######## block 1 ########
Fig. 1: block 1, placement density heat map
Scale: 2 px per micron. 14 x 12 tiles, from black (low) to pale yellow (high), 0 to 100% covered.
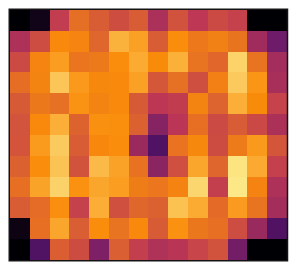

<file path="src/rtl/ez_riscv_pkg.sv">
// Shared RV32I ALU decode constants, op-flag/entry types and skid-buffer states.
// X_LENGTH sets the datapath width (default 32) and must match the ALU.
`ifndef X_LENGTH
`define X_LENGTH 32
`endif

package ez_riscv_pkg;

  localparam int XLEN_WIDTH = `X_LENGTH;

  localparam logic [6:0] OPCODE_OP     = 7'b0110011;
  localparam logic [6:0] OPCODE_OP_IMM = 7'b0010011;

  localparam logic [2:0] FUNCT3_ADD_SUB = 3'b000;
  localparam logic [2:0] FUNCT3_SLL     = 3'b001;
  localparam logic [2:0] FUNCT3_XOR     = 3'b100;
  localparam logic [2:0] FUNCT3_SRL_SRA = 3'b101;
  localparam logic [2:0] FUNCT3_OR      = 3'b110;
  localparam logic [2:0] FUNCT3_AND     = 3'b111;

  localparam logic [6:0] FUNCT7_BASE = 7'b0000000;
  localparam logic [6:0] FUNCT7_ALT  = 7'b0100000;

  typedef struct packed {
    logic add;
    logic subtract;
    logic bit_and;
    logic bit_or;
    logic bit_xor;
    logic shift_left_logical;
    logic shift_right_arithmetic;
    logic shift_right_logical;
  } alu_op_t;

  typedef struct packed {
    alu_op_t                ops;
    logic [XLEN_WIDTH-1:0]  operand_1;
    logic [XLEN_WIDTH-1:0]  operand_2;
    logic [4:0]             rd_addr;
    logic                   reg_write;
    logic                   illegal;
  } issue_entry_t;

  typedef enum logic [1:0] {
    ST_EMPTY,
    ST_MAIN,
    ST_SKID
  } skid_state_t;

endpackage

</file>
<file path="src/rtl/alu_op_decoder.sv">
// Combinational RV32I ALU decoder: instruction word to one-hot op flags,
// the operand-2 immediate and an illegal flag.
module alu_op_decoder
  import ez_riscv_pkg::*;
#(
  parameter int XLEN = XLEN_WIDTH
) (
  input  logic [31:0]     instruction,
  output alu_op_t         ops,
  output logic [XLEN-1:0] immediate,
  output logic            use_immediate,
  output logic            illegal
);

  logic [6:0] opcode;
  logic [6:0] funct7;
  logic [2:0] funct3;
  logic       unused_reg_fields;

  assign opcode = instruction[6:0];
  assign funct7 = instruction[31:25];
  assign funct3 = instruction[14:12];
  assign unused_reg_fields = ^{instruction[19:15], instruction[11:7]};

  always_comb begin
    ops           = '0;
    immediate     = '0;
    use_immediate = 1'b0;
    illegal       = 1'b0;
    case (opcode)
      OPCODE_OP: begin
        case ({funct7, funct3})
          {FUNCT7_BASE, FUNCT3_ADD_SUB}: ops.add                    = 1'b1;
          {FUNCT7_ALT,  FUNCT3_ADD_SUB}: ops.subtract               = 1'b1;
          {FUNCT7_BASE, FUNCT3_AND}:     ops.bit_and                = 1'b1;
          {FUNCT7_BASE, FUNCT3_OR}:      ops.bit_or                 = 1'b1;
          {FUNCT7_BASE, FUNCT3_XOR}:     ops.bit_xor                = 1'b1;
          {FUNCT7_BASE, FUNCT3_SLL}:     ops.shift_left_logical     = 1'b1;
          {FUNCT7_BASE, FUNCT3_SRL_SRA}: ops.shift_right_logical    = 1'b1;
          {FUNCT7_ALT,  FUNCT3_SRL_SRA}: ops.shift_right_arithmetic = 1'b1;
          default:                       illegal                    = 1'b1;
        endcase
      end
      OPCODE_OP_IMM: begin
        use_immediate = 1'b1;
        immediate     = {{(XLEN-12){instruction[31]}}, instruction[31:20]};
        case (funct3)
          FUNCT3_ADD_SUB: ops.add     = 1'b1;
          FUNCT3_AND:     ops.bit_and = 1'b1;
          FUNCT3_OR:      ops.bit_or  = 1'b1;
          FUNCT3_XOR:     ops.bit_xor = 1'b1;
          FUNCT3_SLL: begin
            immediate = {{(XLEN-5){1'b0}}, instruction[24:20]};
            if (funct7 == FUNCT7_BASE) ops.shift_left_logical = 1'b1;
            else                       illegal                = 1'b1;
          end
          FUNCT3_SRL_SRA: begin
            immediate = {{(XLEN-5){1'b0}}, instruction[24:20]};
            if (funct7 == FUNCT7_BASE)     ops.shift_right_logical    = 1'b1;
            else if (funct7 == FUNCT7_ALT) ops.shift_right_arithmetic = 1'b1;
            else                           illegal                    = 1'b1;
          end
          default: illegal = 1'b1;
        endcase
      end
      default: illegal = 1'b1;
    endcase
    // Illegal entries carry no flags and no operands downstream.
    if (illegal) begin
      ops           = '0;
      immediate     = '0;
      use_immediate = 1'b0;
    end
  end

endmodule

</file>
<file path="src/rtl/alu_issue_stage.sv">
// Decode-to-ALU issue stage with a 2-entry skid buffer and registered in_ready.
// Optional macro ALU_ISSUE_FORWARD_EN adds execute-stage result forwarding.
module alu_issue_stage
  import ez_riscv_pkg::*;
#(
  parameter int XLEN = XLEN_WIDTH
) (
  input  logic            clk,
  input  logic            rst,
  input  logic            flush,
  input  logic            in_valid,
  output logic            in_ready,
  input  logic [31:0]     instruction,
  input  logic [XLEN-1:0] rs1_data,
  input  logic [XLEN-1:0] rs2_data,
`ifdef ALU_ISSUE_FORWARD_EN
  input  logic [4:0]      ex_rd_addr,
  input  logic            ex_reg_write,
  input  logic [XLEN-1:0] ex_result,
`endif
  output logic            out_valid,
  input  logic            out_ready,
  output logic            operation_add,
  output logic            operation_subtract,
  output logic            operation_and,
  output logic            operation_or,
  output logic            operation_xor,
  output logic            operation_shift_left_logical,
  output logic            operation_shift_right_arithmetic,
  output logic            operation_shift_right_logical,
  output logic [XLEN-1:0] operand_1,
  output logic [XLEN-1:0] operand_2,
  output logic [4:0]      rd_addr,
  output logic            reg_write,
  output logic            illegal_instruction
);

  alu_op_t         dec_ops;
  logic [XLEN-1:0] dec_immediate;
  logic            dec_use_immediate;
  logic            dec_illegal;
  logic [XLEN-1:0] rs1_value;
  logic [XLEN-1:0] rs2_value;
  issue_entry_t    in_entry;
  issue_entry_t    main_entry;
  issue_entry_t    skid_entry;
  skid_state_t     state;
  skid_state_t     next_state;
  logic            accept;
  logic            emit;
  logic            load_main_from_in;
  logic            load_main_from_skid;
  logic            load_skid;

  alu_op_decoder #(.XLEN(XLEN)) u_decoder (
    .instruction   (instruction),
    .ops           (dec_ops),
    .immediate     (dec_immediate),
    .use_immediate (dec_use_immediate),
    .illegal       (dec_illegal)
  );

`ifdef ALU_ISSUE_FORWARD_EN
  // rs2 only forwards for R-type; for I-type those bits are immediate.
  logic forward_rs1;
  logic forward_rs2;
  assign forward_rs1 = ex_reg_write && (ex_rd_addr != 5'd0) && (ex_rd_addr == instruction[19:15]);
  assign forward_rs2 = ex_reg_write && (ex_rd_addr != 5'd0) && (ex_rd_addr == instruction[24:20])
                       && (instruction[6:0] == OPCODE_OP);
  assign rs1_value = forward_rs1 ? ex_result : rs1_data;
  assign rs2_value = forward_rs2 ? ex_result : rs2_data;
`else
  assign rs1_value = rs1_data;
  assign rs2_value = rs2_data;
`endif

  always_comb begin
    in_entry.ops       = dec_ops;
    in_entry.operand_1 = dec_illegal ? '0 : rs1_value;
    in_entry.operand_2 = dec_illegal ? '0 : (dec_use_immediate ? dec_immediate : rs2_value);
    in_entry.rd_addr   = instruction[11:7];
    in_entry.reg_write = !dec_illegal && (instruction[11:7] != 5'd0);
    in_entry.illegal   = dec_illegal;
  end

  assign out_valid = (state != ST_EMPTY);
  assign accept    = in_valid && in_ready;
  assign emit      = out_valid && out_ready;

  always_ff @(posedge clk) begin
    if (rst) begin
      state    <= ST_EMPTY;
      in_ready <= 1'b1;
    end else begin
      state    <= next_state;
      in_ready <= (next_state != ST_SKID);
    end
  end

  // Flush wins over both handshakes; SKID never accepts since in_ready is low there.
  always_comb begin
    next_state          = state;
    load_main_from_in   = 1'b0;
    load_main_from_skid = 1'b0;
    load_skid           = 1'b0;
    if (flush) begin
      next_state = ST_EMPTY;
    end else begin
      case (state)
        ST_EMPTY: begin
          if (accept) begin
            next_state        = ST_MAIN;
            load_main_from_in = 1'b1;
          end
        end
        ST_MAIN: begin
          if (accept && !emit) begin
            next_state = ST_SKID;
            load_skid  = 1'b1;
          end else if (accept && emit) begin
            load_main_from_in = 1'b1;
          end else if (emit) begin
            next_state = ST_EMPTY;
          end
        end
        ST_SKID: begin
          if (emit) begin
            next_state          = ST_MAIN;
            load_main_from_skid = 1'b1;
          end
        end
        default: next_state = ST_EMPTY;
      endcase
    end
  end

  always_ff @(posedge clk) begin
    if (rst) begin
      main_entry <= '0;
      skid_entry <= '0;
    end else begin
      if (load_main_from_in)        main_entry <= in_entry;
      else if (load_main_from_skid) main_entry <= skid_entry;
      if (load_skid)                skid_entry <= in_entry;
    end
  end

  assign operation_add                    = main_entry.ops.add;
  assign operation_subtract               = main_entry.ops.subtract;
  assign operation_and                    = main_entry.ops.bit_and;
  assign operation_or                     = main_entry.ops.bit_or;
  assign operation_xor                    = main_entry.ops.bit_xor;
  assign operation_shift_left_logical     = main_entry.ops.shift_left_logical;
  assign operation_shift_right_arithmetic = main_entry.ops.shift_right_arithmetic;
  assign operation_shift_right_logical    = main_entry.ops.shift_right_logical;
  assign operand_1                        = main_entry.operand_1;
  assign operand_2                        = main_entry.operand_2;
  assign rd_addr                          = main_entry.rd_addr;
  assign reg_write                        = main_entry.reg_write;
  assign illegal_instruction              = main_entry.illegal;

endmodule

</file>
<file path="config.mk">
export PLATFORM = sky130hd
export DESIGN_NAME = alu_issue_stage
export DESIGN_NICKNAME = d
export VERILOG_FILES = /design/src/rtl/ez_riscv_pkg.sv /design/src/rtl/alu_op_decoder.sv /design/src/rtl/alu_issue_stage.sv
export SDC_FILE = /design/constraint.sdc
export NUM_CORES = 1
export LEC_CHECK = 0
export ABC_AREA = 1
export CORE_ASPECT_RATIO = 0.9
export CORE_MARGIN = 2
export CORE_UTILIZATION = 52
export DETAILED_ROUTE_END_ITERATION = 16
export PLACE_DENSITY_LB_ADDON = 0.2
export SYNTH_ARGS = -nofsm -noshare
export SYNTH_HDL_FRONTEND = slang
export SYNTH_HIERARCHICAL = 1
export SYNTH_SLANG_ARGS = --single-unit
</file>
<file path="constraint.sdc">
create_clock -name clk -period 2.6 [get_ports clk]
set_clock_uncertainty 0.2 [all_clocks]
set_input_delay 0.26 -clock clk [delete_from_list [all_inputs] [get_ports clk]]
set_output_delay 0.26 -clock clk [all_outputs]
set_load 0.005 [all_outputs]
</file>
######## block 2 ########
## config.mk

```make
export PLATFORM = sky130hd
export DESIGN_NAME = neuron_accumulator
export DESIGN_NICKNAME = d
export VERILOG_FILES = /design/src/rtl/neuron_pkg.sv /design/src/rtl/saturate_signed.sv /design/src/rtl/neuron_accumulator.sv
export SDC_FILE = /design/constraint.sdc
export NUM_CORES = 2
export LEC_CHECK = 0
export ABC_AREA = 1
export CORE_AREA = 2 2 424 426
export DETAILED_ROUTE_END_ITERATION = 10
export DIE_AREA = 0 0 426 428
export HOLD_SLACK_MARGIN = 0.1
export MAX_ROUTING_LAYER = met4
export SLEW_MARGIN = 20
export SYNTH_ARGS = -nofsm -noshare
export SYNTH_HDL_FRONTEND = slang
export SYNTH_SLANG_ARGS = --single-unit
```

## constraint.sdc

```tcl
create_clock -name clk -period 47.1 [get_ports clk]
set_input_delay 7.065 -clock clk [delete_from_list [all_inputs] [get_ports clk]]
set_output_delay 7.065 -clock clk [all_outputs]
set_load 0.005 [all_outputs]
```

## src/rtl/neuron_pkg.sv

```systemverilog
// Shared types and sizes for the neuron multiplier, accumulator and activation stages.
package neuron_pkg;

  localparam int NEURON_LANES = 33;
  localparam int NEURON_WIDTH = 32;

  typedef logic [NEURON_LANES-1:0][NEURON_WIDTH-1:0] product_vec_t;

  typedef enum logic [1:0] {
    IDLE,
    ACCUM,
    DONE
  } acc_state_t;

endpackage

```

## src/rtl/saturate_signed.sv

```systemverilog
// Combinational signed clamp from IN_W bits down to OUT_W bits, flagging any clipping.
module saturate_signed #(
  parameter int IN_W  = 38,
  parameter int OUT_W = 32
) (
  input  logic [IN_W-1:0]  d,
  output logic [OUT_W-1:0] q,
  output logic             sat
);

  logic             sign;
  logic [IN_W-OUT_W:0] top;

  // The value fits iff every bit from the sign down to bit OUT_W-1 agrees.
  assign sign = d[IN_W-1];
  assign top  = d[IN_W-1:OUT_W-1];
  assign sat  = !((&top) || (~|top));
  assign q    = sat ? {sign, {(OUT_W-1){~sign}}} : d[OUT_W-1:0];

endmodule

```

## src/rtl/neuron_accumulator.sv

```systemverilog
// Serial reduction of one product vector (inputs + bias) into a saturated pre-activation sum.
//
// state | meaning
// IDLE  | ready for a new product vector
// ACCUM | adding one captured lane per cycle
// DONE  | result presented, waiting for out_ready
module neuron_accumulator
  import neuron_pkg::*;
#(
  parameter int LANES     = NEURON_LANES,
  parameter int WIDTH     = NEURON_WIDTH,
  parameter int ACC_WIDTH = WIDTH + $clog2(LANES)
) (
  input  logic                         clk,
  input  logic                         rst,
  input  logic                         in_valid,
  output logic                         in_ready,
  input  logic [LANES-1:0][WIDTH-1:0]  in,
  output logic                         out_valid,
  input  logic                         out_ready,
  output logic [WIDTH-1:0]             sum,
  output logic                         sat
);

  localparam int IDX_W = $clog2(LANES);

  acc_state_t                  state, state_nxt;
  logic [LANES-1:0][WIDTH-1:0] vec;
  logic [ACC_WIDTH-1:0]        acc;
  logic [ACC_WIDTH-1:0]        acc_nxt;
  logic [IDX_W-1:0]            idx;
  logic [WIDTH-1:0]            lane;
  logic                        last_lane;
  logic [WIDTH-1:0]            sum_clamped;
  logic                        sat_clamped;

  assign lane      = vec[idx];
  assign acc_nxt   = acc + {{(ACC_WIDTH-WIDTH){lane[WIDTH-1]}}, lane};
  assign last_lane = (idx == IDX_W'(LANES-1));

  saturate_signed #(
    .IN_W  (ACC_WIDTH),
    .OUT_W (WIDTH)
  ) u_sat (
    .d   (acc_nxt),
    .q   (sum_clamped),
    .sat (sat_clamped)
  );

  always_comb begin
    state_nxt = state;
    in_ready  = 1'b0;
    out_valid = 1'b0;
    case (state)
      IDLE: begin
        in_ready = 1'b1;
        if (in_valid) state_nxt = ACCUM;
      end
      ACCUM: begin
        if (last_lane) state_nxt = DONE;
      end
      DONE: begin
        out_valid = 1'b1;
        if (out_ready) state_nxt = IDLE;
      end
      default: state_nxt = IDLE;
    endcase
  end

  always_ff @(posedge clk or posedge rst) begin
    if (rst) begin
      state <= IDLE;
    end else begin
      state <= state_nxt;
    end
  end

  always_ff @(posedge clk or posedge rst) begin
    if (rst) begin
      vec <= '0;
      acc <= '0;
      idx <= '0;
      sum <= '0;
      sat <= 1'b0;
    end else begin
      if (state == IDLE && in_valid) begin
        vec <= in;
        acc <= '0;
        idx <= '0;
      end else if (state == ACCUM) begin
        acc <= acc_nxt;
        // Saturate only once, on the exact full-width total.
        if (last_lane) begin
          idx <= '0;
          sum <= sum_clamped;
          sat <= sat_clamped;
        end else begin
          idx <= idx + 1'b1;
        end
      end
    end
  end

endmodule
```

######## block 3 ########
**src/rtl/lgdst_ts_spi_bridge.sv**
```systemverilog
// Deserializes a TS bit stream into a byte FIFO drained by an SPI mode-0 host; every async input is
// oversampled on clk. A byte is pushed 1 clk after its 8th bit; a push into a full FIFO is dropped and counted.
module lgdst_ts_spi_bridge #(
  parameter int         FIFO_AW      = 4,
  parameter bit         TS_MSB_FIRST = 1'b0,
  parameter int         SYNC_STAGES  = 2,
  parameter logic [7:0] CLR_CMD      = 8'hA5
) (
  input  logic               clk,
  input  logic               rst_n,
  input  logic               ts_clk,
  input  logic               ts_d0,
  input  logic               ts_valid,
  input  logic               ts_sync,
  input  logic               spi_spck,
  input  logic               spi_npcs0,
  input  logic               spi_mosi,
  output logic               spi_miso,
  output logic [FIFO_AW:0]   fifo_level,
  output logic               ovf_flag,
  output logic [7:0]         drop_cnt
);

  localparam int               SS       = (SYNC_STAGES < 2) ? 2 : SYNC_STAGES;
  localparam int               DEPTH    = 1 << FIFO_AW;
  localparam logic [FIFO_AW:0] FULL_LVL = (FIFO_AW + 1)'(DEPTH);

  typedef enum logic {SPI_IDLE, SPI_XFER} spi_st_e;

  // Edge chains {spi_npcs0, spi_spck, ts_clk} and level chains {spi_mosi, ts_sync, ts_valid, ts_d0}
  logic [2:0] esync_q [SS];
  logic [3:0] lsync_q [SS];

  always_ff @(posedge clk or negedge rst_n) begin
    if (!rst_n) begin
      for (int i = 0; i < SS; i++) begin
        esync_q[i] <= 3'b100;
        lsync_q[i] <= 4'b0000;
      end
    end else begin
      esync_q[0] <= {spi_npcs0, spi_spck, ts_clk};
      lsync_q[0] <= {spi_mosi, ts_sync, ts_valid, ts_d0};
      for (int i = 1; i < SS; i++) begin
        esync_q[i] <= esync_q[i-1];
        lsync_q[i] <= lsync_q[i-1];
      end
    end
  end

  logic [2:0] e_new, e_old;
  logic [3:0] lvl_s;
  logic       ts_rise, sck_rise, sck_fall, cs_rise, cs_fall;
  logic       ts_din, ts_vld, ts_syn, mosi_s;

  assign e_new    = esync_q[SS-2];
  assign e_old    = esync_q[SS-1];
  assign lvl_s    = lsync_q[SS-1];
  assign ts_rise  = e_new[0] & ~e_old[0];
  assign sck_rise = e_new[1] & ~e_old[1];
  assign sck_fall = ~e_new[1] & e_old[1];
  assign cs_rise  = e_new[2] & ~e_old[2];
  assign cs_fall  = ~e_new[2] & e_old[2];
  assign ts_din   = lvl_s[0];
  assign ts_vld   = lvl_s[1];
  assign ts_syn   = lvl_s[2];
  assign mosi_s   = lvl_s[3];

  // ---------------- TS deserializer ----------------
  logic       ts_act_q;
  logic [2:0] ts_cnt_q;
  logic [7:0] ts_sh_q;
  logic       push_q;
  logic [7:0] push_dat_q;
  logic [2:0] ts_pos;
  logic [7:0] ts_cap, ts_first;

  assign ts_pos   = TS_MSB_FIRST ? ~ts_cnt_q : ts_cnt_q;
  assign ts_first = TS_MSB_FIRST ? {ts_din, 7'b0} : {7'b0, ts_din};

  always_comb begin
    ts_cap         = ts_sh_q;
    ts_cap[ts_pos] = ts_din;
  end

  always_ff @(posedge clk or negedge rst_n) begin
    if (!rst_n) begin
      ts_act_q   <= 1'b0;
      ts_cnt_q   <= 3'd0;
      ts_sh_q    <= 8'h00;
      push_q     <= 1'b0;
      push_dat_q <= 8'h00;
    end else begin
      push_q <= 1'b0;
      if (ts_rise) begin
        if (!ts_vld) begin
          ts_act_q <= 1'b0;
          ts_cnt_q <= 3'd0;
        end else if (ts_syn) begin
          ts_act_q <= 1'b1;
          ts_cnt_q <= 3'd1;
          ts_sh_q  <= ts_first;
        end else if (ts_act_q) begin
          ts_sh_q  <= ts_cap;
          ts_cnt_q <= ts_cnt_q + 3'd1;
          if (ts_cnt_q == 3'd7) begin
            push_q     <= 1'b1;
            push_dat_q <= ts_cap;
          end
        end
      end
    end
  end

  // ---------------- Byte FIFO ----------------
  logic [7:0]         mem_q [DEPTH];
  logic [FIFO_AW-1:0] wr_ptr_q, rd_ptr_q;
  logic [FIFO_AW:0]   cnt_q;
  logic               fifo_empty, fifo_full, pop, push_ok, ovf_ev;
  logic [7:0]         head;

  logic               spi_bnd;
  spi_st_e            spi_st_q;

  assign fifo_empty = (cnt_q == '0);
  assign fifo_full  = (cnt_q == FULL_LVL);
  assign head       = mem_q[rd_ptr_q];
  assign pop        = spi_bnd & ~fifo_empty;
  // Full plus a same-cycle pop frees the slot the push writes into
  assign push_ok    = push_q & (~fifo_full | pop);
  assign ovf_ev     = push_q & fifo_full & ~pop;

  always_ff @(posedge clk) begin
    if (push_ok) mem_q[wr_ptr_q] <= push_dat_q;
  end

  always_ff @(posedge clk or negedge rst_n) begin
    if (!rst_n) begin
      wr_ptr_q <= '0;
      rd_ptr_q <= '0;
      cnt_q    <= '0;
    end else begin
      if (push_ok) wr_ptr_q <= wr_ptr_q + 1'b1;
      if (pop)     rd_ptr_q <= rd_ptr_q + 1'b1;
      if (push_ok && !pop)      cnt_q <= cnt_q + (FIFO_AW + 1)'(1);
      else if (pop && !push_ok) cnt_q <= cnt_q - (FIFO_AW + 1)'(1);
    end
  end

  // ---------------- Overflow status ----------------
  logic       ovf_q, clr_q;
  logic [7:0] drop_q;

  always_ff @(posedge clk or negedge rst_n) begin
    if (!rst_n) begin
      ovf_q  <= 1'b0;
      drop_q <= 8'h00;
    end else if (ovf_ev) begin
      ovf_q  <= 1'b1;
      drop_q <= clr_q ? 8'd1 : ((drop_q == 8'hFF) ? drop_q : drop_q + 8'd1);
    end else if (clr_q) begin
      ovf_q  <= 1'b0;
      drop_q <= 8'h00;
    end
  end

  // ---------------- SPI slave ----------------
  logic [31:0] lvl_ext;
  logic [7:0]  status;
  logic [2:0]  bit_cnt_q;
  logic [6:0]  rx_q, tx_q;
  logic [7:0]  rx_nxt;
  logic        miso_q, first_q, started_q;

  assign lvl_ext = 32'(cnt_q);
  assign status  = {ovf_q, fifo_empty, (lvl_ext > 32'd63) ? 6'd63 : lvl_ext[5:0]};
  assign rx_nxt  = {rx_q, mosi_s};
  // started_q guards against a stray falling edge before the first rising edge of a frame
  assign spi_bnd = (spi_st_q == SPI_XFER) & ~cs_rise & sck_fall & (bit_cnt_q == 3'd0) & started_q;

  always_ff @(posedge clk or negedge rst_n) begin
    if (!rst_n) begin
      spi_st_q  <= SPI_IDLE;
      bit_cnt_q <= 3'd0;
      rx_q      <= 7'd0;
      tx_q      <= 7'd0;
      miso_q    <= 1'b0;
      first_q   <= 1'b0;
      started_q <= 1'b0;
      clr_q     <= 1'b0;
    end else begin
      clr_q <= 1'b0;
      if (spi_st_q == SPI_IDLE) begin
        miso_q    <= 1'b0;
        bit_cnt_q <= 3'd0;
        if (cs_fall) begin
          spi_st_q  <= SPI_XFER;
          tx_q      <= status[6:0];
          miso_q    <= status[7];
          first_q   <= 1'b1;
          started_q <= 1'b0;
        end
      end else if (cs_rise) begin
        spi_st_q  <= SPI_IDLE;
        miso_q    <= 1'b0;
        bit_cnt_q <= 3'd0;
      end else begin
        if (sck_rise) begin
          rx_q      <= rx_nxt[6:0];
          bit_cnt_q <= bit_cnt_q + 3'd1;
          started_q <= 1'b1;
          if (bit_cnt_q == 3'd7) begin
            first_q <= 1'b0;
            if (first_q && rx_nxt == CLR_CMD) clr_q <= 1'b1;
          end
        end
        if (sck_fall) begin
          if (spi_bnd) begin
            tx_q   <= fifo_empty ? 7'd0 : head[6:0];
            miso_q <= fifo_empty ? 1'b0 : head[7];
          end else begin
            tx_q   <= {tx_q[5:0], 1'b0};
            miso_q <= tx_q[6];
          end
        end
      end
    end
  end

  assign spi_miso   = miso_q;
  assign fifo_level = cnt_q;
  assign ovf_flag   = ovf_q;
  assign drop_cnt   = drop_q;

endmodule

```
**config.mk**
```make
export PLATFORM = sky130hd
export DESIGN_NAME = lgdst_ts_spi_bridge
export DESIGN_NICKNAME = d
export VERILOG_FILES = /design/src/rtl/lgdst_ts_spi_bridge.sv
export SDC_FILE = /design/constraint.sdc
export NUM_CORES = 1
export LEC_CHECK = 0
export ABC_AREA = 1
export CAP_MARGIN = 40
export CORE_UTILIZATION = 52
export DETAILED_ROUTE_END_ITERATION = 10
export HOLD_SLACK_MARGIN = 0.08
export PLACE_DENSITY = 0.69
export SLEW_MARGIN = 5
export SYNTH_ARGS = -nofsm -noshare
export SYNTH_HDL_FRONTEND = slang
export SYNTH_SLANG_ARGS = --single-unit
```
**constraint.sdc**
```tcl
create_clock -name clk -period 5.9 [get_ports clk]
set_input_delay 1.18 -clock clk [delete_from_list [all_inputs] [get_ports clk]]
set_output_delay 1.18 -clock clk [all_outputs]
set_load 0.01 [all_outputs]
```

## Gallery

Clock wiring as the flow saved it.
image #1
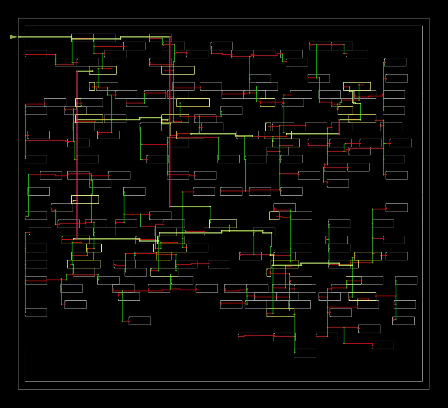
image #2
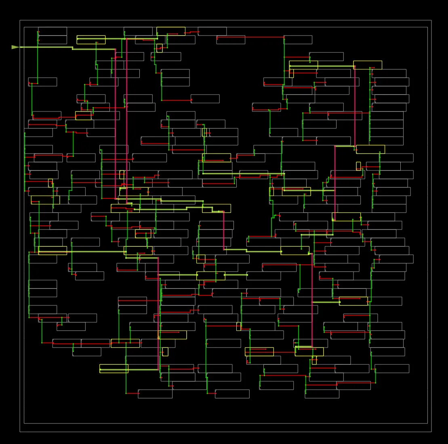
image #3
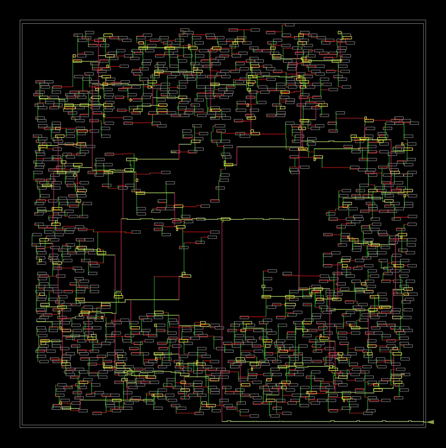
- image #3 = block 2
- image #1 = block 1
- image #2 = block 3

Fig. 2: block 1, close-up of the layout
Region (57, 50) to (82, 75) microns. Cells in gray, sequential cells in the stronger gray; small squares are vias.
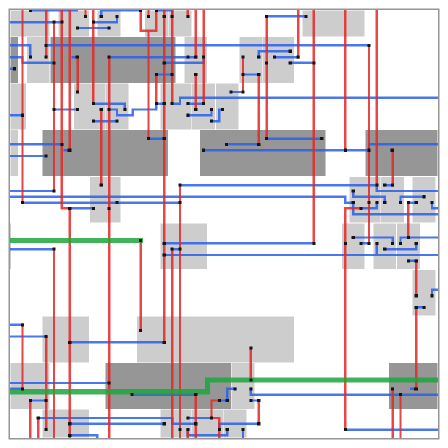
| color | layer |
|---|---|
| green | met3 |
| blue | met1 |
| red | met2 |
netlist names of flops here include: `skid_entry` (4), `illegal_instruction` (1)
cells with their middle in the window: 37
sequential cells in the window: 5
most frequent: nand2_1 (13), dfxtp_1 (5)

About Fig. 1:
tiles over 75% full: 26%
fullest tile: 95%
nearly empty tiles: 3.6%
mean over tiles: 62%
Final Util: 68.8%
Pre-Place Util: 52.8%
area of the core: 0.0160 sq mm

==> job_summary.md, block 1 <==
## Implementation flow summary

| Metric | Value |
|---|---|
| Sequential area share after synthesis | `38.1%` |
| Worst slew pin tran | `1.12 ns` |
| Fraction of registers with async set/reset | `0%` |
| Worst R2R Path Depth | `8` |
| Sequential power | `0.00252 W` |
| EDFF count, synth | `0` |
| Ports | `182` |
| Die span in x | `138 microns` |
| Status | `finished, final reports clean` |
| Final Cell Area | `0.0110 sq mm` |
| Longest Clk Path Bufs | `2` |
| WS Path Type | `in -> reg` |
| Layer with the highest usage | `met2` |
| DP Wirelength | `14600 microns` |
| Hold Path Class | `in -> reg` |
| Post-synth regs | `161` |
| Max FFs per register | `79` |
| Post-Syn Area per Cell | `6.18 sq um` |
| Die ar. | `0.0173 sq mm` |
| Vias | `8748` |
| Crit path DAT | `2.40 ns` |
| CP Launch Type | `input pin` |
| Multi-In Gates | `946` |
| Chip area line of the yosys report | `0.00845 sq mm` |
| Hold endpoint | `operand_1[5]` |
| Reg clk slew, reported paths | `0.06 ns` |
| Routed WL | `23300 microns` |
| Bufs and invs on worst path | `3` |
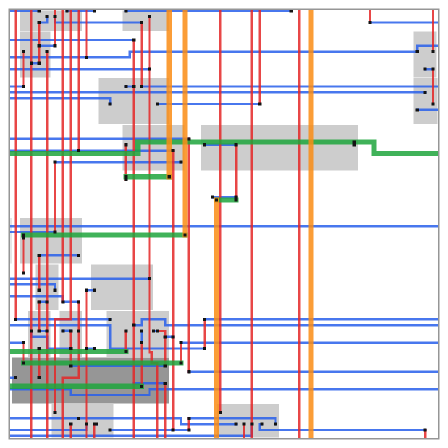
Fig. 3. Close-up of the layout (block 2).
Region (200, 202) to (225, 227) microns. Cells in gray, sequential cells in the stronger gray; small squares are vias.
| color | layer |
|---|---|
| red | met2 |
| orange | met4 |
| blue | met1 |
| green | met3 |
sequential cells in the window: 1
most frequent: nand2_1 (4), a32o_1 (3), clkdlybuf4s50_1 (3)
netlist names of flops here include: `vec` (1)
cells with their middle in the window: 15

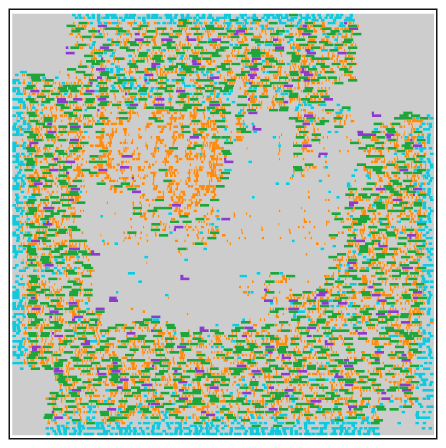
Fig. 4. Cells colored by class (block 2).
Scale: 1 px per micron. Fill, decap, tap and diode cells in gray.
| color | class | cells |
|---|---|---|
| green | flops | 1135 |
| cyan | other buffers and delay cells | 1160 |
| purple | clock drivers and dummy loads | 241 |
| orange | all other logic | 5440 |

==> job_summary.md, block 2 <==
## Implementation flow summary

| Metric | Value |
|---|---|
| Status | `finished, final reports clean` |
| Register share of the cell area | `39.8%` |
| Hold endpoint | `vec[701]` |
| CP most frequent cell | `buf_4` |
| Die span in x | `426 microns` |
| Syn Nets | `8141` |
| Bufs and invs on worst path | `6` |
| Commonest cells after routing, fill and taps aside | `nand2_1 (3034), dfrtp_1 (1130), clkdlybuf4s50_1 (1094)` |
| Top Layer Used | `met4` |
| Hold Crit Start | `vec[701]` |
| Signal buffers | `1160` |
| Reg clk slew, reported paths | `0.06 ns` |
| Synth area leader | `dfrtp_1` |
| Drt wl/cell | `24.5 microns` |
| Fill count | `18254` |
| Top power group | `combinational cells` |
| Met1 Track Usage GR | `33.4%` |
| Setup bufs post-CTS | `0` |
| Pre-Place Util | `30.4%` |
| Register Area | `0.0284 sq mm` |
| Internal | `0.00289 W` |
| ANT cells | `54` |
| FP Rows | `155` |
| Required @ worst endpoint | `47.74 ns` |
| Vias/cell | `5.01` |
| Routed WL | `254000 microns` |
| Post-synth regs | `1135` |
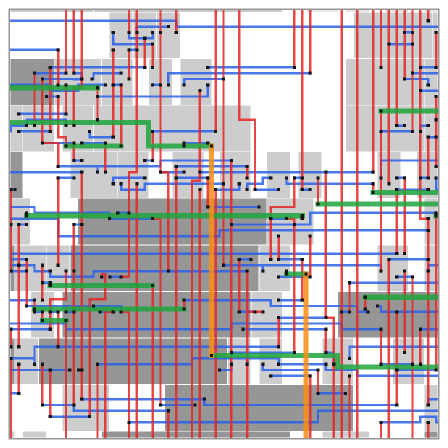
Fig. 5. Close-up of the layout (block 3).
Region (54, 54) to (79, 79) microns. Cells in gray, sequential cells in the stronger gray; small squares are vias.
| color | layer |
|---|---|
| red | met2 |
| orange | met4 |
| green | met3 |
| blue | met1 |
cells with their middle in the window: 45
most frequent: nor2_1 (13), o21ai_0 (8)
netlist names of flops here include: `mem_q` (6)
sequential cells in the window: 6

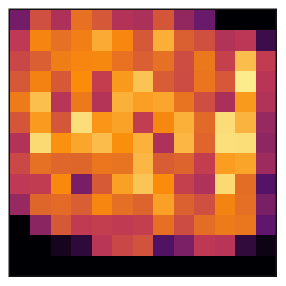
Fig. 6. Placement density heat map (block 3).
Scale: 2 px per micron. 13 x 13 tiles, from black (low) to pale yellow (high), 0 to 100% covered.
emptiest ninth of the die: south-west
nearly empty tiles: 11%
tiles over 75% full: 20%
fullest tile: 96%
mean over tiles: 54%
Final Util: 59.3%
Pre-Place Util: 53.5%

==> job_summary.md, block 3 <==
## Implementation flow summary

| Metric | Value |
|---|---|
| Status | `finished, final reports clean` |
| Drt wl/cell | `17.1 microns` |
| FFs & Latches | `207` |
| Log Warnings | `31` |
| Post-DP Area | `0.00924 sq mm` |
| Root Buffer | `clkbuf_16` |
| CP Depth | `16` |
| Final net count | `853` |
| Worst reg2reg startpoint | `bit_cnt_q[0]` |
| Syn Nets | `832` |
| Register Area | `0.00582 sq mm` |
| Internal | `0.00234 W` |
| Longest Clk Path Bufs | `3` |
| Die ar. | `0.0176 sq mm` |
| Starting DRC count in detailed routing | `361` |
| Hold Crit Start | `lsync_q[7]` |
| Die span in x | `133 microns` |
| Clock Power | `0.00120 W` |
| Syn. warnings | `0` |
| Post-DRT Antenna Nets | `0` |
| Met3 wire length | `1020 microns` |
| CP max stage cell | `dfrtp_1` |
| WHS | `0.347 ns` |
| CP most frequent cell | `inv_1` |
| Dominant flop cell | `edfxtp_1` |
| WS Path Type | `reg -> reg` |
| Fill count | `1344` |
| Flop-to-flop setup slack | `3.07 ns` |

######## block 4 ########
Fig. 7: block 4, cells colored by class
Scale: 3 px per micron. Fill, decap, tap and diode cells in gray.
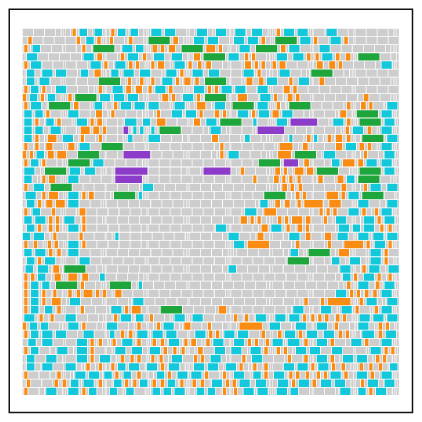

`src/rtl/retire_stage.sv`:
```
// Retire stage: commits up to three ROB entries per cycle, raises the mispredict flush and
// tracks halt. Performance counters are built only when RETIRE_PERF_CNT_EN is defined.

package retire_pkg;
    localparam int unsigned XLEN       = 32;
    localparam int unsigned ROB_PRF_W  = 6;
    localparam int unsigned ROB_ARCH_W = 5;

    typedef struct packed {
        logic                  valid;
        logic                  halt;
        logic                  is_store;
        logic                  precise_state_need;
        logic [XLEN-1:0]       target_pc;
        logic [ROB_ARCH_W-1:0] arch_reg;
        logic [ROB_PRF_W-1:0]  Tag;
        logic [ROB_PRF_W-1:0]  Told;
    } ROB_ENTRY_PACKET;
endpackage

module retire_stage #(
    parameter int unsigned PRF_W          = retire_pkg::ROB_PRF_W,
    parameter int unsigned ARCH_W         = retire_pkg::ROB_ARCH_W,
    parameter int unsigned RECOVER_CYCLES = 1,
    parameter int unsigned CNT_W          = 32
) (
    input  logic                                  clock,
    input  logic                                  reset,
    input  retire_pkg::ROB_ENTRY_PACKET [2:0]     retire_entry,
    output logic [2:0]                            map_ar_valid,
    output logic [2:0][ARCH_W-1:0]                map_ar,
    output logic [2:0][PRF_W-1:0]                 map_tag,
    output logic [2:0]                            fl_free_valid,
    output logic [2:0][PRF_W-1:0]                 fl_free_tag,
    output logic [2:0]                            sq_retire,
    output logic                                  BPRecoverEN,
    output logic [retire_pkg::XLEN-1:0]           recover_pc,
    output logic                                  halt,
    output logic [CNT_W-1:0]                      retire_count,
    output logic [CNT_W-1:0]                      mispredict_count
);

    localparam logic [1:0] ST_NORMAL  = 2'd0;
    localparam logic [1:0] ST_RECOVER = 2'd1;
    localparam logic [1:0] ST_HALTED  = 2'd2;

    localparam logic [2:0] RC_LAST = 3'(RECOVER_CYCLES - 1);

    logic [1:0]                  state_q, state_d;
    logic [2:0]                  rc_q, rc_d;
    logic                        bp_q, bp_d;
    logic [retire_pkg::XLEN-1:0] pc_q, pc_d;
    logic                        halt_q, halt_d;

    logic [2:0]                  eligible;
    logic                        term_mis;
    logic                        term_halt;
    logic [retire_pkg::XLEN-1:0] term_pc;

    // Oldest-first scan; the chain breaks on the first invalid slot or after a terminator.
    always_comb begin : scan
        logic live;
        live      = (state_q == ST_NORMAL);
        eligible  = '0;
        term_mis  = 1'b0;
        term_halt = 1'b0;
        term_pc   = '0;
        for (int i = 2; i >= 0; i--) begin
            if (live && retire_entry[i].valid) begin
                eligible[i] = 1'b1;
                if (retire_entry[i].halt || retire_entry[i].precise_state_need) begin
                    live      = 1'b0;
                    term_halt = retire_entry[i].halt;
                    term_mis  = retire_entry[i].precise_state_need & ~retire_entry[i].halt;
                    term_pc   = retire_entry[i].target_pc;
                end
            end else begin
                live = 1'b0;
            end
        end
    end

    always_comb begin
        for (int i = 0; i < 3; i++) begin
            map_ar_valid[i]  = eligible[i] && (retire_entry[i].arch_reg != '0);
            fl_free_valid[i] = map_ar_valid[i];
            map_ar[i]        = map_ar_valid[i] ? retire_entry[i].arch_reg : '0;
            map_tag[i]       = map_ar_valid[i] ? retire_entry[i].Tag : '0;
            fl_free_tag[i]   = map_ar_valid[i] ? retire_entry[i].Told : '0;
            sq_retire[i]     = eligible[i] && retire_entry[i].is_store;
        end
    end

    always_comb begin
        state_d = state_q;
        rc_d    = rc_q;
        bp_d    = 1'b0;
        pc_d    = '0;
        halt_d  = halt_q;
        case (state_q)
            ST_NORMAL: begin
                if (term_mis) begin
                    state_d = ST_RECOVER;
                    rc_d    = '0;
                    bp_d    = 1'b1;
                    pc_d    = term_pc;
                end else if (term_halt) begin
                    state_d = ST_HALTED;
                    halt_d  = 1'b1;
                end
            end
            ST_RECOVER: begin
                if (rc_q == RC_LAST) begin
                    state_d = ST_NORMAL;
                    rc_d    = '0;
                end else begin
                    rc_d = rc_q + 3'd1;
                end
            end
            ST_HALTED: ;
            default: state_d = ST_NORMAL;
        endcase
    end

    always_ff @(posedge clock) begin
        if (reset) begin
            state_q <= ST_NORMAL;
            rc_q    <= '0;
            bp_q    <= 1'b0;
            pc_q    <= '0;
            halt_q  <= 1'b0;
        end else begin
            state_q <= state_d;
            rc_q    <= rc_d;
            bp_q    <= bp_d;
            pc_q    <= pc_d;
            halt_q  <= halt_d;
        end
    end

    assign BPRecoverEN = bp_q;
    assign recover_pc  = pc_q;
    assign halt        = halt_q;

`ifdef RETIRE_PERF_CNT_EN
    logic [CNT_W-1:0] ret_cnt_q;
    logic [CNT_W-1:0] mis_cnt_q;
    logic [CNT_W-1:0] n_retired;

    assign n_retired = CNT_W'(eligible[2]) + CNT_W'(eligible[1]) + CNT_W'(eligible[0]);

    always_ff @(posedge clock) begin
        if (reset) begin
            ret_cnt_q <= '0;
            mis_cnt_q <= '0;
        end else begin
            ret_cnt_q <= ret_cnt_q + n_retired;
            if (term_mis) begin
                mis_cnt_q <= mis_cnt_q + 1'b1;
            end
        end
    end

    assign retire_count     = ret_cnt_q;
    assign mispredict_count = mis_cnt_q;
`else
    assign retire_count     = '0;
    assign mispredict_count = '0;
`endif

endmodule

```
`config.mk`:
```
export PLATFORM = sky130hd
export DESIGN_NAME = retire_stage
export DESIGN_NICKNAME = d
export VERILOG_FILES = /design/src/rtl/retire_stage.sv
export SDC_FILE = /design/constraint.sdc
export NUM_CORES = 1
export LEC_CHECK = 0
export ABC_AREA = 1
export CAP_MARGIN = 10
export CELL_PAD_IN_SITES_DETAIL_PLACEMENT = 1
export CELL_PAD_IN_SITES_GLOBAL_PLACEMENT = 1
export CORE_MARGIN = 4
export CORE_UTILIZATION = 19
export CTS_CLUSTER_DIAMETER = 60
export DETAILED_ROUTE_END_ITERATION = 12
export GPL_ROUTABILITY_DRIVEN = 1
export GPL_TIMING_DRIVEN = 0
export PLACE_DENSITY = 0.88
export SETUP_SLACK_MARGIN = 0.4
export SLEW_MARGIN = 40
export SYNTH_ARGS = -nofsm -noshare
export SYNTH_HDL_FRONTEND = slang
export SYNTH_SLANG_ARGS = --single-unit
```
`constraint.sdc`:
```
create_clock -name clock -period 4.5 [get_ports clock]
set_input_delay 0.9 -clock clock [delete_from_list [all_inputs] [get_ports clock]]
set_output_delay 0.9 -clock clock [all_outputs]
set_load 0.005 [all_outputs]
```
######## block 5 ########
===== src/rtl/gate_pkg.sv =====
// Shared mode encodings, default widths and the stage-2 combine-op helper.
// Latency: n/a (declarations only).
// Backpressure: n/a.
package gate_pkg;

    localparam int GATE_WIDTH = 8;
    localparam int GATE_CNT_W = 16;

    typedef enum logic [1:0] {
        MODE_XOR_OR = 2'd0,
        MODE_MUX    = 2'd1,
        MODE_MAJ    = 2'd2,
        MODE_PAR    = 2'd3
    } mode_e;

    // Each mode is split into two stage-1 terms. XOR_OR and PAR merge them
    // with XOR in stage 2. MUX and MAJ merge them with OR.
    function automatic logic combine_is_xor(input mode_e m);
        return (m == MODE_XOR_OR) || (m == MODE_PAR);
    endfunction

endpackage


===== src/rtl/gate_func_stage.sv =====
// Generic pipeline register slice: one valid bit plus a W-bit payload.
// Latency: 1 cycle from an accepted input to out_valid.
// Backpressure: in_ready = !out_valid || out_ready. The slice holds while full and stalled.
module gate_func_stage #(
    parameter int W = 8
) (
    input  logic         clk,
    input  logic         rst_n,
    input  logic         in_valid,
    output logic         in_ready,
    input  logic [W-1:0] in_dat,
    output logic         out_valid,
    input  logic         out_ready,
    output logic [W-1:0] out_dat
);

    // The slice can advance when it is empty or when its content leaves this cycle.
    assign in_ready = !out_valid || out_ready;

    // Load a new beat on advance. The payload is kept when nothing valid arrives.
    always_ff @(posedge clk) begin
        if (!rst_n) begin
            out_valid <= 1'b0;
            out_dat   <= '0;
        end else if (in_ready) begin
            out_valid <= in_valid;
            if (in_valid) begin
                out_dat <= in_dat;
            end
        end
    end

endmodule


===== src/rtl/gate_func_pipe.sv =====
// Applies one of four 3-input bitwise functions to WIDTH-bit operands. It also counts delivered results, saturating at the maximum.
// Latency: 2 cycles from input transfer to out_valid. Throughput is 1 result per cycle.
// Backpressure: full valid/ready. At most 2 triples are buffered, and in_ready is combinational from state and out_ready.
module gate_func_pipe
    import gate_pkg::*;
#(
    parameter int WIDTH = GATE_WIDTH,
    parameter int CNT_W = GATE_CNT_W
) (
    input  logic             clk,
    input  logic             rst_n,
    input  logic             in_valid,
    output logic             in_ready,
    input  logic [1:0]       mode,
    input  logic [WIDTH-1:0] a,
    input  logic [WIDTH-1:0] b,
    input  logic [WIDTH-1:0] c,
    output logic             out_valid,
    input  logic             out_ready,
    output logic [WIDTH-1:0] y,
    output logic [CNT_W-1:0] count
);

    // Stage-1 payload: captured mode plus the two intermediate terms.
    typedef struct packed {
        mode_e            mode;
        logic [WIDTH-1:0] t0;
        logic [WIDTH-1:0] t1;
    } terms_t;

    localparam int TERMS_W = $bits(terms_t);
    localparam logic [CNT_W-1:0] CNT_MAX = '1;

    terms_t           s1_d;
    terms_t           s1_q;
    logic             s1_valid;
    logic             s2_ready;
    logic [WIDTH-1:0] y_d;

    // Split each function into two terms. Stage 2 then needs only one XOR or OR.
    always_comb begin
        s1_d.mode = mode_e'(mode);
        s1_d.t0   = '0;
        s1_d.t1   = '0;
        case (mode_e'(mode))
            MODE_XOR_OR: begin
                s1_d.t0 = a | b;
                s1_d.t1 = ~b & c;
            end
            MODE_MUX: begin
                s1_d.t0 = b & a;
                s1_d.t1 = ~b & c;
            end
            MODE_MAJ: begin
                s1_d.t0 = a & b;
                s1_d.t1 = (a | b) & c;
            end
            MODE_PAR: begin
                s1_d.t0 = a ^ b;
                s1_d.t1 = c;
            end
            default: begin
                s1_d.t0 = '0;
                s1_d.t1 = '0;
            end
        endcase
    end

    gate_func_stage #(
        .W(TERMS_W)
    ) u_s1 (
        .clk      (clk),
        .rst_n    (rst_n),
        .in_valid (in_valid),
        .in_ready (in_ready),
        .in_dat   (s1_d),
        .out_valid(s1_valid),
        .out_ready(s2_ready),
        .out_dat  (s1_q)
    );

    assign y_d = combine_is_xor(s1_q.mode) ? (s1_q.t0 ^ s1_q.t1)
                                           : (s1_q.t0 | s1_q.t1);

    gate_func_stage #(
        .W(WIDTH)
    ) u_s2 (
        .clk      (clk),
        .rst_n    (rst_n),
        .in_valid (s1_valid),
        .in_ready (s2_ready),
        .in_dat   (y_d),
        .out_valid(out_valid),
        .out_ready(out_ready),
        .out_dat  (y)
    );

    // Count output handshakes, holding at the maximum instead of wrapping.
    always_ff @(posedge clk) begin
        if (!rst_n) begin
            count <= '0;
        end else if (out_valid && out_ready && (count != CNT_MAX)) begin
            count <= count + 1'b1;
        end
    end

endmodule


===== config.mk =====
export PLATFORM = sky130hd
export DESIGN_NAME = gate_func_pipe
export DESIGN_NICKNAME = d
export VERILOG_FILES = /design/src/rtl/gate_pkg.sv /design/src/rtl/gate_func_stage.sv /design/src/rtl/gate_func_pipe.sv
export SDC_FILE = /design/constraint.sdc
export NUM_CORES = 1
export LEC_CHECK = 0
export CAP_MARGIN = 5
export CORE_ASPECT_RATIO = 0.75
export CORE_MARGIN = 4
export CORE_UTILIZATION = 40
export CTS_CLUSTER_SIZE = 28
export DETAILED_ROUTE_END_ITERATION = 8
export PLACE_DENSITY = 0.63
export SLEW_MARGIN = 40
export SYNTH_ARGS = -nofsm -noshare
export SYNTH_HDL_FRONTEND = slang
export SYNTH_HIERARCHICAL = 1
export SYNTH_SLANG_ARGS = --single-unit

===== constraint.sdc =====
create_clock -name clk -period 5.5 [get_ports clk]
set_clock_uncertainty 0.2 [all_clocks]
set_input_delay 1.375 -clock clk [delete_from_list [all_inputs] [get_ports clk]]
set_output_delay 1.375 -clock clk [all_outputs]
set_load 0.01 [all_outputs]

######## block 6 ########
## config.mk

```make
export PLATFORM = sky130hd
export DESIGN_NAME = i2c_config_seq
export DESIGN_NICKNAME = d
export VERILOG_FILES = /design/src/rtl/i2c_config_seq_pkg.sv /design/src/rtl/i2c_config_seq_cfg_rom.sv /design/src/rtl/i2c_config_seq.sv
export SDC_FILE = /design/constraint.sdc
export NUM_CORES = 1
export LEC_CHECK = 0
export CELL_PAD_IN_SITES_DETAIL_PLACEMENT = 1
export CELL_PAD_IN_SITES_GLOBAL_PLACEMENT = 2
export CORE_ASPECT_RATIO = 0.6
export CORE_MARGIN = 2
export CORE_UTILIZATION = 30
export CTS_CLUSTER_DIAMETER = 120
export DETAILED_ROUTE_END_ITERATION = 7
export GPL_TIMING_DRIVEN = 0
export PLACE_DENSITY = 0.74
export SLEW_MARGIN = 20
export SYNTH_ARGS = -nofsm -noshare
export SYNTH_HDL_FRONTEND = slang
export SYNTH_SLANG_ARGS = --single-unit
```

## constraint.sdc

```tcl
create_clock -name clk -period 1.84 [get_ports clk]
set_input_delay 0.276 -clock clk [delete_from_list [all_inputs] [get_ports clk]]
set_output_delay 0.276 -clock clk [all_outputs]
set_load 0.005 [all_outputs]
```

## src/rtl/i2c_config_seq_pkg.sv

```systemverilog
// Shared types for the HDMI transmitter init sequencer: FSM encoding,
// default slave address and the {sub-address, data} table entry format.
package i2c_config_seq_pkg;

    typedef enum logic [2:0] {
        S_IDLE,
        S_SETTLE,
        S_LOAD,
        S_LAUNCH,
        S_WAIT,
        S_CHECK,
        S_DONE,
        S_FAIL
    } state_t;

    localparam logic [7:0] DEFAULT_SLAVE_ADDR = 8'h72;

    typedef struct packed {
        logic [7:0] sub_addr;
        logic [7:0] data;
    } cfg_entry_t;

    function automatic cfg_entry_t cfg(input logic [7:0] sub_addr, input logic [7:0] data);
        cfg_entry_t e;
        e.sub_addr = sub_addr;
        e.data     = data;
        return e;
    endfunction

endpackage

```

## src/rtl/i2c_config_seq_cfg_rom.sv

```systemverilog
// Combinational init table for the HDMI transmitter; entries at or beyond
// NUM_REGS read as zero.
module i2c_cfg_rom
    import i2c_config_seq_pkg::*;
#(
    parameter int NUM_REGS = 16
) (
    input  logic [5:0] addr_i,
    output cfg_entry_t entry_o
);

    localparam logic [6:0] NUM_ENTRIES = 7'(NUM_REGS);

    cfg_entry_t table_entry;

    always_comb begin
        // NOTE: default assigned before the case so no path leaves table_entry unassigned (no latch).
        table_entry = cfg(8'h00, 8'h00);
        case (addr_i)
            6'd0:    table_entry = cfg(8'h41, 8'h10);
            6'd1:    table_entry = cfg(8'h98, 8'h03);
            6'd2:    table_entry = cfg(8'h9A, 8'hE0);
            6'd3:    table_entry = cfg(8'h9C, 8'h30);
            6'd4:    table_entry = cfg(8'h9D, 8'h61);
            6'd5:    table_entry = cfg(8'hA2, 8'hA4);
            6'd6:    table_entry = cfg(8'hA3, 8'hA4);
            6'd7:    table_entry = cfg(8'hE0, 8'hD0);
            6'd8:    table_entry = cfg(8'hF9, 8'h00);
            6'd9:    table_entry = cfg(8'h15, 8'h00);
            6'd10:   table_entry = cfg(8'h16, 8'h30);
            6'd11:   table_entry = cfg(8'h18, 8'h46);
            6'd12:   table_entry = cfg(8'h40, 8'h80);
            6'd13:   table_entry = cfg(8'h48, 8'h08);
            6'd14:   table_entry = cfg(8'h55, 8'h00);
            6'd15:   table_entry = cfg(8'hAF, 8'h06);
            default: table_entry = cfg(8'h00, 8'h00);
        endcase
    end

    assign entry_o = ({1'b0, addr_i} < NUM_ENTRIES) ? table_entry : cfg(8'h00, 8'h00);

endmodule

```

## src/rtl/i2c_config_seq.sv

```systemverilog
// Power-up register init sequencer: walks the init table and issues one
// I2C write per entry, with per-attempt timeout and bounded retries.
module i2c_config_seq
    import i2c_config_seq_pkg::*;
#(
    parameter int         NUM_REGS       = 16,
    parameter logic [7:0] SLAVE_ADDR     = DEFAULT_SLAVE_ADDR,
    parameter int         SETTLE_CYCLES  = 1000,
    parameter int         TIMEOUT_CYCLES = 4096,
    parameter int         MAX_RETRY      = 3
) (
    input  logic        clk,
    input  logic        reset,
    input  logic        start,
    input  logic        i2c_done,
    input  logic        i2c_ack_err,
    output logic        i2c_go,
    output logic [23:0] i2c_data,
    output logic        busy,
    output logic        config_done,
    output logic        error,
    output logic [5:0]  reg_index
);

    localparam int CNT_MAX = (SETTLE_CYCLES > TIMEOUT_CYCLES) ? SETTLE_CYCLES : TIMEOUT_CYCLES;
    localparam int CNT_W   = (CNT_MAX < 2) ? 1 : $clog2(CNT_MAX);
    localparam int RTY_W   = (MAX_RETRY < 1) ? 1 : $clog2(MAX_RETRY + 1);

    localparam logic [CNT_W-1:0] SETTLE_LAST  = CNT_W'((SETTLE_CYCLES  > 0) ? SETTLE_CYCLES  - 1 : 0);
    localparam logic [CNT_W-1:0] TIMEOUT_LAST = CNT_W'((TIMEOUT_CYCLES > 0) ? TIMEOUT_CYCLES - 1 : 0);
    localparam logic [RTY_W-1:0] RETRY_MAX    = RTY_W'(MAX_RETRY);
    localparam logic [5:0]       LAST_IDX     = 6'(NUM_REGS - 1);
    localparam state_t           RUN_ENTRY    = (SETTLE_CYCLES == 0) ? S_LOAD : S_SETTLE;

    state_t             state_q, state_d;
    logic [CNT_W-1:0]   cnt_q, cnt_d;
    logic [5:0]         idx_q, idx_d;
    logic [RTY_W-1:0]   retry_q, retry_d;
    logic [23:0]        data_q, data_d;
    logic               go_q, go_d;
    logic               pass_q, pass_d;
    cfg_entry_t         rom_entry;

    i2c_cfg_rom #(
        .NUM_REGS (NUM_REGS)
    ) u_rom (
        .addr_i  (idx_q),
        .entry_o (rom_entry)
    );

    always_comb begin
        state_d = state_q;
        cnt_d   = cnt_q;
        idx_d   = idx_q;
        retry_d = retry_q;
        data_d  = data_q;
        pass_d  = pass_q;
        // The go pulse is registered, so it lands the cycle after LAUNCH.
        go_d    = (state_q == S_LAUNCH);

        case (state_q)
            S_IDLE, S_DONE, S_FAIL: begin
                if (start) begin
                    state_d = RUN_ENTRY;
                    cnt_d   = '0;
                    idx_d   = '0;
                    retry_d = '0;
                end
            end
            S_SETTLE: begin
                if (cnt_q == SETTLE_LAST) begin
                    state_d = S_LOAD;
                    cnt_d   = '0;
                end else begin
                    cnt_d = cnt_q + CNT_W'(1);
                end
            end
            S_LOAD: begin
                data_d  = {SLAVE_ADDR, rom_entry};
                state_d = S_LAUNCH;
            end
            S_LAUNCH: begin
                cnt_d   = '0;
                state_d = S_WAIT;
            end
            S_WAIT: begin
                if (i2c_done) begin
                    pass_d  = ~i2c_ack_err;
                    state_d = S_CHECK;
                end else if (cnt_q == TIMEOUT_LAST) begin
                    pass_d  = 1'b0;
                    state_d = S_CHECK;
                end else begin
                    cnt_d = cnt_q + CNT_W'(1);
                end
            end
            S_CHECK: begin
                if (pass_q) begin
                    retry_d = '0;
                    if (idx_q == LAST_IDX) begin
                        state_d = S_DONE;
                    end else begin
                        idx_d   = idx_q + 6'd1;
                        state_d = S_LOAD;
                    end
                end else if (retry_q < RETRY_MAX) begin
                    retry_d = retry_q + RTY_W'(1);
                    state_d = S_LAUNCH;
                end else begin
                    state_d = S_FAIL;
                end
            end
            default: state_d = S_IDLE;
        endcase
    end

    // NOTE: sequential state uses non-blocking assignments so every register samples pre-edge values.
    always_ff @(posedge clk or posedge reset) begin
        if (reset) begin
            state_q <= S_IDLE;
            cnt_q   <= '0;
            idx_q   <= '0;
            retry_q <= '0;
            data_q  <= '0;
            go_q    <= 1'b0;
            pass_q  <= 1'b0;
        end else begin
            state_q <= state_d;
            cnt_q   <= cnt_d;
            idx_q   <= idx_d;
            retry_q <= retry_d;
            data_q  <= data_d;
            go_q    <= go_d;
            pass_q  <= pass_d;
        end
    end

    assign i2c_go      = go_q;
    assign i2c_data    = data_q;
    assign reg_index   = idx_q;
    assign config_done = (state_q == S_DONE);
    assign error       = (state_q == S_FAIL);
    assign busy        = (state_q != S_IDLE) && (state_q != S_DONE) && (state_q != S_FAIL);

endmodule

```

######## block 7 ########
--- config.mk ---
export PLATFORM = sky130hd
export DESIGN_NAME = midi_note_ctrl
export DESIGN_NICKNAME = d
export VERILOG_FILES = /design/src/rtl/midi_note_ctrl.sv
export SDC_FILE = /design/constraint.sdc
export NUM_CORES = 1
export LEC_CHECK = 0
export ABC_AREA = 1
export CELL_PAD_IN_SITES_DETAIL_PLACEMENT = 0
export CELL_PAD_IN_SITES_GLOBAL_PLACEMENT = 2
export CORE_UTILIZATION = 31
export DETAILED_ROUTE_END_ITERATION = 10
export PLACE_DENSITY_LB_ADDON = 0.12
export SETUP_SLACK_MARGIN = 0.5
export SYNTH_ARGS = -nofsm -noshare
export SYNTH_HDL_FRONTEND = slang
export SYNTH_SLANG_ARGS = --single-unit
--- constraint.sdc ---
create_clock -name clk -period 2.15 [get_ports clk]
set_input_delay 0.215 -clock clk [delete_from_list [all_inputs] [get_ports clk]]
set_output_delay 0.215 -clock clk [all_outputs]
set_load 0.02 [all_outputs]
--- src/rtl/midi_note_ctrl.sv ---
// Monophonic MIDI note front-end: parses a MIDI byte stream (running status, SysEx,
// real-time) and emits registered note-on / note-off events for the envelope manager.
module midi_note_ctrl #(
  parameter bit OMNI = 1'b0
) (
  input  logic       clk,
  input  logic       rst,
  input  logic       byte_valid,
  input  logic [7:0] byte_data,
  input  logic [3:0] channel,
  output logic       new_note_pulse,
  output logic       release_note_pulse,
  output logic [6:0] note_number,
  output logic [6:0] velocity,
  output logic       note_active
);

  localparam logic [1:0] IDLE    = 2'd0;
  localparam logic [1:0] WAIT_D1 = 2'd1;
  localparam logic [1:0] WAIT_D2 = 2'd2;
  localparam logic [1:0] SYSEX   = 2'd3;

  logic [1:0] state;
  logic [7:0] run_status;
  logic [6:0] d1;

  logic is_realtime;
  logic is_data;
  logic msg_done_p0;
  logic chan_ok_p0;
  logic note_on_p0;
  logic note_off_p0;
  logic release_hit_p0;

  // Stage p0: decode the incoming byte and the message it completes
  always_comb begin
    is_realtime    = byte_data >= 8'hF8;
    is_data        = ~byte_data[7];
    msg_done_p0    = byte_valid && is_data && (state == WAIT_D2);
    chan_ok_p0     = OMNI || (run_status[3:0] == channel);
    note_on_p0     = msg_done_p0 && chan_ok_p0 && (run_status[7:4] == 4'h9) &&
                     (byte_data[6:0] != 7'd0);
    note_off_p0    = msg_done_p0 && chan_ok_p0 &&
                     ((run_status[7:4] == 4'h8) ||
                      ((run_status[7:4] == 4'h9) && (byte_data[6:0] == 7'd0)));
    release_hit_p0 = note_off_p0 && note_active && (d1 == note_number);
  end

  // Stage p1: registered outputs and parser state
  always_ff @(posedge clk) begin
    if (!rst) begin
      state              <= IDLE;
      run_status         <= 8'h00;
      d1                 <= 7'd0;
      new_note_pulse     <= 1'b0;
      release_note_pulse <= 1'b0;
      note_number        <= 7'd0;
      velocity           <= 7'd0;
      note_active        <= 1'b0;
    end else begin
      new_note_pulse     <= note_on_p0;
      release_note_pulse <= release_hit_p0;
      if (note_on_p0) begin
        note_number <= d1;
        velocity    <= byte_data[6:0];
        note_active <= 1'b1;
      end else if (release_hit_p0) begin
        note_active <= 1'b0;
      end

      // Real-time bytes are transparent to the parser, even inside SysEx
      if (byte_valid && !is_realtime) begin
        if (state == SYSEX) begin
          if (byte_data == 8'hF7) state <= IDLE;
        end else if (byte_data == 8'hF0) begin
          state      <= SYSEX;
          run_status <= 8'h00;
        end else if (byte_data >= 8'hF1) begin
          state      <= IDLE;
          run_status <= 8'h00;
        end else if (!is_data) begin
          state      <= WAIT_D1;
          run_status <= byte_data;
        end else if (state == WAIT_D1) begin
          d1 <= byte_data[6:0];
          // Program change and channel pressure carry a single data byte
          if ((run_status[7:4] == 4'hC) || (run_status[7:4] == 4'hD)) state <= WAIT_D1;
          else state <= WAIT_D2;
        end else if (state == WAIT_D2) begin
          state <= WAIT_D1;
        end
      end
    end
  end

endmodule
######## block 8 ########
File: src/rtl/match_result_uart_tx.sv
// rtl/match_result_uart_tx.sv - serialises SAD match coordinates as a framed 8N1 UART byte stream.
// Define RESULT_CHECKSUM_EN to append an XOR checksum byte to every frame.
module match_result_uart_tx #(
  parameter int          CLKS_PER_BIT = 868,
  parameter logic [7:0]  SYNC_BYTE    = 8'hA5
) (
  input  logic       clock,
  input  logic       reset,
  input  logic       valid,
  input  logic [9:0] x_in,
  input  logic [8:0] y_in,
  output logic       tx,
  output logic       busy,
  output logic       send_complete,
  output logic       overrun
);

  localparam int TW = (CLKS_PER_BIT > 1) ? $clog2(CLKS_PER_BIT) : 1;
  localparam logic [TW-1:0] TIMER_LAST = TW'(CLKS_PER_BIT - 1);
`ifdef RESULT_CHECKSUM_EN
  localparam logic [2:0] LAST_BYTE = 3'd4;
`else
  localparam logic [2:0] LAST_BYTE = 3'd3;
`endif

  typedef enum logic [2:0] {
    IDLE  = 3'd0,
    START = 3'd1,
    DATA  = 3'd2,
    STOP  = 3'd3,
    DONE  = 3'd4
  } state_t;

  state_t        state;
  state_t        state_next;
  logic [TW-1:0] bit_timer;
  logic [2:0]    bit_idx;
  logic [2:0]    byte_idx;
  logic [9:0]    x_buf;
  logic [8:0]    y_buf;
  logic [7:0]    cur_byte;
  logic          bit_wrap;
  logic          accept;

  assign bit_wrap = (bit_timer == TIMER_LAST);
  assign accept   = (state == IDLE) && valid;

  // Byte selected by the frame position; only the buffered coordinates feed it.
  always_comb begin
    cur_byte = SYNC_BYTE;
    case (byte_idx)
      3'd0: cur_byte = SYNC_BYTE;
      3'd1: cur_byte = {5'b0, y_buf[8], x_buf[9:8]};
      3'd2: cur_byte = x_buf[7:0];
      3'd3: cur_byte = y_buf[7:0];
`ifdef RESULT_CHECKSUM_EN
      3'd4: cur_byte = {5'b0, y_buf[8], x_buf[9:8]} ^ x_buf[7:0] ^ y_buf[7:0];
`endif
      default: cur_byte = SYNC_BYTE;
    endcase
  end

  always_comb begin
    state_next    = state;
    tx            = 1'b1;
    busy          = 1'b0;
    send_complete = 1'b0;
    case (state)
      IDLE: begin
        if (valid) state_next = START;
      end
      START: begin
        tx   = 1'b0;
        busy = 1'b1;
        if (bit_wrap) state_next = DATA;
      end
      DATA: begin
        tx   = cur_byte[bit_idx];
        busy = 1'b1;
        if (bit_wrap && (bit_idx == 3'd7)) state_next = STOP;
      end
      STOP: begin
        busy = 1'b1;
        if (bit_wrap) state_next = (byte_idx == LAST_BYTE) ? DONE : START;
      end
      DONE: begin
        send_complete = 1'b1;
        state_next    = IDLE;
      end
      default: state_next = IDLE;
    endcase
  end

  always_ff @(posedge clock) begin
    if (reset) begin
      state     <= IDLE;
      bit_timer <= '0;
      bit_idx   <= '0;
      byte_idx  <= '0;
      x_buf     <= '0;
      y_buf     <= '0;
      overrun   <= 1'b0;
    end else begin
      state <= state_next;

      if (busy) bit_timer <= bit_wrap ? '0 : bit_timer + TW'(1);
      else      bit_timer <= '0;

      if (state == IDLE) begin
        bit_idx  <= '0;
        byte_idx <= '0;
      end else begin
        if ((state == DATA) && bit_wrap) bit_idx  <= bit_idx + 3'd1;
        if ((state == STOP) && bit_wrap) byte_idx <= byte_idx + 3'd1;
      end

      if (accept) begin
        x_buf <= x_in;
        y_buf <= y_in;
      end

      // Results arriving mid-frame are dropped; flag it until the next reset.
      if (busy && valid) overrun <= 1'b1;
    end
  end

endmodule

File: config.mk
export PLATFORM = sky130hd
export DESIGN_NAME = match_result_uart_tx
export DESIGN_NICKNAME = d
export VERILOG_FILES = /design/src/rtl/match_result_uart_tx.sv
export SDC_FILE = /design/constraint.sdc
export NUM_CORES = 1
export LEC_CHECK = 0
export CORE_MARGIN = 4
export CORE_UTILIZATION = 27
export CTS_CLUSTER_SIZE = 16
export DETAILED_ROUTE_END_ITERATION = 16
export SLEW_MARGIN = 10
export SYNTH_ARGS = -nofsm -noshare
export SYNTH_HDL_FRONTEND = slang
export SYNTH_SLANG_ARGS = --single-unit
File: constraint.sdc
create_clock -name clock -period 3 [get_ports clock]
set_clock_uncertainty 0.05 [all_clocks]
set_input_delay 0.9 -clock clock [delete_from_list [all_inputs] [get_ports clock]]
set_output_delay 0.9 -clock clock [all_outputs]
set_load 0.005 [all_outputs]

==> layout pictures side by side <==
Cells colored by class.
Scale: 4 px per micron. Fill, decap, tap and diode cells in gray.
shot_01.png
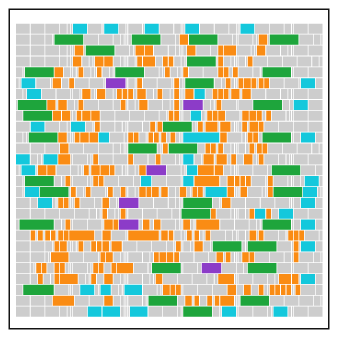
shot_02.png
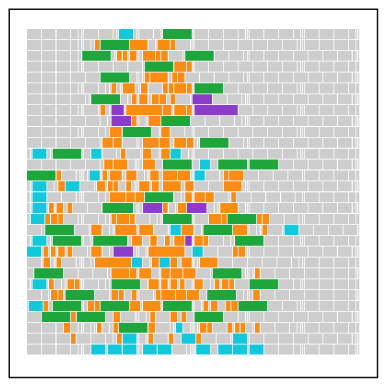
shot_03.png
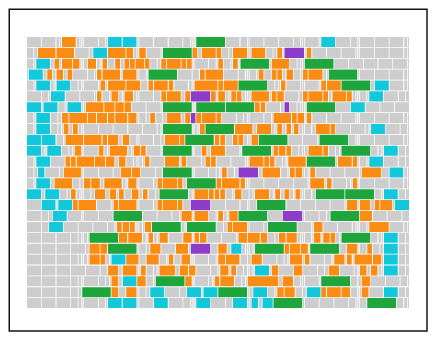
shot_04.png
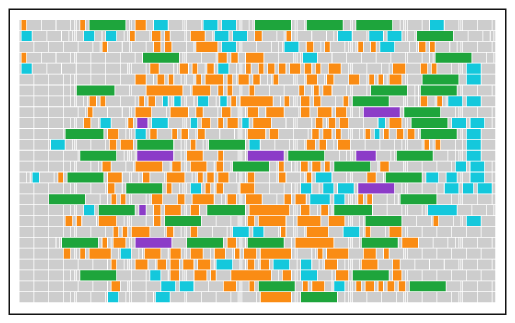
- shot_02.png = block 8
- shot_04.png = block 6
- shot_03.png = block 5
- shot_01.png = block 7

Fig. 8: block 4, signal wires on met1
Scale: 4 px per micron.
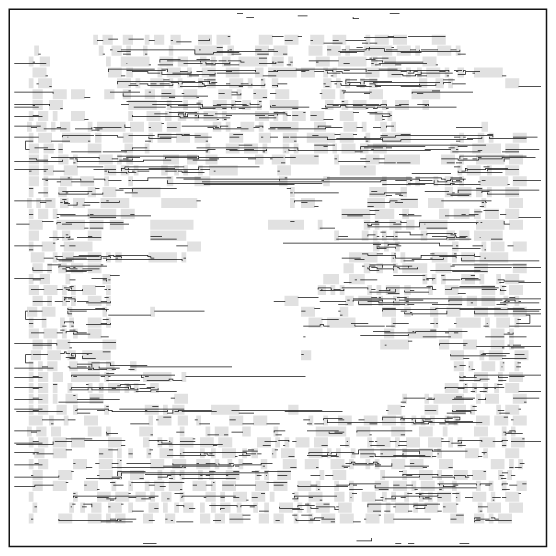
longest straight run: 58.9 microns
nets with wire on the layer: 838

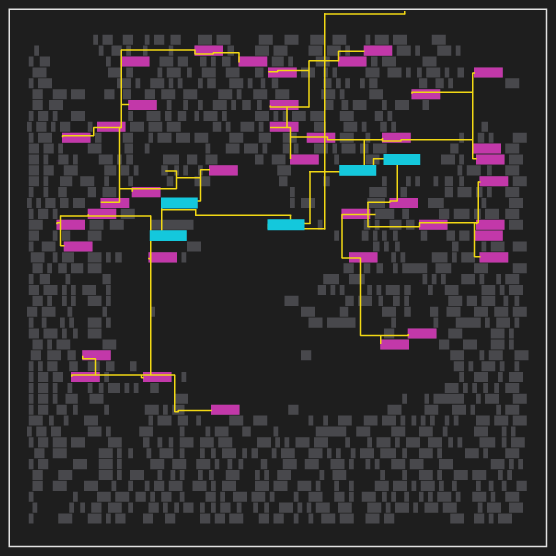
Fig. 9. Clock distribution (block 4).
Scale: 4 px per micron.
[yellow] clock wires | length: 734 microns
[cyan] cells driving clock nets | count: 5
[magenta] flip-flops | count: 39
routed clock nets: 6
Max Clock Skew: 0.00428 ns
Clock Power: 0.000427 W
insertion delay at the late pin of the worst-skew pair: 0.28 ns

About Fig. 7:
| color | class | cells |
|---|---|---|
| orange | all other logic | 396 |
| cyan | other buffers and delay cells | 349 |
| purple | clock drivers and dummy loads | 8 |
| green | flops | 39 |
register share of the cell area: 12.4%
area of the core: 0.0154 sq mm
FP Rows: 45
Final Util: 40.9%

==> job_summary.md, block 4 <==
## Implementation flow summary

| Metric | Value |
|---|---|
| Logic pwr share | `31.9%` |
| Met1 Track Usage GR | `16.8%` |
| Die ar. | `0.0179 sq mm` |
| Required @ worst endpoint | `3.60 ns` |
| Worst hold path stage count | `2` |
| Starting DRC count in detailed routing | `110` |
| Xor/xnor share | `0.291%` |
| Largest cell class by area | `buffers` |
| Die span in x | `134 microns` |
| Longest Clk Path Bufs | `2` |
| TritonCTS buffer count | `5` |
| CTS tree | `done` |
| Total gr overflow | `0` |
| Worst reg2reg startpoint | `state_q[0]` |
| Top Layer Used | `met4` |
| Fin crit period | `3.97 ns` |
| DP Wirelength | `12900 microns` |
| Status | `finished, final reports clean` |
| Log Warnings | `27` |
| Post-Synth Adder-Cell Area | `0.831%` |
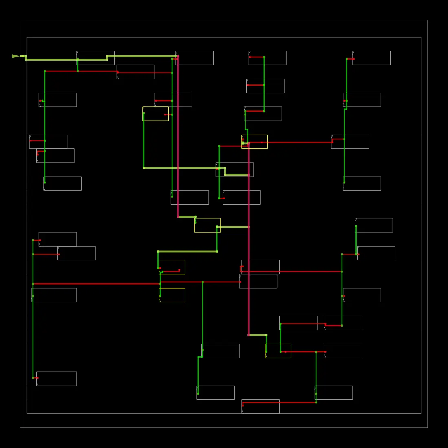
Fig. 10. Clock wiring as the flow saved it (block 7).
Clock Power: 0.000475 W
insertion delay at the late pin of the worst-skew pair: 0.29 ns

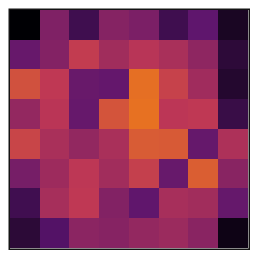
Fig. 11. Placement density heat map (block 7).
Scale: 3 px per micron. 8 x 8 tiles, from black (low) to pale yellow (high), 0 to 100% covered.
mean over tiles: 38%
fullest tile: 67%
nearly empty tiles: 1.6%
densest ninth of the die: center
emptiest ninth of the die: north-east

==> job_summary.md, block 7 <==
## Implementation flow summary

| Metric | Value |
|---|---|
| Combinational power | `0.000189 W` |
| Post-Syn Area per Cell | `6.75 sq um` |
| WS Path Type | `reg -> out` |
| CP max stage delay | `0.64 ns` |
| Setup crit end | `note_number[3]` |
| CP Launch Point | `note_number[3]` |
| Post-DP Area | `0.00226 sq mm` |
| Dominant flop cell | `dfxtp_1` |
| Status | `finished, final reports clean` |
| Clock network power share | `35.8%` |
| Logic pwr share | `14.3%` |
| Final net count | `336` |
| Chip area line of the yosys report | `0.00186 sq mm` |
| Die span in x | `79.5 microns` |
| Worst R2R Path Depth | `10` |
| Bufs and invs on worst path | `1` |
| Routed met2 length | `2240 microns` |
| Switching Power | `0.000356 W` |
| Total gr overflow | `0` |
| Post-Synth Adder-Cell Area | `2.02%` |
| FP Rows | `27` |
| Commonest cells after routing, fill and taps aside | `nand2_1 (71), nor2_1 (34), inv_1 (32), dfxtp_1 (32), clkdlybuf4s50_1 (28)` |
| Root Buffer | `clkbuf_8` |
| Largest net degree at the start of global routing | `24` |
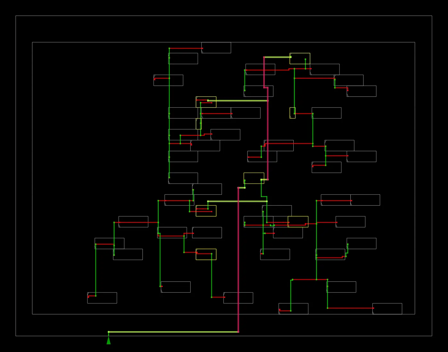
Fig. 12. Clock wiring as the flow saved it (block 5).
Clock Buffer Count: 8
TritonCTS buffer count: 5
Num Clock Sinks: 44
insertion delay at the late pin of the worst-skew pair: 0.29 ns
Clock Power: 0.000207 W

==> job_summary.md, block 5 <==
## Implementation flow summary

| Metric | Value |
|---|---|
| Met1 Track Usage GR | `22.4%` |
| Die span in x | `104 microns` |
| Crit end category | `output pin` |
| Slack of the critical path | `1.22 ns` |
| Largest logic family | `simple AND/OR/NAND/NOR gates` |
| Initial antenna violation count | `0` |
| Area of the core | `0.00651 sq mm` |
| Fraction of registers with async set/reset | `0%` |
| Sequential area share after synthesis | `31.8%` |
| Status | `finished, final reports clean` |
| Most flops, register | `u_s1/out_dat` |
| Drt wl/cell | `12.8 microns` |
| Slew HR | `56.9%` |
| Crit path DAT | `2.70 ns` |
| WS Path Type | `in -> out` |
| Total power | `0.000681 W` |
| Worst-path cell chain | `clkdlybuf4s50_1 -> nand2b_4 -> nand2b_4 -> clkdlybuf4s50_1` |
| CP max stage cell | `clkdlybuf4s50_1` |
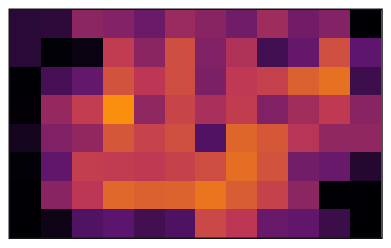
Fig. 13. Placement density heat map (block 6).
Scale: 3 px per micron. 12 x 8 tiles, from black (low) to pale yellow (high), 0 to 100% covered.
nearly empty tiles: 10%
fullest tile: 76%
tiles over 75% full: 1.0%
mean over tiles: 37%
Pre-Place Util: 30.7%
Final Util: 42.3%

==> job_summary.md, block 6 <==
## Implementation flow summary

| Metric | Value |
|---|---|
| CP Depth | `7` |
| Worst reg2reg startpoint | `cnt_q[1]` |
| Setup TNS Final | `0 ns` |
| Status | `finished, final reports clean` |
| Post-Synth Adder-Cell Area | `5.33%` |
| Setup WS pre-CTS | `-0.194 ns` |
| Worst R2R Path Depth | `7` |
| H-tree depth | `2` |
| Unique cell type count in the Yosys netlist | `53` |
| Largest cell class by area | `logic gates` |
| Tap Count | `112` |
| Xor/xnor share | `2.03%` |
| FFs & Latches | `42` |
| CP max stage delay | `0.37 ns` |
| GRT Overall Usage | `17.0%` |
| Switching Power | `0.00196 W` |
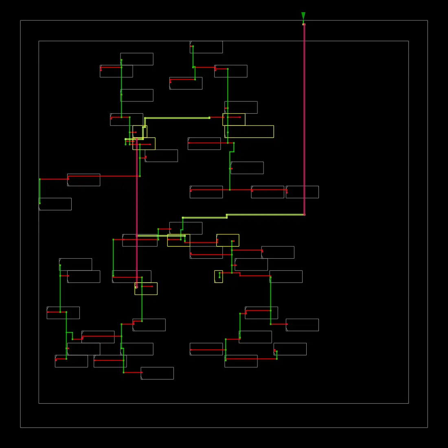
Fig. 14. Clock wiring as the flow saved it (block 8).
Clock Buffer Count: 5
FFs & Latches: 39
TritonCTS buffer count: 5
insertion delay at the late pin of the worst-skew pair: 0.29 ns

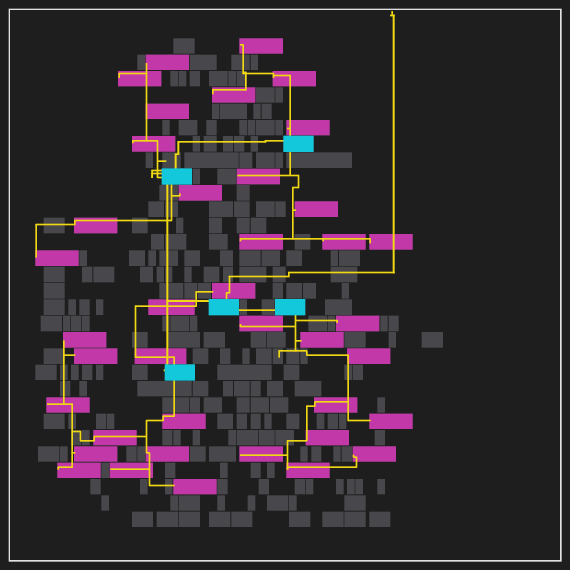
Fig. 15. Clock distribution (block 8).
Scale: 6 px per micron.
[magenta] flip-flops | count: 39
[cyan] cells driving clock nets | count: 5
[yellow] clock wires | length: 536 microns
routed clock nets: 6
clock network power share: 39.7%
Clock Power: 0.000442 W

==> job_summary.md, block 8 <==
## Implementation flow summary

| Metric | Value |
|---|---|
| Status | `finished, final reports clean` |
| Longest Clk Path Bufs | `2` |
| Setup WS pre-CTS | `-0.0156 ns` |
| Tap Count | `96` |
| Register share of the cell area | `32.5%` |
| Die H | `91.7 microns` |
| Bufs and invs on worst path | `2` |
| Slew HR | `58.9%` |
| Sequential power | `0.000553 W` |
| Area of the core | `0.00679 sq mm` |
| Fraction of registers with async set/reset | `0%` |
| Port Buffers | `25` |
| Sequential area share after synthesis | `41.3%` |
| Syn. warnings | `0` |
| Vias | `1612` |
| CP max stage delay | `0.37 ns` |

######## block 9 ########
**config.mk**
```make
export PLATFORM = sky130hd
export DESIGN_NAME = capture_reg_arbiter
export DESIGN_NICKNAME = d
export VERILOG_FILES = /design/src/rtl/capture_reg_arbiter.sv
export SDC_FILE = /design/constraint.sdc
export NUM_CORES = 1
export LEC_CHECK = 0
export ABC_AREA = 1
export CAP_MARGIN = 20
export CORE_UTILIZATION = 45
export DETAILED_ROUTE_END_ITERATION = 7
export PLACE_DENSITY_LB_ADDON = 0.3
export SLEW_MARGIN = 0
export SYNTH_ARGS = -nofsm -noshare
export SYNTH_HDL_FRONTEND = slang
export SYNTH_SLANG_ARGS = --single-unit
```
**constraint.sdc**
```tcl
create_clock -name clk -period 3.4 [get_ports clk]
set_clock_uncertainty 0.15 [all_clocks]
set_input_delay 0.68 -clock clk [delete_from_list [all_inputs] [get_ports clk]]
set_output_delay 0.68 -clock clk [all_outputs]
set_load 0.01 [all_outputs]
```
**src/rtl/capture_reg_arbiter.sv**
```systemverilog
// Round-robin arbiter feeding a single capture register, with per-requester burst locking.
// A granted beat lands in the register one cycle later; consume and refill can overlap each cycle.
module capture_reg_arbiter #(
    parameter int NUM_REQ = 4,
    parameter int DATA_W  = 8
) (
    input  logic                          clk,
    input  logic                          reset,
    input  logic [NUM_REQ-1:0]            req_i,
    input  logic [NUM_REQ-1:0]            lock_i,
    input  logic [NUM_REQ*DATA_W-1:0]     req_data_i,
    output logic [NUM_REQ-1:0]            gnt_o,
    output logic [DATA_W-1:0]             data_out_o,
    output logic [$clog2(NUM_REQ)-1:0]    out_id_o,
    output logic                          out_valid_o,
    input  logic                          out_ready_i
);

    localparam int ID_W = $clog2(NUM_REQ);
    localparam logic [ID_W-1:0] LAST_IDX = ID_W'(NUM_REQ - 1);

    typedef enum logic {
        IDLE   = 1'b0,
        LOCKED = 1'b1
    } state_e;

    state_e            state_q, state_d;
    logic [ID_W-1:0]   owner_q, owner_d;
    logic [ID_W-1:0]   lastGnt_q, lastGnt_d;
    logic [ID_W-1:0]   outId_q, outId_d;
    logic [DATA_W-1:0] dataOut_q, dataOut_d;
    logic              outValid_q, outValid_d;

    logic [NUM_REQ-1:0] rrGnt;
    logic               rrHit;
    logic [NUM_REQ-1:0] gnt;
    logic [ID_W-1:0]    grantIdx;
    logic [DATA_W-1:0]  grantData;
    logic               slotFree;
    logic               transfer;

    // Circular successor of base by off positions; off never exceeds NUM_REQ.
    function automatic logic [ID_W-1:0] wrapIdx(input logic [ID_W-1:0] base, input int off);
        int sum;
        sum = int'(base) + off;
        if (sum >= NUM_REQ) begin
            sum = sum - NUM_REQ;
        end
        return ID_W'(sum);
    endfunction

    assign slotFree = !outValid_q || out_ready_i;

    always_ff @(posedge clk or posedge reset) begin
        if (reset) begin
            state_q   <= IDLE;
            owner_q   <= '0;
            lastGnt_q <= LAST_IDX;
        end else begin
            state_q   <= state_d;
            owner_q   <= owner_d;
            lastGnt_q <= lastGnt_d;
        end
    end

    // Scan starts just past the last winner, so the previous winner gets lowest priority.
    always_comb begin
        rrGnt = '0;
        rrHit = 1'b0;
        for (int off = 1; off <= NUM_REQ; off++) begin
            if (!rrHit && req_i[wrapIdx(lastGnt_q, off)]) begin
                rrGnt[wrapIdx(lastGnt_q, off)] = 1'b1;
                rrHit = 1'b1;
            end
        end
    end

    always_comb begin
        gnt = '0;
        if (!reset && slotFree) begin
            if (state_q == LOCKED) begin
                gnt[owner_q] = req_i[owner_q];
            end else begin
                gnt = rrGnt;
            end
        end
    end

    always_comb begin
        grantIdx  = '0;
        grantData = '0;
        for (int i = 0; i < NUM_REQ; i++) begin
            if (gnt[i]) begin
                grantIdx  = ID_W'(i);
                grantData = req_data_i[i*DATA_W +: DATA_W];
            end
        end
    end

    assign transfer = |(gnt & req_i);

    // A lock is only taken on a beat granted from IDLE and only dropped by an unlocked owner beat.
    always_comb begin
        state_d   = state_q;
        owner_d   = owner_q;
        lastGnt_d = lastGnt_q;
        if (transfer) begin
            lastGnt_d = grantIdx;
            case (state_q)
                IDLE: begin
                    if (lock_i[grantIdx]) begin
                        state_d = LOCKED;
                        owner_d = grantIdx;
                    end
                end
                LOCKED: begin
                    if (!lock_i[owner_q]) begin
                        state_d = IDLE;
                    end
                end
                default: state_d = IDLE;
            endcase
        end
    end

    always_comb begin
        dataOut_d  = dataOut_q;
        outId_d    = outId_q;
        outValid_d = outValid_q;
        if (transfer) begin
            dataOut_d  = grantData;
            outId_d    = grantIdx;
            outValid_d = 1'b1;
        end else if (out_ready_i) begin
            outValid_d = 1'b0;
        end
    end

    always_ff @(posedge clk or posedge reset) begin
        if (reset) begin
            dataOut_q  <= '0;
            outId_q    <= '0;
            outValid_q <= 1'b0;
        end else begin
            dataOut_q  <= dataOut_d;
            outId_q    <= outId_d;
            outValid_q <= outValid_d;
        end
    end

    assign gnt_o       = gnt;
    assign data_out_o  = dataOut_q;
    assign out_id_o    = outId_q;
    assign out_valid_o = outValid_q;

    property p_gntOneHot;
        @(posedge clk) disable iff (reset) $onehot0(gnt);
    endproperty
    a_gntOneHot: assert property (p_gntOneHot);

    property p_noGntWhenBusy;
        @(posedge clk) disable iff (reset) !slotFree |-> (gnt == '0);
    endproperty
    a_noGntWhenBusy: assert property (p_noGntWhenBusy);

endmodule

```
######## block 10 ########
[src/rtl/lsu.sv]
// lsu: load/store unit with valid/ready word bus; define LSU_MISALIGN_TRAP_EN to trap misaligned accesses
module lsu #(
  parameter int ADDR_W = 32
) (
  input  logic              clk,
  input  logic              rst_n,
  input  logic              memwrite,
  input  logic              memtoreg,
  input  logic [2:0]        memsize,
  input  logic [ADDR_W-1:0] addr,
  input  logic [31:0]       wdata,
  output logic              stall,
  output logic              done,
  output logic [31:0]       rdata,
  output logic              err,
  output logic              bus_req,
  output logic              bus_we,
  output logic [ADDR_W-1:0] bus_addr,
  output logic [3:0]        bus_be,
  output logic [31:0]       bus_wdata,
  input  logic              bus_ready,
  input  logic              bus_rvalid,
  input  logic [31:0]       bus_rdata
);
  typedef enum logic [1:0] {IDLE, REQ, WAIT, DONE} state_t;
  state_t state, state_d;
  logic op_we, start, legal, bad;
  logic [2:0] op_size;
  logic [1:0] a_lo;
  logic [3:0] be_d;
  logic [31:0] wd_d, ext;
  logic [7:0] rb;
  logic [15:0] rh;
  logic sg;
  assign start = memwrite | memtoreg;
  assign legal = (memsize[1:0] != 2'b11) && (memwrite ? !memsize[2] : memsize != 3'b110);
`ifdef LSU_MISALIGN_TRAP_EN
  assign bad = !legal || (memsize[1:0] == 2'b01 && addr[0]) || (memsize[1:0] == 2'b10 && addr[1:0] != 2'b00);
`else
  assign bad = !legal;
`endif
  always_comb begin
    state_d = state == IDLE ? (start ? (bad ? DONE : REQ) : IDLE) :
              state == REQ  ? (bus_ready ? (op_we ? DONE : WAIT) : REQ) :
              state == WAIT ? (bus_rvalid ? DONE : WAIT) : IDLE;
    stall = state == IDLE ? start : state != DONE;
    done = state == DONE;
  end
  always_comb begin
    be_d = memsize[1:0] == 2'b00 ? 4'b0001 << addr[1:0] :
           memsize[1:0] == 2'b01 ? (addr[1] ? 4'b1100 : 4'b0011) : 4'b1111;
    wd_d = memsize[1:0] == 2'b00 ? {4{wdata[7:0]}} :
           memsize[1:0] == 2'b01 ? {2{wdata[15:0]}} : wdata;
    rb = bus_rdata[{a_lo, 3'b000} +: 8];
    rh = a_lo[1] ? bus_rdata[31:16] : bus_rdata[15:0];
    sg = !op_size[2];
    ext = op_size[1:0] == 2'b00 ? {{24{sg & rb[7]}}, rb} :
          op_size[1:0] == 2'b01 ? {{16{sg & rh[15]}}, rh} : bus_rdata;
  end
  always_ff @(posedge clk or negedge rst_n) begin
    if (!rst_n) begin
      state <= IDLE;
      op_we <= 1'b0;
      op_size <= 3'b000;
      a_lo <= 2'b00;
      err <= 1'b0;
      rdata <= '0;
      bus_req <= 1'b0;
      bus_we <= 1'b0;
      bus_addr <= '0;
      bus_be <= '0;
      bus_wdata <= '0;
    end else begin
      state <= state_d;
      if (state == IDLE && start) begin
        op_we <= memwrite;
        op_size <= memsize;
        a_lo <= addr[1:0];
        err <= bad;
        if (bad) rdata <= '0;
        else begin
          bus_req <= 1'b1;
          bus_we <= memwrite;
          bus_addr <= {addr[ADDR_W-1:2], 2'b00};
          bus_be <= be_d;
          bus_wdata <= wd_d;
        end
      end
      if (state == REQ && bus_ready) begin
        bus_req <= 1'b0;
        if (op_we) rdata <= '0;
      end
      if (state == WAIT && bus_rvalid) rdata <= ext;
    end
  end
endmodule

[config.mk]
export PLATFORM = sky130hd
export DESIGN_NAME = lsu
export DESIGN_NICKNAME = d
export VERILOG_FILES = /design/src/rtl/lsu.sv
export SDC_FILE = /design/constraint.sdc
export NUM_CORES = 1
export LEC_CHECK = 0
export ABC_AREA = 1
export CAP_MARGIN = 20
export CORE_ASPECT_RATIO = 0.8
export CORE_MARGIN = 5
export CORE_UTILIZATION = 40
export DETAILED_ROUTE_END_ITERATION = 10
export PLACE_DENSITY = 0.84
export REMOVE_ABC_BUFFERS = 1
export SKIP_CTS_REPAIR_TIMING = 1
export SLEW_MARGIN = 20
export SYNTH_ARGS = -nofsm -noshare
export SYNTH_HDL_FRONTEND = slang
export SYNTH_SLANG_ARGS = --single-unit
[constraint.sdc]
create_clock -name clk -period 1.3 [get_ports clk]
set_input_delay 0.195 -clock clk [delete_from_list [all_inputs] [get_ports clk]]
set_output_delay 0.195 -clock clk [all_outputs]
set_load 0.01 [all_outputs]
Fig. 16: block 9, clock distribution
Scale: 10 px per micron.
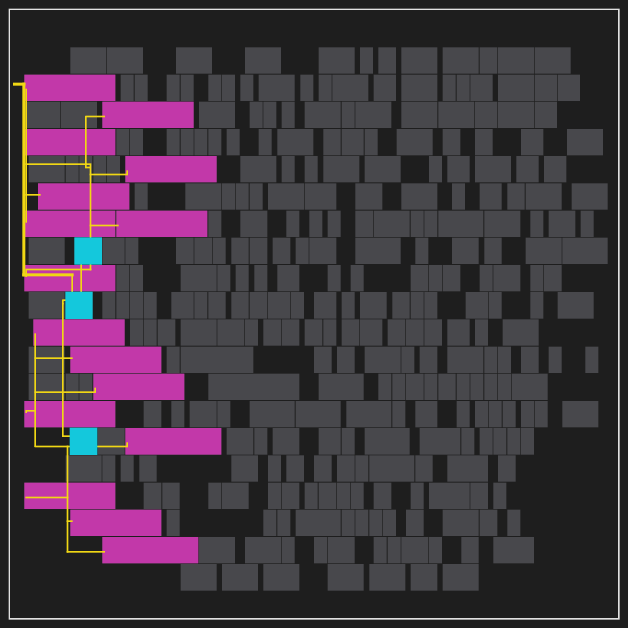
[cyan] cells driving clock nets | count: 3
[yellow] clock wires | length: 153 microns
[magenta] flip-flops | count: 16
routed clock nets: 4

==> job_summary.md, block 9 <==
## Implementation flow summary

| Metric | Value |
|---|---|
| Worst R2R Path Depth | `18` |
| Vias in the first global route | `1510` |
| Worst slew pin tran | `0.360 ns` |
| Synth cell count leaders | `nand2_1 (83), nand3_1 (32), nor2_1 (24)` |
| Flop-to-flop setup slack | `0.67 ns` |
| FP Rows | `20` |
| Family with the most delay on the worst path | `buffers and inverters` |
| Starting DRC count in detailed routing | `123` |
| Final Util | `72.3%` |
| Setup bufs post-CTS | `0` |
| Crit Path Max Fanout | `4` |
| Bufs and invs on worst path | `3` |
| Reg2reg end | `owner_q[0]` |
| Syn-to-layout area delta | `47.7%` |
| Fin crit period | `3.22 ns` |
| Die ar. | `0.00370 sq mm` |
| Status | `finished, final reports clean` |
| Logic pwr share | `74.8%` |
| Clock Buffer Count | `4` |
| Ports | `58` |
| FMAX | `0.311 GHz` |
| Ao+oa area frac | `5.47%` |
| Worst reg2reg startpoint | `lastGnt_q[0]` |
| GRT Overall Usage | `25.4%` |
| Register share of the cell area | `17.5%` |
| Post-DP Area | `0.00225 sq mm` |
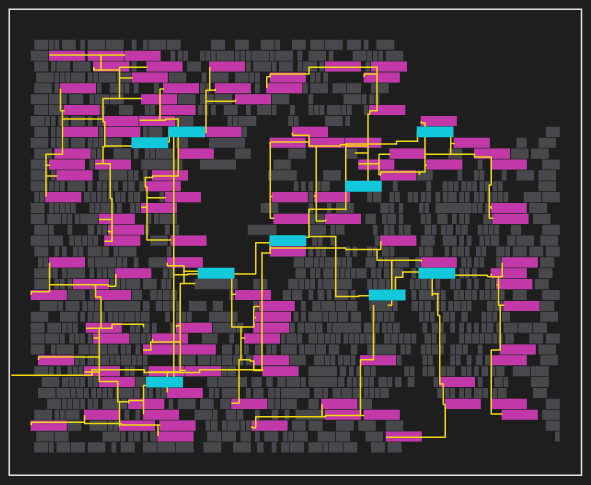
Fig. 17. Clock distribution (block 10).
Scale: 4 px per micron.
[cyan] cells driving clock nets | count: 9
[magenta] flip-flops | count: 109
[yellow] clock wires | length: 1360 microns
routed clock nets: 10
flops lie: widely spread
Clock Power: 0.00293 W
insertion delay at the late pin of the worst-skew pair: 0.36 ns

==> job_summary.md, block 10 <==
## Implementation flow summary

| Metric | Value |
|---|---|
| Dominant flop cell | `dfrtp_1` |
| Crit end category | `flop` |
| Register Area | `0.00273 sq mm` |
| Fin crit period | `1.47 ns` |
| Crit path DAT | `1.73 ns` |
| Count leader, synth | `nand2_1` |
| Sequential area share after synthesis | `48.4%` |
| Unique cell type count in the Yosys netlist | `23` |
| # setup viols final | `102` |
| Failing checks | `setup timing` |
| Slack of the critical path | `-0.175 ns` |
| Total gr overflow | `0` |
| Ao+oa area frac | `2.89%` |
| TritonCTS buffer count | `9` |
| Port Buffers | `207` |
| Ports | `210` |
| ANT cells | `0` |
| Logic pwr share | `53.0%` |
| Hold Path Class | `in -> async` |
| Top Layer Used | `met4` |
| Status | `finished with violations` |
| Longest Clk Path Bufs | `2` |

==> notes/layouts.md <==
Pictures saved along the way, in no particular order.

Close-up of the layout.
(a)
Region (59, 46) to (84, 71) microns. Cells in gray, sequential cells in the stronger gray; small squares are vias.
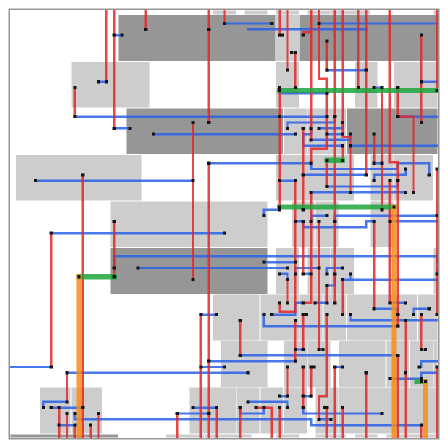
(b)
Region (18, 18) to (43, 43) microns. Cells in gray, sequential cells in the stronger gray; small squares are vias.
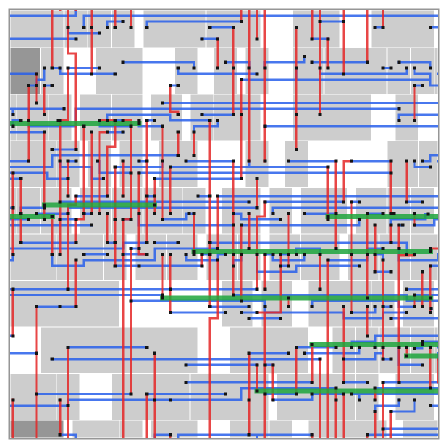
For block 9, see (b).
For block 10, see (a).


######## block 11 ########
Fig. 18: block 11, clock distribution
Scale: 3 px per micron.
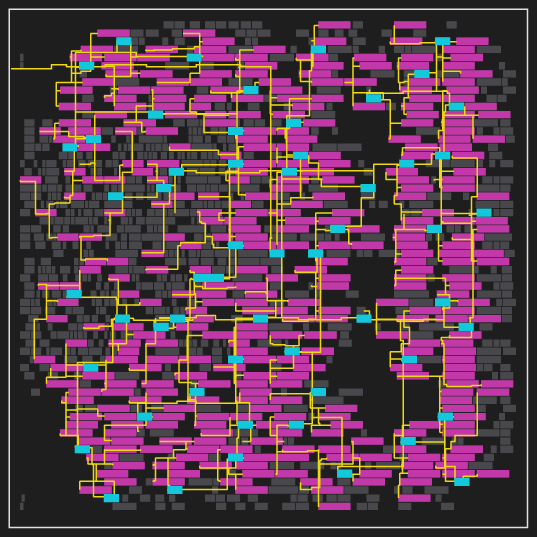

==> config.mk <==
export PLATFORM = sky130hd
export DESIGN_NAME = ifetch_buffer
export DESIGN_NICKNAME = d
export VERILOG_FILES = /design/src/rtl/ifetch_buffer.sv
export SDC_FILE = /design/constraint.sdc
export NUM_CORES = 1
export LEC_CHECK = 0
export CAP_MARGIN = 40
export CORE_MARGIN = 3
export CORE_UTILIZATION = 52
export CTS_BUF_LIST = sky130_fd_sc_hd__clkbuf_4 sky130_fd_sc_hd__clkbuf_8
export DETAILED_ROUTE_END_ITERATION = 8
export GPL_TIMING_DRIVEN = 0
export PLACE_DENSITY = 0.77
export REMOVE_ABC_BUFFERS = 1
export SETUP_SLACK_MARGIN = 0.3
export SYNTH_ARGS = -nofsm -noshare
export SYNTH_HDL_FRONTEND = slang
export SYNTH_SLANG_ARGS = --single-unit
==> constraint.sdc <==
create_clock -name clk -period 3.5 [get_ports clk]
set_clock_uncertainty 0.05 [all_clocks]
set_input_delay 0.7 -clock clk [delete_from_list [all_inputs] [get_ports clk]]
set_output_delay 0.7 -clock clk [all_outputs]
set_load 0.01 [all_outputs]
==> src/rtl/ifetch_buffer.sv <==
// ----------------------------------------------------------------------------
// ifetch_buffer
//   Instruction-fetch front end between PC calculation and decode. Walks a
//   sequential fetch PC, issues in-order word requests to instruction memory,
//   buffers returned words together with their PCs in a FIFO and presents
//   {pc, instr} to decode over valid/ready. A redirect flushes the FIFO,
//   discards every in-flight response and restarts fetch at the target.
//
//   Optional feature macro: IFB_BYPASS_EN
//     defined   : a response arriving while the FIFO is empty (and nothing is
//                 being dropped) is presented to decode in the same cycle and,
//                 if decode is ready, consumed without a FIFO write.
//     undefined : every response passes through the FIFO (1-cycle latency).
//
// Ports
//   clk            in   clock, all state updates on posedge
//   rst            in   synchronous active-high reset
//   redirect_valid in   1-cycle pulse: restart fetch at redirect_pc
//   redirect_pc    in   redirect target, bits [1:0] ignored
//   imem_req       out  request valid
//   imem_addr      out  request byte address (word aligned)
//   imem_gnt       in   request accepted when imem_req && imem_gnt
//   imem_rvalid    in   response valid, in request order
//   imem_rdata     in   response instruction word
//   dec_valid      out  {dec_pc, dec_instr} valid
//   dec_pc         out  PC of presented instruction
//   dec_instr      out  presented instruction
//   dec_ready      in   decode accepts when dec_valid && dec_ready
// ----------------------------------------------------------------------------
module ifetch_buffer #(
    parameter int unsigned DEPTH     = 4,
    parameter int unsigned MAX_OUTST = 2,
    parameter logic [31:0] RESET_PC  = 32'h0000_0000
) (
    input  logic        clk,
    input  logic        rst,
    input  logic        redirect_valid,
    input  logic [31:0] redirect_pc,
    output logic        imem_req,
    output logic [31:0] imem_addr,
    input  logic        imem_gnt,
    input  logic        imem_rvalid,
    input  logic [31:0] imem_rdata,
    output logic        dec_valid,
    output logic [31:0] dec_pc,
    output logic [31:0] dec_instr,
    input  logic        dec_ready
);

    localparam int unsigned PW = $clog2(DEPTH);
    localparam int unsigned CW = $clog2(DEPTH + 1);
    localparam int unsigned TW = (MAX_OUTST > 1) ? $clog2(MAX_OUTST) : 1;

    localparam logic [CW-1:0] DEPTH_CW  = DEPTH[CW-1:0];
    localparam logic [CW:0]   DEPTH_CX  = DEPTH[CW:0];
    localparam logic [CW-1:0] OUTST_CAP = MAX_OUTST[CW-1:0];
    localparam logic [TW-1:0] TAG_LAST  = TW'(MAX_OUTST - 1);

    // ------------------------------------------------------------------
    // State
    // ------------------------------------------------------------------
    logic [31:0]   fetch_pc;
    logic [CW-1:0] outst;       // requests granted but not yet answered
    logic [CW-1:0] drop;        // stale responses still to be discarded
    logic [CW-1:0] count;       // FIFO occupancy
    logic [PW-1:0] wr_ptr;
    logic [PW-1:0] rd_ptr;
    logic          rst_q;

    logic [31:0]   fifo_pc    [DEPTH];
    logic [31:0]   fifo_instr [DEPTH];

    // In-order PC tags of live (non-stale) outstanding requests.
    logic [31:0]   tag_mem [MAX_OUTST];
    logic [TW-1:0] tag_wr;
    logic [TW-1:0] tag_rd;

    // ------------------------------------------------------------------
    // Combinational control
    // ------------------------------------------------------------------
    logic          grant;
    logic          resp_keep;
    logic          fifo_push;
    logic          fifo_pop;
    logic          fifo_empty;
    logic          fifo_full;
    logic          bypass;
    logic [31:0]   tag_pc;
    logic [CW:0]   credit_used;

    function automatic logic [TW-1:0] tag_next(input logic [TW-1:0] p);
        if (p == TAG_LAST) begin
            return '0;
        end
        return p + TW'(1);
    endfunction

    assign fifo_empty  = (count == '0);
    assign fifo_full   = (count == DEPTH_CW);
    assign credit_used = {1'b0, outst} + {1'b0, count};

    // Outstanding plus buffered words never exceed DEPTH, so every response
    // that is kept always finds a free FIFO slot. The cycle right after
    // reset is held off as well.
    assign imem_req  = !rst && !rst_q && !redirect_valid &&
                       (outst < OUTST_CAP) && (credit_used < DEPTH_CX);
    assign imem_addr = fetch_pc;
    assign grant     = imem_req && imem_gnt;

    // A response is delivered only when nothing stale is still in flight and
    // no redirect is discarding it in this very cycle.
    assign resp_keep = imem_rvalid && !rst && !redirect_valid && (drop == '0);
    assign tag_pc    = tag_mem[tag_rd];

`ifdef IFB_BYPASS_EN
    assign bypass = resp_keep && fifo_empty;
`else
    assign bypass = 1'b0;
`endif

    assign dec_valid = !rst && (!fifo_empty || bypass);

    always_comb begin
        dec_pc    = '0;
        dec_instr = '0;
        if (!rst && !fifo_empty) begin
            dec_pc    = fifo_pc[rd_ptr];
            dec_instr = fifo_instr[rd_ptr];
        end else if (bypass) begin
            dec_pc    = tag_pc;
            dec_instr = imem_rdata;
        end
    end

    // A bypassed word that decode takes immediately never touches the FIFO.
    assign fifo_pop  = dec_valid && dec_ready && !redirect_valid && !fifo_empty;
    assign fifo_push = resp_keep && !(bypass && dec_ready);

    // ------------------------------------------------------------------
    // Control state
    // ------------------------------------------------------------------
    always_ff @(posedge clk) begin
        rst_q <= rst;
        if (rst) begin
            fetch_pc <= RESET_PC;
            outst    <= '0;
            drop     <= '0;
            count    <= '0;
            wr_ptr   <= '0;
            rd_ptr   <= '0;
            tag_wr   <= '0;
            tag_rd   <= '0;
        end else begin
            if (grant && !imem_rvalid) begin
                outst <= outst + CW'(1);
            end else if (!grant && imem_rvalid) begin
                outst <= outst - CW'(1);
            end

            if (redirect_valid) begin
                // Everything still in flight becomes stale; a response landing
                // in this same cycle is discarded here and not counted again.
                fetch_pc <= redirect_pc & 32'hFFFF_FFFC;
                drop     <= imem_rvalid ? (outst - CW'(1)) : outst;
                count    <= '0;
                wr_ptr   <= '0;
                rd_ptr   <= '0;
                tag_wr   <= '0;
                tag_rd   <= '0;
            end else begin
                if (grant) begin
                    fetch_pc <= fetch_pc + 32'd4;
                    tag_wr   <= tag_next(tag_wr);
                end

                if (imem_rvalid) begin
                    if (drop != '0) begin
                        drop <= drop - CW'(1);
                    end else begin
                        tag_rd <= tag_next(tag_rd);
                    end
                end

                if (fifo_push) begin
                    wr_ptr <= wr_ptr + PW'(1);
                end
                if (fifo_pop) begin
                    rd_ptr <= rd_ptr + PW'(1);
                end

                if (fifo_push && !fifo_pop) begin
                    count <= count + CW'(1);
                end else if (!fifo_push && fifo_pop) begin
                    count <= count - CW'(1);
                end
            end
        end
    end

    // ------------------------------------------------------------------
    // Storage (no reset needed, validity tracked by pointers/counters)
    // ------------------------------------------------------------------
    always_ff @(posedge clk) begin
        if (fifo_push) begin
            fifo_pc[wr_ptr]    <= tag_pc;
            fifo_instr[wr_ptr] <= imem_rdata;
        end
        if (grant) begin
            tag_mem[tag_wr] <= fetch_pc;
        end
    end

`ifndef SYNTHESIS
    always_ff @(posedge clk) begin
        if (!rst) begin
            assert (!(fifo_push && fifo_full && !fifo_pop));
            assert (!(imem_rvalid && (outst == '0)));
        end
    end
`endif

endmodule

######## block 12 ########
--- config.mk ---
export PLATFORM = sky130hd
export DESIGN_NAME = vx_result_packet_merger_flat
export DESIGN_NICKNAME = d
export VERILOG_FILES = /design/src/rtl/vx_result_packet_merger_pkg.sv /design/src/rtl/vx_result_packet_merger_if.sv /design/src/rtl/vx_result_packet_merger_lane_buffer.sv /design/src/rtl/vx_result_packet_merger.sv /design/src/flat_wrapper.sv
export SDC_FILE = /design/constraint.sdc
export NUM_CORES = 1
export LEC_CHECK = 0
export ABC_AREA = 0
export ABC_CLOCK_PERIOD_IN_PS = 10850
export CAP_MARGIN = 10
export CORE_MARGIN = 2
export CORE_UTILIZATION = 28
export CTS_CLUSTER_SIZE = 24
export DETAILED_ROUTE_END_ITERATION = 10
export PLACE_DENSITY = 0.66
export SYNTH_ARGS = -nofsm -noshare
export SYNTH_HDL_FRONTEND = slang
export SYNTH_SLANG_ARGS = --single-unit
--- constraint.sdc ---
create_clock -name clk -period 10.85 [get_ports clk]
set_clock_uncertainty 0.1 [all_clocks]
set_input_delay 1.6275 -clock clk [delete_from_list [all_inputs] [get_ports clk]]
set_output_delay 1.6275 -clock clk [all_outputs]
set_load 0.005 [all_outputs]
--- src/rtl/vx_result_packet_merger_pkg.sv ---
// Shared types and widths for the result packet merger: FSM states, latched
// instruction header, and the packet-to-lane offset helper.
package vx_result_packet_merger_pkg;

  localparam int NUM_THREADS   = 4;
  localparam int XLEN          = 32;
  localparam int UUID_WIDTH    = 16;
  localparam int NW_WIDTH      = 2;
  localparam int PC_BITS       = 32;
  localparam int NR_BITS       = 5;
  localparam int PERF_CTR_BITS = 16;

  typedef enum logic {
    COLLECT = 1'b0,
    FULL    = 1'b1
  } merge_state_t;

  typedef struct packed {
    logic [UUID_WIDTH-1:0] uuid;
    logic [NW_WIDTH-1:0]   wid;
    logic [PC_BITS-1:0]    pc;
    logic                  wb;
    logic [NR_BITS-1:0]    rd;
  } merge_hdr_t;

  // A single-packet configuration still carries a 1-bit (ignored) pid.
  function automatic int pid_width(input int num_packets);
    return (num_packets > 1) ? $clog2(num_packets) : 1;
  endfunction

  function automatic int unsigned pid_to_lane_base(input int unsigned pid,
                                                   input int unsigned num_lanes);
    return pid * num_lanes;
  endfunction

endpackage

--- src/rtl/vx_result_packet_merger_if.sv ---
// Packet-in / commit-out bus of the result packet merger. The merger is the
// slave; the execute-side producer and commit consumer together form the master.
interface vx_result_packet_merger_if
  import vx_result_packet_merger_pkg::*;
#(
  parameter int NUM_LANES = 1
);
  localparam int NUM_PACKETS = NUM_THREADS / NUM_LANES;
  localparam int PID_WIDTH   = pid_width(NUM_PACKETS);

  logic                             in_valid;
  logic                             in_ready;
  logic [UUID_WIDTH-1:0]            in_uuid;
  logic [NW_WIDTH-1:0]              in_wid;
  logic [PC_BITS-1:0]               in_pc;
  logic                             in_wb;
  logic [NR_BITS-1:0]               in_rd;
  logic [NUM_LANES-1:0]             in_tmask;
  logic [NUM_LANES-1:0][XLEN-1:0]   in_data;
  logic [PID_WIDTH-1:0]             in_pid;
  logic                             in_sop;
  logic                             in_eop;

  logic                             out_valid;
  logic                             out_ready;
  logic [UUID_WIDTH-1:0]            out_uuid;
  logic [NW_WIDTH-1:0]              out_wid;
  logic [PC_BITS-1:0]               out_pc;
  logic                             out_wb;
  logic [NR_BITS-1:0]               out_rd;
  logic [NUM_THREADS-1:0]           out_tmask;
  logic [NUM_THREADS-1:0][XLEN-1:0] out_data;

  modport master (
    output in_valid, in_uuid, in_wid, in_pc, in_wb, in_rd, in_tmask, in_data,
           in_pid, in_sop, in_eop, out_ready,
    input  in_ready, out_valid, out_uuid, out_wid, out_pc, out_wb, out_rd,
           out_tmask, out_data
  );

  modport slave (
    input  in_valid, in_uuid, in_wid, in_pc, in_wb, in_rd, in_tmask, in_data,
           in_pid, in_sop, in_eop, out_ready,
    output in_ready, out_valid, out_uuid, out_wid, out_pc, out_wb, out_rd,
           out_tmask, out_data
  );

endinterface

--- src/rtl/vx_result_packet_merger_lane_buffer.sv ---
// Per-packet mask/data store. A write replaces one packet's lanes; a sop write
// also zeroes every other packet's mask so no stale lanes survive into a commit.
module vx_merge_lane_buffer
  import vx_result_packet_merger_pkg::*;
#(
  parameter int NUM_LANES = 1,
  parameter int PID_WIDTH = 1
) (
  input  logic                             clk,
  input  logic                             reset,
  input  logic                             wr_en,
  input  logic                             sop_clr,
  input  logic [PID_WIDTH-1:0]             wr_pid,
  input  logic [NUM_LANES-1:0]             wr_mask,
  input  logic [NUM_LANES-1:0][XLEN-1:0]   wr_data,
  output logic [NUM_THREADS-1:0]           tmask,
  output logic [NUM_THREADS-1:0][XLEN-1:0] data
);
  localparam int NUM_PACKETS = NUM_THREADS / NUM_LANES;

  logic [NUM_PACKETS-1:0] pkt_we;

  if (NUM_PACKETS == 1) begin : g_single
    logic unused_pid;
    assign unused_pid = ^wr_pid;
    assign pkt_we     = wr_en;
  end else begin : g_multi
    always_comb begin
      pkt_we         = '0;
      pkt_we[wr_pid] = wr_en;
    end
  end

  for (genvar p = 0; p < NUM_PACKETS; p++) begin : g_pkt
    logic [NUM_LANES-1:0]           mask_q, mask_d;
    logic [NUM_LANES-1:0][XLEN-1:0] data_q, data_d;

    always_comb begin
      mask_d = mask_q;
      data_d = data_q;
      if (pkt_we[p]) begin
        mask_d = wr_mask;
        data_d = wr_data;
      end else if (sop_clr) begin
        mask_d = '0;
      end
    end

    always_ff @(posedge clk) begin
      if (reset) mask_q <= '0;
      else       mask_q <= mask_d;
    end

    // Data lanes are qualified by the mask, so they need no reset.
    always_ff @(posedge clk) data_q <= data_d;

    assign tmask[pid_to_lane_base(p, NUM_LANES) +: NUM_LANES] = mask_q;
    assign data[pid_to_lane_base(p, NUM_LANES) +: NUM_LANES]  = data_q;
  end

endmodule

--- src/rtl/vx_result_packet_merger.sv ---
// Reassembles NUM_LANES-wide result packets into one NUM_THREADS-wide commit.
// Optional perf counters are built when RESULT_MERGE_PERF_EN is defined.
module vx_result_packet_merger
  import vx_result_packet_merger_pkg::*;
#(
  parameter int NUM_LANES = 1
) (
  input  logic                      clk,
  input  logic                      reset,
  vx_result_packet_merger_if.slave  bus,
  output logic                      proto_err
`ifdef RESULT_MERGE_PERF_EN
  ,
  output logic [PERF_CTR_BITS-1:0]  perf_stall_cycles,
  output logic [PERF_CTR_BITS-1:0]  perf_merges
`endif
);
  localparam int NUM_PACKETS = NUM_THREADS / NUM_LANES;
  localparam int PID_WIDTH   = pid_width(NUM_PACKETS);

  merge_state_t state_q, state_d;
  merge_hdr_t   hdr_q, hdr_d;
  logic         hdr_valid_q, hdr_valid_d;
  logic         err_q, err_d;
  logic         rdy_en_q, rdy_en_d;
  logic         in_fire, out_fire, hdr_live, pkt_err;

  // in_ready stays low through reset and for the first cycle after it.
  assign bus.in_ready  = rdy_en_q & ((state_q == COLLECT) | bus.out_ready);
  assign bus.out_valid = (state_q == FULL);
  assign in_fire       = bus.in_valid & bus.in_ready;
  assign out_fire      = (state_q == FULL) & bus.out_ready;
  assign hdr_live      = hdr_valid_q & (state_q == COLLECT);

  // A header being committed this cycle no longer anchors continuation packets.
  always_comb begin
    pkt_err = 1'b0;
    if (bus.in_sop) pkt_err = hdr_live;
    else            pkt_err = !hdr_live || (bus.in_wid != hdr_q.wid) ||
                              (bus.in_uuid != hdr_q.uuid);
  end

  always_comb begin
    state_d     = state_q;
    hdr_d       = hdr_q;
    hdr_valid_d = hdr_valid_q;
    err_d       = err_q;
    rdy_en_d    = 1'b1;
    if (out_fire) begin
      state_d     = COLLECT;
      hdr_valid_d = 1'b0;
    end
    if (in_fire) begin
      err_d = err_q | pkt_err;
      if (bus.in_sop) begin
        hdr_d       = '{uuid: bus.in_uuid, wid: bus.in_wid, pc: bus.in_pc,
                        wb: bus.in_wb, rd: bus.in_rd};
        hdr_valid_d = 1'b1;
      end
      if (bus.in_eop) state_d = FULL;
    end
  end

  always_ff @(posedge clk) begin
    if (reset) begin
      state_q     <= COLLECT;
      hdr_valid_q <= 1'b0;
      err_q       <= 1'b0;
      rdy_en_q    <= 1'b0;
    end else begin
      state_q     <= state_d;
      hdr_valid_q <= hdr_valid_d;
      err_q       <= err_d;
      rdy_en_q    <= rdy_en_d;
    end
  end

  always_ff @(posedge clk) hdr_q <= hdr_d;

  assign proto_err    = err_q;
  assign bus.out_uuid = hdr_q.uuid;
  assign bus.out_wid  = hdr_q.wid;
  assign bus.out_pc   = hdr_q.pc;
  assign bus.out_wb   = hdr_q.wb;
  assign bus.out_rd   = hdr_q.rd;

  vx_merge_lane_buffer #(
    .NUM_LANES (NUM_LANES),
    .PID_WIDTH (PID_WIDTH)
  ) lane_buf (
    .clk     (clk),
    .reset   (reset),
    .wr_en   (in_fire),
    .sop_clr (in_fire & bus.in_sop),
    .wr_pid  (bus.in_pid),
    .wr_mask (bus.in_tmask),
    .wr_data (bus.in_data),
    .tmask   (bus.out_tmask),
    .data    (bus.out_data)
  );

`ifdef RESULT_MERGE_PERF_EN
  logic [PERF_CTR_BITS-1:0] stall_q, stall_d, merges_q, merges_d;

  always_comb begin
    stall_d  = stall_q + PERF_CTR_BITS'((state_q == FULL) && !bus.out_ready);
    merges_d = merges_q + PERF_CTR_BITS'(out_fire);
  end

  always_ff @(posedge clk) begin
    if (reset) begin
      stall_q  <= '0;
      merges_q <= '0;
    end else begin
      stall_q  <= stall_d;
      merges_q <= merges_d;
    end
  end

  assign perf_stall_cycles = stall_q;
  assign perf_merges       = merges_q;
`endif

endmodule
--- src/flat_wrapper.sv ---
// flat-port wrapper written by rule: the top's interface ports become plain ports
module vx_result_packet_merger_flat import vx_result_packet_merger_pkg::*;
#(
  parameter int NUM_LANES = 1
)
  (clk, reset, proto_err, bus_in_valid, bus_in_uuid, bus_in_wid, bus_in_pc, bus_in_wb, bus_in_rd, bus_in_tmask, bus_in_data, bus_in_pid, bus_in_sop, bus_in_eop, bus_out_ready, bus_in_ready, bus_out_valid, bus_out_uuid, bus_out_wid, bus_out_pc, bus_out_wb, bus_out_rd, bus_out_tmask, bus_out_data);
  vx_result_packet_merger_if #(.NUM_LANES(NUM_LANES)) bus_i ();
  input  logic clk;
  input  logic reset;
  output logic proto_err;
  input wire logic [$bits(bus_i.in_valid)-1:0] bus_in_valid;
  input wire logic [$bits(bus_i.in_uuid)-1:0] bus_in_uuid;
  input wire logic [$bits(bus_i.in_wid)-1:0] bus_in_wid;
  input wire logic [$bits(bus_i.in_pc)-1:0] bus_in_pc;
  input wire logic [$bits(bus_i.in_wb)-1:0] bus_in_wb;
  input wire logic [$bits(bus_i.in_rd)-1:0] bus_in_rd;
  input wire logic [$bits(bus_i.in_tmask)-1:0] bus_in_tmask;
  input wire logic [$bits(bus_i.in_data)-1:0] bus_in_data;
  input wire logic [$bits(bus_i.in_pid)-1:0] bus_in_pid;
  input wire logic [$bits(bus_i.in_sop)-1:0] bus_in_sop;
  input wire logic [$bits(bus_i.in_eop)-1:0] bus_in_eop;
  input wire logic [$bits(bus_i.out_ready)-1:0] bus_out_ready;
  output wire logic [$bits(bus_i.in_ready)-1:0] bus_in_ready;
  output wire logic [$bits(bus_i.out_valid)-1:0] bus_out_valid;
  output wire logic [$bits(bus_i.out_uuid)-1:0] bus_out_uuid;
  output wire logic [$bits(bus_i.out_wid)-1:0] bus_out_wid;
  output wire logic [$bits(bus_i.out_pc)-1:0] bus_out_pc;
  output wire logic [$bits(bus_i.out_wb)-1:0] bus_out_wb;
  output wire logic [$bits(bus_i.out_rd)-1:0] bus_out_rd;
  output wire logic [$bits(bus_i.out_tmask)-1:0] bus_out_tmask;
  output wire logic [$bits(bus_i.out_data)-1:0] bus_out_data;
  assign bus_i.in_valid = bus_in_valid;
  assign bus_i.in_uuid = bus_in_uuid;
  assign bus_i.in_wid = bus_in_wid;
  assign bus_i.in_pc = bus_in_pc;
  assign bus_i.in_wb = bus_in_wb;
  assign bus_i.in_rd = bus_in_rd;
  assign bus_i.in_tmask = bus_in_tmask;
  assign bus_i.in_data = bus_in_data;
  assign bus_i.in_pid = bus_in_pid;
  assign bus_i.in_sop = bus_in_sop;
  assign bus_i.in_eop = bus_in_eop;
  assign bus_i.out_ready = bus_out_ready;
  assign bus_in_ready = bus_i.in_ready;
  assign bus_out_valid = bus_i.out_valid;
  assign bus_out_uuid = bus_i.out_uuid;
  assign bus_out_wid = bus_i.out_wid;
  assign bus_out_pc = bus_i.out_pc;
  assign bus_out_wb = bus_i.out_wb;
  assign bus_out_rd = bus_i.out_rd;
  assign bus_out_tmask = bus_i.out_tmask;
  assign bus_out_data = bus_i.out_data;
  vx_result_packet_merger #(.NUM_LANES(NUM_LANES)) u_core (.clk(clk), .reset(reset), .bus(bus_i), .proto_err(proto_err));
endmodule
Fig. 19: block 12, signal wires on met1
Scale: 3 px per micron.
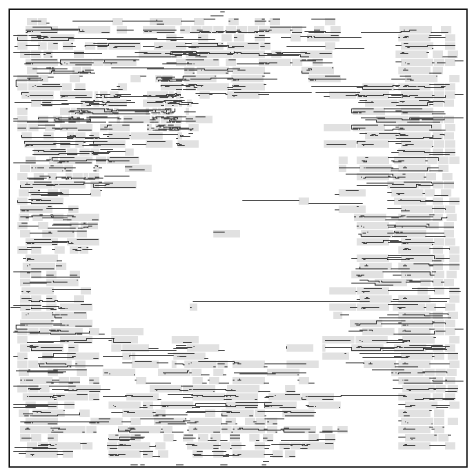
main direction: horizontal
longest straight run: 58.9 microns
Routed WL: 14600 microns
met1 Track Usage GR: 14.5%

==> job_summary.md, block 12 <==
## Implementation flow summary

| Metric | Value |
|---|---|
| Status | `finished, final reports clean` |
| Chip area line of the yosys report | `0.00614 sq mm` |
| Largest cell class by area | `flip-flops and latches` |
| EDFF count, synth | `184` |
| Die span in x | `152 microns` |
| Sw Share | `18.7%` |
| Root Buffer | `clkbuf_16` |
| WS Path Type | `in -> out` |
| Inverter count | `2` |
| Non-Filler Instances | `855` |
| Sequential area share after synthesis | `92.6%` |
| CTS Hold Bufs | `0` |
| Met2 Use GR | `20.2%` |
| Logic pwr share | `5.8%` |
| P_leak | `3.29 nW` |
| Die ar. | `0.0231 sq mm` |
| Buffering overhead | `28.9%` |
| Register share of the cell area | `57.0%` |
| Layout cell share with drive strength beyond 1 | `6.43%` |
| Routed met2 length | `6820 microns` |
| # setup viols final | `0` |
| Yosys simple share | `2.75%` |
| Multi-In Gates | `61` |
| CTS tree | `done` |
| Hold Crit Start | `u_core.lane_buf.g_pkt[1].mask_q` |
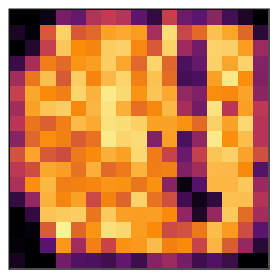
Fig. 20. Placement density heat map (block 11).
Scale: 1.5 px per micron. 17 x 17 tiles, from black (low) to pale yellow (high), 0 to 100% covered.
nearly empty tiles: 4.8%
tiles over 75% full: 39%
densest ninth of the die: center
mean over tiles: 60%
fullest tile: 97%

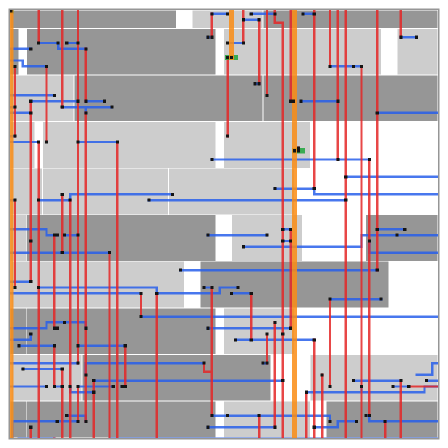
Fig. 21. Close-up of the layout (block 11).
Region (74, 74) to (99, 99) microns. Cells in gray, sequential cells in the stronger gray; small squares are vias.
| color | layer |
|---|---|
| red | met2 |
| green | met3 |
| orange | met4 |
| blue | met1 |
netlist names of flops here include: `tag_mem` (6), `fifo_pc` (3)
most frequent: edfxtp_1 (9), mux2_2 (3), clkbuf_8 (3)
sequential cells in the window: 9
cells with their middle in the window: 23

Notes on Fig. 18 above:
[magenta] flip-flops | count: 357
[yellow] clock wires | length: 4130 microns
[cyan] cells driving clock nets | count: 56
flops lie: widely spread
Clock Power: 0.00348 W
insertion delay at the late pin of the worst-skew pair: 0.59 ns
clock network power share: 39.8%

==> job_summary.md, block 11 <==
## Implementation flow summary

| Metric | Value |
|---|---|
| Setup bufs post-CTS | `8` |
| Die ar. | `0.0297 sq mm` |
| Worst R2R Path Depth | `11` |
| Logic pwr share | `5.6%` |
| Top Layer Used | `met4` |
| RSZ-0062 raised after global routing | `true` |
| Initial antenna violation count | `0` |
| Ports | `168` |
| Drt drc | `0` |
| ANT cells | `0` |
| Switching Power | `0.00186 W` |
| Syn. warnings | `0` |
| Internal | `0.00688 W` |
| Status | `finished, final reports clean` |
| Biggest area cells | `edfxtp_1 (64%), mux4_2 (9.7%), dfxtp_1 (6.8%), and2_1 (2.9%), mux2_2 (2.4%)` |
| Hold Path Class | `in -> reg` |
| DP Wirelength | `18000 microns` |

######## block 13 ########
Fig. 22: block 13, clock distribution
Scale: 1.5 px per micron.
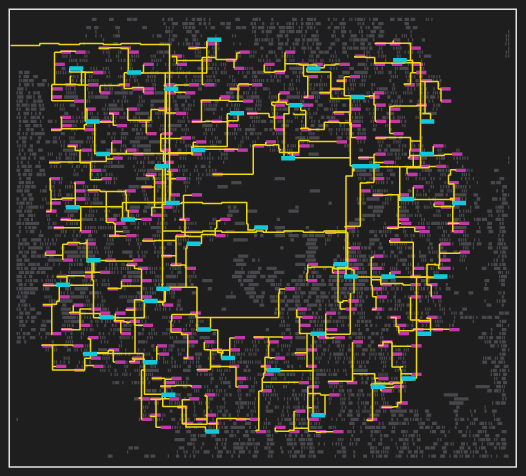

`config.mk`:
```
export PLATFORM = sky130hd
export DESIGN_NAME = dcache_mshr_ctrl
export DESIGN_NICKNAME = d
export VERILOG_FILES = /design/src/rtl/dcache_pkg.sv /design/src/rtl/dcache_mshr_pe.sv /design/src/rtl/dcache_mshr_ctrl.sv
export SDC_FILE = /design/constraint.sdc
export NUM_CORES = 1
export LEC_CHECK = 0
export ABC_AREA = 1
export CAP_MARGIN = 20
export CORE_ASPECT_RATIO = 0.9
export CORE_MARGIN = 4
export CORE_UTILIZATION = 25
export DETAILED_ROUTE_END_ITERATION = 6
export GPL_ROUTABILITY_DRIVEN = 0
export PLACE_DENSITY = 0.48
export SYNTH_ARGS = -nofsm -noshare
export SYNTH_HDL_FRONTEND = slang
export SYNTH_HIERARCHICAL = 1
export SYNTH_SLANG_ARGS = --single-unit
export TNS_END_PERCENT = 100
```
`constraint.sdc`:
```
create_clock -name clk -period 3.1 [get_ports clk]
set_input_delay 0.465 -clock clk [delete_from_list [all_inputs] [get_ports clk]]
set_output_delay 0.465 -clock clk [all_outputs]
set_load 0.005 [all_outputs]
```
`src/rtl/dcache_pkg.sv`:
```
// rtl/dcache_pkg.sv - shared types, widths and bus encodings for the dcache miss handler
package dcache_pkg;

    localparam int DCACHE_TAG_W     = 8;
    localparam int DCACHE_IDX_W     = 5;
    localparam int MSHR_NUM_DEFAULT = 4;
    localparam int LQ_IDX_W_DEFAULT = 3;
    localparam int MEM_TAG_W        = 4;

    typedef enum logic [1:0] {
        BUS_NONE  = 2'd0,
        BUS_LOAD  = 2'd1,
        BUS_STORE = 2'd2
    } bus_cmd_e;

    typedef enum logic [1:0] {
        MSHR_EMPTY     = 2'd0,
        MSHR_WAIT_ISS  = 2'd1,
        MSHR_WAIT_MEM  = 2'd2,
        MSHR_WAIT_FILL = 2'd3
    } mshr_state_e;

    typedef struct packed {
        mshr_state_e                 state;
        logic                        is_st;
        logic [DCACHE_TAG_W-1:0]     tag;
        logic [DCACHE_IDX_W-1:0]     idx;
        logic [63:0]                 data;
        logic [MEM_TAG_W-1:0]        mem_tag;
        logic [LQ_IDX_W_DEFAULT-1:0] lq_idx;
    } mshr_entry_t;

    // Byte address of a cache block: {zero, tag, idx, 3'b000}
    function automatic logic [63:0] blk_addr(input logic [DCACHE_TAG_W-1:0] tag,
                                             input logic [DCACHE_IDX_W-1:0] idx);
        logic [63:0] a;
        a = '0;
        a[DCACHE_IDX_W+2:3] = idx;
        a[DCACHE_TAG_W+DCACHE_IDX_W+2:DCACHE_IDX_W+3] = tag;
        return a;
    endfunction

endpackage

```
`src/rtl/dcache_mshr_pe.sv`:
```
// rtl/dcache_mshr_pe.sv - lowest-index priority encoder
module dcache_mshr_pe #(
    parameter int WIDTH = 4,
    parameter int IDX_W = (WIDTH > 1) ? $clog2(WIDTH) : 1
) (
    input  logic [WIDTH-1:0] req_i,
    output logic [IDX_W-1:0] idx_o,
    output logic             vld_o
);

    // Scan from the top down so the lowest set bit is the last (winning) assignment
    always_comb begin
        idx_o = '0;
        vld_o = 1'b0;
        for (int i = WIDTH - 1; i >= 0; i--) begin
            if (req_i[i]) begin
                idx_o = IDX_W'(i);
                vld_o = 1'b1;
            end
        end
    end

endmodule

```
`src/rtl/dcache_mshr_ctrl.sv`:
```
// rtl/dcache_mshr_ctrl.sv - dcache miss status holding registers; DCACHE_MSHR_FWD_EN forwards load data at completion
module dcache_mshr_ctrl
    import dcache_pkg::*;
#(
    parameter int MSHR_NUM = MSHR_NUM_DEFAULT,
    parameter int LQ_IDX_W = LQ_IDX_W_DEFAULT
) (
    input  logic                    clk,
    input  logic                    rst,
    input  logic                    req_vld_i,
    output logic                    req_rdy_o,
    input  logic                    req_is_st_i,
    input  logic [DCACHE_TAG_W-1:0] req_tag_i,
    input  logic [DCACHE_IDX_W-1:0] req_idx_i,
    input  logic [63:0]             req_data_i,
    input  logic [LQ_IDX_W-1:0]     req_lq_idx_i,
    output logic [1:0]              proc2mem_command_o,
    output logic [63:0]             proc2mem_addr_o,
    output logic [63:0]             proc2mem_data_o,
    input  logic [3:0]              mem2proc_response_i,
    input  logic [3:0]              mem2proc_tag_i,
    input  logic [63:0]             mem2proc_data_i,
    output logic                    mshr_rsp_wr_en_o,
    output logic [DCACHE_TAG_W-1:0] mshr_rsp_wr_tag_o,
    output logic [DCACHE_IDX_W-1:0] mshr_rsp_wr_idx_o,
    output logic [63:0]             mshr_rsp_wr_data_o,
    input  logic                    mshr_rsp_wr_dty_i,
    output logic                    mshr_iss_st_en_o,
    output logic [DCACHE_TAG_W-1:0] mshr_iss_st_tag_o,
    output logic [DCACHE_IDX_W-1:0] mshr_iss_st_idx_o,
    output logic [63:0]             mshr_iss_st_data_o,
    input  logic                    mshr_iss_dty_i,
    output logic                    mshr_evict_en_o,
    output logic [DCACHE_IDX_W-1:0] mshr_evict_idx_o,
    input  logic [DCACHE_TAG_W-1:0] mshr_evict_tag_i,
    input  logic [63:0]             mshr_evict_data_i,
    output logic                    ld_rsp_vld_o,
    output logic [LQ_IDX_W-1:0]     ld_rsp_lq_idx_o,
    output logic [63:0]             ld_rsp_data_o
);

    localparam int MSHR_IDX_W = (MSHR_NUM > 1) ? $clog2(MSHR_NUM) : 1;

    mshr_entry_t ent_q [MSHR_NUM];
    mshr_entry_t ent_d [MSHR_NUM];

    logic [MSHR_NUM-1:0]   empty_vec, iss_vec, fill_vec;
    logic                  dup_hit;
    logic [MSHR_IDX_W-1:0] alloc_idx, iss_idx, fill_idx;
    logic                  alloc_vld, iss_vld, fill_vld;
    logic                  fill_dty, bus_busy, cpl_hit;
    mshr_entry_t           fill_ent, iss_ent;

    // Per-entry state decode and secondary-miss detection against the incoming request
    always_comb begin
        empty_vec = '0;
        iss_vec   = '0;
        fill_vec  = '0;
        dup_hit   = 1'b0;
        for (int i = 0; i < MSHR_NUM; i++) begin
            empty_vec[i] = (ent_q[i].state == MSHR_EMPTY);
            iss_vec[i]   = (ent_q[i].state == MSHR_WAIT_ISS);
            fill_vec[i]  = (ent_q[i].state == MSHR_WAIT_FILL);
            if (ent_q[i].state != MSHR_EMPTY && ent_q[i].tag == req_tag_i && ent_q[i].idx == req_idx_i)
                dup_hit = 1'b1;
        end
    end

    dcache_mshr_pe #(.WIDTH(MSHR_NUM), .IDX_W(MSHR_IDX_W)) u_pe_alloc (
        .req_i(empty_vec), .idx_o(alloc_idx), .vld_o(alloc_vld));
    dcache_mshr_pe #(.WIDTH(MSHR_NUM), .IDX_W(MSHR_IDX_W)) u_pe_iss (
        .req_i(iss_vec), .idx_o(iss_idx), .vld_o(iss_vld));
    dcache_mshr_pe #(.WIDTH(MSHR_NUM), .IDX_W(MSHR_IDX_W)) u_pe_fill (
        .req_i(fill_vec), .idx_o(fill_idx), .vld_o(fill_vld));

    // Next-entry state and all outputs: fill/writeback first (it owns the bus), then issue, completion, allocate
    always_comb begin
        ent_d              = ent_q;
        req_rdy_o          = 1'b0;
        proc2mem_command_o = BUS_NONE;
        proc2mem_addr_o    = '0;
        proc2mem_data_o    = '0;
        mshr_rsp_wr_en_o   = 1'b0;
        mshr_rsp_wr_tag_o  = '0;
        mshr_rsp_wr_idx_o  = '0;
        mshr_rsp_wr_data_o = '0;
        mshr_iss_st_en_o   = 1'b0;
        mshr_iss_st_tag_o  = '0;
        mshr_iss_st_idx_o  = '0;
        mshr_iss_st_data_o = '0;
        mshr_evict_en_o    = 1'b0;
        mshr_evict_idx_o   = '0;
        ld_rsp_vld_o       = 1'b0;
        ld_rsp_lq_idx_o    = '0;
        ld_rsp_data_o      = '0;
        bus_busy           = 1'b0;
        fill_dty           = 1'b0;
        cpl_hit            = 1'b0;
        fill_ent           = ent_q[fill_idx];
        iss_ent            = ent_q[iss_idx];

        // Outputs stay quiet while reset is held so nothing leaks from pre-reset state
        if (!rst) begin
            req_rdy_o = alloc_vld && !dup_hit;

            if (fill_vld) begin
                // The cache reports victim dirtiness for whichever port we present the block on
                if (fill_ent.is_st) begin
                    mshr_iss_st_tag_o  = fill_ent.tag;
                    mshr_iss_st_idx_o  = fill_ent.idx;
                    mshr_iss_st_data_o = fill_ent.data;
                    fill_dty           = mshr_iss_dty_i;
                end else begin
                    mshr_rsp_wr_tag_o  = fill_ent.tag;
                    mshr_rsp_wr_idx_o  = fill_ent.idx;
                    mshr_rsp_wr_data_o = fill_ent.data;
                    fill_dty           = mshr_rsp_wr_dty_i;
                end
                if (fill_dty) begin
                    bus_busy           = 1'b1;
                    proc2mem_command_o = BUS_STORE;
                    proc2mem_addr_o    = blk_addr(mshr_evict_tag_i, fill_ent.idx);
                    proc2mem_data_o    = mshr_evict_data_i;
                    if (mem2proc_response_i != '0) begin
                        mshr_evict_en_o  = 1'b1;
                        mshr_evict_idx_o = fill_ent.idx;
                    end
                end else begin
                    if (fill_ent.is_st) begin
                        mshr_iss_st_en_o = 1'b1;
                    end else begin
                        mshr_rsp_wr_en_o = 1'b1;
`ifndef DCACHE_MSHR_FWD_EN
                        ld_rsp_vld_o    = 1'b1;
                        ld_rsp_lq_idx_o = fill_ent.lq_idx;
                        ld_rsp_data_o   = fill_ent.data;
`endif
                    end
                    ent_d[fill_idx].state = MSHR_EMPTY;
                end
            end

            if (iss_vld && !bus_busy) begin
                proc2mem_command_o = BUS_LOAD;
                proc2mem_addr_o    = blk_addr(iss_ent.tag, iss_ent.idx);
                if (mem2proc_response_i != '0) begin
                    ent_d[iss_idx].mem_tag = mem2proc_response_i;
                    ent_d[iss_idx].state   = MSHR_WAIT_MEM;
                end
            end

            // Tags not held by any waiting entry (e.g. issued before a reset) are simply dropped
            if (mem2proc_tag_i != '0) begin
                for (int i = 0; i < MSHR_NUM; i++) begin
                    if (!cpl_hit && ent_q[i].state == MSHR_WAIT_MEM && ent_q[i].mem_tag == mem2proc_tag_i) begin
                        cpl_hit            = 1'b1;
                        ent_d[i].data      = mem2proc_data_i;
                        ent_d[i].state     = MSHR_WAIT_FILL;
`ifdef DCACHE_MSHR_FWD_EN
                        ld_rsp_vld_o    = 1'b1;
                        ld_rsp_lq_idx_o = ent_q[i].lq_idx;
                        ld_rsp_data_o   = mem2proc_data_i;
`endif
                    end
                end
            end

            if (req_vld_i && req_rdy_o) begin
                ent_d[alloc_idx].state   = req_is_st_i ? MSHR_WAIT_FILL : MSHR_WAIT_ISS;
                ent_d[alloc_idx].is_st   = req_is_st_i;
                ent_d[alloc_idx].tag     = req_tag_i;
                ent_d[alloc_idx].idx     = req_idx_i;
                ent_d[alloc_idx].data    = req_is_st_i ? req_data_i : 64'd0;
                ent_d[alloc_idx].mem_tag = '0;
                ent_d[alloc_idx].lq_idx  = req_lq_idx_i;
            end
        end
    end

    // Entry table register; reset empties every entry
    always_ff @(posedge clk) begin
        if (rst) begin
            for (int i = 0; i < MSHR_NUM; i++) ent_q[i] <= '0;
        end else begin
            ent_q <= ent_d;
        end
    end

endmodule

```
######## block 14 ########
$ cat config.mk
export PLATFORM = sky130hd
export DESIGN_NAME = eth_preamble_sfd_rx
export DESIGN_NICKNAME = d
export VERILOG_FILES = /design/src/rtl/eth_preamble_sfd_rx.sv
export SDC_FILE = /design/constraint.sdc
export NUM_CORES = 1
export LEC_CHECK = 0
export CAP_MARGIN = 20
export CORE_MARGIN = 2
export CORE_UTILIZATION = 50
export DETAILED_ROUTE_END_ITERATION = 6
export PLACE_DENSITY_LB_ADDON = 0.15
export SLEW_MARGIN = 20
export SYNTH_ARGS = -nofsm -noshare
export SYNTH_HDL_FRONTEND = slang
export SYNTH_SLANG_ARGS = --single-unit
$ cat constraint.sdc
create_clock -name mac_gmii_rx_clk -period 3.3 [get_ports mac_gmii_rx_clk]
set_input_delay 0.66 -clock mac_gmii_rx_clk [delete_from_list [all_inputs] [get_ports mac_gmii_rx_clk]]
set_output_delay 0.66 -clock mac_gmii_rx_clk [all_outputs]
set_load 0.005 [all_outputs]
$ cat src/rtl/eth_preamble_sfd_rx.sv
// GMII receive preamble/SFD detector: locks onto 0x55 runs, flags the SFD.
// Ports: mac_gmii_rx_* in; preamble_sfd_valid, frame_active, frame_cnt, preamble_err_cnt out.
module eth_preamble_sfd_rx #(
  parameter int PRE_MIN = 6,
  parameter int PRE_MAX = 7
) (
  input  logic        mac_gmii_rx_clk,
  input  logic        mac_gmii_rx_rstn,
  input  logic [7:0]  mac_gmii_rxd,
  input  logic        mac_gmii_rx_dv,
  input  logic        mac_gmii_rx_er,
  output logic        preamble_sfd_valid,
  output logic        frame_active,
  output logic [15:0] frame_cnt,
  output logic [15:0] preamble_err_cnt
);

  typedef enum logic [1:0] {
    IDLE,
    PREAMBLE,
    FRAME,
    DROP
  } state_t;

  localparam logic [3:0] MIN4 = 4'(PRE_MIN);
  localparam logic [3:0] MAX4 = 4'(PRE_MAX);

  state_t     state;
  state_t     state_nx;
  logic [3:0] cnt;
  logic [3:0] cnt_nx;
  logic       good;
  logic       is_pre;
  logic       is_sfd;
  logic       sfd_ok;
  logic       frame_inc;
  logic       err_inc;

  assign good   = mac_gmii_rx_dv & ~mac_gmii_rx_er;
  assign is_pre = good && (mac_gmii_rxd == 8'h55);
  assign is_sfd = good && (mac_gmii_rxd == 8'hD5);
  assign sfd_ok = is_sfd && (cnt >= MIN4);

  always_ff @(posedge mac_gmii_rx_clk or negedge mac_gmii_rx_rstn) begin
    if (!mac_gmii_rx_rstn) begin
      state        <= IDLE;
      cnt          <= 4'd0;
      frame_active <= 1'b0;
    end else begin
      state        <= state_nx;
      cnt          <= cnt_nx;
      frame_active <= (state_nx == FRAME);
    end
  end

  always_comb begin
    state_nx = state;
    cnt_nx   = cnt;
    unique case (state)
      IDLE: begin
        if (is_pre) begin
          state_nx = PREAMBLE;
          cnt_nx   = 4'd1;
        end else if (mac_gmii_rx_dv) begin
          state_nx = DROP;
        end
      end
      PREAMBLE: begin
        if (!mac_gmii_rx_dv) begin
          state_nx = IDLE;
        end else if (is_pre) begin
          // one more 0x55 than PRE_MAX is a malformed preamble
          if (cnt >= MAX4) state_nx = DROP;
          else cnt_nx = cnt + 4'd1;
        end else if (sfd_ok) begin
          state_nx = FRAME;
        end else begin
          state_nx = DROP;
        end
      end
      FRAME, DROP: begin
        if (!mac_gmii_rx_dv) state_nx = IDLE;
      end
      default: state_nx = IDLE;
    endcase
    // counter only carries meaning while collecting a preamble
    if (state_nx != PREAMBLE) cnt_nx = 4'd0;
  end

  always_comb begin
    preamble_sfd_valid = 1'b0;
    frame_inc          = 1'b0;
    err_inc            = 1'b0;
    unique case (state)
      IDLE: begin
        err_inc = mac_gmii_rx_dv && !is_pre;
      end
      PREAMBLE: begin
        preamble_sfd_valid = mac_gmii_rx_dv && sfd_ok;
        frame_inc          = mac_gmii_rx_dv && sfd_ok;
        err_inc            = (state_nx == IDLE) || (state_nx == DROP);
      end
      default: ;
    endcase
  end

  always_ff @(posedge mac_gmii_rx_clk or negedge mac_gmii_rx_rstn) begin
    if (!mac_gmii_rx_rstn) begin
      frame_cnt        <= 16'd0;
      preamble_err_cnt <= 16'd0;
    end else begin
      if (frame_inc && frame_cnt != 16'hFFFF)
        frame_cnt <= frame_cnt + 16'd1;
      if (err_inc && preamble_err_cnt != 16'hFFFF)
        preamble_err_cnt <= preamble_err_cnt + 16'd1;
    end
  end

endmodule

Fig. 23: block 13, close-up of the layout
Region (156, 140) to (181, 165) microns. Cells in gray, sequential cells in the stronger gray; small squares are vias.
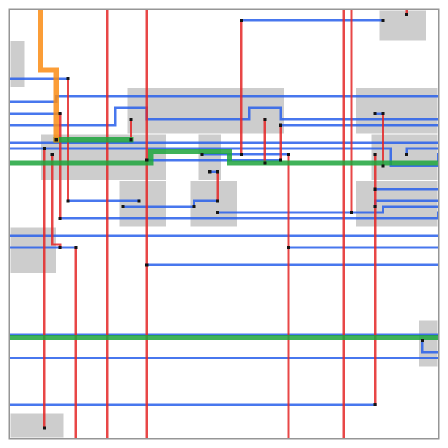
| color | layer |
|---|---|
| green | met3 |
| orange | met4 |
| blue | met1 |
| red | met2 |
cells with their middle in the window: 9
sequential cells in the window: 0
most frequent: buf_12 (3), buf_4 (3)

About Fig. 22:
[cyan] cells driving clock nets | count: 46
[yellow] clock wires | length: 6540 microns
[magenta] flip-flops | count: 348
flops lie: widely spread

==> job_summary.md, block 13 <==
## Implementation flow summary

| Metric | Value |
|---|---|
| Met3 wire length | `9430 microns` |
| Count leader, synth | `nand2_1` |
| Combinational share of cell area | `42.9%` |
| Fin crit period | `3.55 ns` |
| Status | `finished with violations` |
| Slack of the critical path | `-0.446 ns` |
| Commonest cells after routing, fill and taps aside | `nand2_1 (1906), nor2_1 (654), inv_1 (378)` |
| Failing checks | `setup timing` |
| # setup viols final | `305` |
| Worst VDD drop | `0.550 mV` |
| Register share of the cell area | `18.8%` |
| Tcrit/Tclk final | `114%` |
| Routed WL | `126000 microns` |
| TritonCTS buffer count | `46` |
| Ports | `591` |
| Family with the most delay on the worst path | `buffers and inverters` |
| Setup crit end | `mshr_iss_st_data_o[1]` |
| Synth Cell Area | `0.0244 sq mm` |
| Layout cell share with drive strength beyond 1 | `17.9%` |
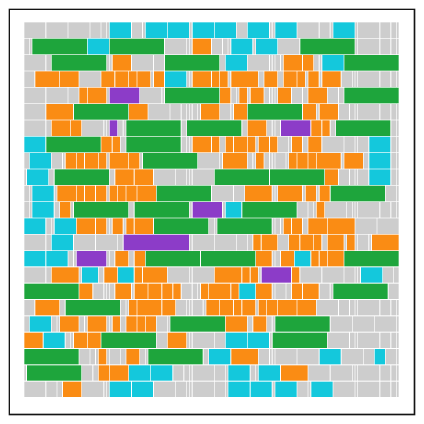
Fig. 24. Cells colored by class (block 14).
Scale: 6 px per micron. Fill, decap, tap and diode cells in gray.
| color | class | cells |
|---|---|---|
| purple | clock drivers and dummy loads | 7 |
| green | flops | 39 |
| orange | all other logic | 154 |
| cyan | other buffers and delay cells | 50 |

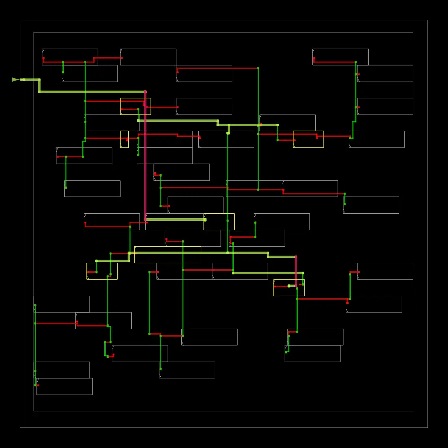
Fig. 25. Clock wiring as the flow saved it (block 14).
TritonCTS buffer count: 5
FFs & Latches: 39
insertion delay at the late pin of the worst-skew pair: 0.29 ns

==> job_summary.md, block 14 <==
## Implementation flow summary

| Metric | Value |
|---|---|
| Status | `finished, final reports clean` |
| Setup crit end | `preamble_err_cnt[14]` |
| CTS Hold Bufs | `0` |
| Flop-to-flop setup slack | `0.61 ns` |
| Commonest cells after routing, fill and taps aside | `clkdlybuf4s50_1 (44), dfrtp_1 (39), nand2_1 (21)` |
| Family with the most delay on the worst path | `simple AND/OR/NAND/NOR gates` |
| Layer with the highest usage | `met2` |
| Slew HR | `43.0%` |
| Slack of the critical path | `0.305 ns` |
| Drt wl/cell | `14.0 microns` |
| Mux area share | `4.43%` |
| Port Buffers | `45` |
| Top cell excl fill/tap | `clkdlybuf4s50_1` |
| EDFF count, synth | `0` |
| Largest net degree at the start of global routing | `40` |
| Cells in synth_stat.txt | `197` |
| Biggest area cells | `dfrtp_1 (49%), xor2_1 (7.9%), mux2_2 (3.9%), nand2_1 (3.9%), ha_1 (3.7%)` |
| Drt first pass iters | `4` |
| Reg2reg end | `preamble_err_cnt[14]` |
| Multi-In Gates | `145` |
| Setup TNS Final | `0 ns` |
| Logic cell area | `976 sq um` |
| Largest regs | `frame_cnt: 16 flops, preamble_err_cnt: 16 flops, cnt: 4 flops` |
| Required @ worst endpoint | `3.48 ns` |
| Fill count | `317` |
| WL met1 | `2030 microns` |

######## block 15 ########
Fig. 26: block 15, clock distribution
Scale: 6 px per micron.
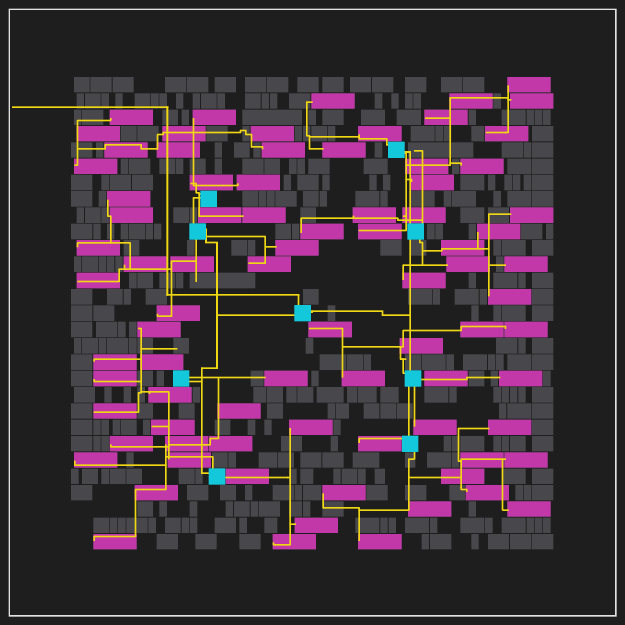

`config.mk`:
```
export PLATFORM = sky130hd
export DESIGN_NAME = mem_bram_ctrl_flat
export DESIGN_NICKNAME = d
export VERILOG_FILES = /design/src/rtl/mem_bram_ctrl_if.sv /design/src/rtl/mem_bram_ctrl.sv /design/src/flat_wrapper.sv
export SDC_FILE = /design/constraint.sdc
export NUM_CORES = 1
export LEC_CHECK = 0
export CORE_MARGIN = 10
export CORE_UTILIZATION = 50
export CTS_BUF_LIST = sky130_fd_sc_hd__clkbuf_4
export DETAILED_ROUTE_END_ITERATION = 7
export DONT_BUFFER_PORTS = 1
export HOLD_SLACK_MARGIN = 0.06
export REMOVE_ABC_BUFFERS = 1
export SYNTH_ARGS = -nofsm -noshare
export SYNTH_HDL_FRONTEND = slang
export SYNTH_SLANG_ARGS = --single-unit
```
`constraint.sdc`:
```
create_clock -name clk -period 2.7 [get_ports clk]
set_input_delay 0.27 -clock clk [delete_from_list [all_inputs] [get_ports clk]]
set_output_delay 0.27 -clock clk [all_outputs]
set_load 0.03 [all_outputs]
```
`src/rtl/mem_bram_ctrl_if.sv`:
```
// Pipeline-side bus between the MEM stage and the BRAM controller.
// master = MEM stage / pipeline, slave = mem_bram_ctrl.
interface mem_bram_ctrl_if;
    logic [31:0] mem_addr;
    logic [31:0] mem_wr_data;
    logic        mem_rd;
    logic        mem_wr;
    logic        mem_stall;
    logic [31:0] mem_rd_data;
    logic        mem_rd_valid;
    logic        mem_misalign;

    modport master (
        output mem_addr, mem_wr_data, mem_rd, mem_wr,
        input  mem_stall, mem_rd_data, mem_rd_valid, mem_misalign
    );

    modport slave (
        input  mem_addr, mem_wr_data, mem_rd, mem_wr,
        output mem_stall, mem_rd_data, mem_rd_valid, mem_misalign
    );
endinterface

```
`src/rtl/mem_bram_ctrl.sv`:
```
// Single-port BRAM controller: posted writes, stalling fixed-latency reads.
// Optional MEM_ALIGN_CHECK_EN drops misaligned requests and pulses mem_misalign.
module mem_bram_ctrl #(
    parameter int ADDR_W = 10,
    parameter int RD_LAT = 1
) (
    input  logic                clk,
    input  logic                rst_n,
    mem_bram_ctrl_if.slave      mem,
    output logic                bram_en,
    output logic                bram_we,
    output logic [ADDR_W-1:0]   bram_addr,
    output logic [31:0]         bram_wdata,
    input  logic [31:0]         bram_rdata
);

    typedef enum logic [1:0] {IDLE, RD_ISSUE, RD_WAIT, RD_DONE} state_t;

    state_t              state_r, state_s;
    logic [2:0]          cnt_r, cnt_s;
    logic                can_accept_s, misalign_s, bad_req_s;
    logic                acc_wr_s, acc_rd_s;
    logic                en_r, en_s, we_r, we_s;
    logic [ADDR_W-1:0]   addr_r, addr_s;
    logic [31:0]         wdata_r, wdata_s;
    logic [31:0]         rd_data_r, rd_data_s;
    logic                rd_valid_r, rd_valid_s;
    logic                misalign_r;
    logic                stall_s;
    logic                unused_addr_bits_s;

    // Request acceptance and alignment qualification
    always_comb begin
        can_accept_s = (state_r == IDLE) || (state_r == RD_DONE);
`ifdef MEM_ALIGN_CHECK_EN
        misalign_s   = (mem.mem_addr[1:0] != 2'b00);
`else
        misalign_s   = 1'b0;
`endif
        bad_req_s    = can_accept_s & (mem.mem_rd | mem.mem_wr) & misalign_s;
        acc_wr_s     = can_accept_s & mem.mem_wr & ~misalign_s;
        acc_rd_s     = can_accept_s & mem.mem_rd & ~mem.mem_wr & ~misalign_s;
    end

    // Next-state, counter and next-value logic for all registered outputs
    always_comb begin
        state_s    = state_r;
        cnt_s      = cnt_r;
        rd_data_s  = rd_data_r;
        rd_valid_s = 1'b0;
        en_s       = acc_wr_s | acc_rd_s;
        we_s       = acc_wr_s;
        addr_s     = addr_r;
        wdata_s    = wdata_r;
        if (acc_wr_s || acc_rd_s) begin
            addr_s = mem.mem_addr[ADDR_W+1:2];
        end else begin
            addr_s = addr_r;
        end
        if (acc_wr_s) begin
            wdata_s = mem.mem_wr_data;
        end else begin
            wdata_s = wdata_r;
        end
        case (state_r)
            IDLE, RD_DONE: begin
                if (acc_rd_s) begin
                    state_s = RD_ISSUE;
                end else begin
                    state_s = IDLE;
                end
            end
            RD_ISSUE: begin
                state_s = RD_WAIT;
                cnt_s   = 3'(RD_LAT);
            end
            RD_WAIT: begin
                // counter==1 marks the cycle bram_rdata is valid for this read
                if (cnt_r == 3'd1) begin
                    rd_data_s  = bram_rdata;
                    rd_valid_s = 1'b1;
                    cnt_s      = 3'd0;
                    state_s    = RD_DONE;
                end else begin
                    cnt_s = cnt_r - 3'd1;
                end
            end
            default: begin
                state_s = IDLE;
                cnt_s   = 3'd0;
            end
        endcase
        stall_s = (state_r == RD_ISSUE) || (state_r == RD_WAIT) || acc_rd_s;
    end

    // FSM state and wait-counter register
    always_ff @(posedge clk) begin
        if (!rst_n) begin
            state_r <= IDLE;
            cnt_r   <= 3'd0;
        end else begin
            state_r <= state_s;
            cnt_r   <= cnt_s;
        end
    end

    // Registered BRAM controls and writeback outputs
    always_ff @(posedge clk) begin
        if (!rst_n) begin
            en_r       <= 1'b0;
            we_r       <= 1'b0;
            addr_r     <= '0;
            wdata_r    <= 32'h0000_0000;
            rd_data_r  <= 32'h0000_0000;
            rd_valid_r <= 1'b0;
            misalign_r <= 1'b0;
        end else begin
            en_r       <= en_s;
            we_r       <= we_s;
            addr_r     <= addr_s;
            wdata_r    <= wdata_s;
            rd_data_r  <= rd_data_s;
            rd_valid_r <= rd_valid_s;
            misalign_r <= bad_req_s;
        end
    end

    // Byte-offset and high address bits are deliberately ignored (wrap modulo depth)
    assign unused_addr_bits_s = ^{mem.mem_addr[31:ADDR_W+2], mem.mem_addr[1:0]};

    assign bram_en          = en_r;
    assign bram_we          = we_r;
    assign bram_addr        = addr_r;
    assign bram_wdata       = wdata_r;
    assign mem.mem_stall    = stall_s;
    assign mem.mem_rd_data  = rd_data_r;
    assign mem.mem_rd_valid = rd_valid_r;
    assign mem.mem_misalign = misalign_r;

endmodule

```
`src/flat_wrapper.sv`:
```
// flat-port wrapper written by rule: the top's interface ports become plain ports
module mem_bram_ctrl_flat 
#(
    parameter int ADDR_W = 10,
    parameter int RD_LAT = 1
)
  (clk, rst_n, bram_en, bram_we, bram_addr, bram_wdata, bram_rdata, mem_mem_addr, mem_mem_wr_data, mem_mem_rd, mem_mem_wr, mem_mem_stall, mem_mem_rd_data, mem_mem_rd_valid, mem_mem_misalign);
  mem_bram_ctrl_if mem_i ();
  input  logic clk;
  input  logic rst_n;
  output logic bram_en;
  output logic bram_we;
  output logic [ADDR_W-1:0] bram_addr;
  output logic [31:0] bram_wdata;
  input  logic [31:0] bram_rdata;
  input wire logic [$bits(mem_i.mem_addr)-1:0] mem_mem_addr;
  input wire logic [$bits(mem_i.mem_wr_data)-1:0] mem_mem_wr_data;
  input wire logic [$bits(mem_i.mem_rd)-1:0] mem_mem_rd;
  input wire logic [$bits(mem_i.mem_wr)-1:0] mem_mem_wr;
  output wire logic [$bits(mem_i.mem_stall)-1:0] mem_mem_stall;
  output wire logic [$bits(mem_i.mem_rd_data)-1:0] mem_mem_rd_data;
  output wire logic [$bits(mem_i.mem_rd_valid)-1:0] mem_mem_rd_valid;
  output wire logic [$bits(mem_i.mem_misalign)-1:0] mem_mem_misalign;
  assign mem_i.mem_addr = mem_mem_addr;
  assign mem_i.mem_wr_data = mem_mem_wr_data;
  assign mem_i.mem_rd = mem_mem_rd;
  assign mem_i.mem_wr = mem_mem_wr;
  assign mem_mem_stall = mem_i.mem_stall;
  assign mem_mem_rd_data = mem_i.mem_rd_data;
  assign mem_mem_rd_valid = mem_i.mem_rd_valid;
  assign mem_mem_misalign = mem_i.mem_misalign;
  mem_bram_ctrl #(.ADDR_W(ADDR_W), .RD_LAT(RD_LAT)) u_core (.clk(clk), .rst_n(rst_n), .mem(mem_i), .bram_en(bram_en), .bram_we(bram_we), .bram_addr(bram_addr), .bram_wdata(bram_wdata), .bram_rdata(bram_rdata));
endmodule
```
######## block 16 ########
`src/rtl/regfile_sb_pkg.sv`:
```
// rtl/regfile_sb_pkg.sv - shared types and defaults for the scoreboarded register file
//
// Purpose : state encoding of the clear-sweep FSM and default geometry.
// Contents: rf_state_t (RF_CLEAR, RF_READY), XLEN_DEFAULT, NREGS_DEFAULT.
package regfile_sb_pkg;

  typedef enum logic {RF_CLEAR, RF_READY} rf_state_t;

  localparam int XLEN_DEFAULT  = 32;
  localparam int NREGS_DEFAULT = 32;

endpackage

```
`src/rtl/regfile_sb_clear.sv`:
```
// rtl/regfile_sb_clear.sv - post-reset clear sweep FSM for regfile_sb
//
// Purpose : after reset, walk a counter over every register so that storage
//           can be zeroed without putting an async reset on the array.
// Ports   : clk, rst        - clock, async active-high reset
//           ready_o         - high once the sweep has written the last register
//           clr_en_o        - storage write enable for the sweep
//           clr_addr_o      - register being cleared this cycle
module regfile_sb_clear
  import regfile_sb_pkg::*;
#(
  parameter  int NREGS = NREGS_DEFAULT,
  localparam int AW    = $clog2(NREGS)
) (
  input  logic          clk,
  input  logic          rst,
  output logic          ready_o,
  output logic          clr_en_o,
  output logic [AW-1:0] clr_addr_o
);

  rf_state_t     state_q, state_d;
  logic [AW-1:0] cnt_q, cnt_d;

  always_ff @(posedge clk or posedge rst) begin
    if (rst) begin
      state_q <= RF_CLEAR;
      cnt_q   <= '0;
    end else begin
      state_q <= state_d;
      cnt_q   <= cnt_d;
    end
  end

  always_comb begin
    state_d = state_q;
    cnt_d   = cnt_q;
    if (state_q == RF_CLEAR) begin
      cnt_d = cnt_q + 1'b1;
      // The edge that clears the last register is also the edge that
      // raises ready; the counter is parked at 0 afterwards.
      if (cnt_q == AW'(NREGS - 1)) begin
        state_d = RF_READY;
        cnt_d   = '0;
      end
    end
  end

  assign ready_o    = (state_q == RF_READY);
  assign clr_en_o   = (state_q == RF_CLEAR);
  assign clr_addr_o = cnt_q;

endmodule

```
`src/rtl/regfile_sb.sv`:
```
// rtl/regfile_sb.sv - 2-read/1-write register file with clear sweep and busy scoreboard
//
// Purpose : architectural register file for the tinyrv1 datapath with a
//           per-register busy bit used by decode to stall on pending writes.
// Ports   : clk, rst                - clock, async active-high reset
//           ready                   - storage sweep complete
//           wen, waddr, wdata       - write port (also clears busy[waddr])
//           raddr0/1, rdata0/1      - combinational read ports
//           rsv_en, rsv_addr        - reserve port (sets busy[rsv_addr])
//           busy0/1                 - busy bit of raddr0/1
// Options : REGFILE_SB_BYPASS_EN - forward same-cycle write data to the read ports.
module regfile_sb
  import regfile_sb_pkg::*;
#(
  parameter  int XLEN     = XLEN_DEFAULT,
  parameter  int NREGS    = NREGS_DEFAULT,
  parameter  int ZERO_REG = 1,
  localparam int AW       = $clog2(NREGS)
) (
  input  logic            clk,
  input  logic            rst,
  output logic            ready,
  input  logic            wen,
  input  logic [AW-1:0]   waddr,
  input  logic [XLEN-1:0] wdata,
  input  logic [AW-1:0]   raddr0,
  output logic [XLEN-1:0] rdata0,
  input  logic [AW-1:0]   raddr1,
  output logic [XLEN-1:0] rdata1,
  input  logic            rsv_en,
  input  logic [AW-1:0]   rsv_addr,
  output logic            busy0,
  output logic            busy1
);

  logic [XLEN-1:0]  regs_q [NREGS];
  logic [NREGS-1:0] busy_q, busy_d;
  logic             clr_en;
  logic [AW-1:0]    clr_addr;

  logic [AW-1:0]    raddr_a [2];
  logic [XLEN-1:0]  rdata_a [2];
  logic             busy_a  [2];

  // Addresses past NREGS (non power-of-2 depth) and the hard-wired zero
  // register are treated as nonexistent.
  function automatic logic addr_valid(input logic [AW-1:0] a);
    return (32'(a) < NREGS) && !((ZERO_REG != 0) && (a == '0));
  endfunction

  regfile_sb_clear #(.NREGS(NREGS)) u_clear (
    .clk       (clk),
    .rst       (rst),
    .ready_o   (ready),
    .clr_en_o  (clr_en),
    .clr_addr_o(clr_addr)
  );

  // Storage is deliberately not reset; the sweep owns the write port until ready.
  always_ff @(posedge clk) begin
    if (clr_en) begin
      regs_q[clr_addr] <= '0;
    end else if (wen && addr_valid(waddr)) begin
      regs_q[waddr] <= wdata;
    end
  end

  // Reserve is applied after the write clear so a same-address pair ends busy.
  always_comb begin
    busy_d = busy_q;
    if (ready) begin
      if (wen && addr_valid(waddr)) busy_d[waddr] = 1'b0;
      if (rsv_en && addr_valid(rsv_addr)) busy_d[rsv_addr] = 1'b1;
    end
  end

  always_ff @(posedge clk or posedge rst) begin
    if (rst) busy_q <= '0;
    else     busy_q <= busy_d;
  end

  assign raddr_a[0] = raddr0;
  assign raddr_a[1] = raddr1;

  always_comb begin
    for (int p = 0; p < 2; p++) begin
      rdata_a[p] = '0;
      busy_a[p]  = 1'b0;
      if (ready && addr_valid(raddr_a[p])) begin
        rdata_a[p] = regs_q[raddr_a[p]];
        busy_a[p]  = busy_q[raddr_a[p]];
      end
`ifdef REGFILE_SB_BYPASS_EN
      if (ready && wen && addr_valid(waddr) && (waddr == raddr_a[p])) begin
        rdata_a[p] = wdata;
        busy_a[p]  = rsv_en && (rsv_addr == waddr);
      end
`endif
    end
  end

  assign rdata0 = rdata_a[0];
  assign rdata1 = rdata_a[1];
  assign busy0  = busy_a[0];
  assign busy1  = busy_a[1];

endmodule

```
`config.mk`:
```
export PLATFORM = sky130hd
export DESIGN_NAME = regfile_sb
export DESIGN_NICKNAME = d
export VERILOG_FILES = /design/src/rtl/regfile_sb_pkg.sv /design/src/rtl/regfile_sb_clear.sv /design/src/rtl/regfile_sb.sv
export SDC_FILE = /design/constraint.sdc
export NUM_CORES = 1
export LEC_CHECK = 0
export ABC_CLOCK_PERIOD_IN_PS = 4500
export CAP_MARGIN = 20
export CORE_MARGIN = 2
export CORE_UTILIZATION = 35
export CTS_CLUSTER_DIAMETER = 40
export DETAILED_ROUTE_END_ITERATION = 8
export PLACE_DENSITY = 0.5
export SLEW_MARGIN = 20
export SYNTH_ARGS = -nofsm -noshare
export SYNTH_HDL_FRONTEND = slang
export SYNTH_SLANG_ARGS = --single-unit
```
`constraint.sdc`:
```
create_clock -name clk -period 4.5 [get_ports clk]
set_clock_uncertainty 0.1 [all_clocks]
set_input_delay 0.675 -clock clk [delete_from_list [all_inputs] [get_ports clk]]
set_output_delay 0.675 -clock clk [all_outputs]
set_load 0.1 [all_outputs]
```
######## block 17 ########
**config.mk**
```make
export PLATFORM = sky130hd
export DESIGN_NAME = lfu_access_player_flat
export DESIGN_NICKNAME = d
export VERILOG_FILES = /design/src/rtl/lfu_pkg.sv /design/src/rtl/lfu_player_if.sv /design/src/rtl/lfu_seq_mem.sv /design/src/rtl/lfu_access_player.sv /design/src/flat_wrapper.sv
export SDC_FILE = /design/constraint.sdc
export NUM_CORES = 1
export LEC_CHECK = 0
export CORE_ASPECT_RATIO = 1.25
export CORE_MARGIN = 2
export CORE_UTILIZATION = 45
export CTS_CLUSTER_DIAMETER = 40
export DETAILED_ROUTE_END_ITERATION = 10
export DONT_BUFFER_PORTS = 1
export GPL_TIMING_DRIVEN = 0
export SYNTH_ARGS = -nofsm -noshare
export SYNTH_HDL_FRONTEND = slang
export SYNTH_SLANG_ARGS = --single-unit
```
**constraint.sdc**
```tcl
create_clock -name clk -period 5.19 [get_ports clk]
set_input_delay 0.519 -clock clk [delete_from_list [all_inputs] [get_ports clk]]
set_output_delay 0.519 -clock clk [all_outputs]
set_load 0.01 [all_outputs]
```
**src/rtl/lfu_pkg.sv**
```systemverilog
// -----------------------------------------------------------------------------
// lfu_pkg
// Shared types and helpers for the LFU access player and its sequence memory.
//   DEFAULT_NUM_SLOTS : default number of tracked slots / button lines
//   slot_idx_t        : 3-bit access-string entry (slot index or SLOT_IDLE)
//   SLOT_IDLE         : entry code meaning "no press" for this access
//   player_state_t    : player FSM states
//   slot_onehot()     : entry -> one-hot button vector (zero for idle/out-of-range)
// -----------------------------------------------------------------------------
package lfu_pkg;

    localparam int DEFAULT_NUM_SLOTS = 5;

    typedef logic [2:0] slot_idx_t;

    localparam slot_idx_t SLOT_IDLE = 3'd7;

    typedef enum logic [2:0] {
        IDLE  = 3'd0,
        FETCH = 3'd1,
        PRESS = 3'd2,
        GAP   = 3'd3,
        DONE  = 3'd4
    } player_state_t;

    // Idle code and any index beyond the populated slots map to "no button".
    function automatic logic [7:0] slot_onehot(input slot_idx_t s, input int n);
        logic [7:0] oh;
        oh = 8'd0;
        if ((s != SLOT_IDLE) && (int'(s) < n)) begin
            oh[s] = 1'b1;
        end
        return oh;
    endfunction

endpackage

```
**src/rtl/lfu_player_if.sv**
```systemverilog
// -----------------------------------------------------------------------------
// lfu_player_if
// Bundle between the host/loader side, the LFU tracker LEDs and the player.
//   master : host side (drives loader/control and led_in, observes status)
//   slave  : lfu_access_player
// Signals:
//   wr_en/wr_addr/wr_data : access-string write port (accepted only while idle)
//   len/loop/start/stop   : playback control (len/loop sampled on start)
//   led_in                : occupancy LEDs from the tracker
//   b                     : one-hot button drive to the tracker
//   busy/done/idx         : playback status
//   hit_count/miss_count  : press statistics
//   state                 : player FSM state, for debug observation
// Control semantics: start and stop are levels sampled on every clock edge;
// there is no ready back-pressure, start is simply ignored while busy.
// -----------------------------------------------------------------------------
interface lfu_player_if
    import lfu_pkg::*;
#(
    parameter int NUM_SLOTS = DEFAULT_NUM_SLOTS,
    parameter int DEPTH     = 16
);
    localparam int AW = $clog2(DEPTH);

    logic                 wr_en;
    logic [AW-1:0]        wr_addr;
    slot_idx_t            wr_data;
    logic [AW:0]          len;
    logic                 start;
    logic                 stop;
    logic                 loop;
    logic [NUM_SLOTS-1:0] led_in;
    logic [NUM_SLOTS-1:0] b;
    logic                 busy;
    logic                 done;
    logic [AW-1:0]        idx;
    logic [15:0]          hit_count;
    logic [15:0]          miss_count;
    player_state_t        state;

    modport master (
        output wr_en, wr_addr, wr_data, len, start, stop, loop, led_in,
        input  b, busy, done, idx, hit_count, miss_count, state
    );

    modport slave (
        input  wr_en, wr_addr, wr_data, len, start, stop, loop, led_in,
        output b, busy, done, idx, hit_count, miss_count, state
    );

endinterface

```
**src/rtl/lfu_seq_mem.sv**
```systemverilog
// -----------------------------------------------------------------------------
// lfu_seq_mem
// DEPTH x 3 simple dual-port RAM holding the access string.
//   clk   : clock
//   we    : write enable (synchronous write of wdata to waddr)
//   waddr : write address
//   wdata : entry to store
//   raddr : read address, sampled every edge
//   rdata : registered read data (one-cycle latency)
// Contents are intentionally not reset.
// -----------------------------------------------------------------------------
module lfu_seq_mem
    import lfu_pkg::*;
#(
    parameter int DEPTH = 16,
    parameter int AW    = $clog2(DEPTH)
) (
    input  logic          clk,
    input  logic          we,
    input  logic [AW-1:0] waddr,
    input  slot_idx_t     wdata,
    input  logic [AW-1:0] raddr,
    output slot_idx_t     rdata
);

    slot_idx_t mem [DEPTH];

    always_ff @(posedge clk) begin
        if (we) begin
            mem[waddr] <= wdata;
        end
        rdata <= mem[raddr];
    end

endmodule

```
**src/rtl/lfu_access_player.sv**
```systemverilog
// -----------------------------------------------------------------------------
// lfu_access_player
// Replays a programmed access string into the LFU tracker's one-hot button
// inputs: each entry is pressed for HOLD_CYCLES, then all buttons are released
// for GAP_CYCLES. Access period is 1 + HOLD_CYCLES + GAP_CYCLES cycles.
// Ports:
//   clk : clock
//   rst : synchronous, active-high reset
//   bus : lfu_player_if.slave (loader, control, LEDs, buttons, status)
// Configuration macro:
//   LFU_PLAYER_HITCNT_EN : when defined, led_in is sampled on the first cycle
//   of every real press and hit/miss counters (saturating) are kept; when
//   undefined, led_in is unused and both counters read zero.
// -----------------------------------------------------------------------------
module lfu_access_player
    import lfu_pkg::*;
#(
    parameter int NUM_SLOTS   = DEFAULT_NUM_SLOTS,
    parameter int DEPTH       = 16,
    parameter int HOLD_CYCLES = 1024,
    parameter int GAP_CYCLES  = 1024
) (
    input logic         clk,
    input logic         rst,
    lfu_player_if.slave bus
);

    localparam int AW   = $clog2(DEPTH);
    localparam int LW   = AW + 1;
    localparam int TMAX = (HOLD_CYCLES > GAP_CYCLES) ? HOLD_CYCLES : GAP_CYCLES;
    localparam int TW   = $clog2(TMAX + 1);

    player_state_t        state_q, state_nxt;
    logic [AW-1:0]        idx_q, idx_nxt;
    logic [TW-1:0]        timer_q, timer_nxt;
    logic [LW-1:0]        len_q, len_nxt;
    logic                 loop_q, loop_nxt;
    logic [NUM_SLOTS-1:0] b_q, b_nxt;
    logic                 busy_q, done_q, done_nxt;
    logic                 clr_cnt;
    logic                 mem_we;
    logic                 last_entry;
    slot_idx_t            rd_data;
    logic [NUM_SLOTS-1:0] press_oh;

    // The read address follows idx_nxt, so the entry is already on rd_data
    // during FETCH and stays there for the whole PRESS (writes are blocked
    // while busy, so the word cannot change underneath).
    lfu_seq_mem #(
        .DEPTH (DEPTH),
        .AW    (AW)
    ) u_mem (
        .clk   (clk),
        .we    (mem_we),
        .waddr (bus.wr_addr),
        .wdata (bus.wr_data),
        .raddr (idx_nxt),
        .rdata (rd_data)
    );

    assign mem_we     = bus.wr_en && (state_q == IDLE);
    assign press_oh   = NUM_SLOTS'(slot_onehot(rd_data, NUM_SLOTS));
    assign last_entry = ({1'b0, idx_q} == (len_q - LW'(1)));

    always_comb begin
        state_nxt = state_q;
        idx_nxt   = idx_q;
        timer_nxt = timer_q;
        len_nxt   = len_q;
        loop_nxt  = loop_q;
        done_nxt  = 1'b0;
        clr_cnt   = 1'b0;

        unique case (state_q)
            IDLE: begin
                // stop wins over start when both arrive together.
                if (bus.start && !bus.stop) begin
                    if (bus.len == '0) begin
                        done_nxt = 1'b1;
                    end else begin
                        state_nxt = FETCH;
                        idx_nxt   = '0;
                        timer_nxt = '0;
                        len_nxt   = (bus.len > LW'(DEPTH)) ? LW'(DEPTH) : bus.len;
                        loop_nxt  = bus.loop;
                        clr_cnt   = 1'b1;
                    end
                end
            end
            FETCH: begin
                state_nxt = PRESS;
                timer_nxt = '0;
            end
            PRESS: begin
                if (timer_q == TW'(HOLD_CYCLES - 1)) begin
                    state_nxt = GAP;
                    timer_nxt = '0;
                end else begin
                    timer_nxt = timer_q + TW'(1);
                end
            end
            GAP: begin
                if (timer_q == TW'(GAP_CYCLES - 1)) begin
                    timer_nxt = '0;
                    if (!last_entry) begin
                        idx_nxt   = idx_q + AW'(1);
                        state_nxt = FETCH;
                    end else if (loop_q) begin
                        idx_nxt   = '0;
                        state_nxt = FETCH;
                    end else begin
                        state_nxt = DONE;
                    end
                end else begin
                    timer_nxt = timer_q + TW'(1);
                end
            end
            DONE: begin
                state_nxt = IDLE;
            end
            default: begin
                state_nxt = IDLE;
            end
        endcase

        // Abort: back to IDLE silently, idx and counters keep their values.
        if (bus.stop && (state_q != IDLE)) begin
            state_nxt = IDLE;
            idx_nxt   = idx_q;
            timer_nxt = '0;
        end

        if (state_nxt == DONE) begin
            done_nxt = 1'b1;
        end

        // Buttons are registered off the next state, so they are driven
        // exactly during PRESS cycles and never for two slots at once.
        b_nxt = (state_nxt == PRESS) ? press_oh : '0;
    end

    always_ff @(posedge clk) begin
        if (rst) begin
            state_q <= IDLE;
            idx_q   <= '0;
            timer_q <= '0;
            len_q   <= '0;
            loop_q  <= 1'b0;
            b_q     <= '0;
            busy_q  <= 1'b0;
            done_q  <= 1'b0;
        end else begin
            state_q <= state_nxt;
            idx_q   <= idx_nxt;
            timer_q <= timer_nxt;
            len_q   <= len_nxt;
            loop_q  <= loop_nxt;
            b_q     <= b_nxt;
            busy_q  <= (state_nxt != IDLE);
            done_q  <= done_nxt;
        end
    end

`ifdef LFU_PLAYER_HITCNT_EN
    logic [15:0] hit_q, miss_q;
    logic        sample;
    logic        press_hit;

    // Sample once, on the first PRESS cycle, and only for real presses.
    assign sample    = (state_q == PRESS) && (timer_q == '0) && (press_oh != '0);
    assign press_hit = |(bus.led_in & press_oh);

    always_ff @(posedge clk) begin
        if (rst || clr_cnt) begin
            hit_q  <= '0;
            miss_q <= '0;
        end else if (sample) begin
            if (press_hit) begin
                if (hit_q != 16'hFFFF) hit_q <= hit_q + 16'd1;
            end else begin
                if (miss_q != 16'hFFFF) miss_q <= miss_q + 16'd1;
            end
        end
    end

    assign bus.hit_count  = hit_q;
    assign bus.miss_count = miss_q;
`else
    logic led_unused;
    logic clr_unused;

    assign led_unused     = ^bus.led_in;
    assign clr_unused     = clr_cnt;
    assign bus.hit_count  = 16'd0;
    assign bus.miss_count = 16'd0;
`endif

    assign bus.b     = b_q;
    assign bus.busy  = busy_q;
    assign bus.done  = done_q;
    assign bus.idx   = idx_q;
    assign bus.state = state_q;

endmodule
```
**src/flat_wrapper.sv**
```systemverilog
// flat-port wrapper written by rule: the top's interface ports become plain ports
module lfu_access_player_flat import lfu_pkg::*;
#(
    parameter int NUM_SLOTS   = DEFAULT_NUM_SLOTS,
    parameter int DEPTH       = 16,
    parameter int HOLD_CYCLES = 1024,
    parameter int GAP_CYCLES  = 1024
)
  (clk, rst, bus_wr_en, bus_wr_addr, bus_wr_data, bus_len, bus_start, bus_stop, bus_loop, bus_led_in, bus_b, bus_busy, bus_done, bus_idx, bus_hit_count, bus_miss_count, bus_state);
  lfu_player_if #(.NUM_SLOTS(NUM_SLOTS), .DEPTH(DEPTH)) bus_i ();
  input logic clk;
  input logic rst;
  input wire logic [$bits(bus_i.wr_en)-1:0] bus_wr_en;
  input wire logic [$bits(bus_i.wr_addr)-1:0] bus_wr_addr;
  input wire logic [$bits(bus_i.wr_data)-1:0] bus_wr_data;
  input wire logic [$bits(bus_i.len)-1:0] bus_len;
  input wire logic [$bits(bus_i.start)-1:0] bus_start;
  input wire logic [$bits(bus_i.stop)-1:0] bus_stop;
  input wire logic [$bits(bus_i.loop)-1:0] bus_loop;
  input wire logic [$bits(bus_i.led_in)-1:0] bus_led_in;
  output wire logic [$bits(bus_i.b)-1:0] bus_b;
  output wire logic [$bits(bus_i.busy)-1:0] bus_busy;
  output wire logic [$bits(bus_i.done)-1:0] bus_done;
  output wire logic [$bits(bus_i.idx)-1:0] bus_idx;
  output wire logic [$bits(bus_i.hit_count)-1:0] bus_hit_count;
  output wire logic [$bits(bus_i.miss_count)-1:0] bus_miss_count;
  output wire logic [$bits(bus_i.state)-1:0] bus_state;
  assign bus_i.wr_en = bus_wr_en;
  assign bus_i.wr_addr = bus_wr_addr;
  assign bus_i.wr_data = bus_wr_data;
  assign bus_i.len = bus_len;
  assign bus_i.start = bus_start;
  assign bus_i.stop = bus_stop;
  assign bus_i.loop = bus_loop;
  assign bus_i.led_in = bus_led_in;
  assign bus_b = bus_i.b;
  assign bus_busy = bus_i.busy;
  assign bus_done = bus_i.done;
  assign bus_idx = bus_i.idx;
  assign bus_hit_count = bus_i.hit_count;
  assign bus_miss_count = bus_i.miss_count;
  assign bus_state = bus_i.state;
  lfu_access_player #(.NUM_SLOTS(NUM_SLOTS), .DEPTH(DEPTH), .HOLD_CYCLES(HOLD_CYCLES), .GAP_CYCLES(GAP_CYCLES)) u_core (.clk(clk), .rst(rst), .bus(bus_i));
endmodule
```
######## block 18 ########
**src/rtl/apb4_pkg.sv**
```systemverilog
// Shared types and constants for the APB4 requester.
package apb4_pkg;

  typedef enum logic [1:0] {
    IDLE   = 2'd0,
    SETUP  = 2'd1,
    ACCESS = 2'd2,
    RESP   = 2'd3
  } apb4_state_e;

  typedef logic [2:0] apb4_prot_t;

  localparam apb4_prot_t PROT_PRIVILEGED  = 3'b001;
  localparam apb4_prot_t PROT_NONSECURE   = 3'b010;
  localparam apb4_prot_t PROT_INSTRUCTION = 3'b100;

endpackage

```
**src/rtl/apb4_master.sv**
```systemverilog
// Single-outstanding APB4 requester: cmd stream in, SETUP/ACCESS on the bus, rsp stream out.
// state  | meaning
// IDLE   | cmd_ready high, waiting for a command
// SETUP  | psel high, penable low
// ACCESS | psel and penable high, waiting for pready or timeout
// RESP   | rsp_valid high until rsp_ready
module apb4_master
  import apb4_pkg::*;
#(
  parameter int ADDR_WIDTH     = 32,
  parameter int DATA_WIDTH     = 32,
  parameter int TIMEOUT_CYCLES = 256
) (
  input  logic                      clk,
  input  logic                      rst,
  input  logic                      cmd_valid,
  output logic                      cmd_ready,
  input  logic                      cmd_write,
  input  logic [ADDR_WIDTH-1:0]     cmd_addr,
  input  logic [DATA_WIDTH-1:0]     cmd_wdata,
  input  logic [DATA_WIDTH/8-1:0]   cmd_strb,
  input  logic [2:0]                cmd_prot,
  output logic                      rsp_valid,
  input  logic                      rsp_ready,
  output logic [DATA_WIDTH-1:0]     rsp_rdata,
  output logic                      rsp_err,
  output logic                      rsp_timeout,
  output logic                      psel,
  output logic                      penable,
  output logic                      pwrite,
  output logic [ADDR_WIDTH-1:0]     paddr,
  output logic [DATA_WIDTH-1:0]     pwdata,
  output logic [DATA_WIDTH/8-1:0]   pstrb,
  output logic [2:0]                pprot,
  input  logic                      pready,
  input  logic                      pslverr,
  input  logic [DATA_WIDTH-1:0]     prdata
);

  localparam int CNT_W = (TIMEOUT_CYCLES > 0) ? $clog2(TIMEOUT_CYCLES + 1) : 1;
  localparam logic [CNT_W-1:0] CNT_LAST =
    CNT_W'((TIMEOUT_CYCLES > 0) ? TIMEOUT_CYCLES - 1 : 0);

  apb4_state_e state_q, state_d;

  logic [CNT_W-1:0]        cnt_q, cnt_d;
  logic                    pwrite_q, pwrite_d;
  logic [ADDR_WIDTH-1:0]   paddr_q, paddr_d;
  logic [DATA_WIDTH-1:0]   pwdata_q, pwdata_d;
  logic [DATA_WIDTH/8-1:0] pstrb_q, pstrb_d;
  apb4_prot_t              pprot_q, pprot_d;
  logic [DATA_WIDTH-1:0]   rdata_q, rdata_d;
  logic                    err_q, err_d;
  logic                    tout_q, tout_d;

  logic accept;
  logic timeout_hit;

  assign accept      = (state_q == IDLE) && cmd_valid;
  assign timeout_hit = (TIMEOUT_CYCLES != 0) && (cnt_q == CNT_LAST);

  always_ff @(posedge clk) begin
    if (rst) state_q <= IDLE;
    else     state_q <= state_d;
  end

  always_comb begin
    state_d = state_q;
    unique case (state_q)
      IDLE:    if (cmd_valid) state_d = SETUP;
      SETUP:   state_d = ACCESS;
      ACCESS:  if (pready || timeout_hit) state_d = RESP;
      RESP:    if (rsp_ready) state_d = IDLE;
      default: state_d = IDLE;
    endcase
  end

  // cmd_ready is held low while rst is asserted so reset shows an all-zero interface.
  always_comb begin
    cmd_ready = 1'b0;
    psel      = 1'b0;
    penable   = 1'b0;
    rsp_valid = 1'b0;
    unique case (state_q)
      IDLE:    cmd_ready = ~rst;
      SETUP:   psel = 1'b1;
      ACCESS:  begin psel = 1'b1; penable = 1'b1; end
      RESP:    rsp_valid = 1'b1;
      default: ;
    endcase
  end

  always_comb begin
    cnt_d    = cnt_q;
    pwrite_d = pwrite_q;
    paddr_d  = paddr_q;
    pwdata_d = pwdata_q;
    pstrb_d  = pstrb_q;
    pprot_d  = pprot_q;
    rdata_d  = rdata_q;
    err_d    = err_q;
    tout_d   = tout_q;
    if (accept) begin
      cnt_d    = '0;
      pwrite_d = cmd_write;
      paddr_d  = cmd_addr;
      pwdata_d = cmd_wdata;
      pstrb_d  = cmd_write ? cmd_strb : '0;
      pprot_d  = cmd_prot;
    end
    if (state_q == ACCESS) begin
      cnt_d = cnt_q + 1'b1;
      // pready takes priority over a timeout reached in the same cycle
      if (pready) begin
        rdata_d = pwrite_q ? '0 : prdata;
        err_d   = pslverr;
        tout_d  = 1'b0;
      end else if (timeout_hit) begin
        rdata_d = '0;
        err_d   = 1'b1;
        tout_d  = 1'b1;
      end
    end
  end

  always_ff @(posedge clk) begin
    if (rst) begin
      cnt_q    <= '0;
      pwrite_q <= 1'b0;
      paddr_q  <= '0;
      pwdata_q <= '0;
      pstrb_q  <= '0;
      pprot_q  <= '0;
      rdata_q  <= '0;
      err_q    <= 1'b0;
      tout_q   <= 1'b0;
    end else begin
      cnt_q    <= cnt_d;
      pwrite_q <= pwrite_d;
      paddr_q  <= paddr_d;
      pwdata_q <= pwdata_d;
      pstrb_q  <= pstrb_d;
      pprot_q  <= pprot_d;
      rdata_q  <= rdata_d;
      err_q    <= err_d;
      tout_q   <= tout_d;
    end
  end

  assign pwrite      = pwrite_q;
  assign paddr       = paddr_q;
  assign pwdata      = pwdata_q;
  assign pstrb       = pstrb_q;
  assign pprot       = pprot_q;
  assign rsp_rdata   = rdata_q;
  assign rsp_err     = err_q;
  assign rsp_timeout = tout_q;

endmodule
```
**config.mk**
```make
export PLATFORM = sky130hd
export DESIGN_NAME = apb4_master
export DESIGN_NICKNAME = d
export VERILOG_FILES = /design/src/rtl/apb4_pkg.sv /design/src/rtl/apb4_master.sv
export SDC_FILE = /design/constraint.sdc
export NUM_CORES = 1
export LEC_CHECK = 0
export ABC_AREA = 1
export CORE_MARGIN = 8
export CORE_UTILIZATION = 40
export CTS_CLUSTER_DIAMETER = 150
export CTS_CLUSTER_SIZE = 25
export DETAILED_ROUTE_END_ITERATION = 8
export GPL_ROUTABILITY_DRIVEN = 0
export PLACE_DENSITY = 0.79
export SLEW_MARGIN = 20
export SYNTH_ARGS = -nofsm -noshare
export SYNTH_HDL_FRONTEND = slang
export SYNTH_SLANG_ARGS = --single-unit
```
**constraint.sdc**
```tcl
create_clock -name clk -period 1.75 [get_ports clk]
set_input_delay 0.525 -clock clk [delete_from_list [all_inputs] [get_ports clk]]
set_output_delay 0.525 -clock clk [all_outputs]
set_load 0.05 [all_outputs]
```
Fig. 27: block 15, cells colored by class
Scale: 4 px per micron. Fill, decap, tap and diode cells in gray.
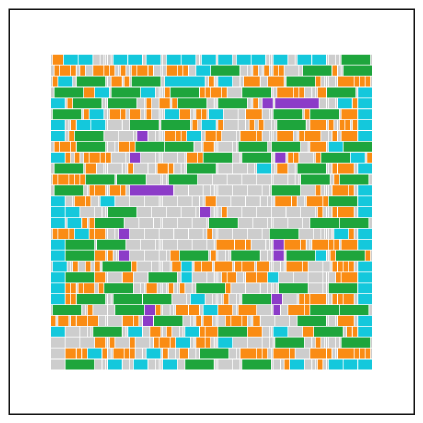
| color | class | cells |
|---|---|---|
| purple | clock drivers and dummy loads | 15 |
| orange | all other logic | 259 |
| cyan | other buffers and delay cells | 87 |
| green | flops | 82 |
area of the core: 0.00635 sq mm
Final Cell Area: 0.00423 sq mm
Final Util: 66.7%
register share of the cell area: 38.8%
FP Rows: 29

## Picture notes: Fig. 26
[cyan] cells driving clock nets | count: 9
[magenta] flip-flops | count: 82
[yellow] clock wires | length: 942 microns
routed clock nets: 10
clock network power share: 23.1%
insertion delay at the late pin of the worst-skew pair: 0.41 ns
Max Clock Skew: 0.0155 ns

==> job_summary.md, block 15 <==
## Implementation flow summary

| Metric | Value |
|---|---|
| Post-DP Area | `0.00323 sq mm` |
| Post-synth regs | `82` |
| Worst reg2reg startpoint | `u_core.state_r[0]` |
| WHS | `0.106 ns` |
| Top power group | `registers` |
| P_leak | `1.57 nW` |
| Switching Power | `0.00130 W` |
| Ao+oa area frac | `22.8%` |
| Starting DRC count in detailed routing | `107` |
| Tcrit/Tclk final | `85.7%` |
| Fraction of registers with async set/reset | `0%` |
| Post-Syn Area per Cell | `8.90 sq um` |
| Signal buffers | `87` |
| Xor/xnor share | `0%` |
| # setup viols final | `0` |
| Status | `finished, final reports clean` |
| GRT Overall Usage | `16.6%` |
| CP Depth | `7` |
| Total power | `0.00337 W` |
| Required @ worst endpoint | `3.06 ns` |
| Sequential share of power | `55.9%` |
| Pre-Place Util | `51.5%` |
| Tap Count | `77` |
| Setup TNS Final | `0 ns` |
| Chip area line of the yosys report | `0.00327 sq mm` |
| Placed cells | `422` |
| Multi-In Gates | `254` |
| Layer with the highest usage | `met2` |
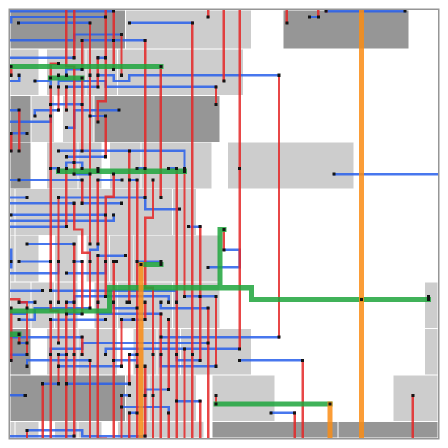
Fig. 28. Close-up of the layout (block 18).
Region (48, 48) to (73, 73) microns. Cells in gray, sequential cells in the stronger gray; small squares are vias.
| color | layer |
|---|---|
| red | met2 |
| orange | met4 |
| green | met3 |
| blue | met1 |
cells with their middle in the window: 38
most frequent: nand2_1 (8)
sequential cells in the window: 4
netlist names of flops here include: `cnt_q` (2), `paddr` (2)

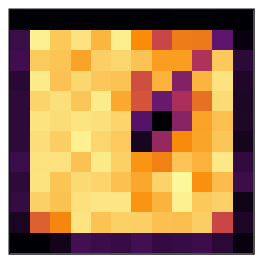
Fig. 29. Placement density heat map (block 18).
Scale: 2 px per micron. 12 x 12 tiles, from black (low) to pale yellow (high), 0 to 100% covered.
tiles over 75% full: 54%
nearly empty tiles: 10%
mean over tiles: 58%
fullest tile: 98%
emptiest ninth of the die: north-east
Final Util: 80.5%
Pre-Place Util: 41.0%

==> job_summary.md, block 18 <==
## Implementation flow summary

| Metric | Value |
|---|---|
| Starting DRC count in detailed routing | `400` |
| Fill count | `621` |
| Setup TNS Final | `-0.688 ns` |
| Ao+oa area frac | `13.6%` |
| Bufs and invs on worst path | `3` |
| CTS Hold Bufs | `0` |
| Post_cts resized | `21` |
| Signal buffers | `257` |
| Worst-path cell chain | `inv_4 -> ha_4 -> inv_2 -> nor2_4 -> buf_12` |
| Crit end category | `output pin` |
| Log Warnings | `31` |
| Register Area | `0.00236 sq mm` |
| CP Depth | `5` |
| Met1 Track Usage GR | `22.9%` |
| Slack of the critical path | `-0.160 ns` |
| # setup viols final | `10` |
| Final Hold Viols | `0` |
| Failing checks | `setup timing` |
| H-tree depth | `4` |
| Status | `finished with violations` |
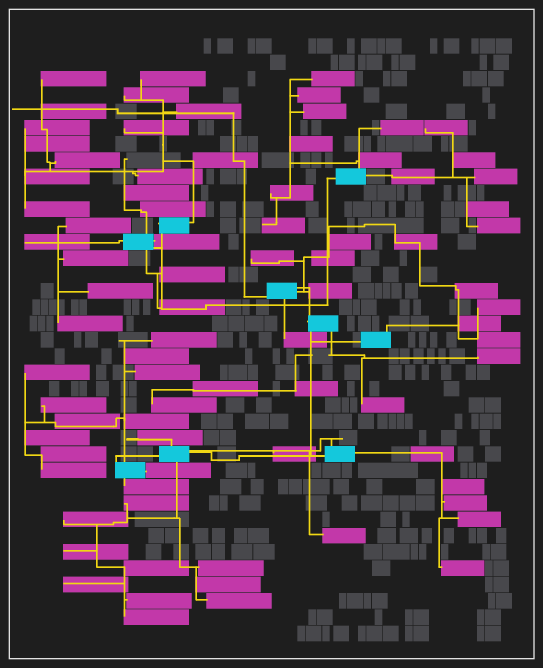
Fig. 30. Clock distribution (block 17).
Scale: 6 px per micron.
[cyan] cells driving clock nets | count: 9
[yellow] clock wires | length: 962 microns
[magenta] flip-flops | count: 82
routed clock nets: 10
flops lie: widely spread

==> job_summary.md, block 17 <==
## Implementation flow summary

| Metric | Value |
|---|---|
| Worst R2R Path Depth | `10` |
| Port Buffers | `0` |
| Top cell excl fill/tap | `edfxtp_1` |
| GR Util met3 | `4.81%` |
| GRT Overall Usage | `16.7%` |
| ANT cells | `0` |
| Setup WS pre-CTS | `2.12 ns` |
| CP Depth | `10` |
| Sequential share of power | `54.0%` |
| Combinational share of cell area | `35.6%` |
| Synth Cell Area | `0.00389 sq mm` |
| Ports | `69` |
| Logic cell area | `0.00156 sq mm` |
| Inverter count | `7` |
| Largest net degree at the start of global routing | `17` |
| WS Path Type | `reg -> reg` |
| Die span in x | `87.2 microns` |
| Met3 wire length | `464 microns` |
| Maxcap violations | `0` |
| Fill count | `789` |
| Reg2reg end | `u_core.u_mem.rdata[2]` |
| Commonest cells after routing, fill and taps aside | `edfxtp_1 (48), nor2_1 (44), dfxtp_1 (34)` |
| Internal | `0.00102 W` |
| Status | `finished, final reports clean` |
| Buffering overhead | `7.01%` |
| Synth cell count leaders | `edfxtp_1 (48), nor2_1 (44), dfxtp_1 (34)` |
| Clock network power share | `40.8%` |
| Max Clock Skew | `0.00618 ns` |
| Drt wl/cell | `15.1 microns` |
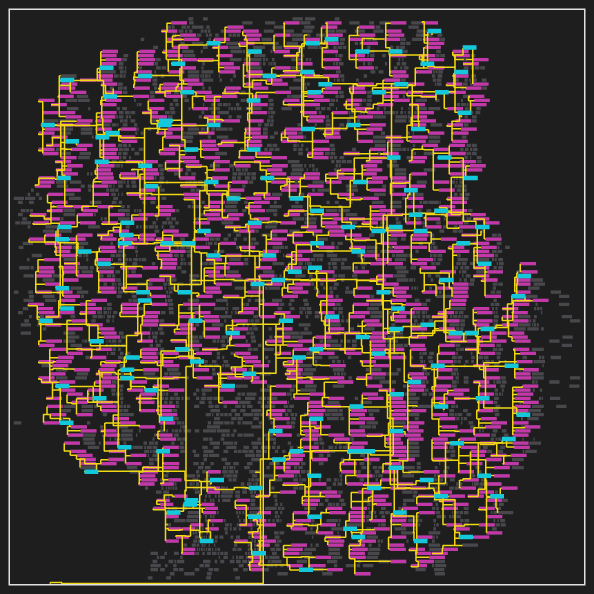
Fig. 31. Clock distribution (block 16).
Scale: 1.5 px per micron.
[yellow] clock wires | length: 14100 microns
[magenta] flip-flops | count: 1062
[cyan] cells driving clock nets | count: 158
routed clock nets: 159
flops lie: widely spread
clock network power share: 48.4%
insertion delay at the late pin of the worst-skew pair: 0.76 ns

==> job_summary.md, block 16 <==
## Implementation flow summary

| Metric | Value |
|---|---|
| Status | `finished, final reports clean` |
| CP Launch Type | `input pin` |
| CP max stage cell | `nor2b_4` |
| Layout cell share with drive strength beyond 1 | `26.0%` |
| Syn. warnings | `0` |
| Synth area leader | `edfxtp_1` |
| Crit end category | `output pin` |
| Clock Buffer Count | `173` |
| CTS tree | `done` |
| ANT cells | `2` |
| Inverter count | `3` |
| Dominant flop cell | `edfxtp_1` |
| Syn Nets | `3140` |
| Root Buffer | `clkbuf_16` |
| Log Warnings | `27` |
| Biggest area cells | `edfxtp_1 (61%), mux4_2 (12%), mux2i_1 (11%), a22oi_1 (3.1%), dfrtp_1 (1.9%)` |
| Xor/xnor share | `0%` |
| Routed WL | `189000 microns` |
| Register Area | `0.0317 sq mm` |
| Top Layer Used | `met4` |
| Flop-to-flop setup slack | `0.96 ns` |
| WHS | `0.252 ns` |

######## block 19 ########
Fig. 32: block 19, clock distribution
Scale: 1.5 px per micron.
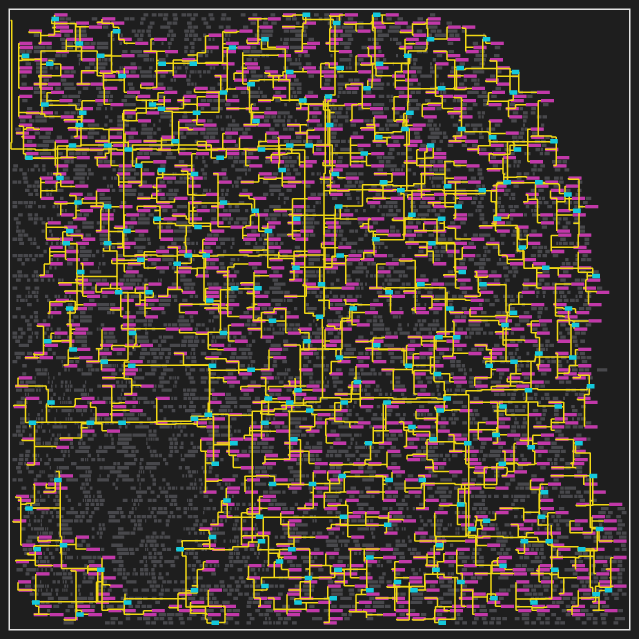

===== src/rtl/core_s2_operand_stage_pkg.sv =====
// Shared types and default configuration for the stage-2 operand front end.
package core_s2_operand_stage_pkg;

    localparam int unsigned CORE_XLEN      = 32;
    localparam int unsigned CORE_NUM_REGS  = 32;
    localparam int unsigned CORE_NUM_FWD   = 2;
    localparam int unsigned CORE_PAYLOAD_W = 64;
    localparam int unsigned CORE_SB_CNT_W  = 2;
    localparam int unsigned CORE_IDX_W     = $clog2(CORE_NUM_REGS);

    typedef logic [CORE_SB_CNT_W-1:0] sb_cnt_t;
    typedef logic [CORE_IDX_W-1:0]    reg_idx_t;

    typedef struct packed {
        logic [CORE_XLEN-1:0] rs1_val;
        logic [CORE_XLEN-1:0] rs2_val;
        reg_idx_t             rd_idx;
        logic                 rd_we;
    } s2_operands_t;

endpackage


===== src/rtl/core_s2_operand_stage_if.sv =====
// s1/s3/bypass/writeback signal bundle of the stage-2 operand front end.
interface core_s2_operand_stage_if
    import core_s2_operand_stage_pkg::*;
#(
    parameter int unsigned XLEN      = CORE_XLEN,
    parameter int unsigned NUM_REGS  = CORE_NUM_REGS,
    parameter int unsigned NUM_FWD   = CORE_NUM_FWD,
    parameter int unsigned PAYLOAD_W = CORE_PAYLOAD_W
);
    localparam int unsigned IDX_W = $clog2(NUM_REGS);

    logic                      flush;
    logic                      in_valid;
    logic                      in_ready;
    logic [IDX_W-1:0]          in_rs1_idx;
    logic [IDX_W-1:0]          in_rs2_idx;
    logic [IDX_W-1:0]          in_rd_idx;
    logic                      in_rd_we;
    logic [PAYLOAD_W-1:0]      in_payload;
    logic                      out_valid;
    logic                      out_ready;
    logic [XLEN-1:0]           out_rs1_val;
    logic [XLEN-1:0]           out_rs2_val;
    logic [IDX_W-1:0]          out_rd_idx;
    logic                      out_rd_we;
    logic [PAYLOAD_W-1:0]      out_payload;
    logic [NUM_FWD-1:0]        fwd_valid;
    logic [NUM_FWD*IDX_W-1:0]  fwd_idx;
    logic [NUM_FWD*XLEN-1:0]   fwd_data;
    logic                      wb_valid;
    logic                      wb_we;
    logic [IDX_W-1:0]          wb_idx;
    logic [XLEN-1:0]           wb_data;
    logic                      sb_busy;

    modport slave (
        input  flush, in_valid, in_rs1_idx, in_rs2_idx, in_rd_idx, in_rd_we, in_payload,
        input  out_ready, fwd_valid, fwd_idx, fwd_data, wb_valid, wb_we, wb_idx, wb_data,
        output in_ready, out_valid, out_rs1_val, out_rs2_val, out_rd_idx, out_rd_we,
        output out_payload, sb_busy
    );

    modport master (
        output flush, in_valid, in_rs1_idx, in_rs2_idx, in_rd_idx, in_rd_we, in_payload,
        output out_ready, fwd_valid, fwd_idx, fwd_data, wb_valid, wb_we, wb_idx, wb_data,
        input  in_ready, out_valid, out_rs1_val, out_rs2_val, out_rd_idx, out_rd_we,
        input  out_payload, sb_busy
    );

endinterface


===== src/rtl/core_s2_operand_stage_scoreboard.sv =====
// Per-register pending-write counters; x0 is never tracked.
module core_s2_operand_stage_scoreboard #(
    parameter int unsigned NUM_REGS = 32,
    parameter int unsigned SB_CNT_W = 2,
    parameter int unsigned IDX_W    = $clog2(NUM_REGS)
) (
    input  logic                clk,
    input  logic                rst_n,
    input  logic                i_inc_en,
    input  logic [IDX_W-1:0]    i_inc_idx,
    input  logic                i_dec_en,
    input  logic [IDX_W-1:0]    i_dec_idx,
    input  logic                i_fdec_en,
    input  logic [IDX_W-1:0]    i_fdec_idx,
    input  logic [IDX_W-1:0]    i_rs1_idx,
    input  logic [IDX_W-1:0]    i_rs2_idx,
    input  logic [IDX_W-1:0]    i_rd_idx,
    output logic [SB_CNT_W-1:0] o_rs1_cnt,
    output logic [SB_CNT_W-1:0] o_rs2_cnt,
    output logic [SB_CNT_W-1:0] o_rd_cnt,
    output logic                o_busy
);

    logic [SB_CNT_W-1:0] r_cnt      [NUM_REGS];
    logic [SB_CNT_W-1:0] w_cnt_next [NUM_REGS];
    logic                w_busy;

    // Simultaneous events on one register sum, so +1-1 nets to no change.
    always_comb begin
        w_busy = 1'b0;
        for (int r = 0; r < NUM_REGS; r++) begin
            w_cnt_next[r] = r_cnt[r];
            if (r != 0) begin
                w_cnt_next[r] = r_cnt[r]
                              + SB_CNT_W'(i_inc_en  && (i_inc_idx  == IDX_W'(r)))
                              - SB_CNT_W'(i_dec_en  && (i_dec_idx  == IDX_W'(r)))
                              - SB_CNT_W'(i_fdec_en && (i_fdec_idx == IDX_W'(r)));
            end
            w_busy = w_busy | (r_cnt[r] != '0);
        end
    end

    always_ff @(posedge clk or negedge rst_n) begin
        if (!rst_n) begin
            for (int r = 0; r < NUM_REGS; r++) begin
                r_cnt[r] <= '0;
            end
        end else begin
            for (int r = 0; r < NUM_REGS; r++) begin
                r_cnt[r] <= w_cnt_next[r];
            end
        end
    end

    assign o_rs1_cnt = r_cnt[i_rs1_idx];
    assign o_rs2_cnt = r_cnt[i_rs2_idx];
    assign o_rd_cnt  = r_cnt[i_rd_idx];
    assign o_busy    = w_busy;

    a_no_dec_of_idle: assert property (@(posedge clk) disable iff (!rst_n)
        (i_dec_en && (i_dec_idx != '0)) |-> (r_cnt[i_dec_idx] != '0));

endmodule


===== src/rtl/core_s2_operand_stage.sv =====
// Stage-2 operand front end: register file read, bypass resolution, scoreboard and s3 register.
module core_s2_operand_stage
    import core_s2_operand_stage_pkg::*;
#(
    parameter int unsigned XLEN      = CORE_XLEN,
    parameter int unsigned NUM_REGS  = CORE_NUM_REGS,
    parameter int unsigned NUM_FWD   = CORE_NUM_FWD,
    parameter int unsigned PAYLOAD_W = CORE_PAYLOAD_W,
    parameter int unsigned SB_CNT_W  = CORE_SB_CNT_W
) (
    input  logic                   clk,
    input  logic                   rst_n,
    core_s2_operand_stage_if.slave bus
);

    localparam int unsigned IDX_W = $clog2(NUM_REGS);
    localparam logic [SB_CNT_W-1:0] SB_MAX = '1;

    logic [XLEN-1:0]      r_rf [NUM_REGS];
    s2_operands_t         r_out;
    logic                 r_out_valid;
    logic [PAYLOAD_W-1:0] r_payload;

    logic [SB_CNT_W-1:0]  w_rs1_cnt, w_rs2_cnt, w_rd_cnt;
    logic                 w_rs1_rdy, w_rs2_rdy;
    logic [XLEN-1:0]      w_rs1_val, w_rs2_val;
    logic                 w_struct_haz, w_ops_ready, w_in_ready, w_fire;
    logic                 w_wb_wr, w_flush_dec;

    // Returns {ready, value}; a lone pending write may be satisfied by writeback or bypass.
    function automatic logic [XLEN:0] resolve(
        input logic [IDX_W-1:0]         src,
        input logic [SB_CNT_W-1:0]      cnt,
        input logic [XLEN-1:0]          rf_val,
        input logic                     wb_hit,
        input logic [IDX_W-1:0]         wb_idx,
        input logic [XLEN-1:0]          wb_data,
        input logic [NUM_FWD-1:0]       fwd_valid,
        input logic [NUM_FWD*IDX_W-1:0] fwd_idx,
        input logic [NUM_FWD*XLEN-1:0]  fwd_data
    );
        logic            rdy;
        logic [XLEN-1:0] val;
        rdy = 1'b0;
        val = '0;
        if (src == '0) begin
            rdy = 1'b1;
        end else if (cnt == '0) begin
            rdy = 1'b1;
            val = rf_val;
        end else if (cnt == SB_CNT_W'(1)) begin
            if (wb_hit && (wb_idx == src)) begin
                rdy = 1'b1;
                val = wb_data;
            end else begin
                for (int i = 0; i < NUM_FWD; i++) begin
                    if (!rdy && fwd_valid[i] && (fwd_idx[i*IDX_W +: IDX_W] == src)) begin
                        rdy = 1'b1;
                        val = fwd_data[i*XLEN +: XLEN];
                    end
                end
            end
        end
        return {rdy, val};
    endfunction

    assign {w_rs1_rdy, w_rs1_val} = resolve(bus.in_rs1_idx, w_rs1_cnt, r_rf[bus.in_rs1_idx],
                                            bus.wb_valid & bus.wb_we, bus.wb_idx, bus.wb_data,
                                            bus.fwd_valid, bus.fwd_idx, bus.fwd_data);
    assign {w_rs2_rdy, w_rs2_val} = resolve(bus.in_rs2_idx, w_rs2_cnt, r_rf[bus.in_rs2_idx],
                                            bus.wb_valid & bus.wb_we, bus.wb_idx, bus.wb_data,
                                            bus.fwd_valid, bus.fwd_idx, bus.fwd_data);

    assign w_struct_haz = bus.in_rd_we && (bus.in_rd_idx != '0) && (w_rd_cnt == SB_MAX);
    assign w_ops_ready  = w_rs1_rdy && w_rs2_rdy && !w_struct_haz;
    assign w_in_ready   = w_ops_ready && !bus.flush && (!r_out_valid || bus.out_ready);
    assign w_fire       = bus.in_valid && w_in_ready;
    assign w_wb_wr      = bus.wb_valid && bus.wb_we && (bus.wb_idx != '0);
    assign w_flush_dec  = bus.flush && r_out_valid && r_out.rd_we;

    core_s2_operand_stage_scoreboard #(
        .NUM_REGS (NUM_REGS),
        .SB_CNT_W (SB_CNT_W),
        .IDX_W    (IDX_W)
    ) u_scoreboard (
        .clk        (clk),
        .rst_n      (rst_n),
        .i_inc_en   (w_fire && bus.in_rd_we),
        .i_inc_idx  (bus.in_rd_idx),
        .i_dec_en   (bus.wb_valid),
        .i_dec_idx  (bus.wb_idx),
        .i_fdec_en  (w_flush_dec),
        .i_fdec_idx (r_out.rd_idx),
        .i_rs1_idx  (bus.in_rs1_idx),
        .i_rs2_idx  (bus.in_rs2_idx),
        .i_rd_idx   (bus.in_rd_idx),
        .o_rs1_cnt  (w_rs1_cnt),
        .o_rs2_cnt  (w_rs2_cnt),
        .o_rd_cnt   (w_rd_cnt),
        .o_busy     (bus.sb_busy)
    );

    always_ff @(posedge clk or negedge rst_n) begin
        if (!rst_n) begin
            r_out_valid <= 1'b0;
            r_out       <= '0;
            r_payload   <= '0;
        end else if (bus.flush) begin
            r_out_valid <= 1'b0;
        end else if (w_fire) begin
            r_out_valid   <= 1'b1;
            r_out.rs1_val <= w_rs1_val;
            r_out.rs2_val <= w_rs2_val;
            r_out.rd_idx  <= bus.in_rd_idx;
            r_out.rd_we   <= bus.in_rd_we;
            r_payload     <= bus.in_payload;
        end else if (bus.out_ready) begin
            r_out_valid <= 1'b0;
        end
    end

    always_ff @(posedge clk or negedge rst_n) begin
        if (!rst_n) begin
            for (int r = 0; r < NUM_REGS; r++) begin
                r_rf[r] <= '0;
            end
        end else if (w_wb_wr) begin
            r_rf[bus.wb_idx] <= bus.wb_data;
        end
    end

    assign bus.in_ready    = w_in_ready;
    assign bus.out_valid   = r_out_valid;
    assign bus.out_rs1_val = r_out.rs1_val;
    assign bus.out_rs2_val = r_out.rs2_val;
    assign bus.out_rd_idx  = r_out.rd_idx;
    assign bus.out_rd_we   = r_out.rd_we;
    assign bus.out_payload = r_payload;

endmodule


===== src/flat_wrapper.sv =====
// flat-port wrapper written by rule: the top's interface ports become plain ports
module core_s2_operand_stage_flat import core_s2_operand_stage_pkg::*;
#(
    parameter int unsigned XLEN      = CORE_XLEN,
    parameter int unsigned NUM_REGS  = CORE_NUM_REGS,
    parameter int unsigned NUM_FWD   = CORE_NUM_FWD,
    parameter int unsigned PAYLOAD_W = CORE_PAYLOAD_W,
    parameter int unsigned SB_CNT_W  = CORE_SB_CNT_W
)
  (clk, rst_n, bus_flush, bus_in_valid, bus_in_rs1_idx, bus_in_rs2_idx, bus_in_rd_idx, bus_in_rd_we, bus_in_payload, bus_out_ready, bus_fwd_valid, bus_fwd_idx, bus_fwd_data, bus_wb_valid, bus_wb_we, bus_wb_idx, bus_wb_data, bus_in_ready, bus_out_valid, bus_out_rs1_val, bus_out_rs2_val, bus_out_rd_idx, bus_out_rd_we, bus_out_payload, bus_sb_busy);
  core_s2_operand_stage_if #(.XLEN(XLEN), .NUM_REGS(NUM_REGS), .NUM_FWD(NUM_FWD), .PAYLOAD_W(PAYLOAD_W)) bus_i ();
  input  logic clk;
  input  logic rst_n;
  input wire logic [$bits(bus_i.flush)-1:0] bus_flush;
  input wire logic [$bits(bus_i.in_valid)-1:0] bus_in_valid;
  input wire logic [$bits(bus_i.in_rs1_idx)-1:0] bus_in_rs1_idx;
  input wire logic [$bits(bus_i.in_rs2_idx)-1:0] bus_in_rs2_idx;
  input wire logic [$bits(bus_i.in_rd_idx)-1:0] bus_in_rd_idx;
  input wire logic [$bits(bus_i.in_rd_we)-1:0] bus_in_rd_we;
  input wire logic [$bits(bus_i.in_payload)-1:0] bus_in_payload;
  input wire logic [$bits(bus_i.out_ready)-1:0] bus_out_ready;
  input wire logic [$bits(bus_i.fwd_valid)-1:0] bus_fwd_valid;
  input wire logic [$bits(bus_i.fwd_idx)-1:0] bus_fwd_idx;
  input wire logic [$bits(bus_i.fwd_data)-1:0] bus_fwd_data;
  input wire logic [$bits(bus_i.wb_valid)-1:0] bus_wb_valid;
  input wire logic [$bits(bus_i.wb_we)-1:0] bus_wb_we;
  input wire logic [$bits(bus_i.wb_idx)-1:0] bus_wb_idx;
  input wire logic [$bits(bus_i.wb_data)-1:0] bus_wb_data;
  output wire logic [$bits(bus_i.in_ready)-1:0] bus_in_ready;
  output wire logic [$bits(bus_i.out_valid)-1:0] bus_out_valid;
  output wire logic [$bits(bus_i.out_rs1_val)-1:0] bus_out_rs1_val;
  output wire logic [$bits(bus_i.out_rs2_val)-1:0] bus_out_rs2_val;
  output wire logic [$bits(bus_i.out_rd_idx)-1:0] bus_out_rd_idx;
  output wire logic [$bits(bus_i.out_rd_we)-1:0] bus_out_rd_we;
  output wire logic [$bits(bus_i.out_payload)-1:0] bus_out_payload;
  output wire logic [$bits(bus_i.sb_busy)-1:0] bus_sb_busy;
  assign bus_i.flush = bus_flush;
  assign bus_i.in_valid = bus_in_valid;
  assign bus_i.in_rs1_idx = bus_in_rs1_idx;
  assign bus_i.in_rs2_idx = bus_in_rs2_idx;
  assign bus_i.in_rd_idx = bus_in_rd_idx;
  assign bus_i.in_rd_we = bus_in_rd_we;
  assign bus_i.in_payload = bus_in_payload;
  assign bus_i.out_ready = bus_out_ready;
  assign bus_i.fwd_valid = bus_fwd_valid;
  assign bus_i.fwd_idx = bus_fwd_idx;
  assign bus_i.fwd_data = bus_fwd_data;
  assign bus_i.wb_valid = bus_wb_valid;
  assign bus_i.wb_we = bus_wb_we;
  assign bus_i.wb_idx = bus_wb_idx;
  assign bus_i.wb_data = bus_wb_data;
  assign bus_in_ready = bus_i.in_ready;
  assign bus_out_valid = bus_i.out_valid;
  assign bus_out_rs1_val = bus_i.out_rs1_val;
  assign bus_out_rs2_val = bus_i.out_rs2_val;
  assign bus_out_rd_idx = bus_i.out_rd_idx;
  assign bus_out_rd_we = bus_i.out_rd_we;
  assign bus_out_payload = bus_i.out_payload;
  assign bus_sb_busy = bus_i.sb_busy;
  core_s2_operand_stage #(.XLEN(XLEN), .NUM_REGS(NUM_REGS), .NUM_FWD(NUM_FWD), .PAYLOAD_W(PAYLOAD_W), .SB_CNT_W(SB_CNT_W)) u_core (.clk(clk), .rst_n(rst_n), .bus(bus_i));
endmodule

===== config.mk =====
export PLATFORM = sky130hd
export DESIGN_NAME = core_s2_operand_stage_flat
export DESIGN_NICKNAME = d
export VERILOG_FILES = /design/src/rtl/core_s2_operand_stage_pkg.sv /design/src/rtl/core_s2_operand_stage_if.sv /design/src/rtl/core_s2_operand_stage_scoreboard.sv /design/src/rtl/core_s2_operand_stage.sv /design/src/flat_wrapper.sv
export SDC_FILE = /design/constraint.sdc
export NUM_CORES = 2
export LEC_CHECK = 0
export CELL_PAD_IN_SITES_DETAIL_PLACEMENT = 0
export CELL_PAD_IN_SITES_GLOBAL_PLACEMENT = 2
export CORE_UTILIZATION = 40
export CTS_BUF_LIST = sky130_fd_sc_hd__clkbuf_2 sky130_fd_sc_hd__clkbuf_4 sky130_fd_sc_hd__clkbuf_8
export DETAILED_ROUTE_END_ITERATION = 7
export PLACE_DENSITY_LB_ADDON = 0.1
export SYNTH_ARGS = -nofsm -noshare
export SYNTH_HDL_FRONTEND = slang
export SYNTH_HIERARCHICAL = 1
export SYNTH_SLANG_ARGS = --single-unit

===== constraint.sdc =====
create_clock -name clk -period 4.6 [get_ports clk]
set_input_delay 1.15 -clock clk [delete_from_list [all_inputs] [get_ports clk]]
set_output_delay 1.15 -clock clk [all_outputs]
set_load 0.01 [all_outputs]

######## block 20 ########
`src/rtl/drive_cmd_pkg.sv`:
```
// Shared types and constants for the drive command path: parser/motor state
// encodings, frame header bytes, direction encoding and setpoint limits.
package drive_cmd_pkg;

  typedef enum logic [2:0] {P_A, P_B, P_C, P_S1, P_S0, P_T1, P_T0, P_CK} parserStateT;
  typedef enum logic [1:0] {M_SAFE, M_RUN, M_DEAD} motorStateT;
  typedef enum logic {DIR_FWD = 1'b0, DIR_REV = 1'b1} dirT;

  localparam logic [7:0]  HDR_A      = 8'h61;  // 'a'
  localparam logic [7:0]  HDR_B      = 8'h62;  // 'b'
  localparam logic [7:0]  HDR_C      = 8'h63;  // 'c'
  localparam logic [15:0] THR_CENTER = 16'd512;
  localparam logic [15:0] THR_MAX    = 16'd1023;
  localparam logic [15:0] STEER_MAX  = 16'd1000;
  localparam logic [15:0] SERVO_MIN  = 16'd1000;

  function automatic logic [15:0] clampU16(input logic [15:0] v, input logic [15:0] lim);
    return (v > lim) ? lim : v;
  endfunction

endpackage

```
`src/rtl/drive_frame_parser.sv`:
```
// Byte-level parser for 8-byte drive frames: header match, inter-byte timeout
// and XOR checksum. Emits one-cycle frame_ok/frame_err pulses.
module drive_frame_parser
  import drive_cmd_pkg::*;
#(
  parameter int unsigned BYTE_TO_CYC = 100_000
) (
  input  logic        clk,
  input  logic        rst_n,
  input  logic        rx_valid,
  input  logic [7:0]  rx_data,
  output logic        frame_ok,
  output logic        frame_err,
  output logic [15:0] steer,
  output logic [15:0] thr
);

  localparam int TW = (BYTE_TO_CYC > 1) ? $clog2(BYTE_TO_CYC) : 1;

  parserStateT   stateReg, stateNext;
  logic [TW-1:0] timerReg;
  logic [7:0]    sHi, sLo, tHi, tLo;
  logic          timeout, ckMatch, ckByte;

  // The timer idles in P_A so a silent line never produces an error.
  assign timeout = (stateReg != P_A) && !rx_valid && (timerReg == TW'(BYTE_TO_CYC - 1));
  assign ckMatch = (rx_data == (sHi ^ sLo ^ tHi ^ tLo));
  assign ckByte  = rx_valid && (stateReg == P_CK);

  always_comb begin
    stateNext = stateReg;
    if (timeout) begin
      stateNext = P_A;
    end else if (rx_valid) begin
      case (stateReg)
        P_A:     stateNext = (rx_data == HDR_A) ? P_B : P_A;
        P_B:     stateNext = (rx_data == HDR_B) ? P_C : ((rx_data == HDR_A) ? P_B : P_A);
        P_C:     stateNext = (rx_data == HDR_C) ? P_S1 : ((rx_data == HDR_A) ? P_B : P_A);
        P_S1:    stateNext = P_S0;
        P_S0:    stateNext = P_T1;
        P_T1:    stateNext = P_T0;
        P_T0:    stateNext = P_CK;
        default: stateNext = P_A;
      endcase
    end
  end

  always_ff @(posedge clk or negedge rst_n) begin
    if (!rst_n) begin
      stateReg  <= P_A;
      timerReg  <= '0;
      sHi       <= '0;
      sLo       <= '0;
      tHi       <= '0;
      tLo       <= '0;
      frame_ok  <= 1'b0;
      frame_err <= 1'b0;
      steer     <= '0;
      thr       <= '0;
    end else begin
      stateReg  <= stateNext;
      frame_ok  <= ckByte && ckMatch;
      frame_err <= timeout || (ckByte && !ckMatch);
      if (rx_valid || timeout || stateReg == P_A) timerReg <= '0;
      else                                         timerReg <= timerReg + 1'b1;
      if (rx_valid) begin
        case (stateReg)
          P_S1:    sHi <= rx_data;
          P_S0:    sLo <= rx_data;
          P_T1:    tHi <= rx_data;
          P_T0:    tLo <= rx_data;
          default: ;
        endcase
      end
      if (ckByte && ckMatch) begin
        steer <= {sHi, sLo};
        thr   <= {tHi, tLo};
      end
    end
  end

endmodule

```
`src/rtl/drive_cmd_controller.sv`:
```
// Drive command sequencer: turns parsed frames into servo/motor setpoints,
// commits them at PWM boundaries, inserts reversal dead-time and a watchdog failsafe.
module drive_cmd_controller
  import drive_cmd_pkg::*;
#(
  parameter int unsigned CLK_HZ        = 50_000_000,
  parameter int unsigned BYTE_TO_CYC   = CLK_HZ / 500,
  parameter int unsigned WDOG_CYC      = CLK_HZ / 4,
  parameter int unsigned DEADTIME_CYC  = CLK_HZ / 1000,
  parameter logic [15:0] MOTOR_MAX     = 16'd5000,
  parameter logic [15:0] SERVO_NEUTRAL = 16'd1500
) (
  input  logic        clk,
  input  logic        rst_n,
  input  logic        rx_valid,
  input  logic [7:0]  rx_data,
  input  logic        upd_strobe,
  output logic [15:0] servo_duty,
  output logic [15:0] motor_duty,
  output logic        motor_a,
  output logic        motor_b,
  output logic        frame_ok,
  output logic        frame_err,
  output logic        failsafe
);

  localparam int WW = $clog2(WDOG_CYC + 1);
  localparam int DW = (DEADTIME_CYC > 1) ? $clog2(DEADTIME_CYC) : 1;

  logic          frameOk, frameErr, commit, pendValid, wdogTrip;
  logic [15:0]   steerRaw, thrRaw, thrC, servoCalc, magRaw, magCalc;
  logic [15:0]   servoReg, servoPend, magPend;
  logic [15:0]   dutyReg, dutyNext, tgtMagReg, tgtMagNext;
  dirT           dirCalc, dirPend, dirReg, dirNext, tgtDirReg, tgtDirNext;
  motorStateT    mStateReg, mStateNext;
  logic [WW-1:0] wdogCnt;
  logic [DW-1:0] deadCntReg, deadNext;

  drive_frame_parser #(.BYTE_TO_CYC(BYTE_TO_CYC)) uParser (
    .clk       (clk),
    .rst_n     (rst_n),
    .rx_valid  (rx_valid),
    .rx_data   (rx_data),
    .frame_ok  (frameOk),
    .frame_err (frameErr),
    .steer     (steerRaw),
    .thr       (thrRaw)
  );

  assign frame_ok  = frameOk;
  assign frame_err = frameErr;
  assign wdogTrip  = (wdogCnt == WW'(WDOG_CYC));
  assign commit    = upd_strobe && pendValid && !wdogTrip;

  // Centre throttle keeps the present direction so a stop never forces a reversal.
  always_comb begin
    thrC      = clampU16(thrRaw, THR_MAX);
    servoCalc = SERVO_MIN + clampU16(steerRaw, STEER_MAX);
    dirCalc   = dirReg;
    magRaw    = '0;
    if (thrC > THR_CENTER) begin
      dirCalc = DIR_FWD;
      magRaw  = (thrC - THR_CENTER) << 3;
    end else if (thrC < THR_CENTER) begin
      dirCalc = DIR_REV;
      magRaw  = (THR_CENTER - thrC) << 3;
    end
    magCalc = clampU16(magRaw, MOTOR_MAX);
  end

  always_ff @(posedge clk or negedge rst_n) begin
    if (!rst_n) begin
      wdogCnt   <= '0;
      servoReg  <= SERVO_NEUTRAL;
      servoPend <= SERVO_NEUTRAL;
      dirPend   <= DIR_FWD;
      magPend   <= '0;
      pendValid <= 1'b0;
    end else begin
      if (frameOk)        wdogCnt <= '0;
      else if (!wdogTrip) wdogCnt <= wdogCnt + 1'b1;
      if (wdogTrip)       servoReg <= SERVO_NEUTRAL;
      else if (commit)    servoReg <= servoPend;
      // A frame landing with a commit refills the slot after the old values are consumed.
      if (frameOk) begin
        servoPend <= servoCalc;
        dirPend   <= dirCalc;
        magPend   <= magCalc;
        pendValid <= 1'b1;
      end else if (wdogTrip || commit) begin
        pendValid <= 1'b0;
      end
    end
  end

  always_comb begin
    mStateNext = mStateReg;
    dutyNext   = dutyReg;
    dirNext    = dirReg;
    deadNext   = deadCntReg;
    tgtDirNext = tgtDirReg;
    tgtMagNext = tgtMagReg;
    if (wdogTrip) begin
      mStateNext = M_SAFE;
      dutyNext   = '0;
    end else begin
      case (mStateReg)
        M_SAFE: if (commit) begin
          mStateNext = M_RUN;
          dirNext    = dirPend;
          dutyNext   = magPend;
        end
        M_RUN: if (commit) begin
          if (dirPend == dirReg || magPend == '0 || dutyReg == '0) begin
            dirNext  = dirPend;
            dutyNext = magPend;
          end else begin
            mStateNext = M_DEAD;
            dutyNext   = '0;
            deadNext   = '0;
            tgtDirNext = dirPend;
            tgtMagNext = magPend;
          end
        end
        M_DEAD: begin
          if (commit) begin
            tgtDirNext = dirPend;
            tgtMagNext = magPend;
          end
          if (deadCntReg == DW'(DEADTIME_CYC - 1)) begin
            mStateNext = M_RUN;
            dirNext    = tgtDirNext;
            dutyNext   = tgtMagNext;
          end else begin
            deadNext = deadCntReg + 1'b1;
          end
        end
        default: mStateNext = M_SAFE;
      endcase
    end
  end

  always_ff @(posedge clk or negedge rst_n) begin
    if (!rst_n) begin
      mStateReg  <= M_SAFE;
      dutyReg    <= '0;
      dirReg     <= DIR_FWD;
      deadCntReg <= '0;
      tgtDirReg  <= DIR_FWD;
      tgtMagReg  <= '0;
    end else begin
      mStateReg  <= mStateNext;
      dutyReg    <= dutyNext;
      dirReg     <= dirNext;
      deadCntReg <= deadNext;
      tgtDirReg  <= tgtDirNext;
      tgtMagReg  <= tgtMagNext;
    end
  end

  // Bridge inputs are driven only in M_RUN, so A and B can never both be high.
  assign servo_duty = servoReg;
  assign motor_duty = dutyReg;
  assign motor_a    = (mStateReg == M_RUN) && (dirReg == DIR_FWD);
  assign motor_b    = (mStateReg == M_RUN) && (dirReg == DIR_REV);
  assign failsafe   = (mStateReg == M_SAFE);

endmodule

```
`config.mk`:
```
export PLATFORM = sky130hd
export DESIGN_NAME = drive_cmd_controller
export DESIGN_NICKNAME = d
export VERILOG_FILES = /design/src/rtl/drive_cmd_pkg.sv /design/src/rtl/drive_frame_parser.sv /design/src/rtl/drive_cmd_controller.sv
export SDC_FILE = /design/constraint.sdc
export NUM_CORES = 1
export LEC_CHECK = 0
export CAP_MARGIN = 20
export CORE_UTILIZATION = 35
export DETAILED_ROUTE_END_ITERATION = 8
export PLACE_DENSITY_LB_ADDON = 0.15
export SYNTH_ARGS = -nofsm -noshare
export SYNTH_HDL_FRONTEND = slang
export SYNTH_HIERARCHICAL = 1
export SYNTH_SLANG_ARGS = --single-unit
export TNS_END_PERCENT = 100
```
`constraint.sdc`:
```
create_clock -name clk -period 5.5 [get_ports clk]
set_clock_uncertainty 0.15 [all_clocks]
set_input_delay 1.65 -clock clk [delete_from_list [all_inputs] [get_ports clk]]
set_output_delay 1.65 -clock clk [all_outputs]
set_load 0.03 [all_outputs]
```
######## block 21 ########
<file path="src/rtl/pipe_ctrl_pkg.sv">
`default_nettype none
// ---------------------------------------------------------------------------
// Module : pipe_ctrl_pkg
// Brief  : Shared types and constants for the pipeline sequencing controller.
// Rev    : 1.0
// ---------------------------------------------------------------------------
package pipe_ctrl_pkg;

  localparam int REG_ADDR_W = 6;

  localparam logic [1:0] PC_SEL_SEQ    = 2'd0;
  localparam logic [1:0] PC_SEL_BRANCH = 2'd1;
  localparam logic [1:0] PC_SEL_MEM    = 2'd2;

  typedef enum logic [1:0] {
    FILL       = 2'd0,
    RUN        = 2'd1,
    LOAD_STALL = 2'd2,
    JM_WAIT    = 2'd3
  } state_t;

endpackage
`default_nettype wire

</file>
<file path="src/rtl/pipeline_controller_hazard_detect.sv">
`default_nettype none
// ---------------------------------------------------------------------------
// Module : hazard_detect
// Brief  : Combinational load-use compare between the ID sources and EX dest.
// Rev    : 1.0
// ---------------------------------------------------------------------------
module hazard_detect
  import pipe_ctrl_pkg::*;
(
  input  logic [REG_ADDR_W-1:0] id_rs,
  input  logic [REG_ADDR_W-1:0] id_rt,
  input  logic                  id_uses_rs,
  input  logic                  id_uses_rt,
  input  logic [REG_ADDR_W-1:0] ex_rd,
  input  logic                  ex_mem_read,
  input  logic                  ex_reg_wrt,
  output logic                  load_use
);

  // Register 0 compares like any other register.
  always_comb begin
    load_use = ex_mem_read & ex_reg_wrt &
               ((id_uses_rs & (id_rs == ex_rd)) | (id_uses_rt & (id_rt == ex_rd)));
  end

endmodule
`default_nettype wire

</file>
<file path="src/rtl/pipeline_controller.sv">
`default_nettype none
// ---------------------------------------------------------------------------
// Module : pipeline_controller
// Brief  : PC / IF-ID / ID-EX sequencing for load-use, redirect and jumpMem.
//          Define PIPE_CTRL_PERF_EN to add the stall/flush event counters.
// Rev    : 1.0
// ---------------------------------------------------------------------------
module pipeline_controller
  import pipe_ctrl_pkg::*;
#(
  parameter int STALL_CYCLES = 1
) (
  input  logic                  clock,
  input  logic                  reset,
  input  logic [REG_ADDR_W-1:0] id_rs,
  input  logic [REG_ADDR_W-1:0] id_rt,
  input  logic                  id_uses_rs,
  input  logic                  id_uses_rt,
  input  logic [REG_ADDR_W-1:0] ex_rd,
  input  logic                  ex_mem_read,
  input  logic                  ex_reg_wrt,
  input  logic                  ex_branch_zero,
  input  logic                  ex_branch_neg,
  input  logic                  ex_jump,
  input  logic                  ex_jump_mem,
  input  logic                  ex_alu_zero,
  input  logic                  ex_alu_neg,
  output logic                  pc_wr_en,
  output logic [1:0]            pc_sel,
  output logic                  if_id_wr_en,
  output logic                  if_id_flush,
  output logic                  id_ex_bubble
`ifdef PIPE_CTRL_PERF_EN
  ,
  output logic [31:0]           stall_cycles,
  output logic [31:0]           flush_events
`endif
);

  localparam logic [1:0] c_stall_load = 2'(STALL_CYCLES - 1);

  state_t     state_q, state_d;
  logic [1:0] cnt_q, cnt_d;
  logic       w_taken;
  logic       w_load_use;

  hazard_detect u_hazard_detect (
    .id_rs       (id_rs),
    .id_rt       (id_rt),
    .id_uses_rs  (id_uses_rs),
    .id_uses_rt  (id_uses_rt),
    .ex_rd       (ex_rd),
    .ex_mem_read (ex_mem_read),
    .ex_reg_wrt  (ex_reg_wrt),
    .load_use    (w_load_use)
  );

  always_comb begin
    w_taken = ex_jump | (ex_branch_zero & ex_alu_zero) | (ex_branch_neg & ex_alu_neg);
  end

  always_comb begin
    state_d      = state_q;
    cnt_d        = cnt_q;
    pc_wr_en     = 1'b1;
    pc_sel       = PC_SEL_SEQ;
    if_id_wr_en  = 1'b1;
    if_id_flush  = 1'b0;
    id_ex_bubble = 1'b0;
    case (state_q)
      FILL: begin
        if_id_flush  = 1'b1;
        id_ex_bubble = 1'b1;
        state_d      = RUN;
      end
      RUN: begin
        // Redirects outrank load-use: the ID instruction is flushed anyway.
        if (w_taken) begin
          pc_sel       = PC_SEL_BRANCH;
          if_id_flush  = 1'b1;
          id_ex_bubble = 1'b1;
        end else if (ex_jump_mem) begin
          pc_wr_en     = 1'b0;
          if_id_flush  = 1'b1;
          id_ex_bubble = 1'b1;
          state_d      = JM_WAIT;
        end else if (w_load_use) begin
          pc_wr_en     = 1'b0;
          if_id_wr_en  = 1'b0;
          id_ex_bubble = 1'b1;
          cnt_d        = c_stall_load;
          state_d      = (STALL_CYCLES == 1) ? RUN : LOAD_STALL;
        end
      end
      LOAD_STALL: begin
        pc_wr_en     = 1'b0;
        if_id_wr_en  = 1'b0;
        id_ex_bubble = 1'b1;
        if (cnt_q <= 2'd1) begin
          cnt_d   = 2'd0;
          state_d = RUN;
        end else begin
          cnt_d = cnt_q - 2'd1;
        end
      end
      JM_WAIT: begin
        pc_sel       = PC_SEL_MEM;
        if_id_flush  = 1'b1;
        id_ex_bubble = 1'b1;
        state_d      = RUN;
      end
      default: state_d = FILL;
    endcase
    if (reset) begin
      pc_wr_en     = 1'b1;
      pc_sel       = PC_SEL_SEQ;
      if_id_wr_en  = 1'b1;
      if_id_flush  = 1'b1;
      id_ex_bubble = 1'b1;
      state_d      = FILL;
      cnt_d        = 2'd0;
    end
  end

  always_ff @(posedge clock) begin
    if (reset) begin
      state_q <= FILL;
      cnt_q   <= 2'd0;
    end else begin
      state_q <= state_d;
      cnt_q   <= cnt_d;
    end
  end

  always_ff @(posedge clock) begin
    if (!reset && state_q == RUN) begin
      assert (!(w_taken && ex_jump_mem));
    end
  end

`ifdef PIPE_CTRL_PERF_EN
  logic [31:0] stall_q, stall_d;
  logic [31:0] flush_q, flush_d;
  logic        w_stall_evt;
  logic        w_flush_evt;

  always_comb begin
    w_flush_evt = !reset && state_q == RUN && (w_taken || ex_jump_mem);
    w_stall_evt = !reset && ((state_q == LOAD_STALL) ||
                  (state_q == RUN && !w_taken && !ex_jump_mem && w_load_use));
    stall_d     = (w_stall_evt && stall_q != 32'hFFFF_FFFF) ? stall_q + 32'd1 : stall_q;
    flush_d     = (w_flush_evt && flush_q != 32'hFFFF_FFFF) ? flush_q + 32'd1 : flush_q;
  end

  always_ff @(posedge clock) begin
    if (reset) begin
      stall_q <= 32'd0;
      flush_q <= 32'd0;
    end else begin
      stall_q <= stall_d;
      flush_q <= flush_d;
    end
  end

  assign stall_cycles = stall_q;
  assign flush_events = flush_q;
`endif

endmodule
`default_nettype wire

</file>
<file path="config.mk">
export PLATFORM = sky130hd
export DESIGN_NAME = pipeline_controller
export DESIGN_NICKNAME = d
export VERILOG_FILES = /design/src/rtl/pipe_ctrl_pkg.sv /design/src/rtl/pipeline_controller_hazard_detect.sv /design/src/rtl/pipeline_controller.sv
export SDC_FILE = /design/constraint.sdc
export NUM_CORES = 1
export LEC_CHECK = 0
export CAP_MARGIN = 25
export CORE_ASPECT_RATIO = 0.8
export CORE_MARGIN = 2
export CORE_UTILIZATION = 31
export CTS_CLUSTER_DIAMETER = 100
export DETAILED_ROUTE_END_ITERATION = 10
export GPL_ROUTABILITY_DRIVEN = 0
export PLACE_DENSITY = 0.75
export SLEW_MARGIN = 20
export SYNTH_ARGS = -nofsm -noshare
export SYNTH_HDL_FRONTEND = slang
export SYNTH_SLANG_ARGS = --single-unit
export TNS_END_PERCENT = 100
</file>
<file path="constraint.sdc">
create_clock -name clock -period 1.6 [get_ports clock]
set_input_delay 0.32 -clock clock [delete_from_list [all_inputs] [get_ports clock]]
set_output_delay 0.32 -clock clock [all_outputs]
set_load 0.01 [all_outputs]
</file>

==> gallery <==
Close-up of the layout.
Plate I
Region (13, 8) to (38, 33) microns. Cells in gray, sequential cells in the stronger gray; small squares are vias.
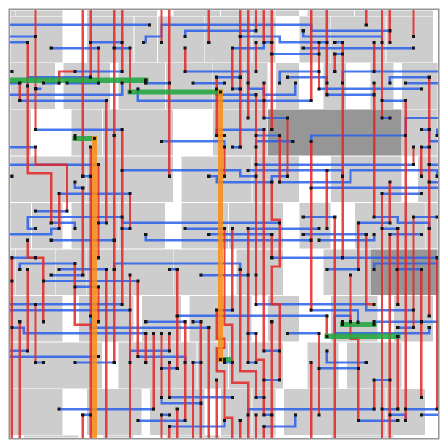
Plate II
Region (74, 74) to (99, 99) microns. Cells in gray, sequential cells in the stronger gray; small squares are vias.
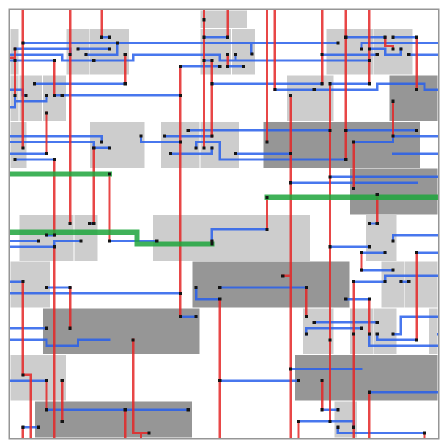
Plate III
Region (194, 194) to (219, 219) microns. Cells in gray, sequential cells in the stronger gray; small squares are vias.
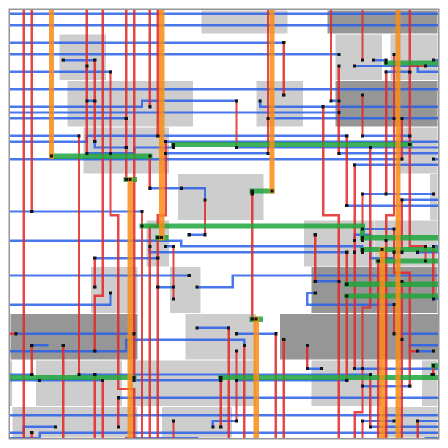
- Plate III = block 19
- Plate I = block 21
- Plate II = block 20

Key to Plate III:
| color | layer |
|---|---|
| blue | met1 |
| orange | met4 |
| green | met3 |
| red | met2 |
netlist names of flops here include: `u_core/r_rf` (5)
sequential cells in the window: 5
cells with their middle in the window: 24
most frequent: mux2_2 (6), dfrtp_1 (5)

Fig. 33: block 21, cells colored by class
Scale: 8 px per micron. Fill, decap, tap and diode cells in gray.
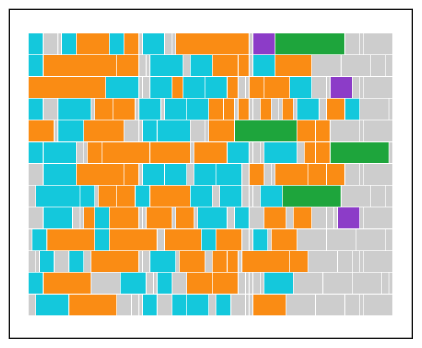
| color | class | cells |
|---|---|---|
| green | flops | 4 |
| cyan | other buffers and delay cells | 58 |
| purple | cells driving clock nets | 3 |
| orange | all other logic | 63 |
Final Util: 71.2%
FP Rows: 13

==> job_summary.md, block 21 <==
## Implementation flow summary

| Metric | Value |
|---|---|
| ClkCell Share | `1.97%` |
| Post-DP Area | `0.00102 sq mm` |
| Mux area share | `0%` |
| # setup viols final | `4` |
| Biggest area cells | `xnor2_1 (20%), dfxtp_1 (15%), ha_1 (7.1%), a221oi_4 (5.0%), a21oi_1 (4.7%)` |
| Inverter count | `2` |
| Failing checks | `setup timing` |
| Slack of the critical path | `-0.0847 ns` |
| Fin. max-slew vios | `0` |
| Longest Clk Path Bufs | `2` |
| Layer with the highest usage | `met2` |
| Reg clk slew, reported paths | `0.04 ns` |
| CP Depth | `7` |
| WL met1 | `880 microns` |
| Post_cts resized | `122` |
| Worst slew pin tran | `0.306 ns` |
| Fraction of registers with async set/reset | `0%` |
| Drt wl/cell | `14.2 microns` |
| Post-DRT Antenna Nets | `0` |
| Combinational power | `0.000229 W` |
| Status | `finished with violations` |
| CTS Hold Bufs | `0` |
| Setup TNS Final | `-0.241 ns` |
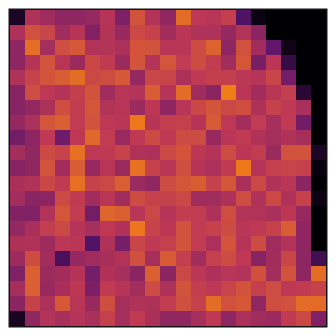
Fig. 34. Placement density heat map (block 19).
21 x 21 tiles, from black (low) to pale yellow (high), 0 to 100% covered.
emptiest ninth of the die: north-east
mean over tiles: 46%
fullest tile: 71%
nearly empty tiles: 5.2%
Pre-Place Util: 40.3%
area of the core: 0.167 sq mm

Notes on Fig. 32 above:
[cyan] cells driving clock nets | count: 220
[yellow] clock wires | length: 19200 microns
[magenta] flip-flops | count: 1221
flops lie: widely spread
Clock Power: 0.0111 W
insertion delay at the late pin of the worst-skew pair: 0.99 ns

==> job_summary.md, block 19 <==
## Implementation flow summary

| Metric | Value |
|---|---|
| Clock Buffer Count | `354` |
| Status | `finished, final reports clean` |
| Drt wl/cell | `32.6 microns` |
| Crit path DAT | `3.38 ns` |
| Synth cell count leaders | `dfrtp_1 (1221), mux2_2 (1036), mux2i_1 (384)` |
| Largest cell class by area | `logic gates` |
| Post-DRT Antenna Nets | `0` |
| Syn. warnings | `6` |
| Signal buffers | `767` |
| Top power group | `registers` |
| GRT Overall Usage | `30.3%` |
| Combinational power | `0.00939 W` |
| Sequential share of power | `41.9%` |
| Setup TNS Final | `0 ns` |
| FFs & Latches | `1221` |
| Flop-to-flop setup slack | `0.39 ns` |
| Logic cell area | `0.0347 sq mm` |
| ANT cells | `9` |
| ClkCell Share | `5.89%` |
| Synth area leader | `dfrtp_1` |
| Setup bufs post-CTS | `12` |
| Post_cts resized | `52` |
| Xor/xnor share | `1.19%` |
| GR Util met3 | `6.06%` |
| Drt first pass iters | `5` |
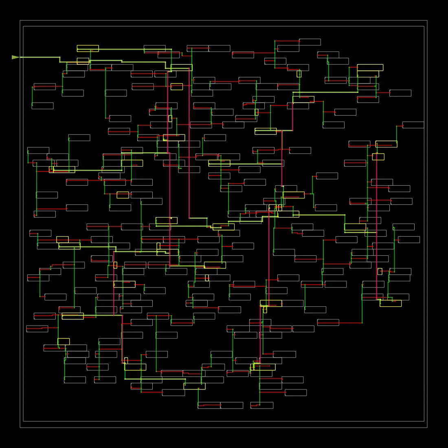
Fig. 35. Clock wiring as the flow saved it (block 20).
TritonCTS buffer count: 25
Clock Power: 0.00160 W
Clock Buffer Count: 40
insertion delay at the late pin of the worst-skew pair: 0.52 ns
Num Clock Sinks: 209

==> job_summary.md, block 20 <==
## Implementation flow summary

| Metric | Value |
|---|---|
| Cells in synth_stat.txt | `929` |
| Reg2reg end | `deadCntReg[6]` |
| Status | `finished, final reports clean` |
| Non-Filler Instances | `1378` |
| Routed WL | `23300 microns` |
| Synth Instances | `929` |
| Inverter count | `24` |
| Final Util | `41.5%` |
| Most flops, register | `wdogCnt` |
| Largest cell class by area | `flip-flops and latches` |
| Synth cell count leaders | `dfrtp_1 (195), nand2_1 (81), nor2_1 (72)` |
| Ao+oa area frac | `10.5%` |
| Hold Path Class | `reg -> reg` |
| Post-synth regs | `209` |
| Yosys simple share | `16.7%` |
| Chip area line of the yosys report | `0.0103 sq mm` |
| First-pass GRT wire length | `39300 microns` |


## Gallery

Close-up of the layout.
panel A
Region (33, 33) to (58, 58) microns. Cells in gray, sequential cells in the stronger gray; small squares are vias.
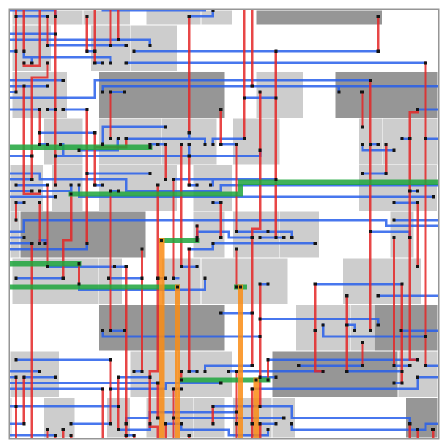
panel B
Region (31, 42) to (56, 67) microns. Cells in gray, sequential cells in the stronger gray; small squares are vias.
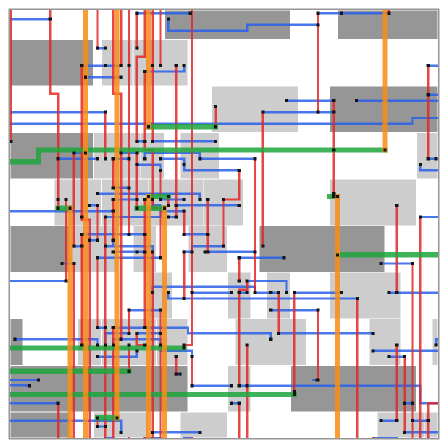
panel C
Region (179, 179) to (204, 204) microns. Cells in gray, sequential cells in the stronger gray; small squares are vias.
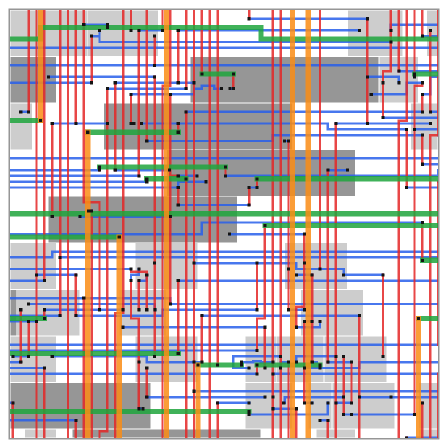
panel D
Region (27, 27) to (52, 52) microns. Cells in gray, sequential cells in the stronger gray; small squares are vias.
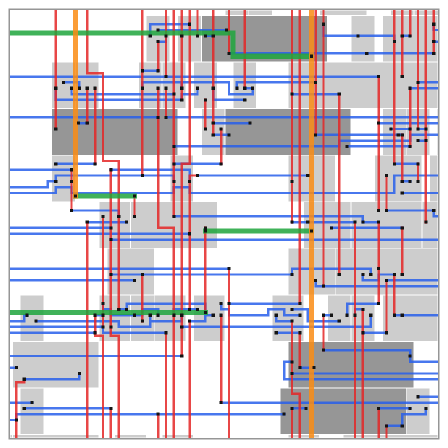
panel E
Region (49, 25) to (74, 50) microns. Cells in gray, sequential cells in the stronger gray; small squares are vias.
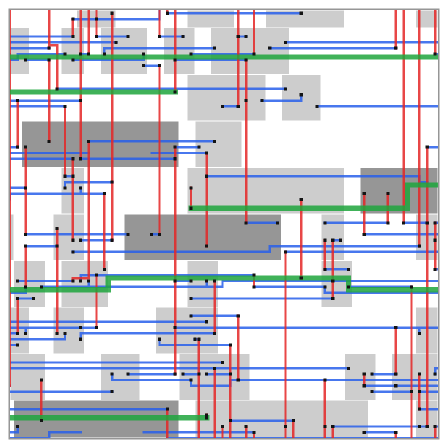
panel F
Region (21, 21) to (46, 46) microns. Cells in gray, sequential cells in the stronger gray; small squares are vias.
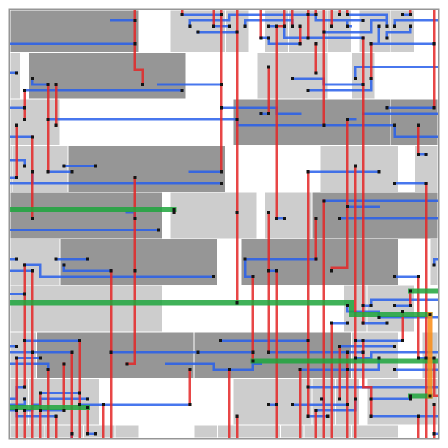
- block 16 = panel C
- block 6 = panel E
- block 7 = panel D
- block 17 = panel B
- block 8 = panel A
- block 14 = panel F


==> screenshots <==
Clock distribution.
picture 1
Scale: 3 px per micron.
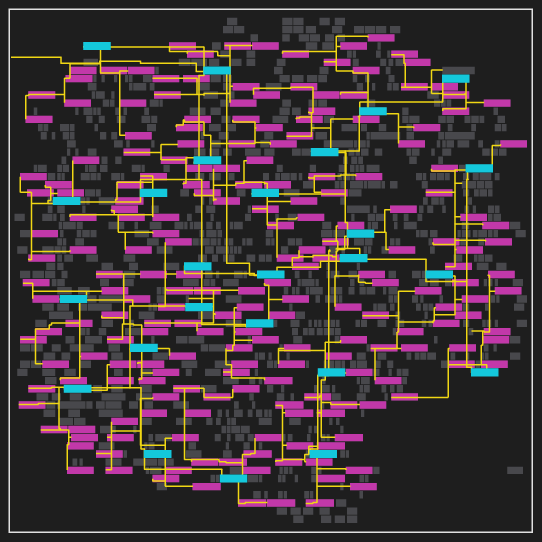
picture 2
Scale: 4 px per micron.
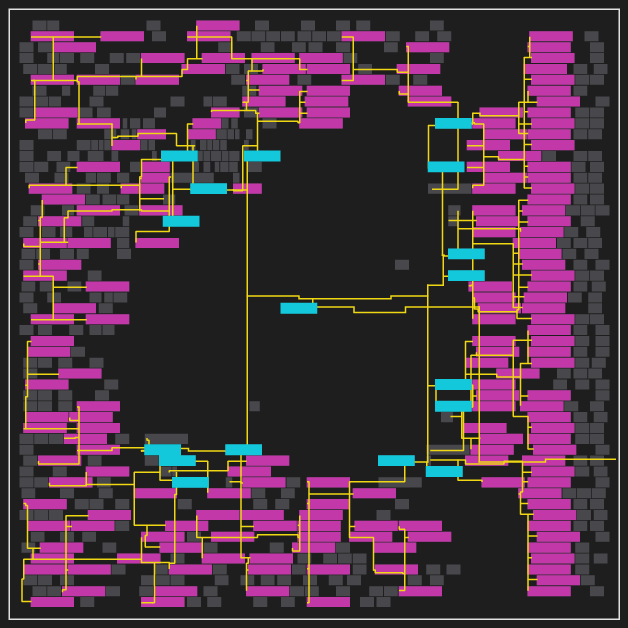
picture 3
Scale: 8 px per micron.
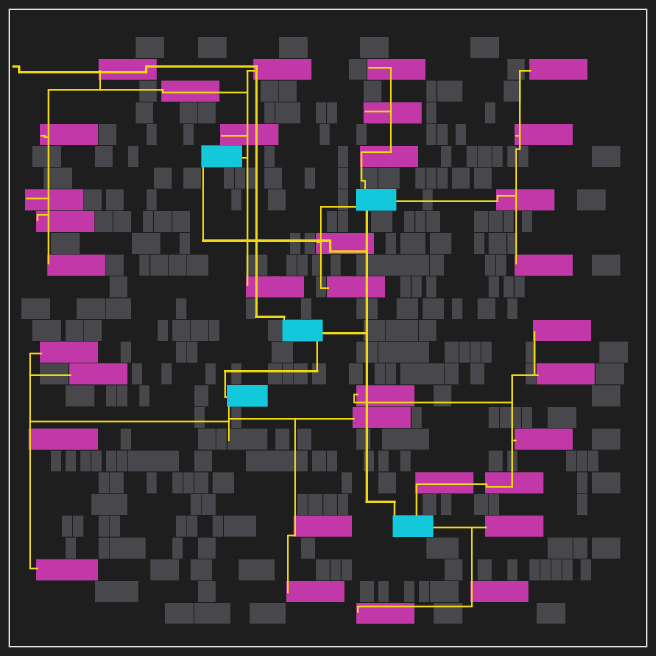
picture 4
Scale: 4 px per micron.
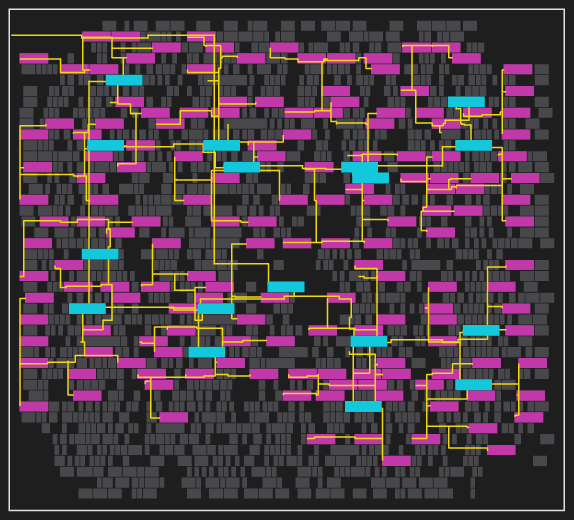
picture 5
Scale: 1.5 px per micron.
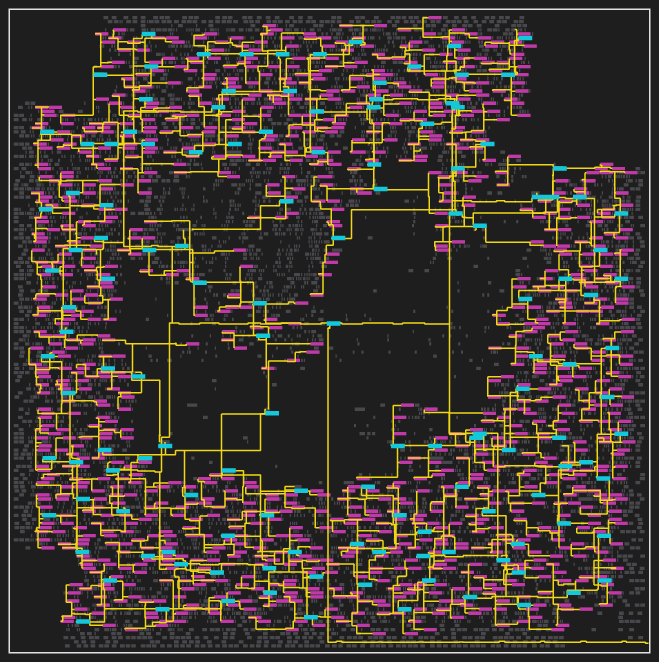
picture 6
Scale: 6 px per micron.
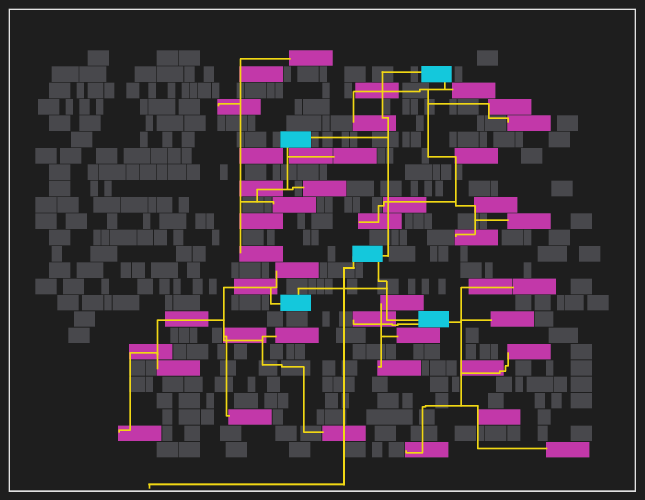
| picture | from |
|---|---|
| picture 2 | block 12 |
| picture 5 | block 2 |
| picture 3 | block 7 |
| picture 4 | block 1 |
| picture 6 | block 5 |
| picture 1 | block 20 |

Power figures rest on the tool's default switching activity, not on a simulated workload.
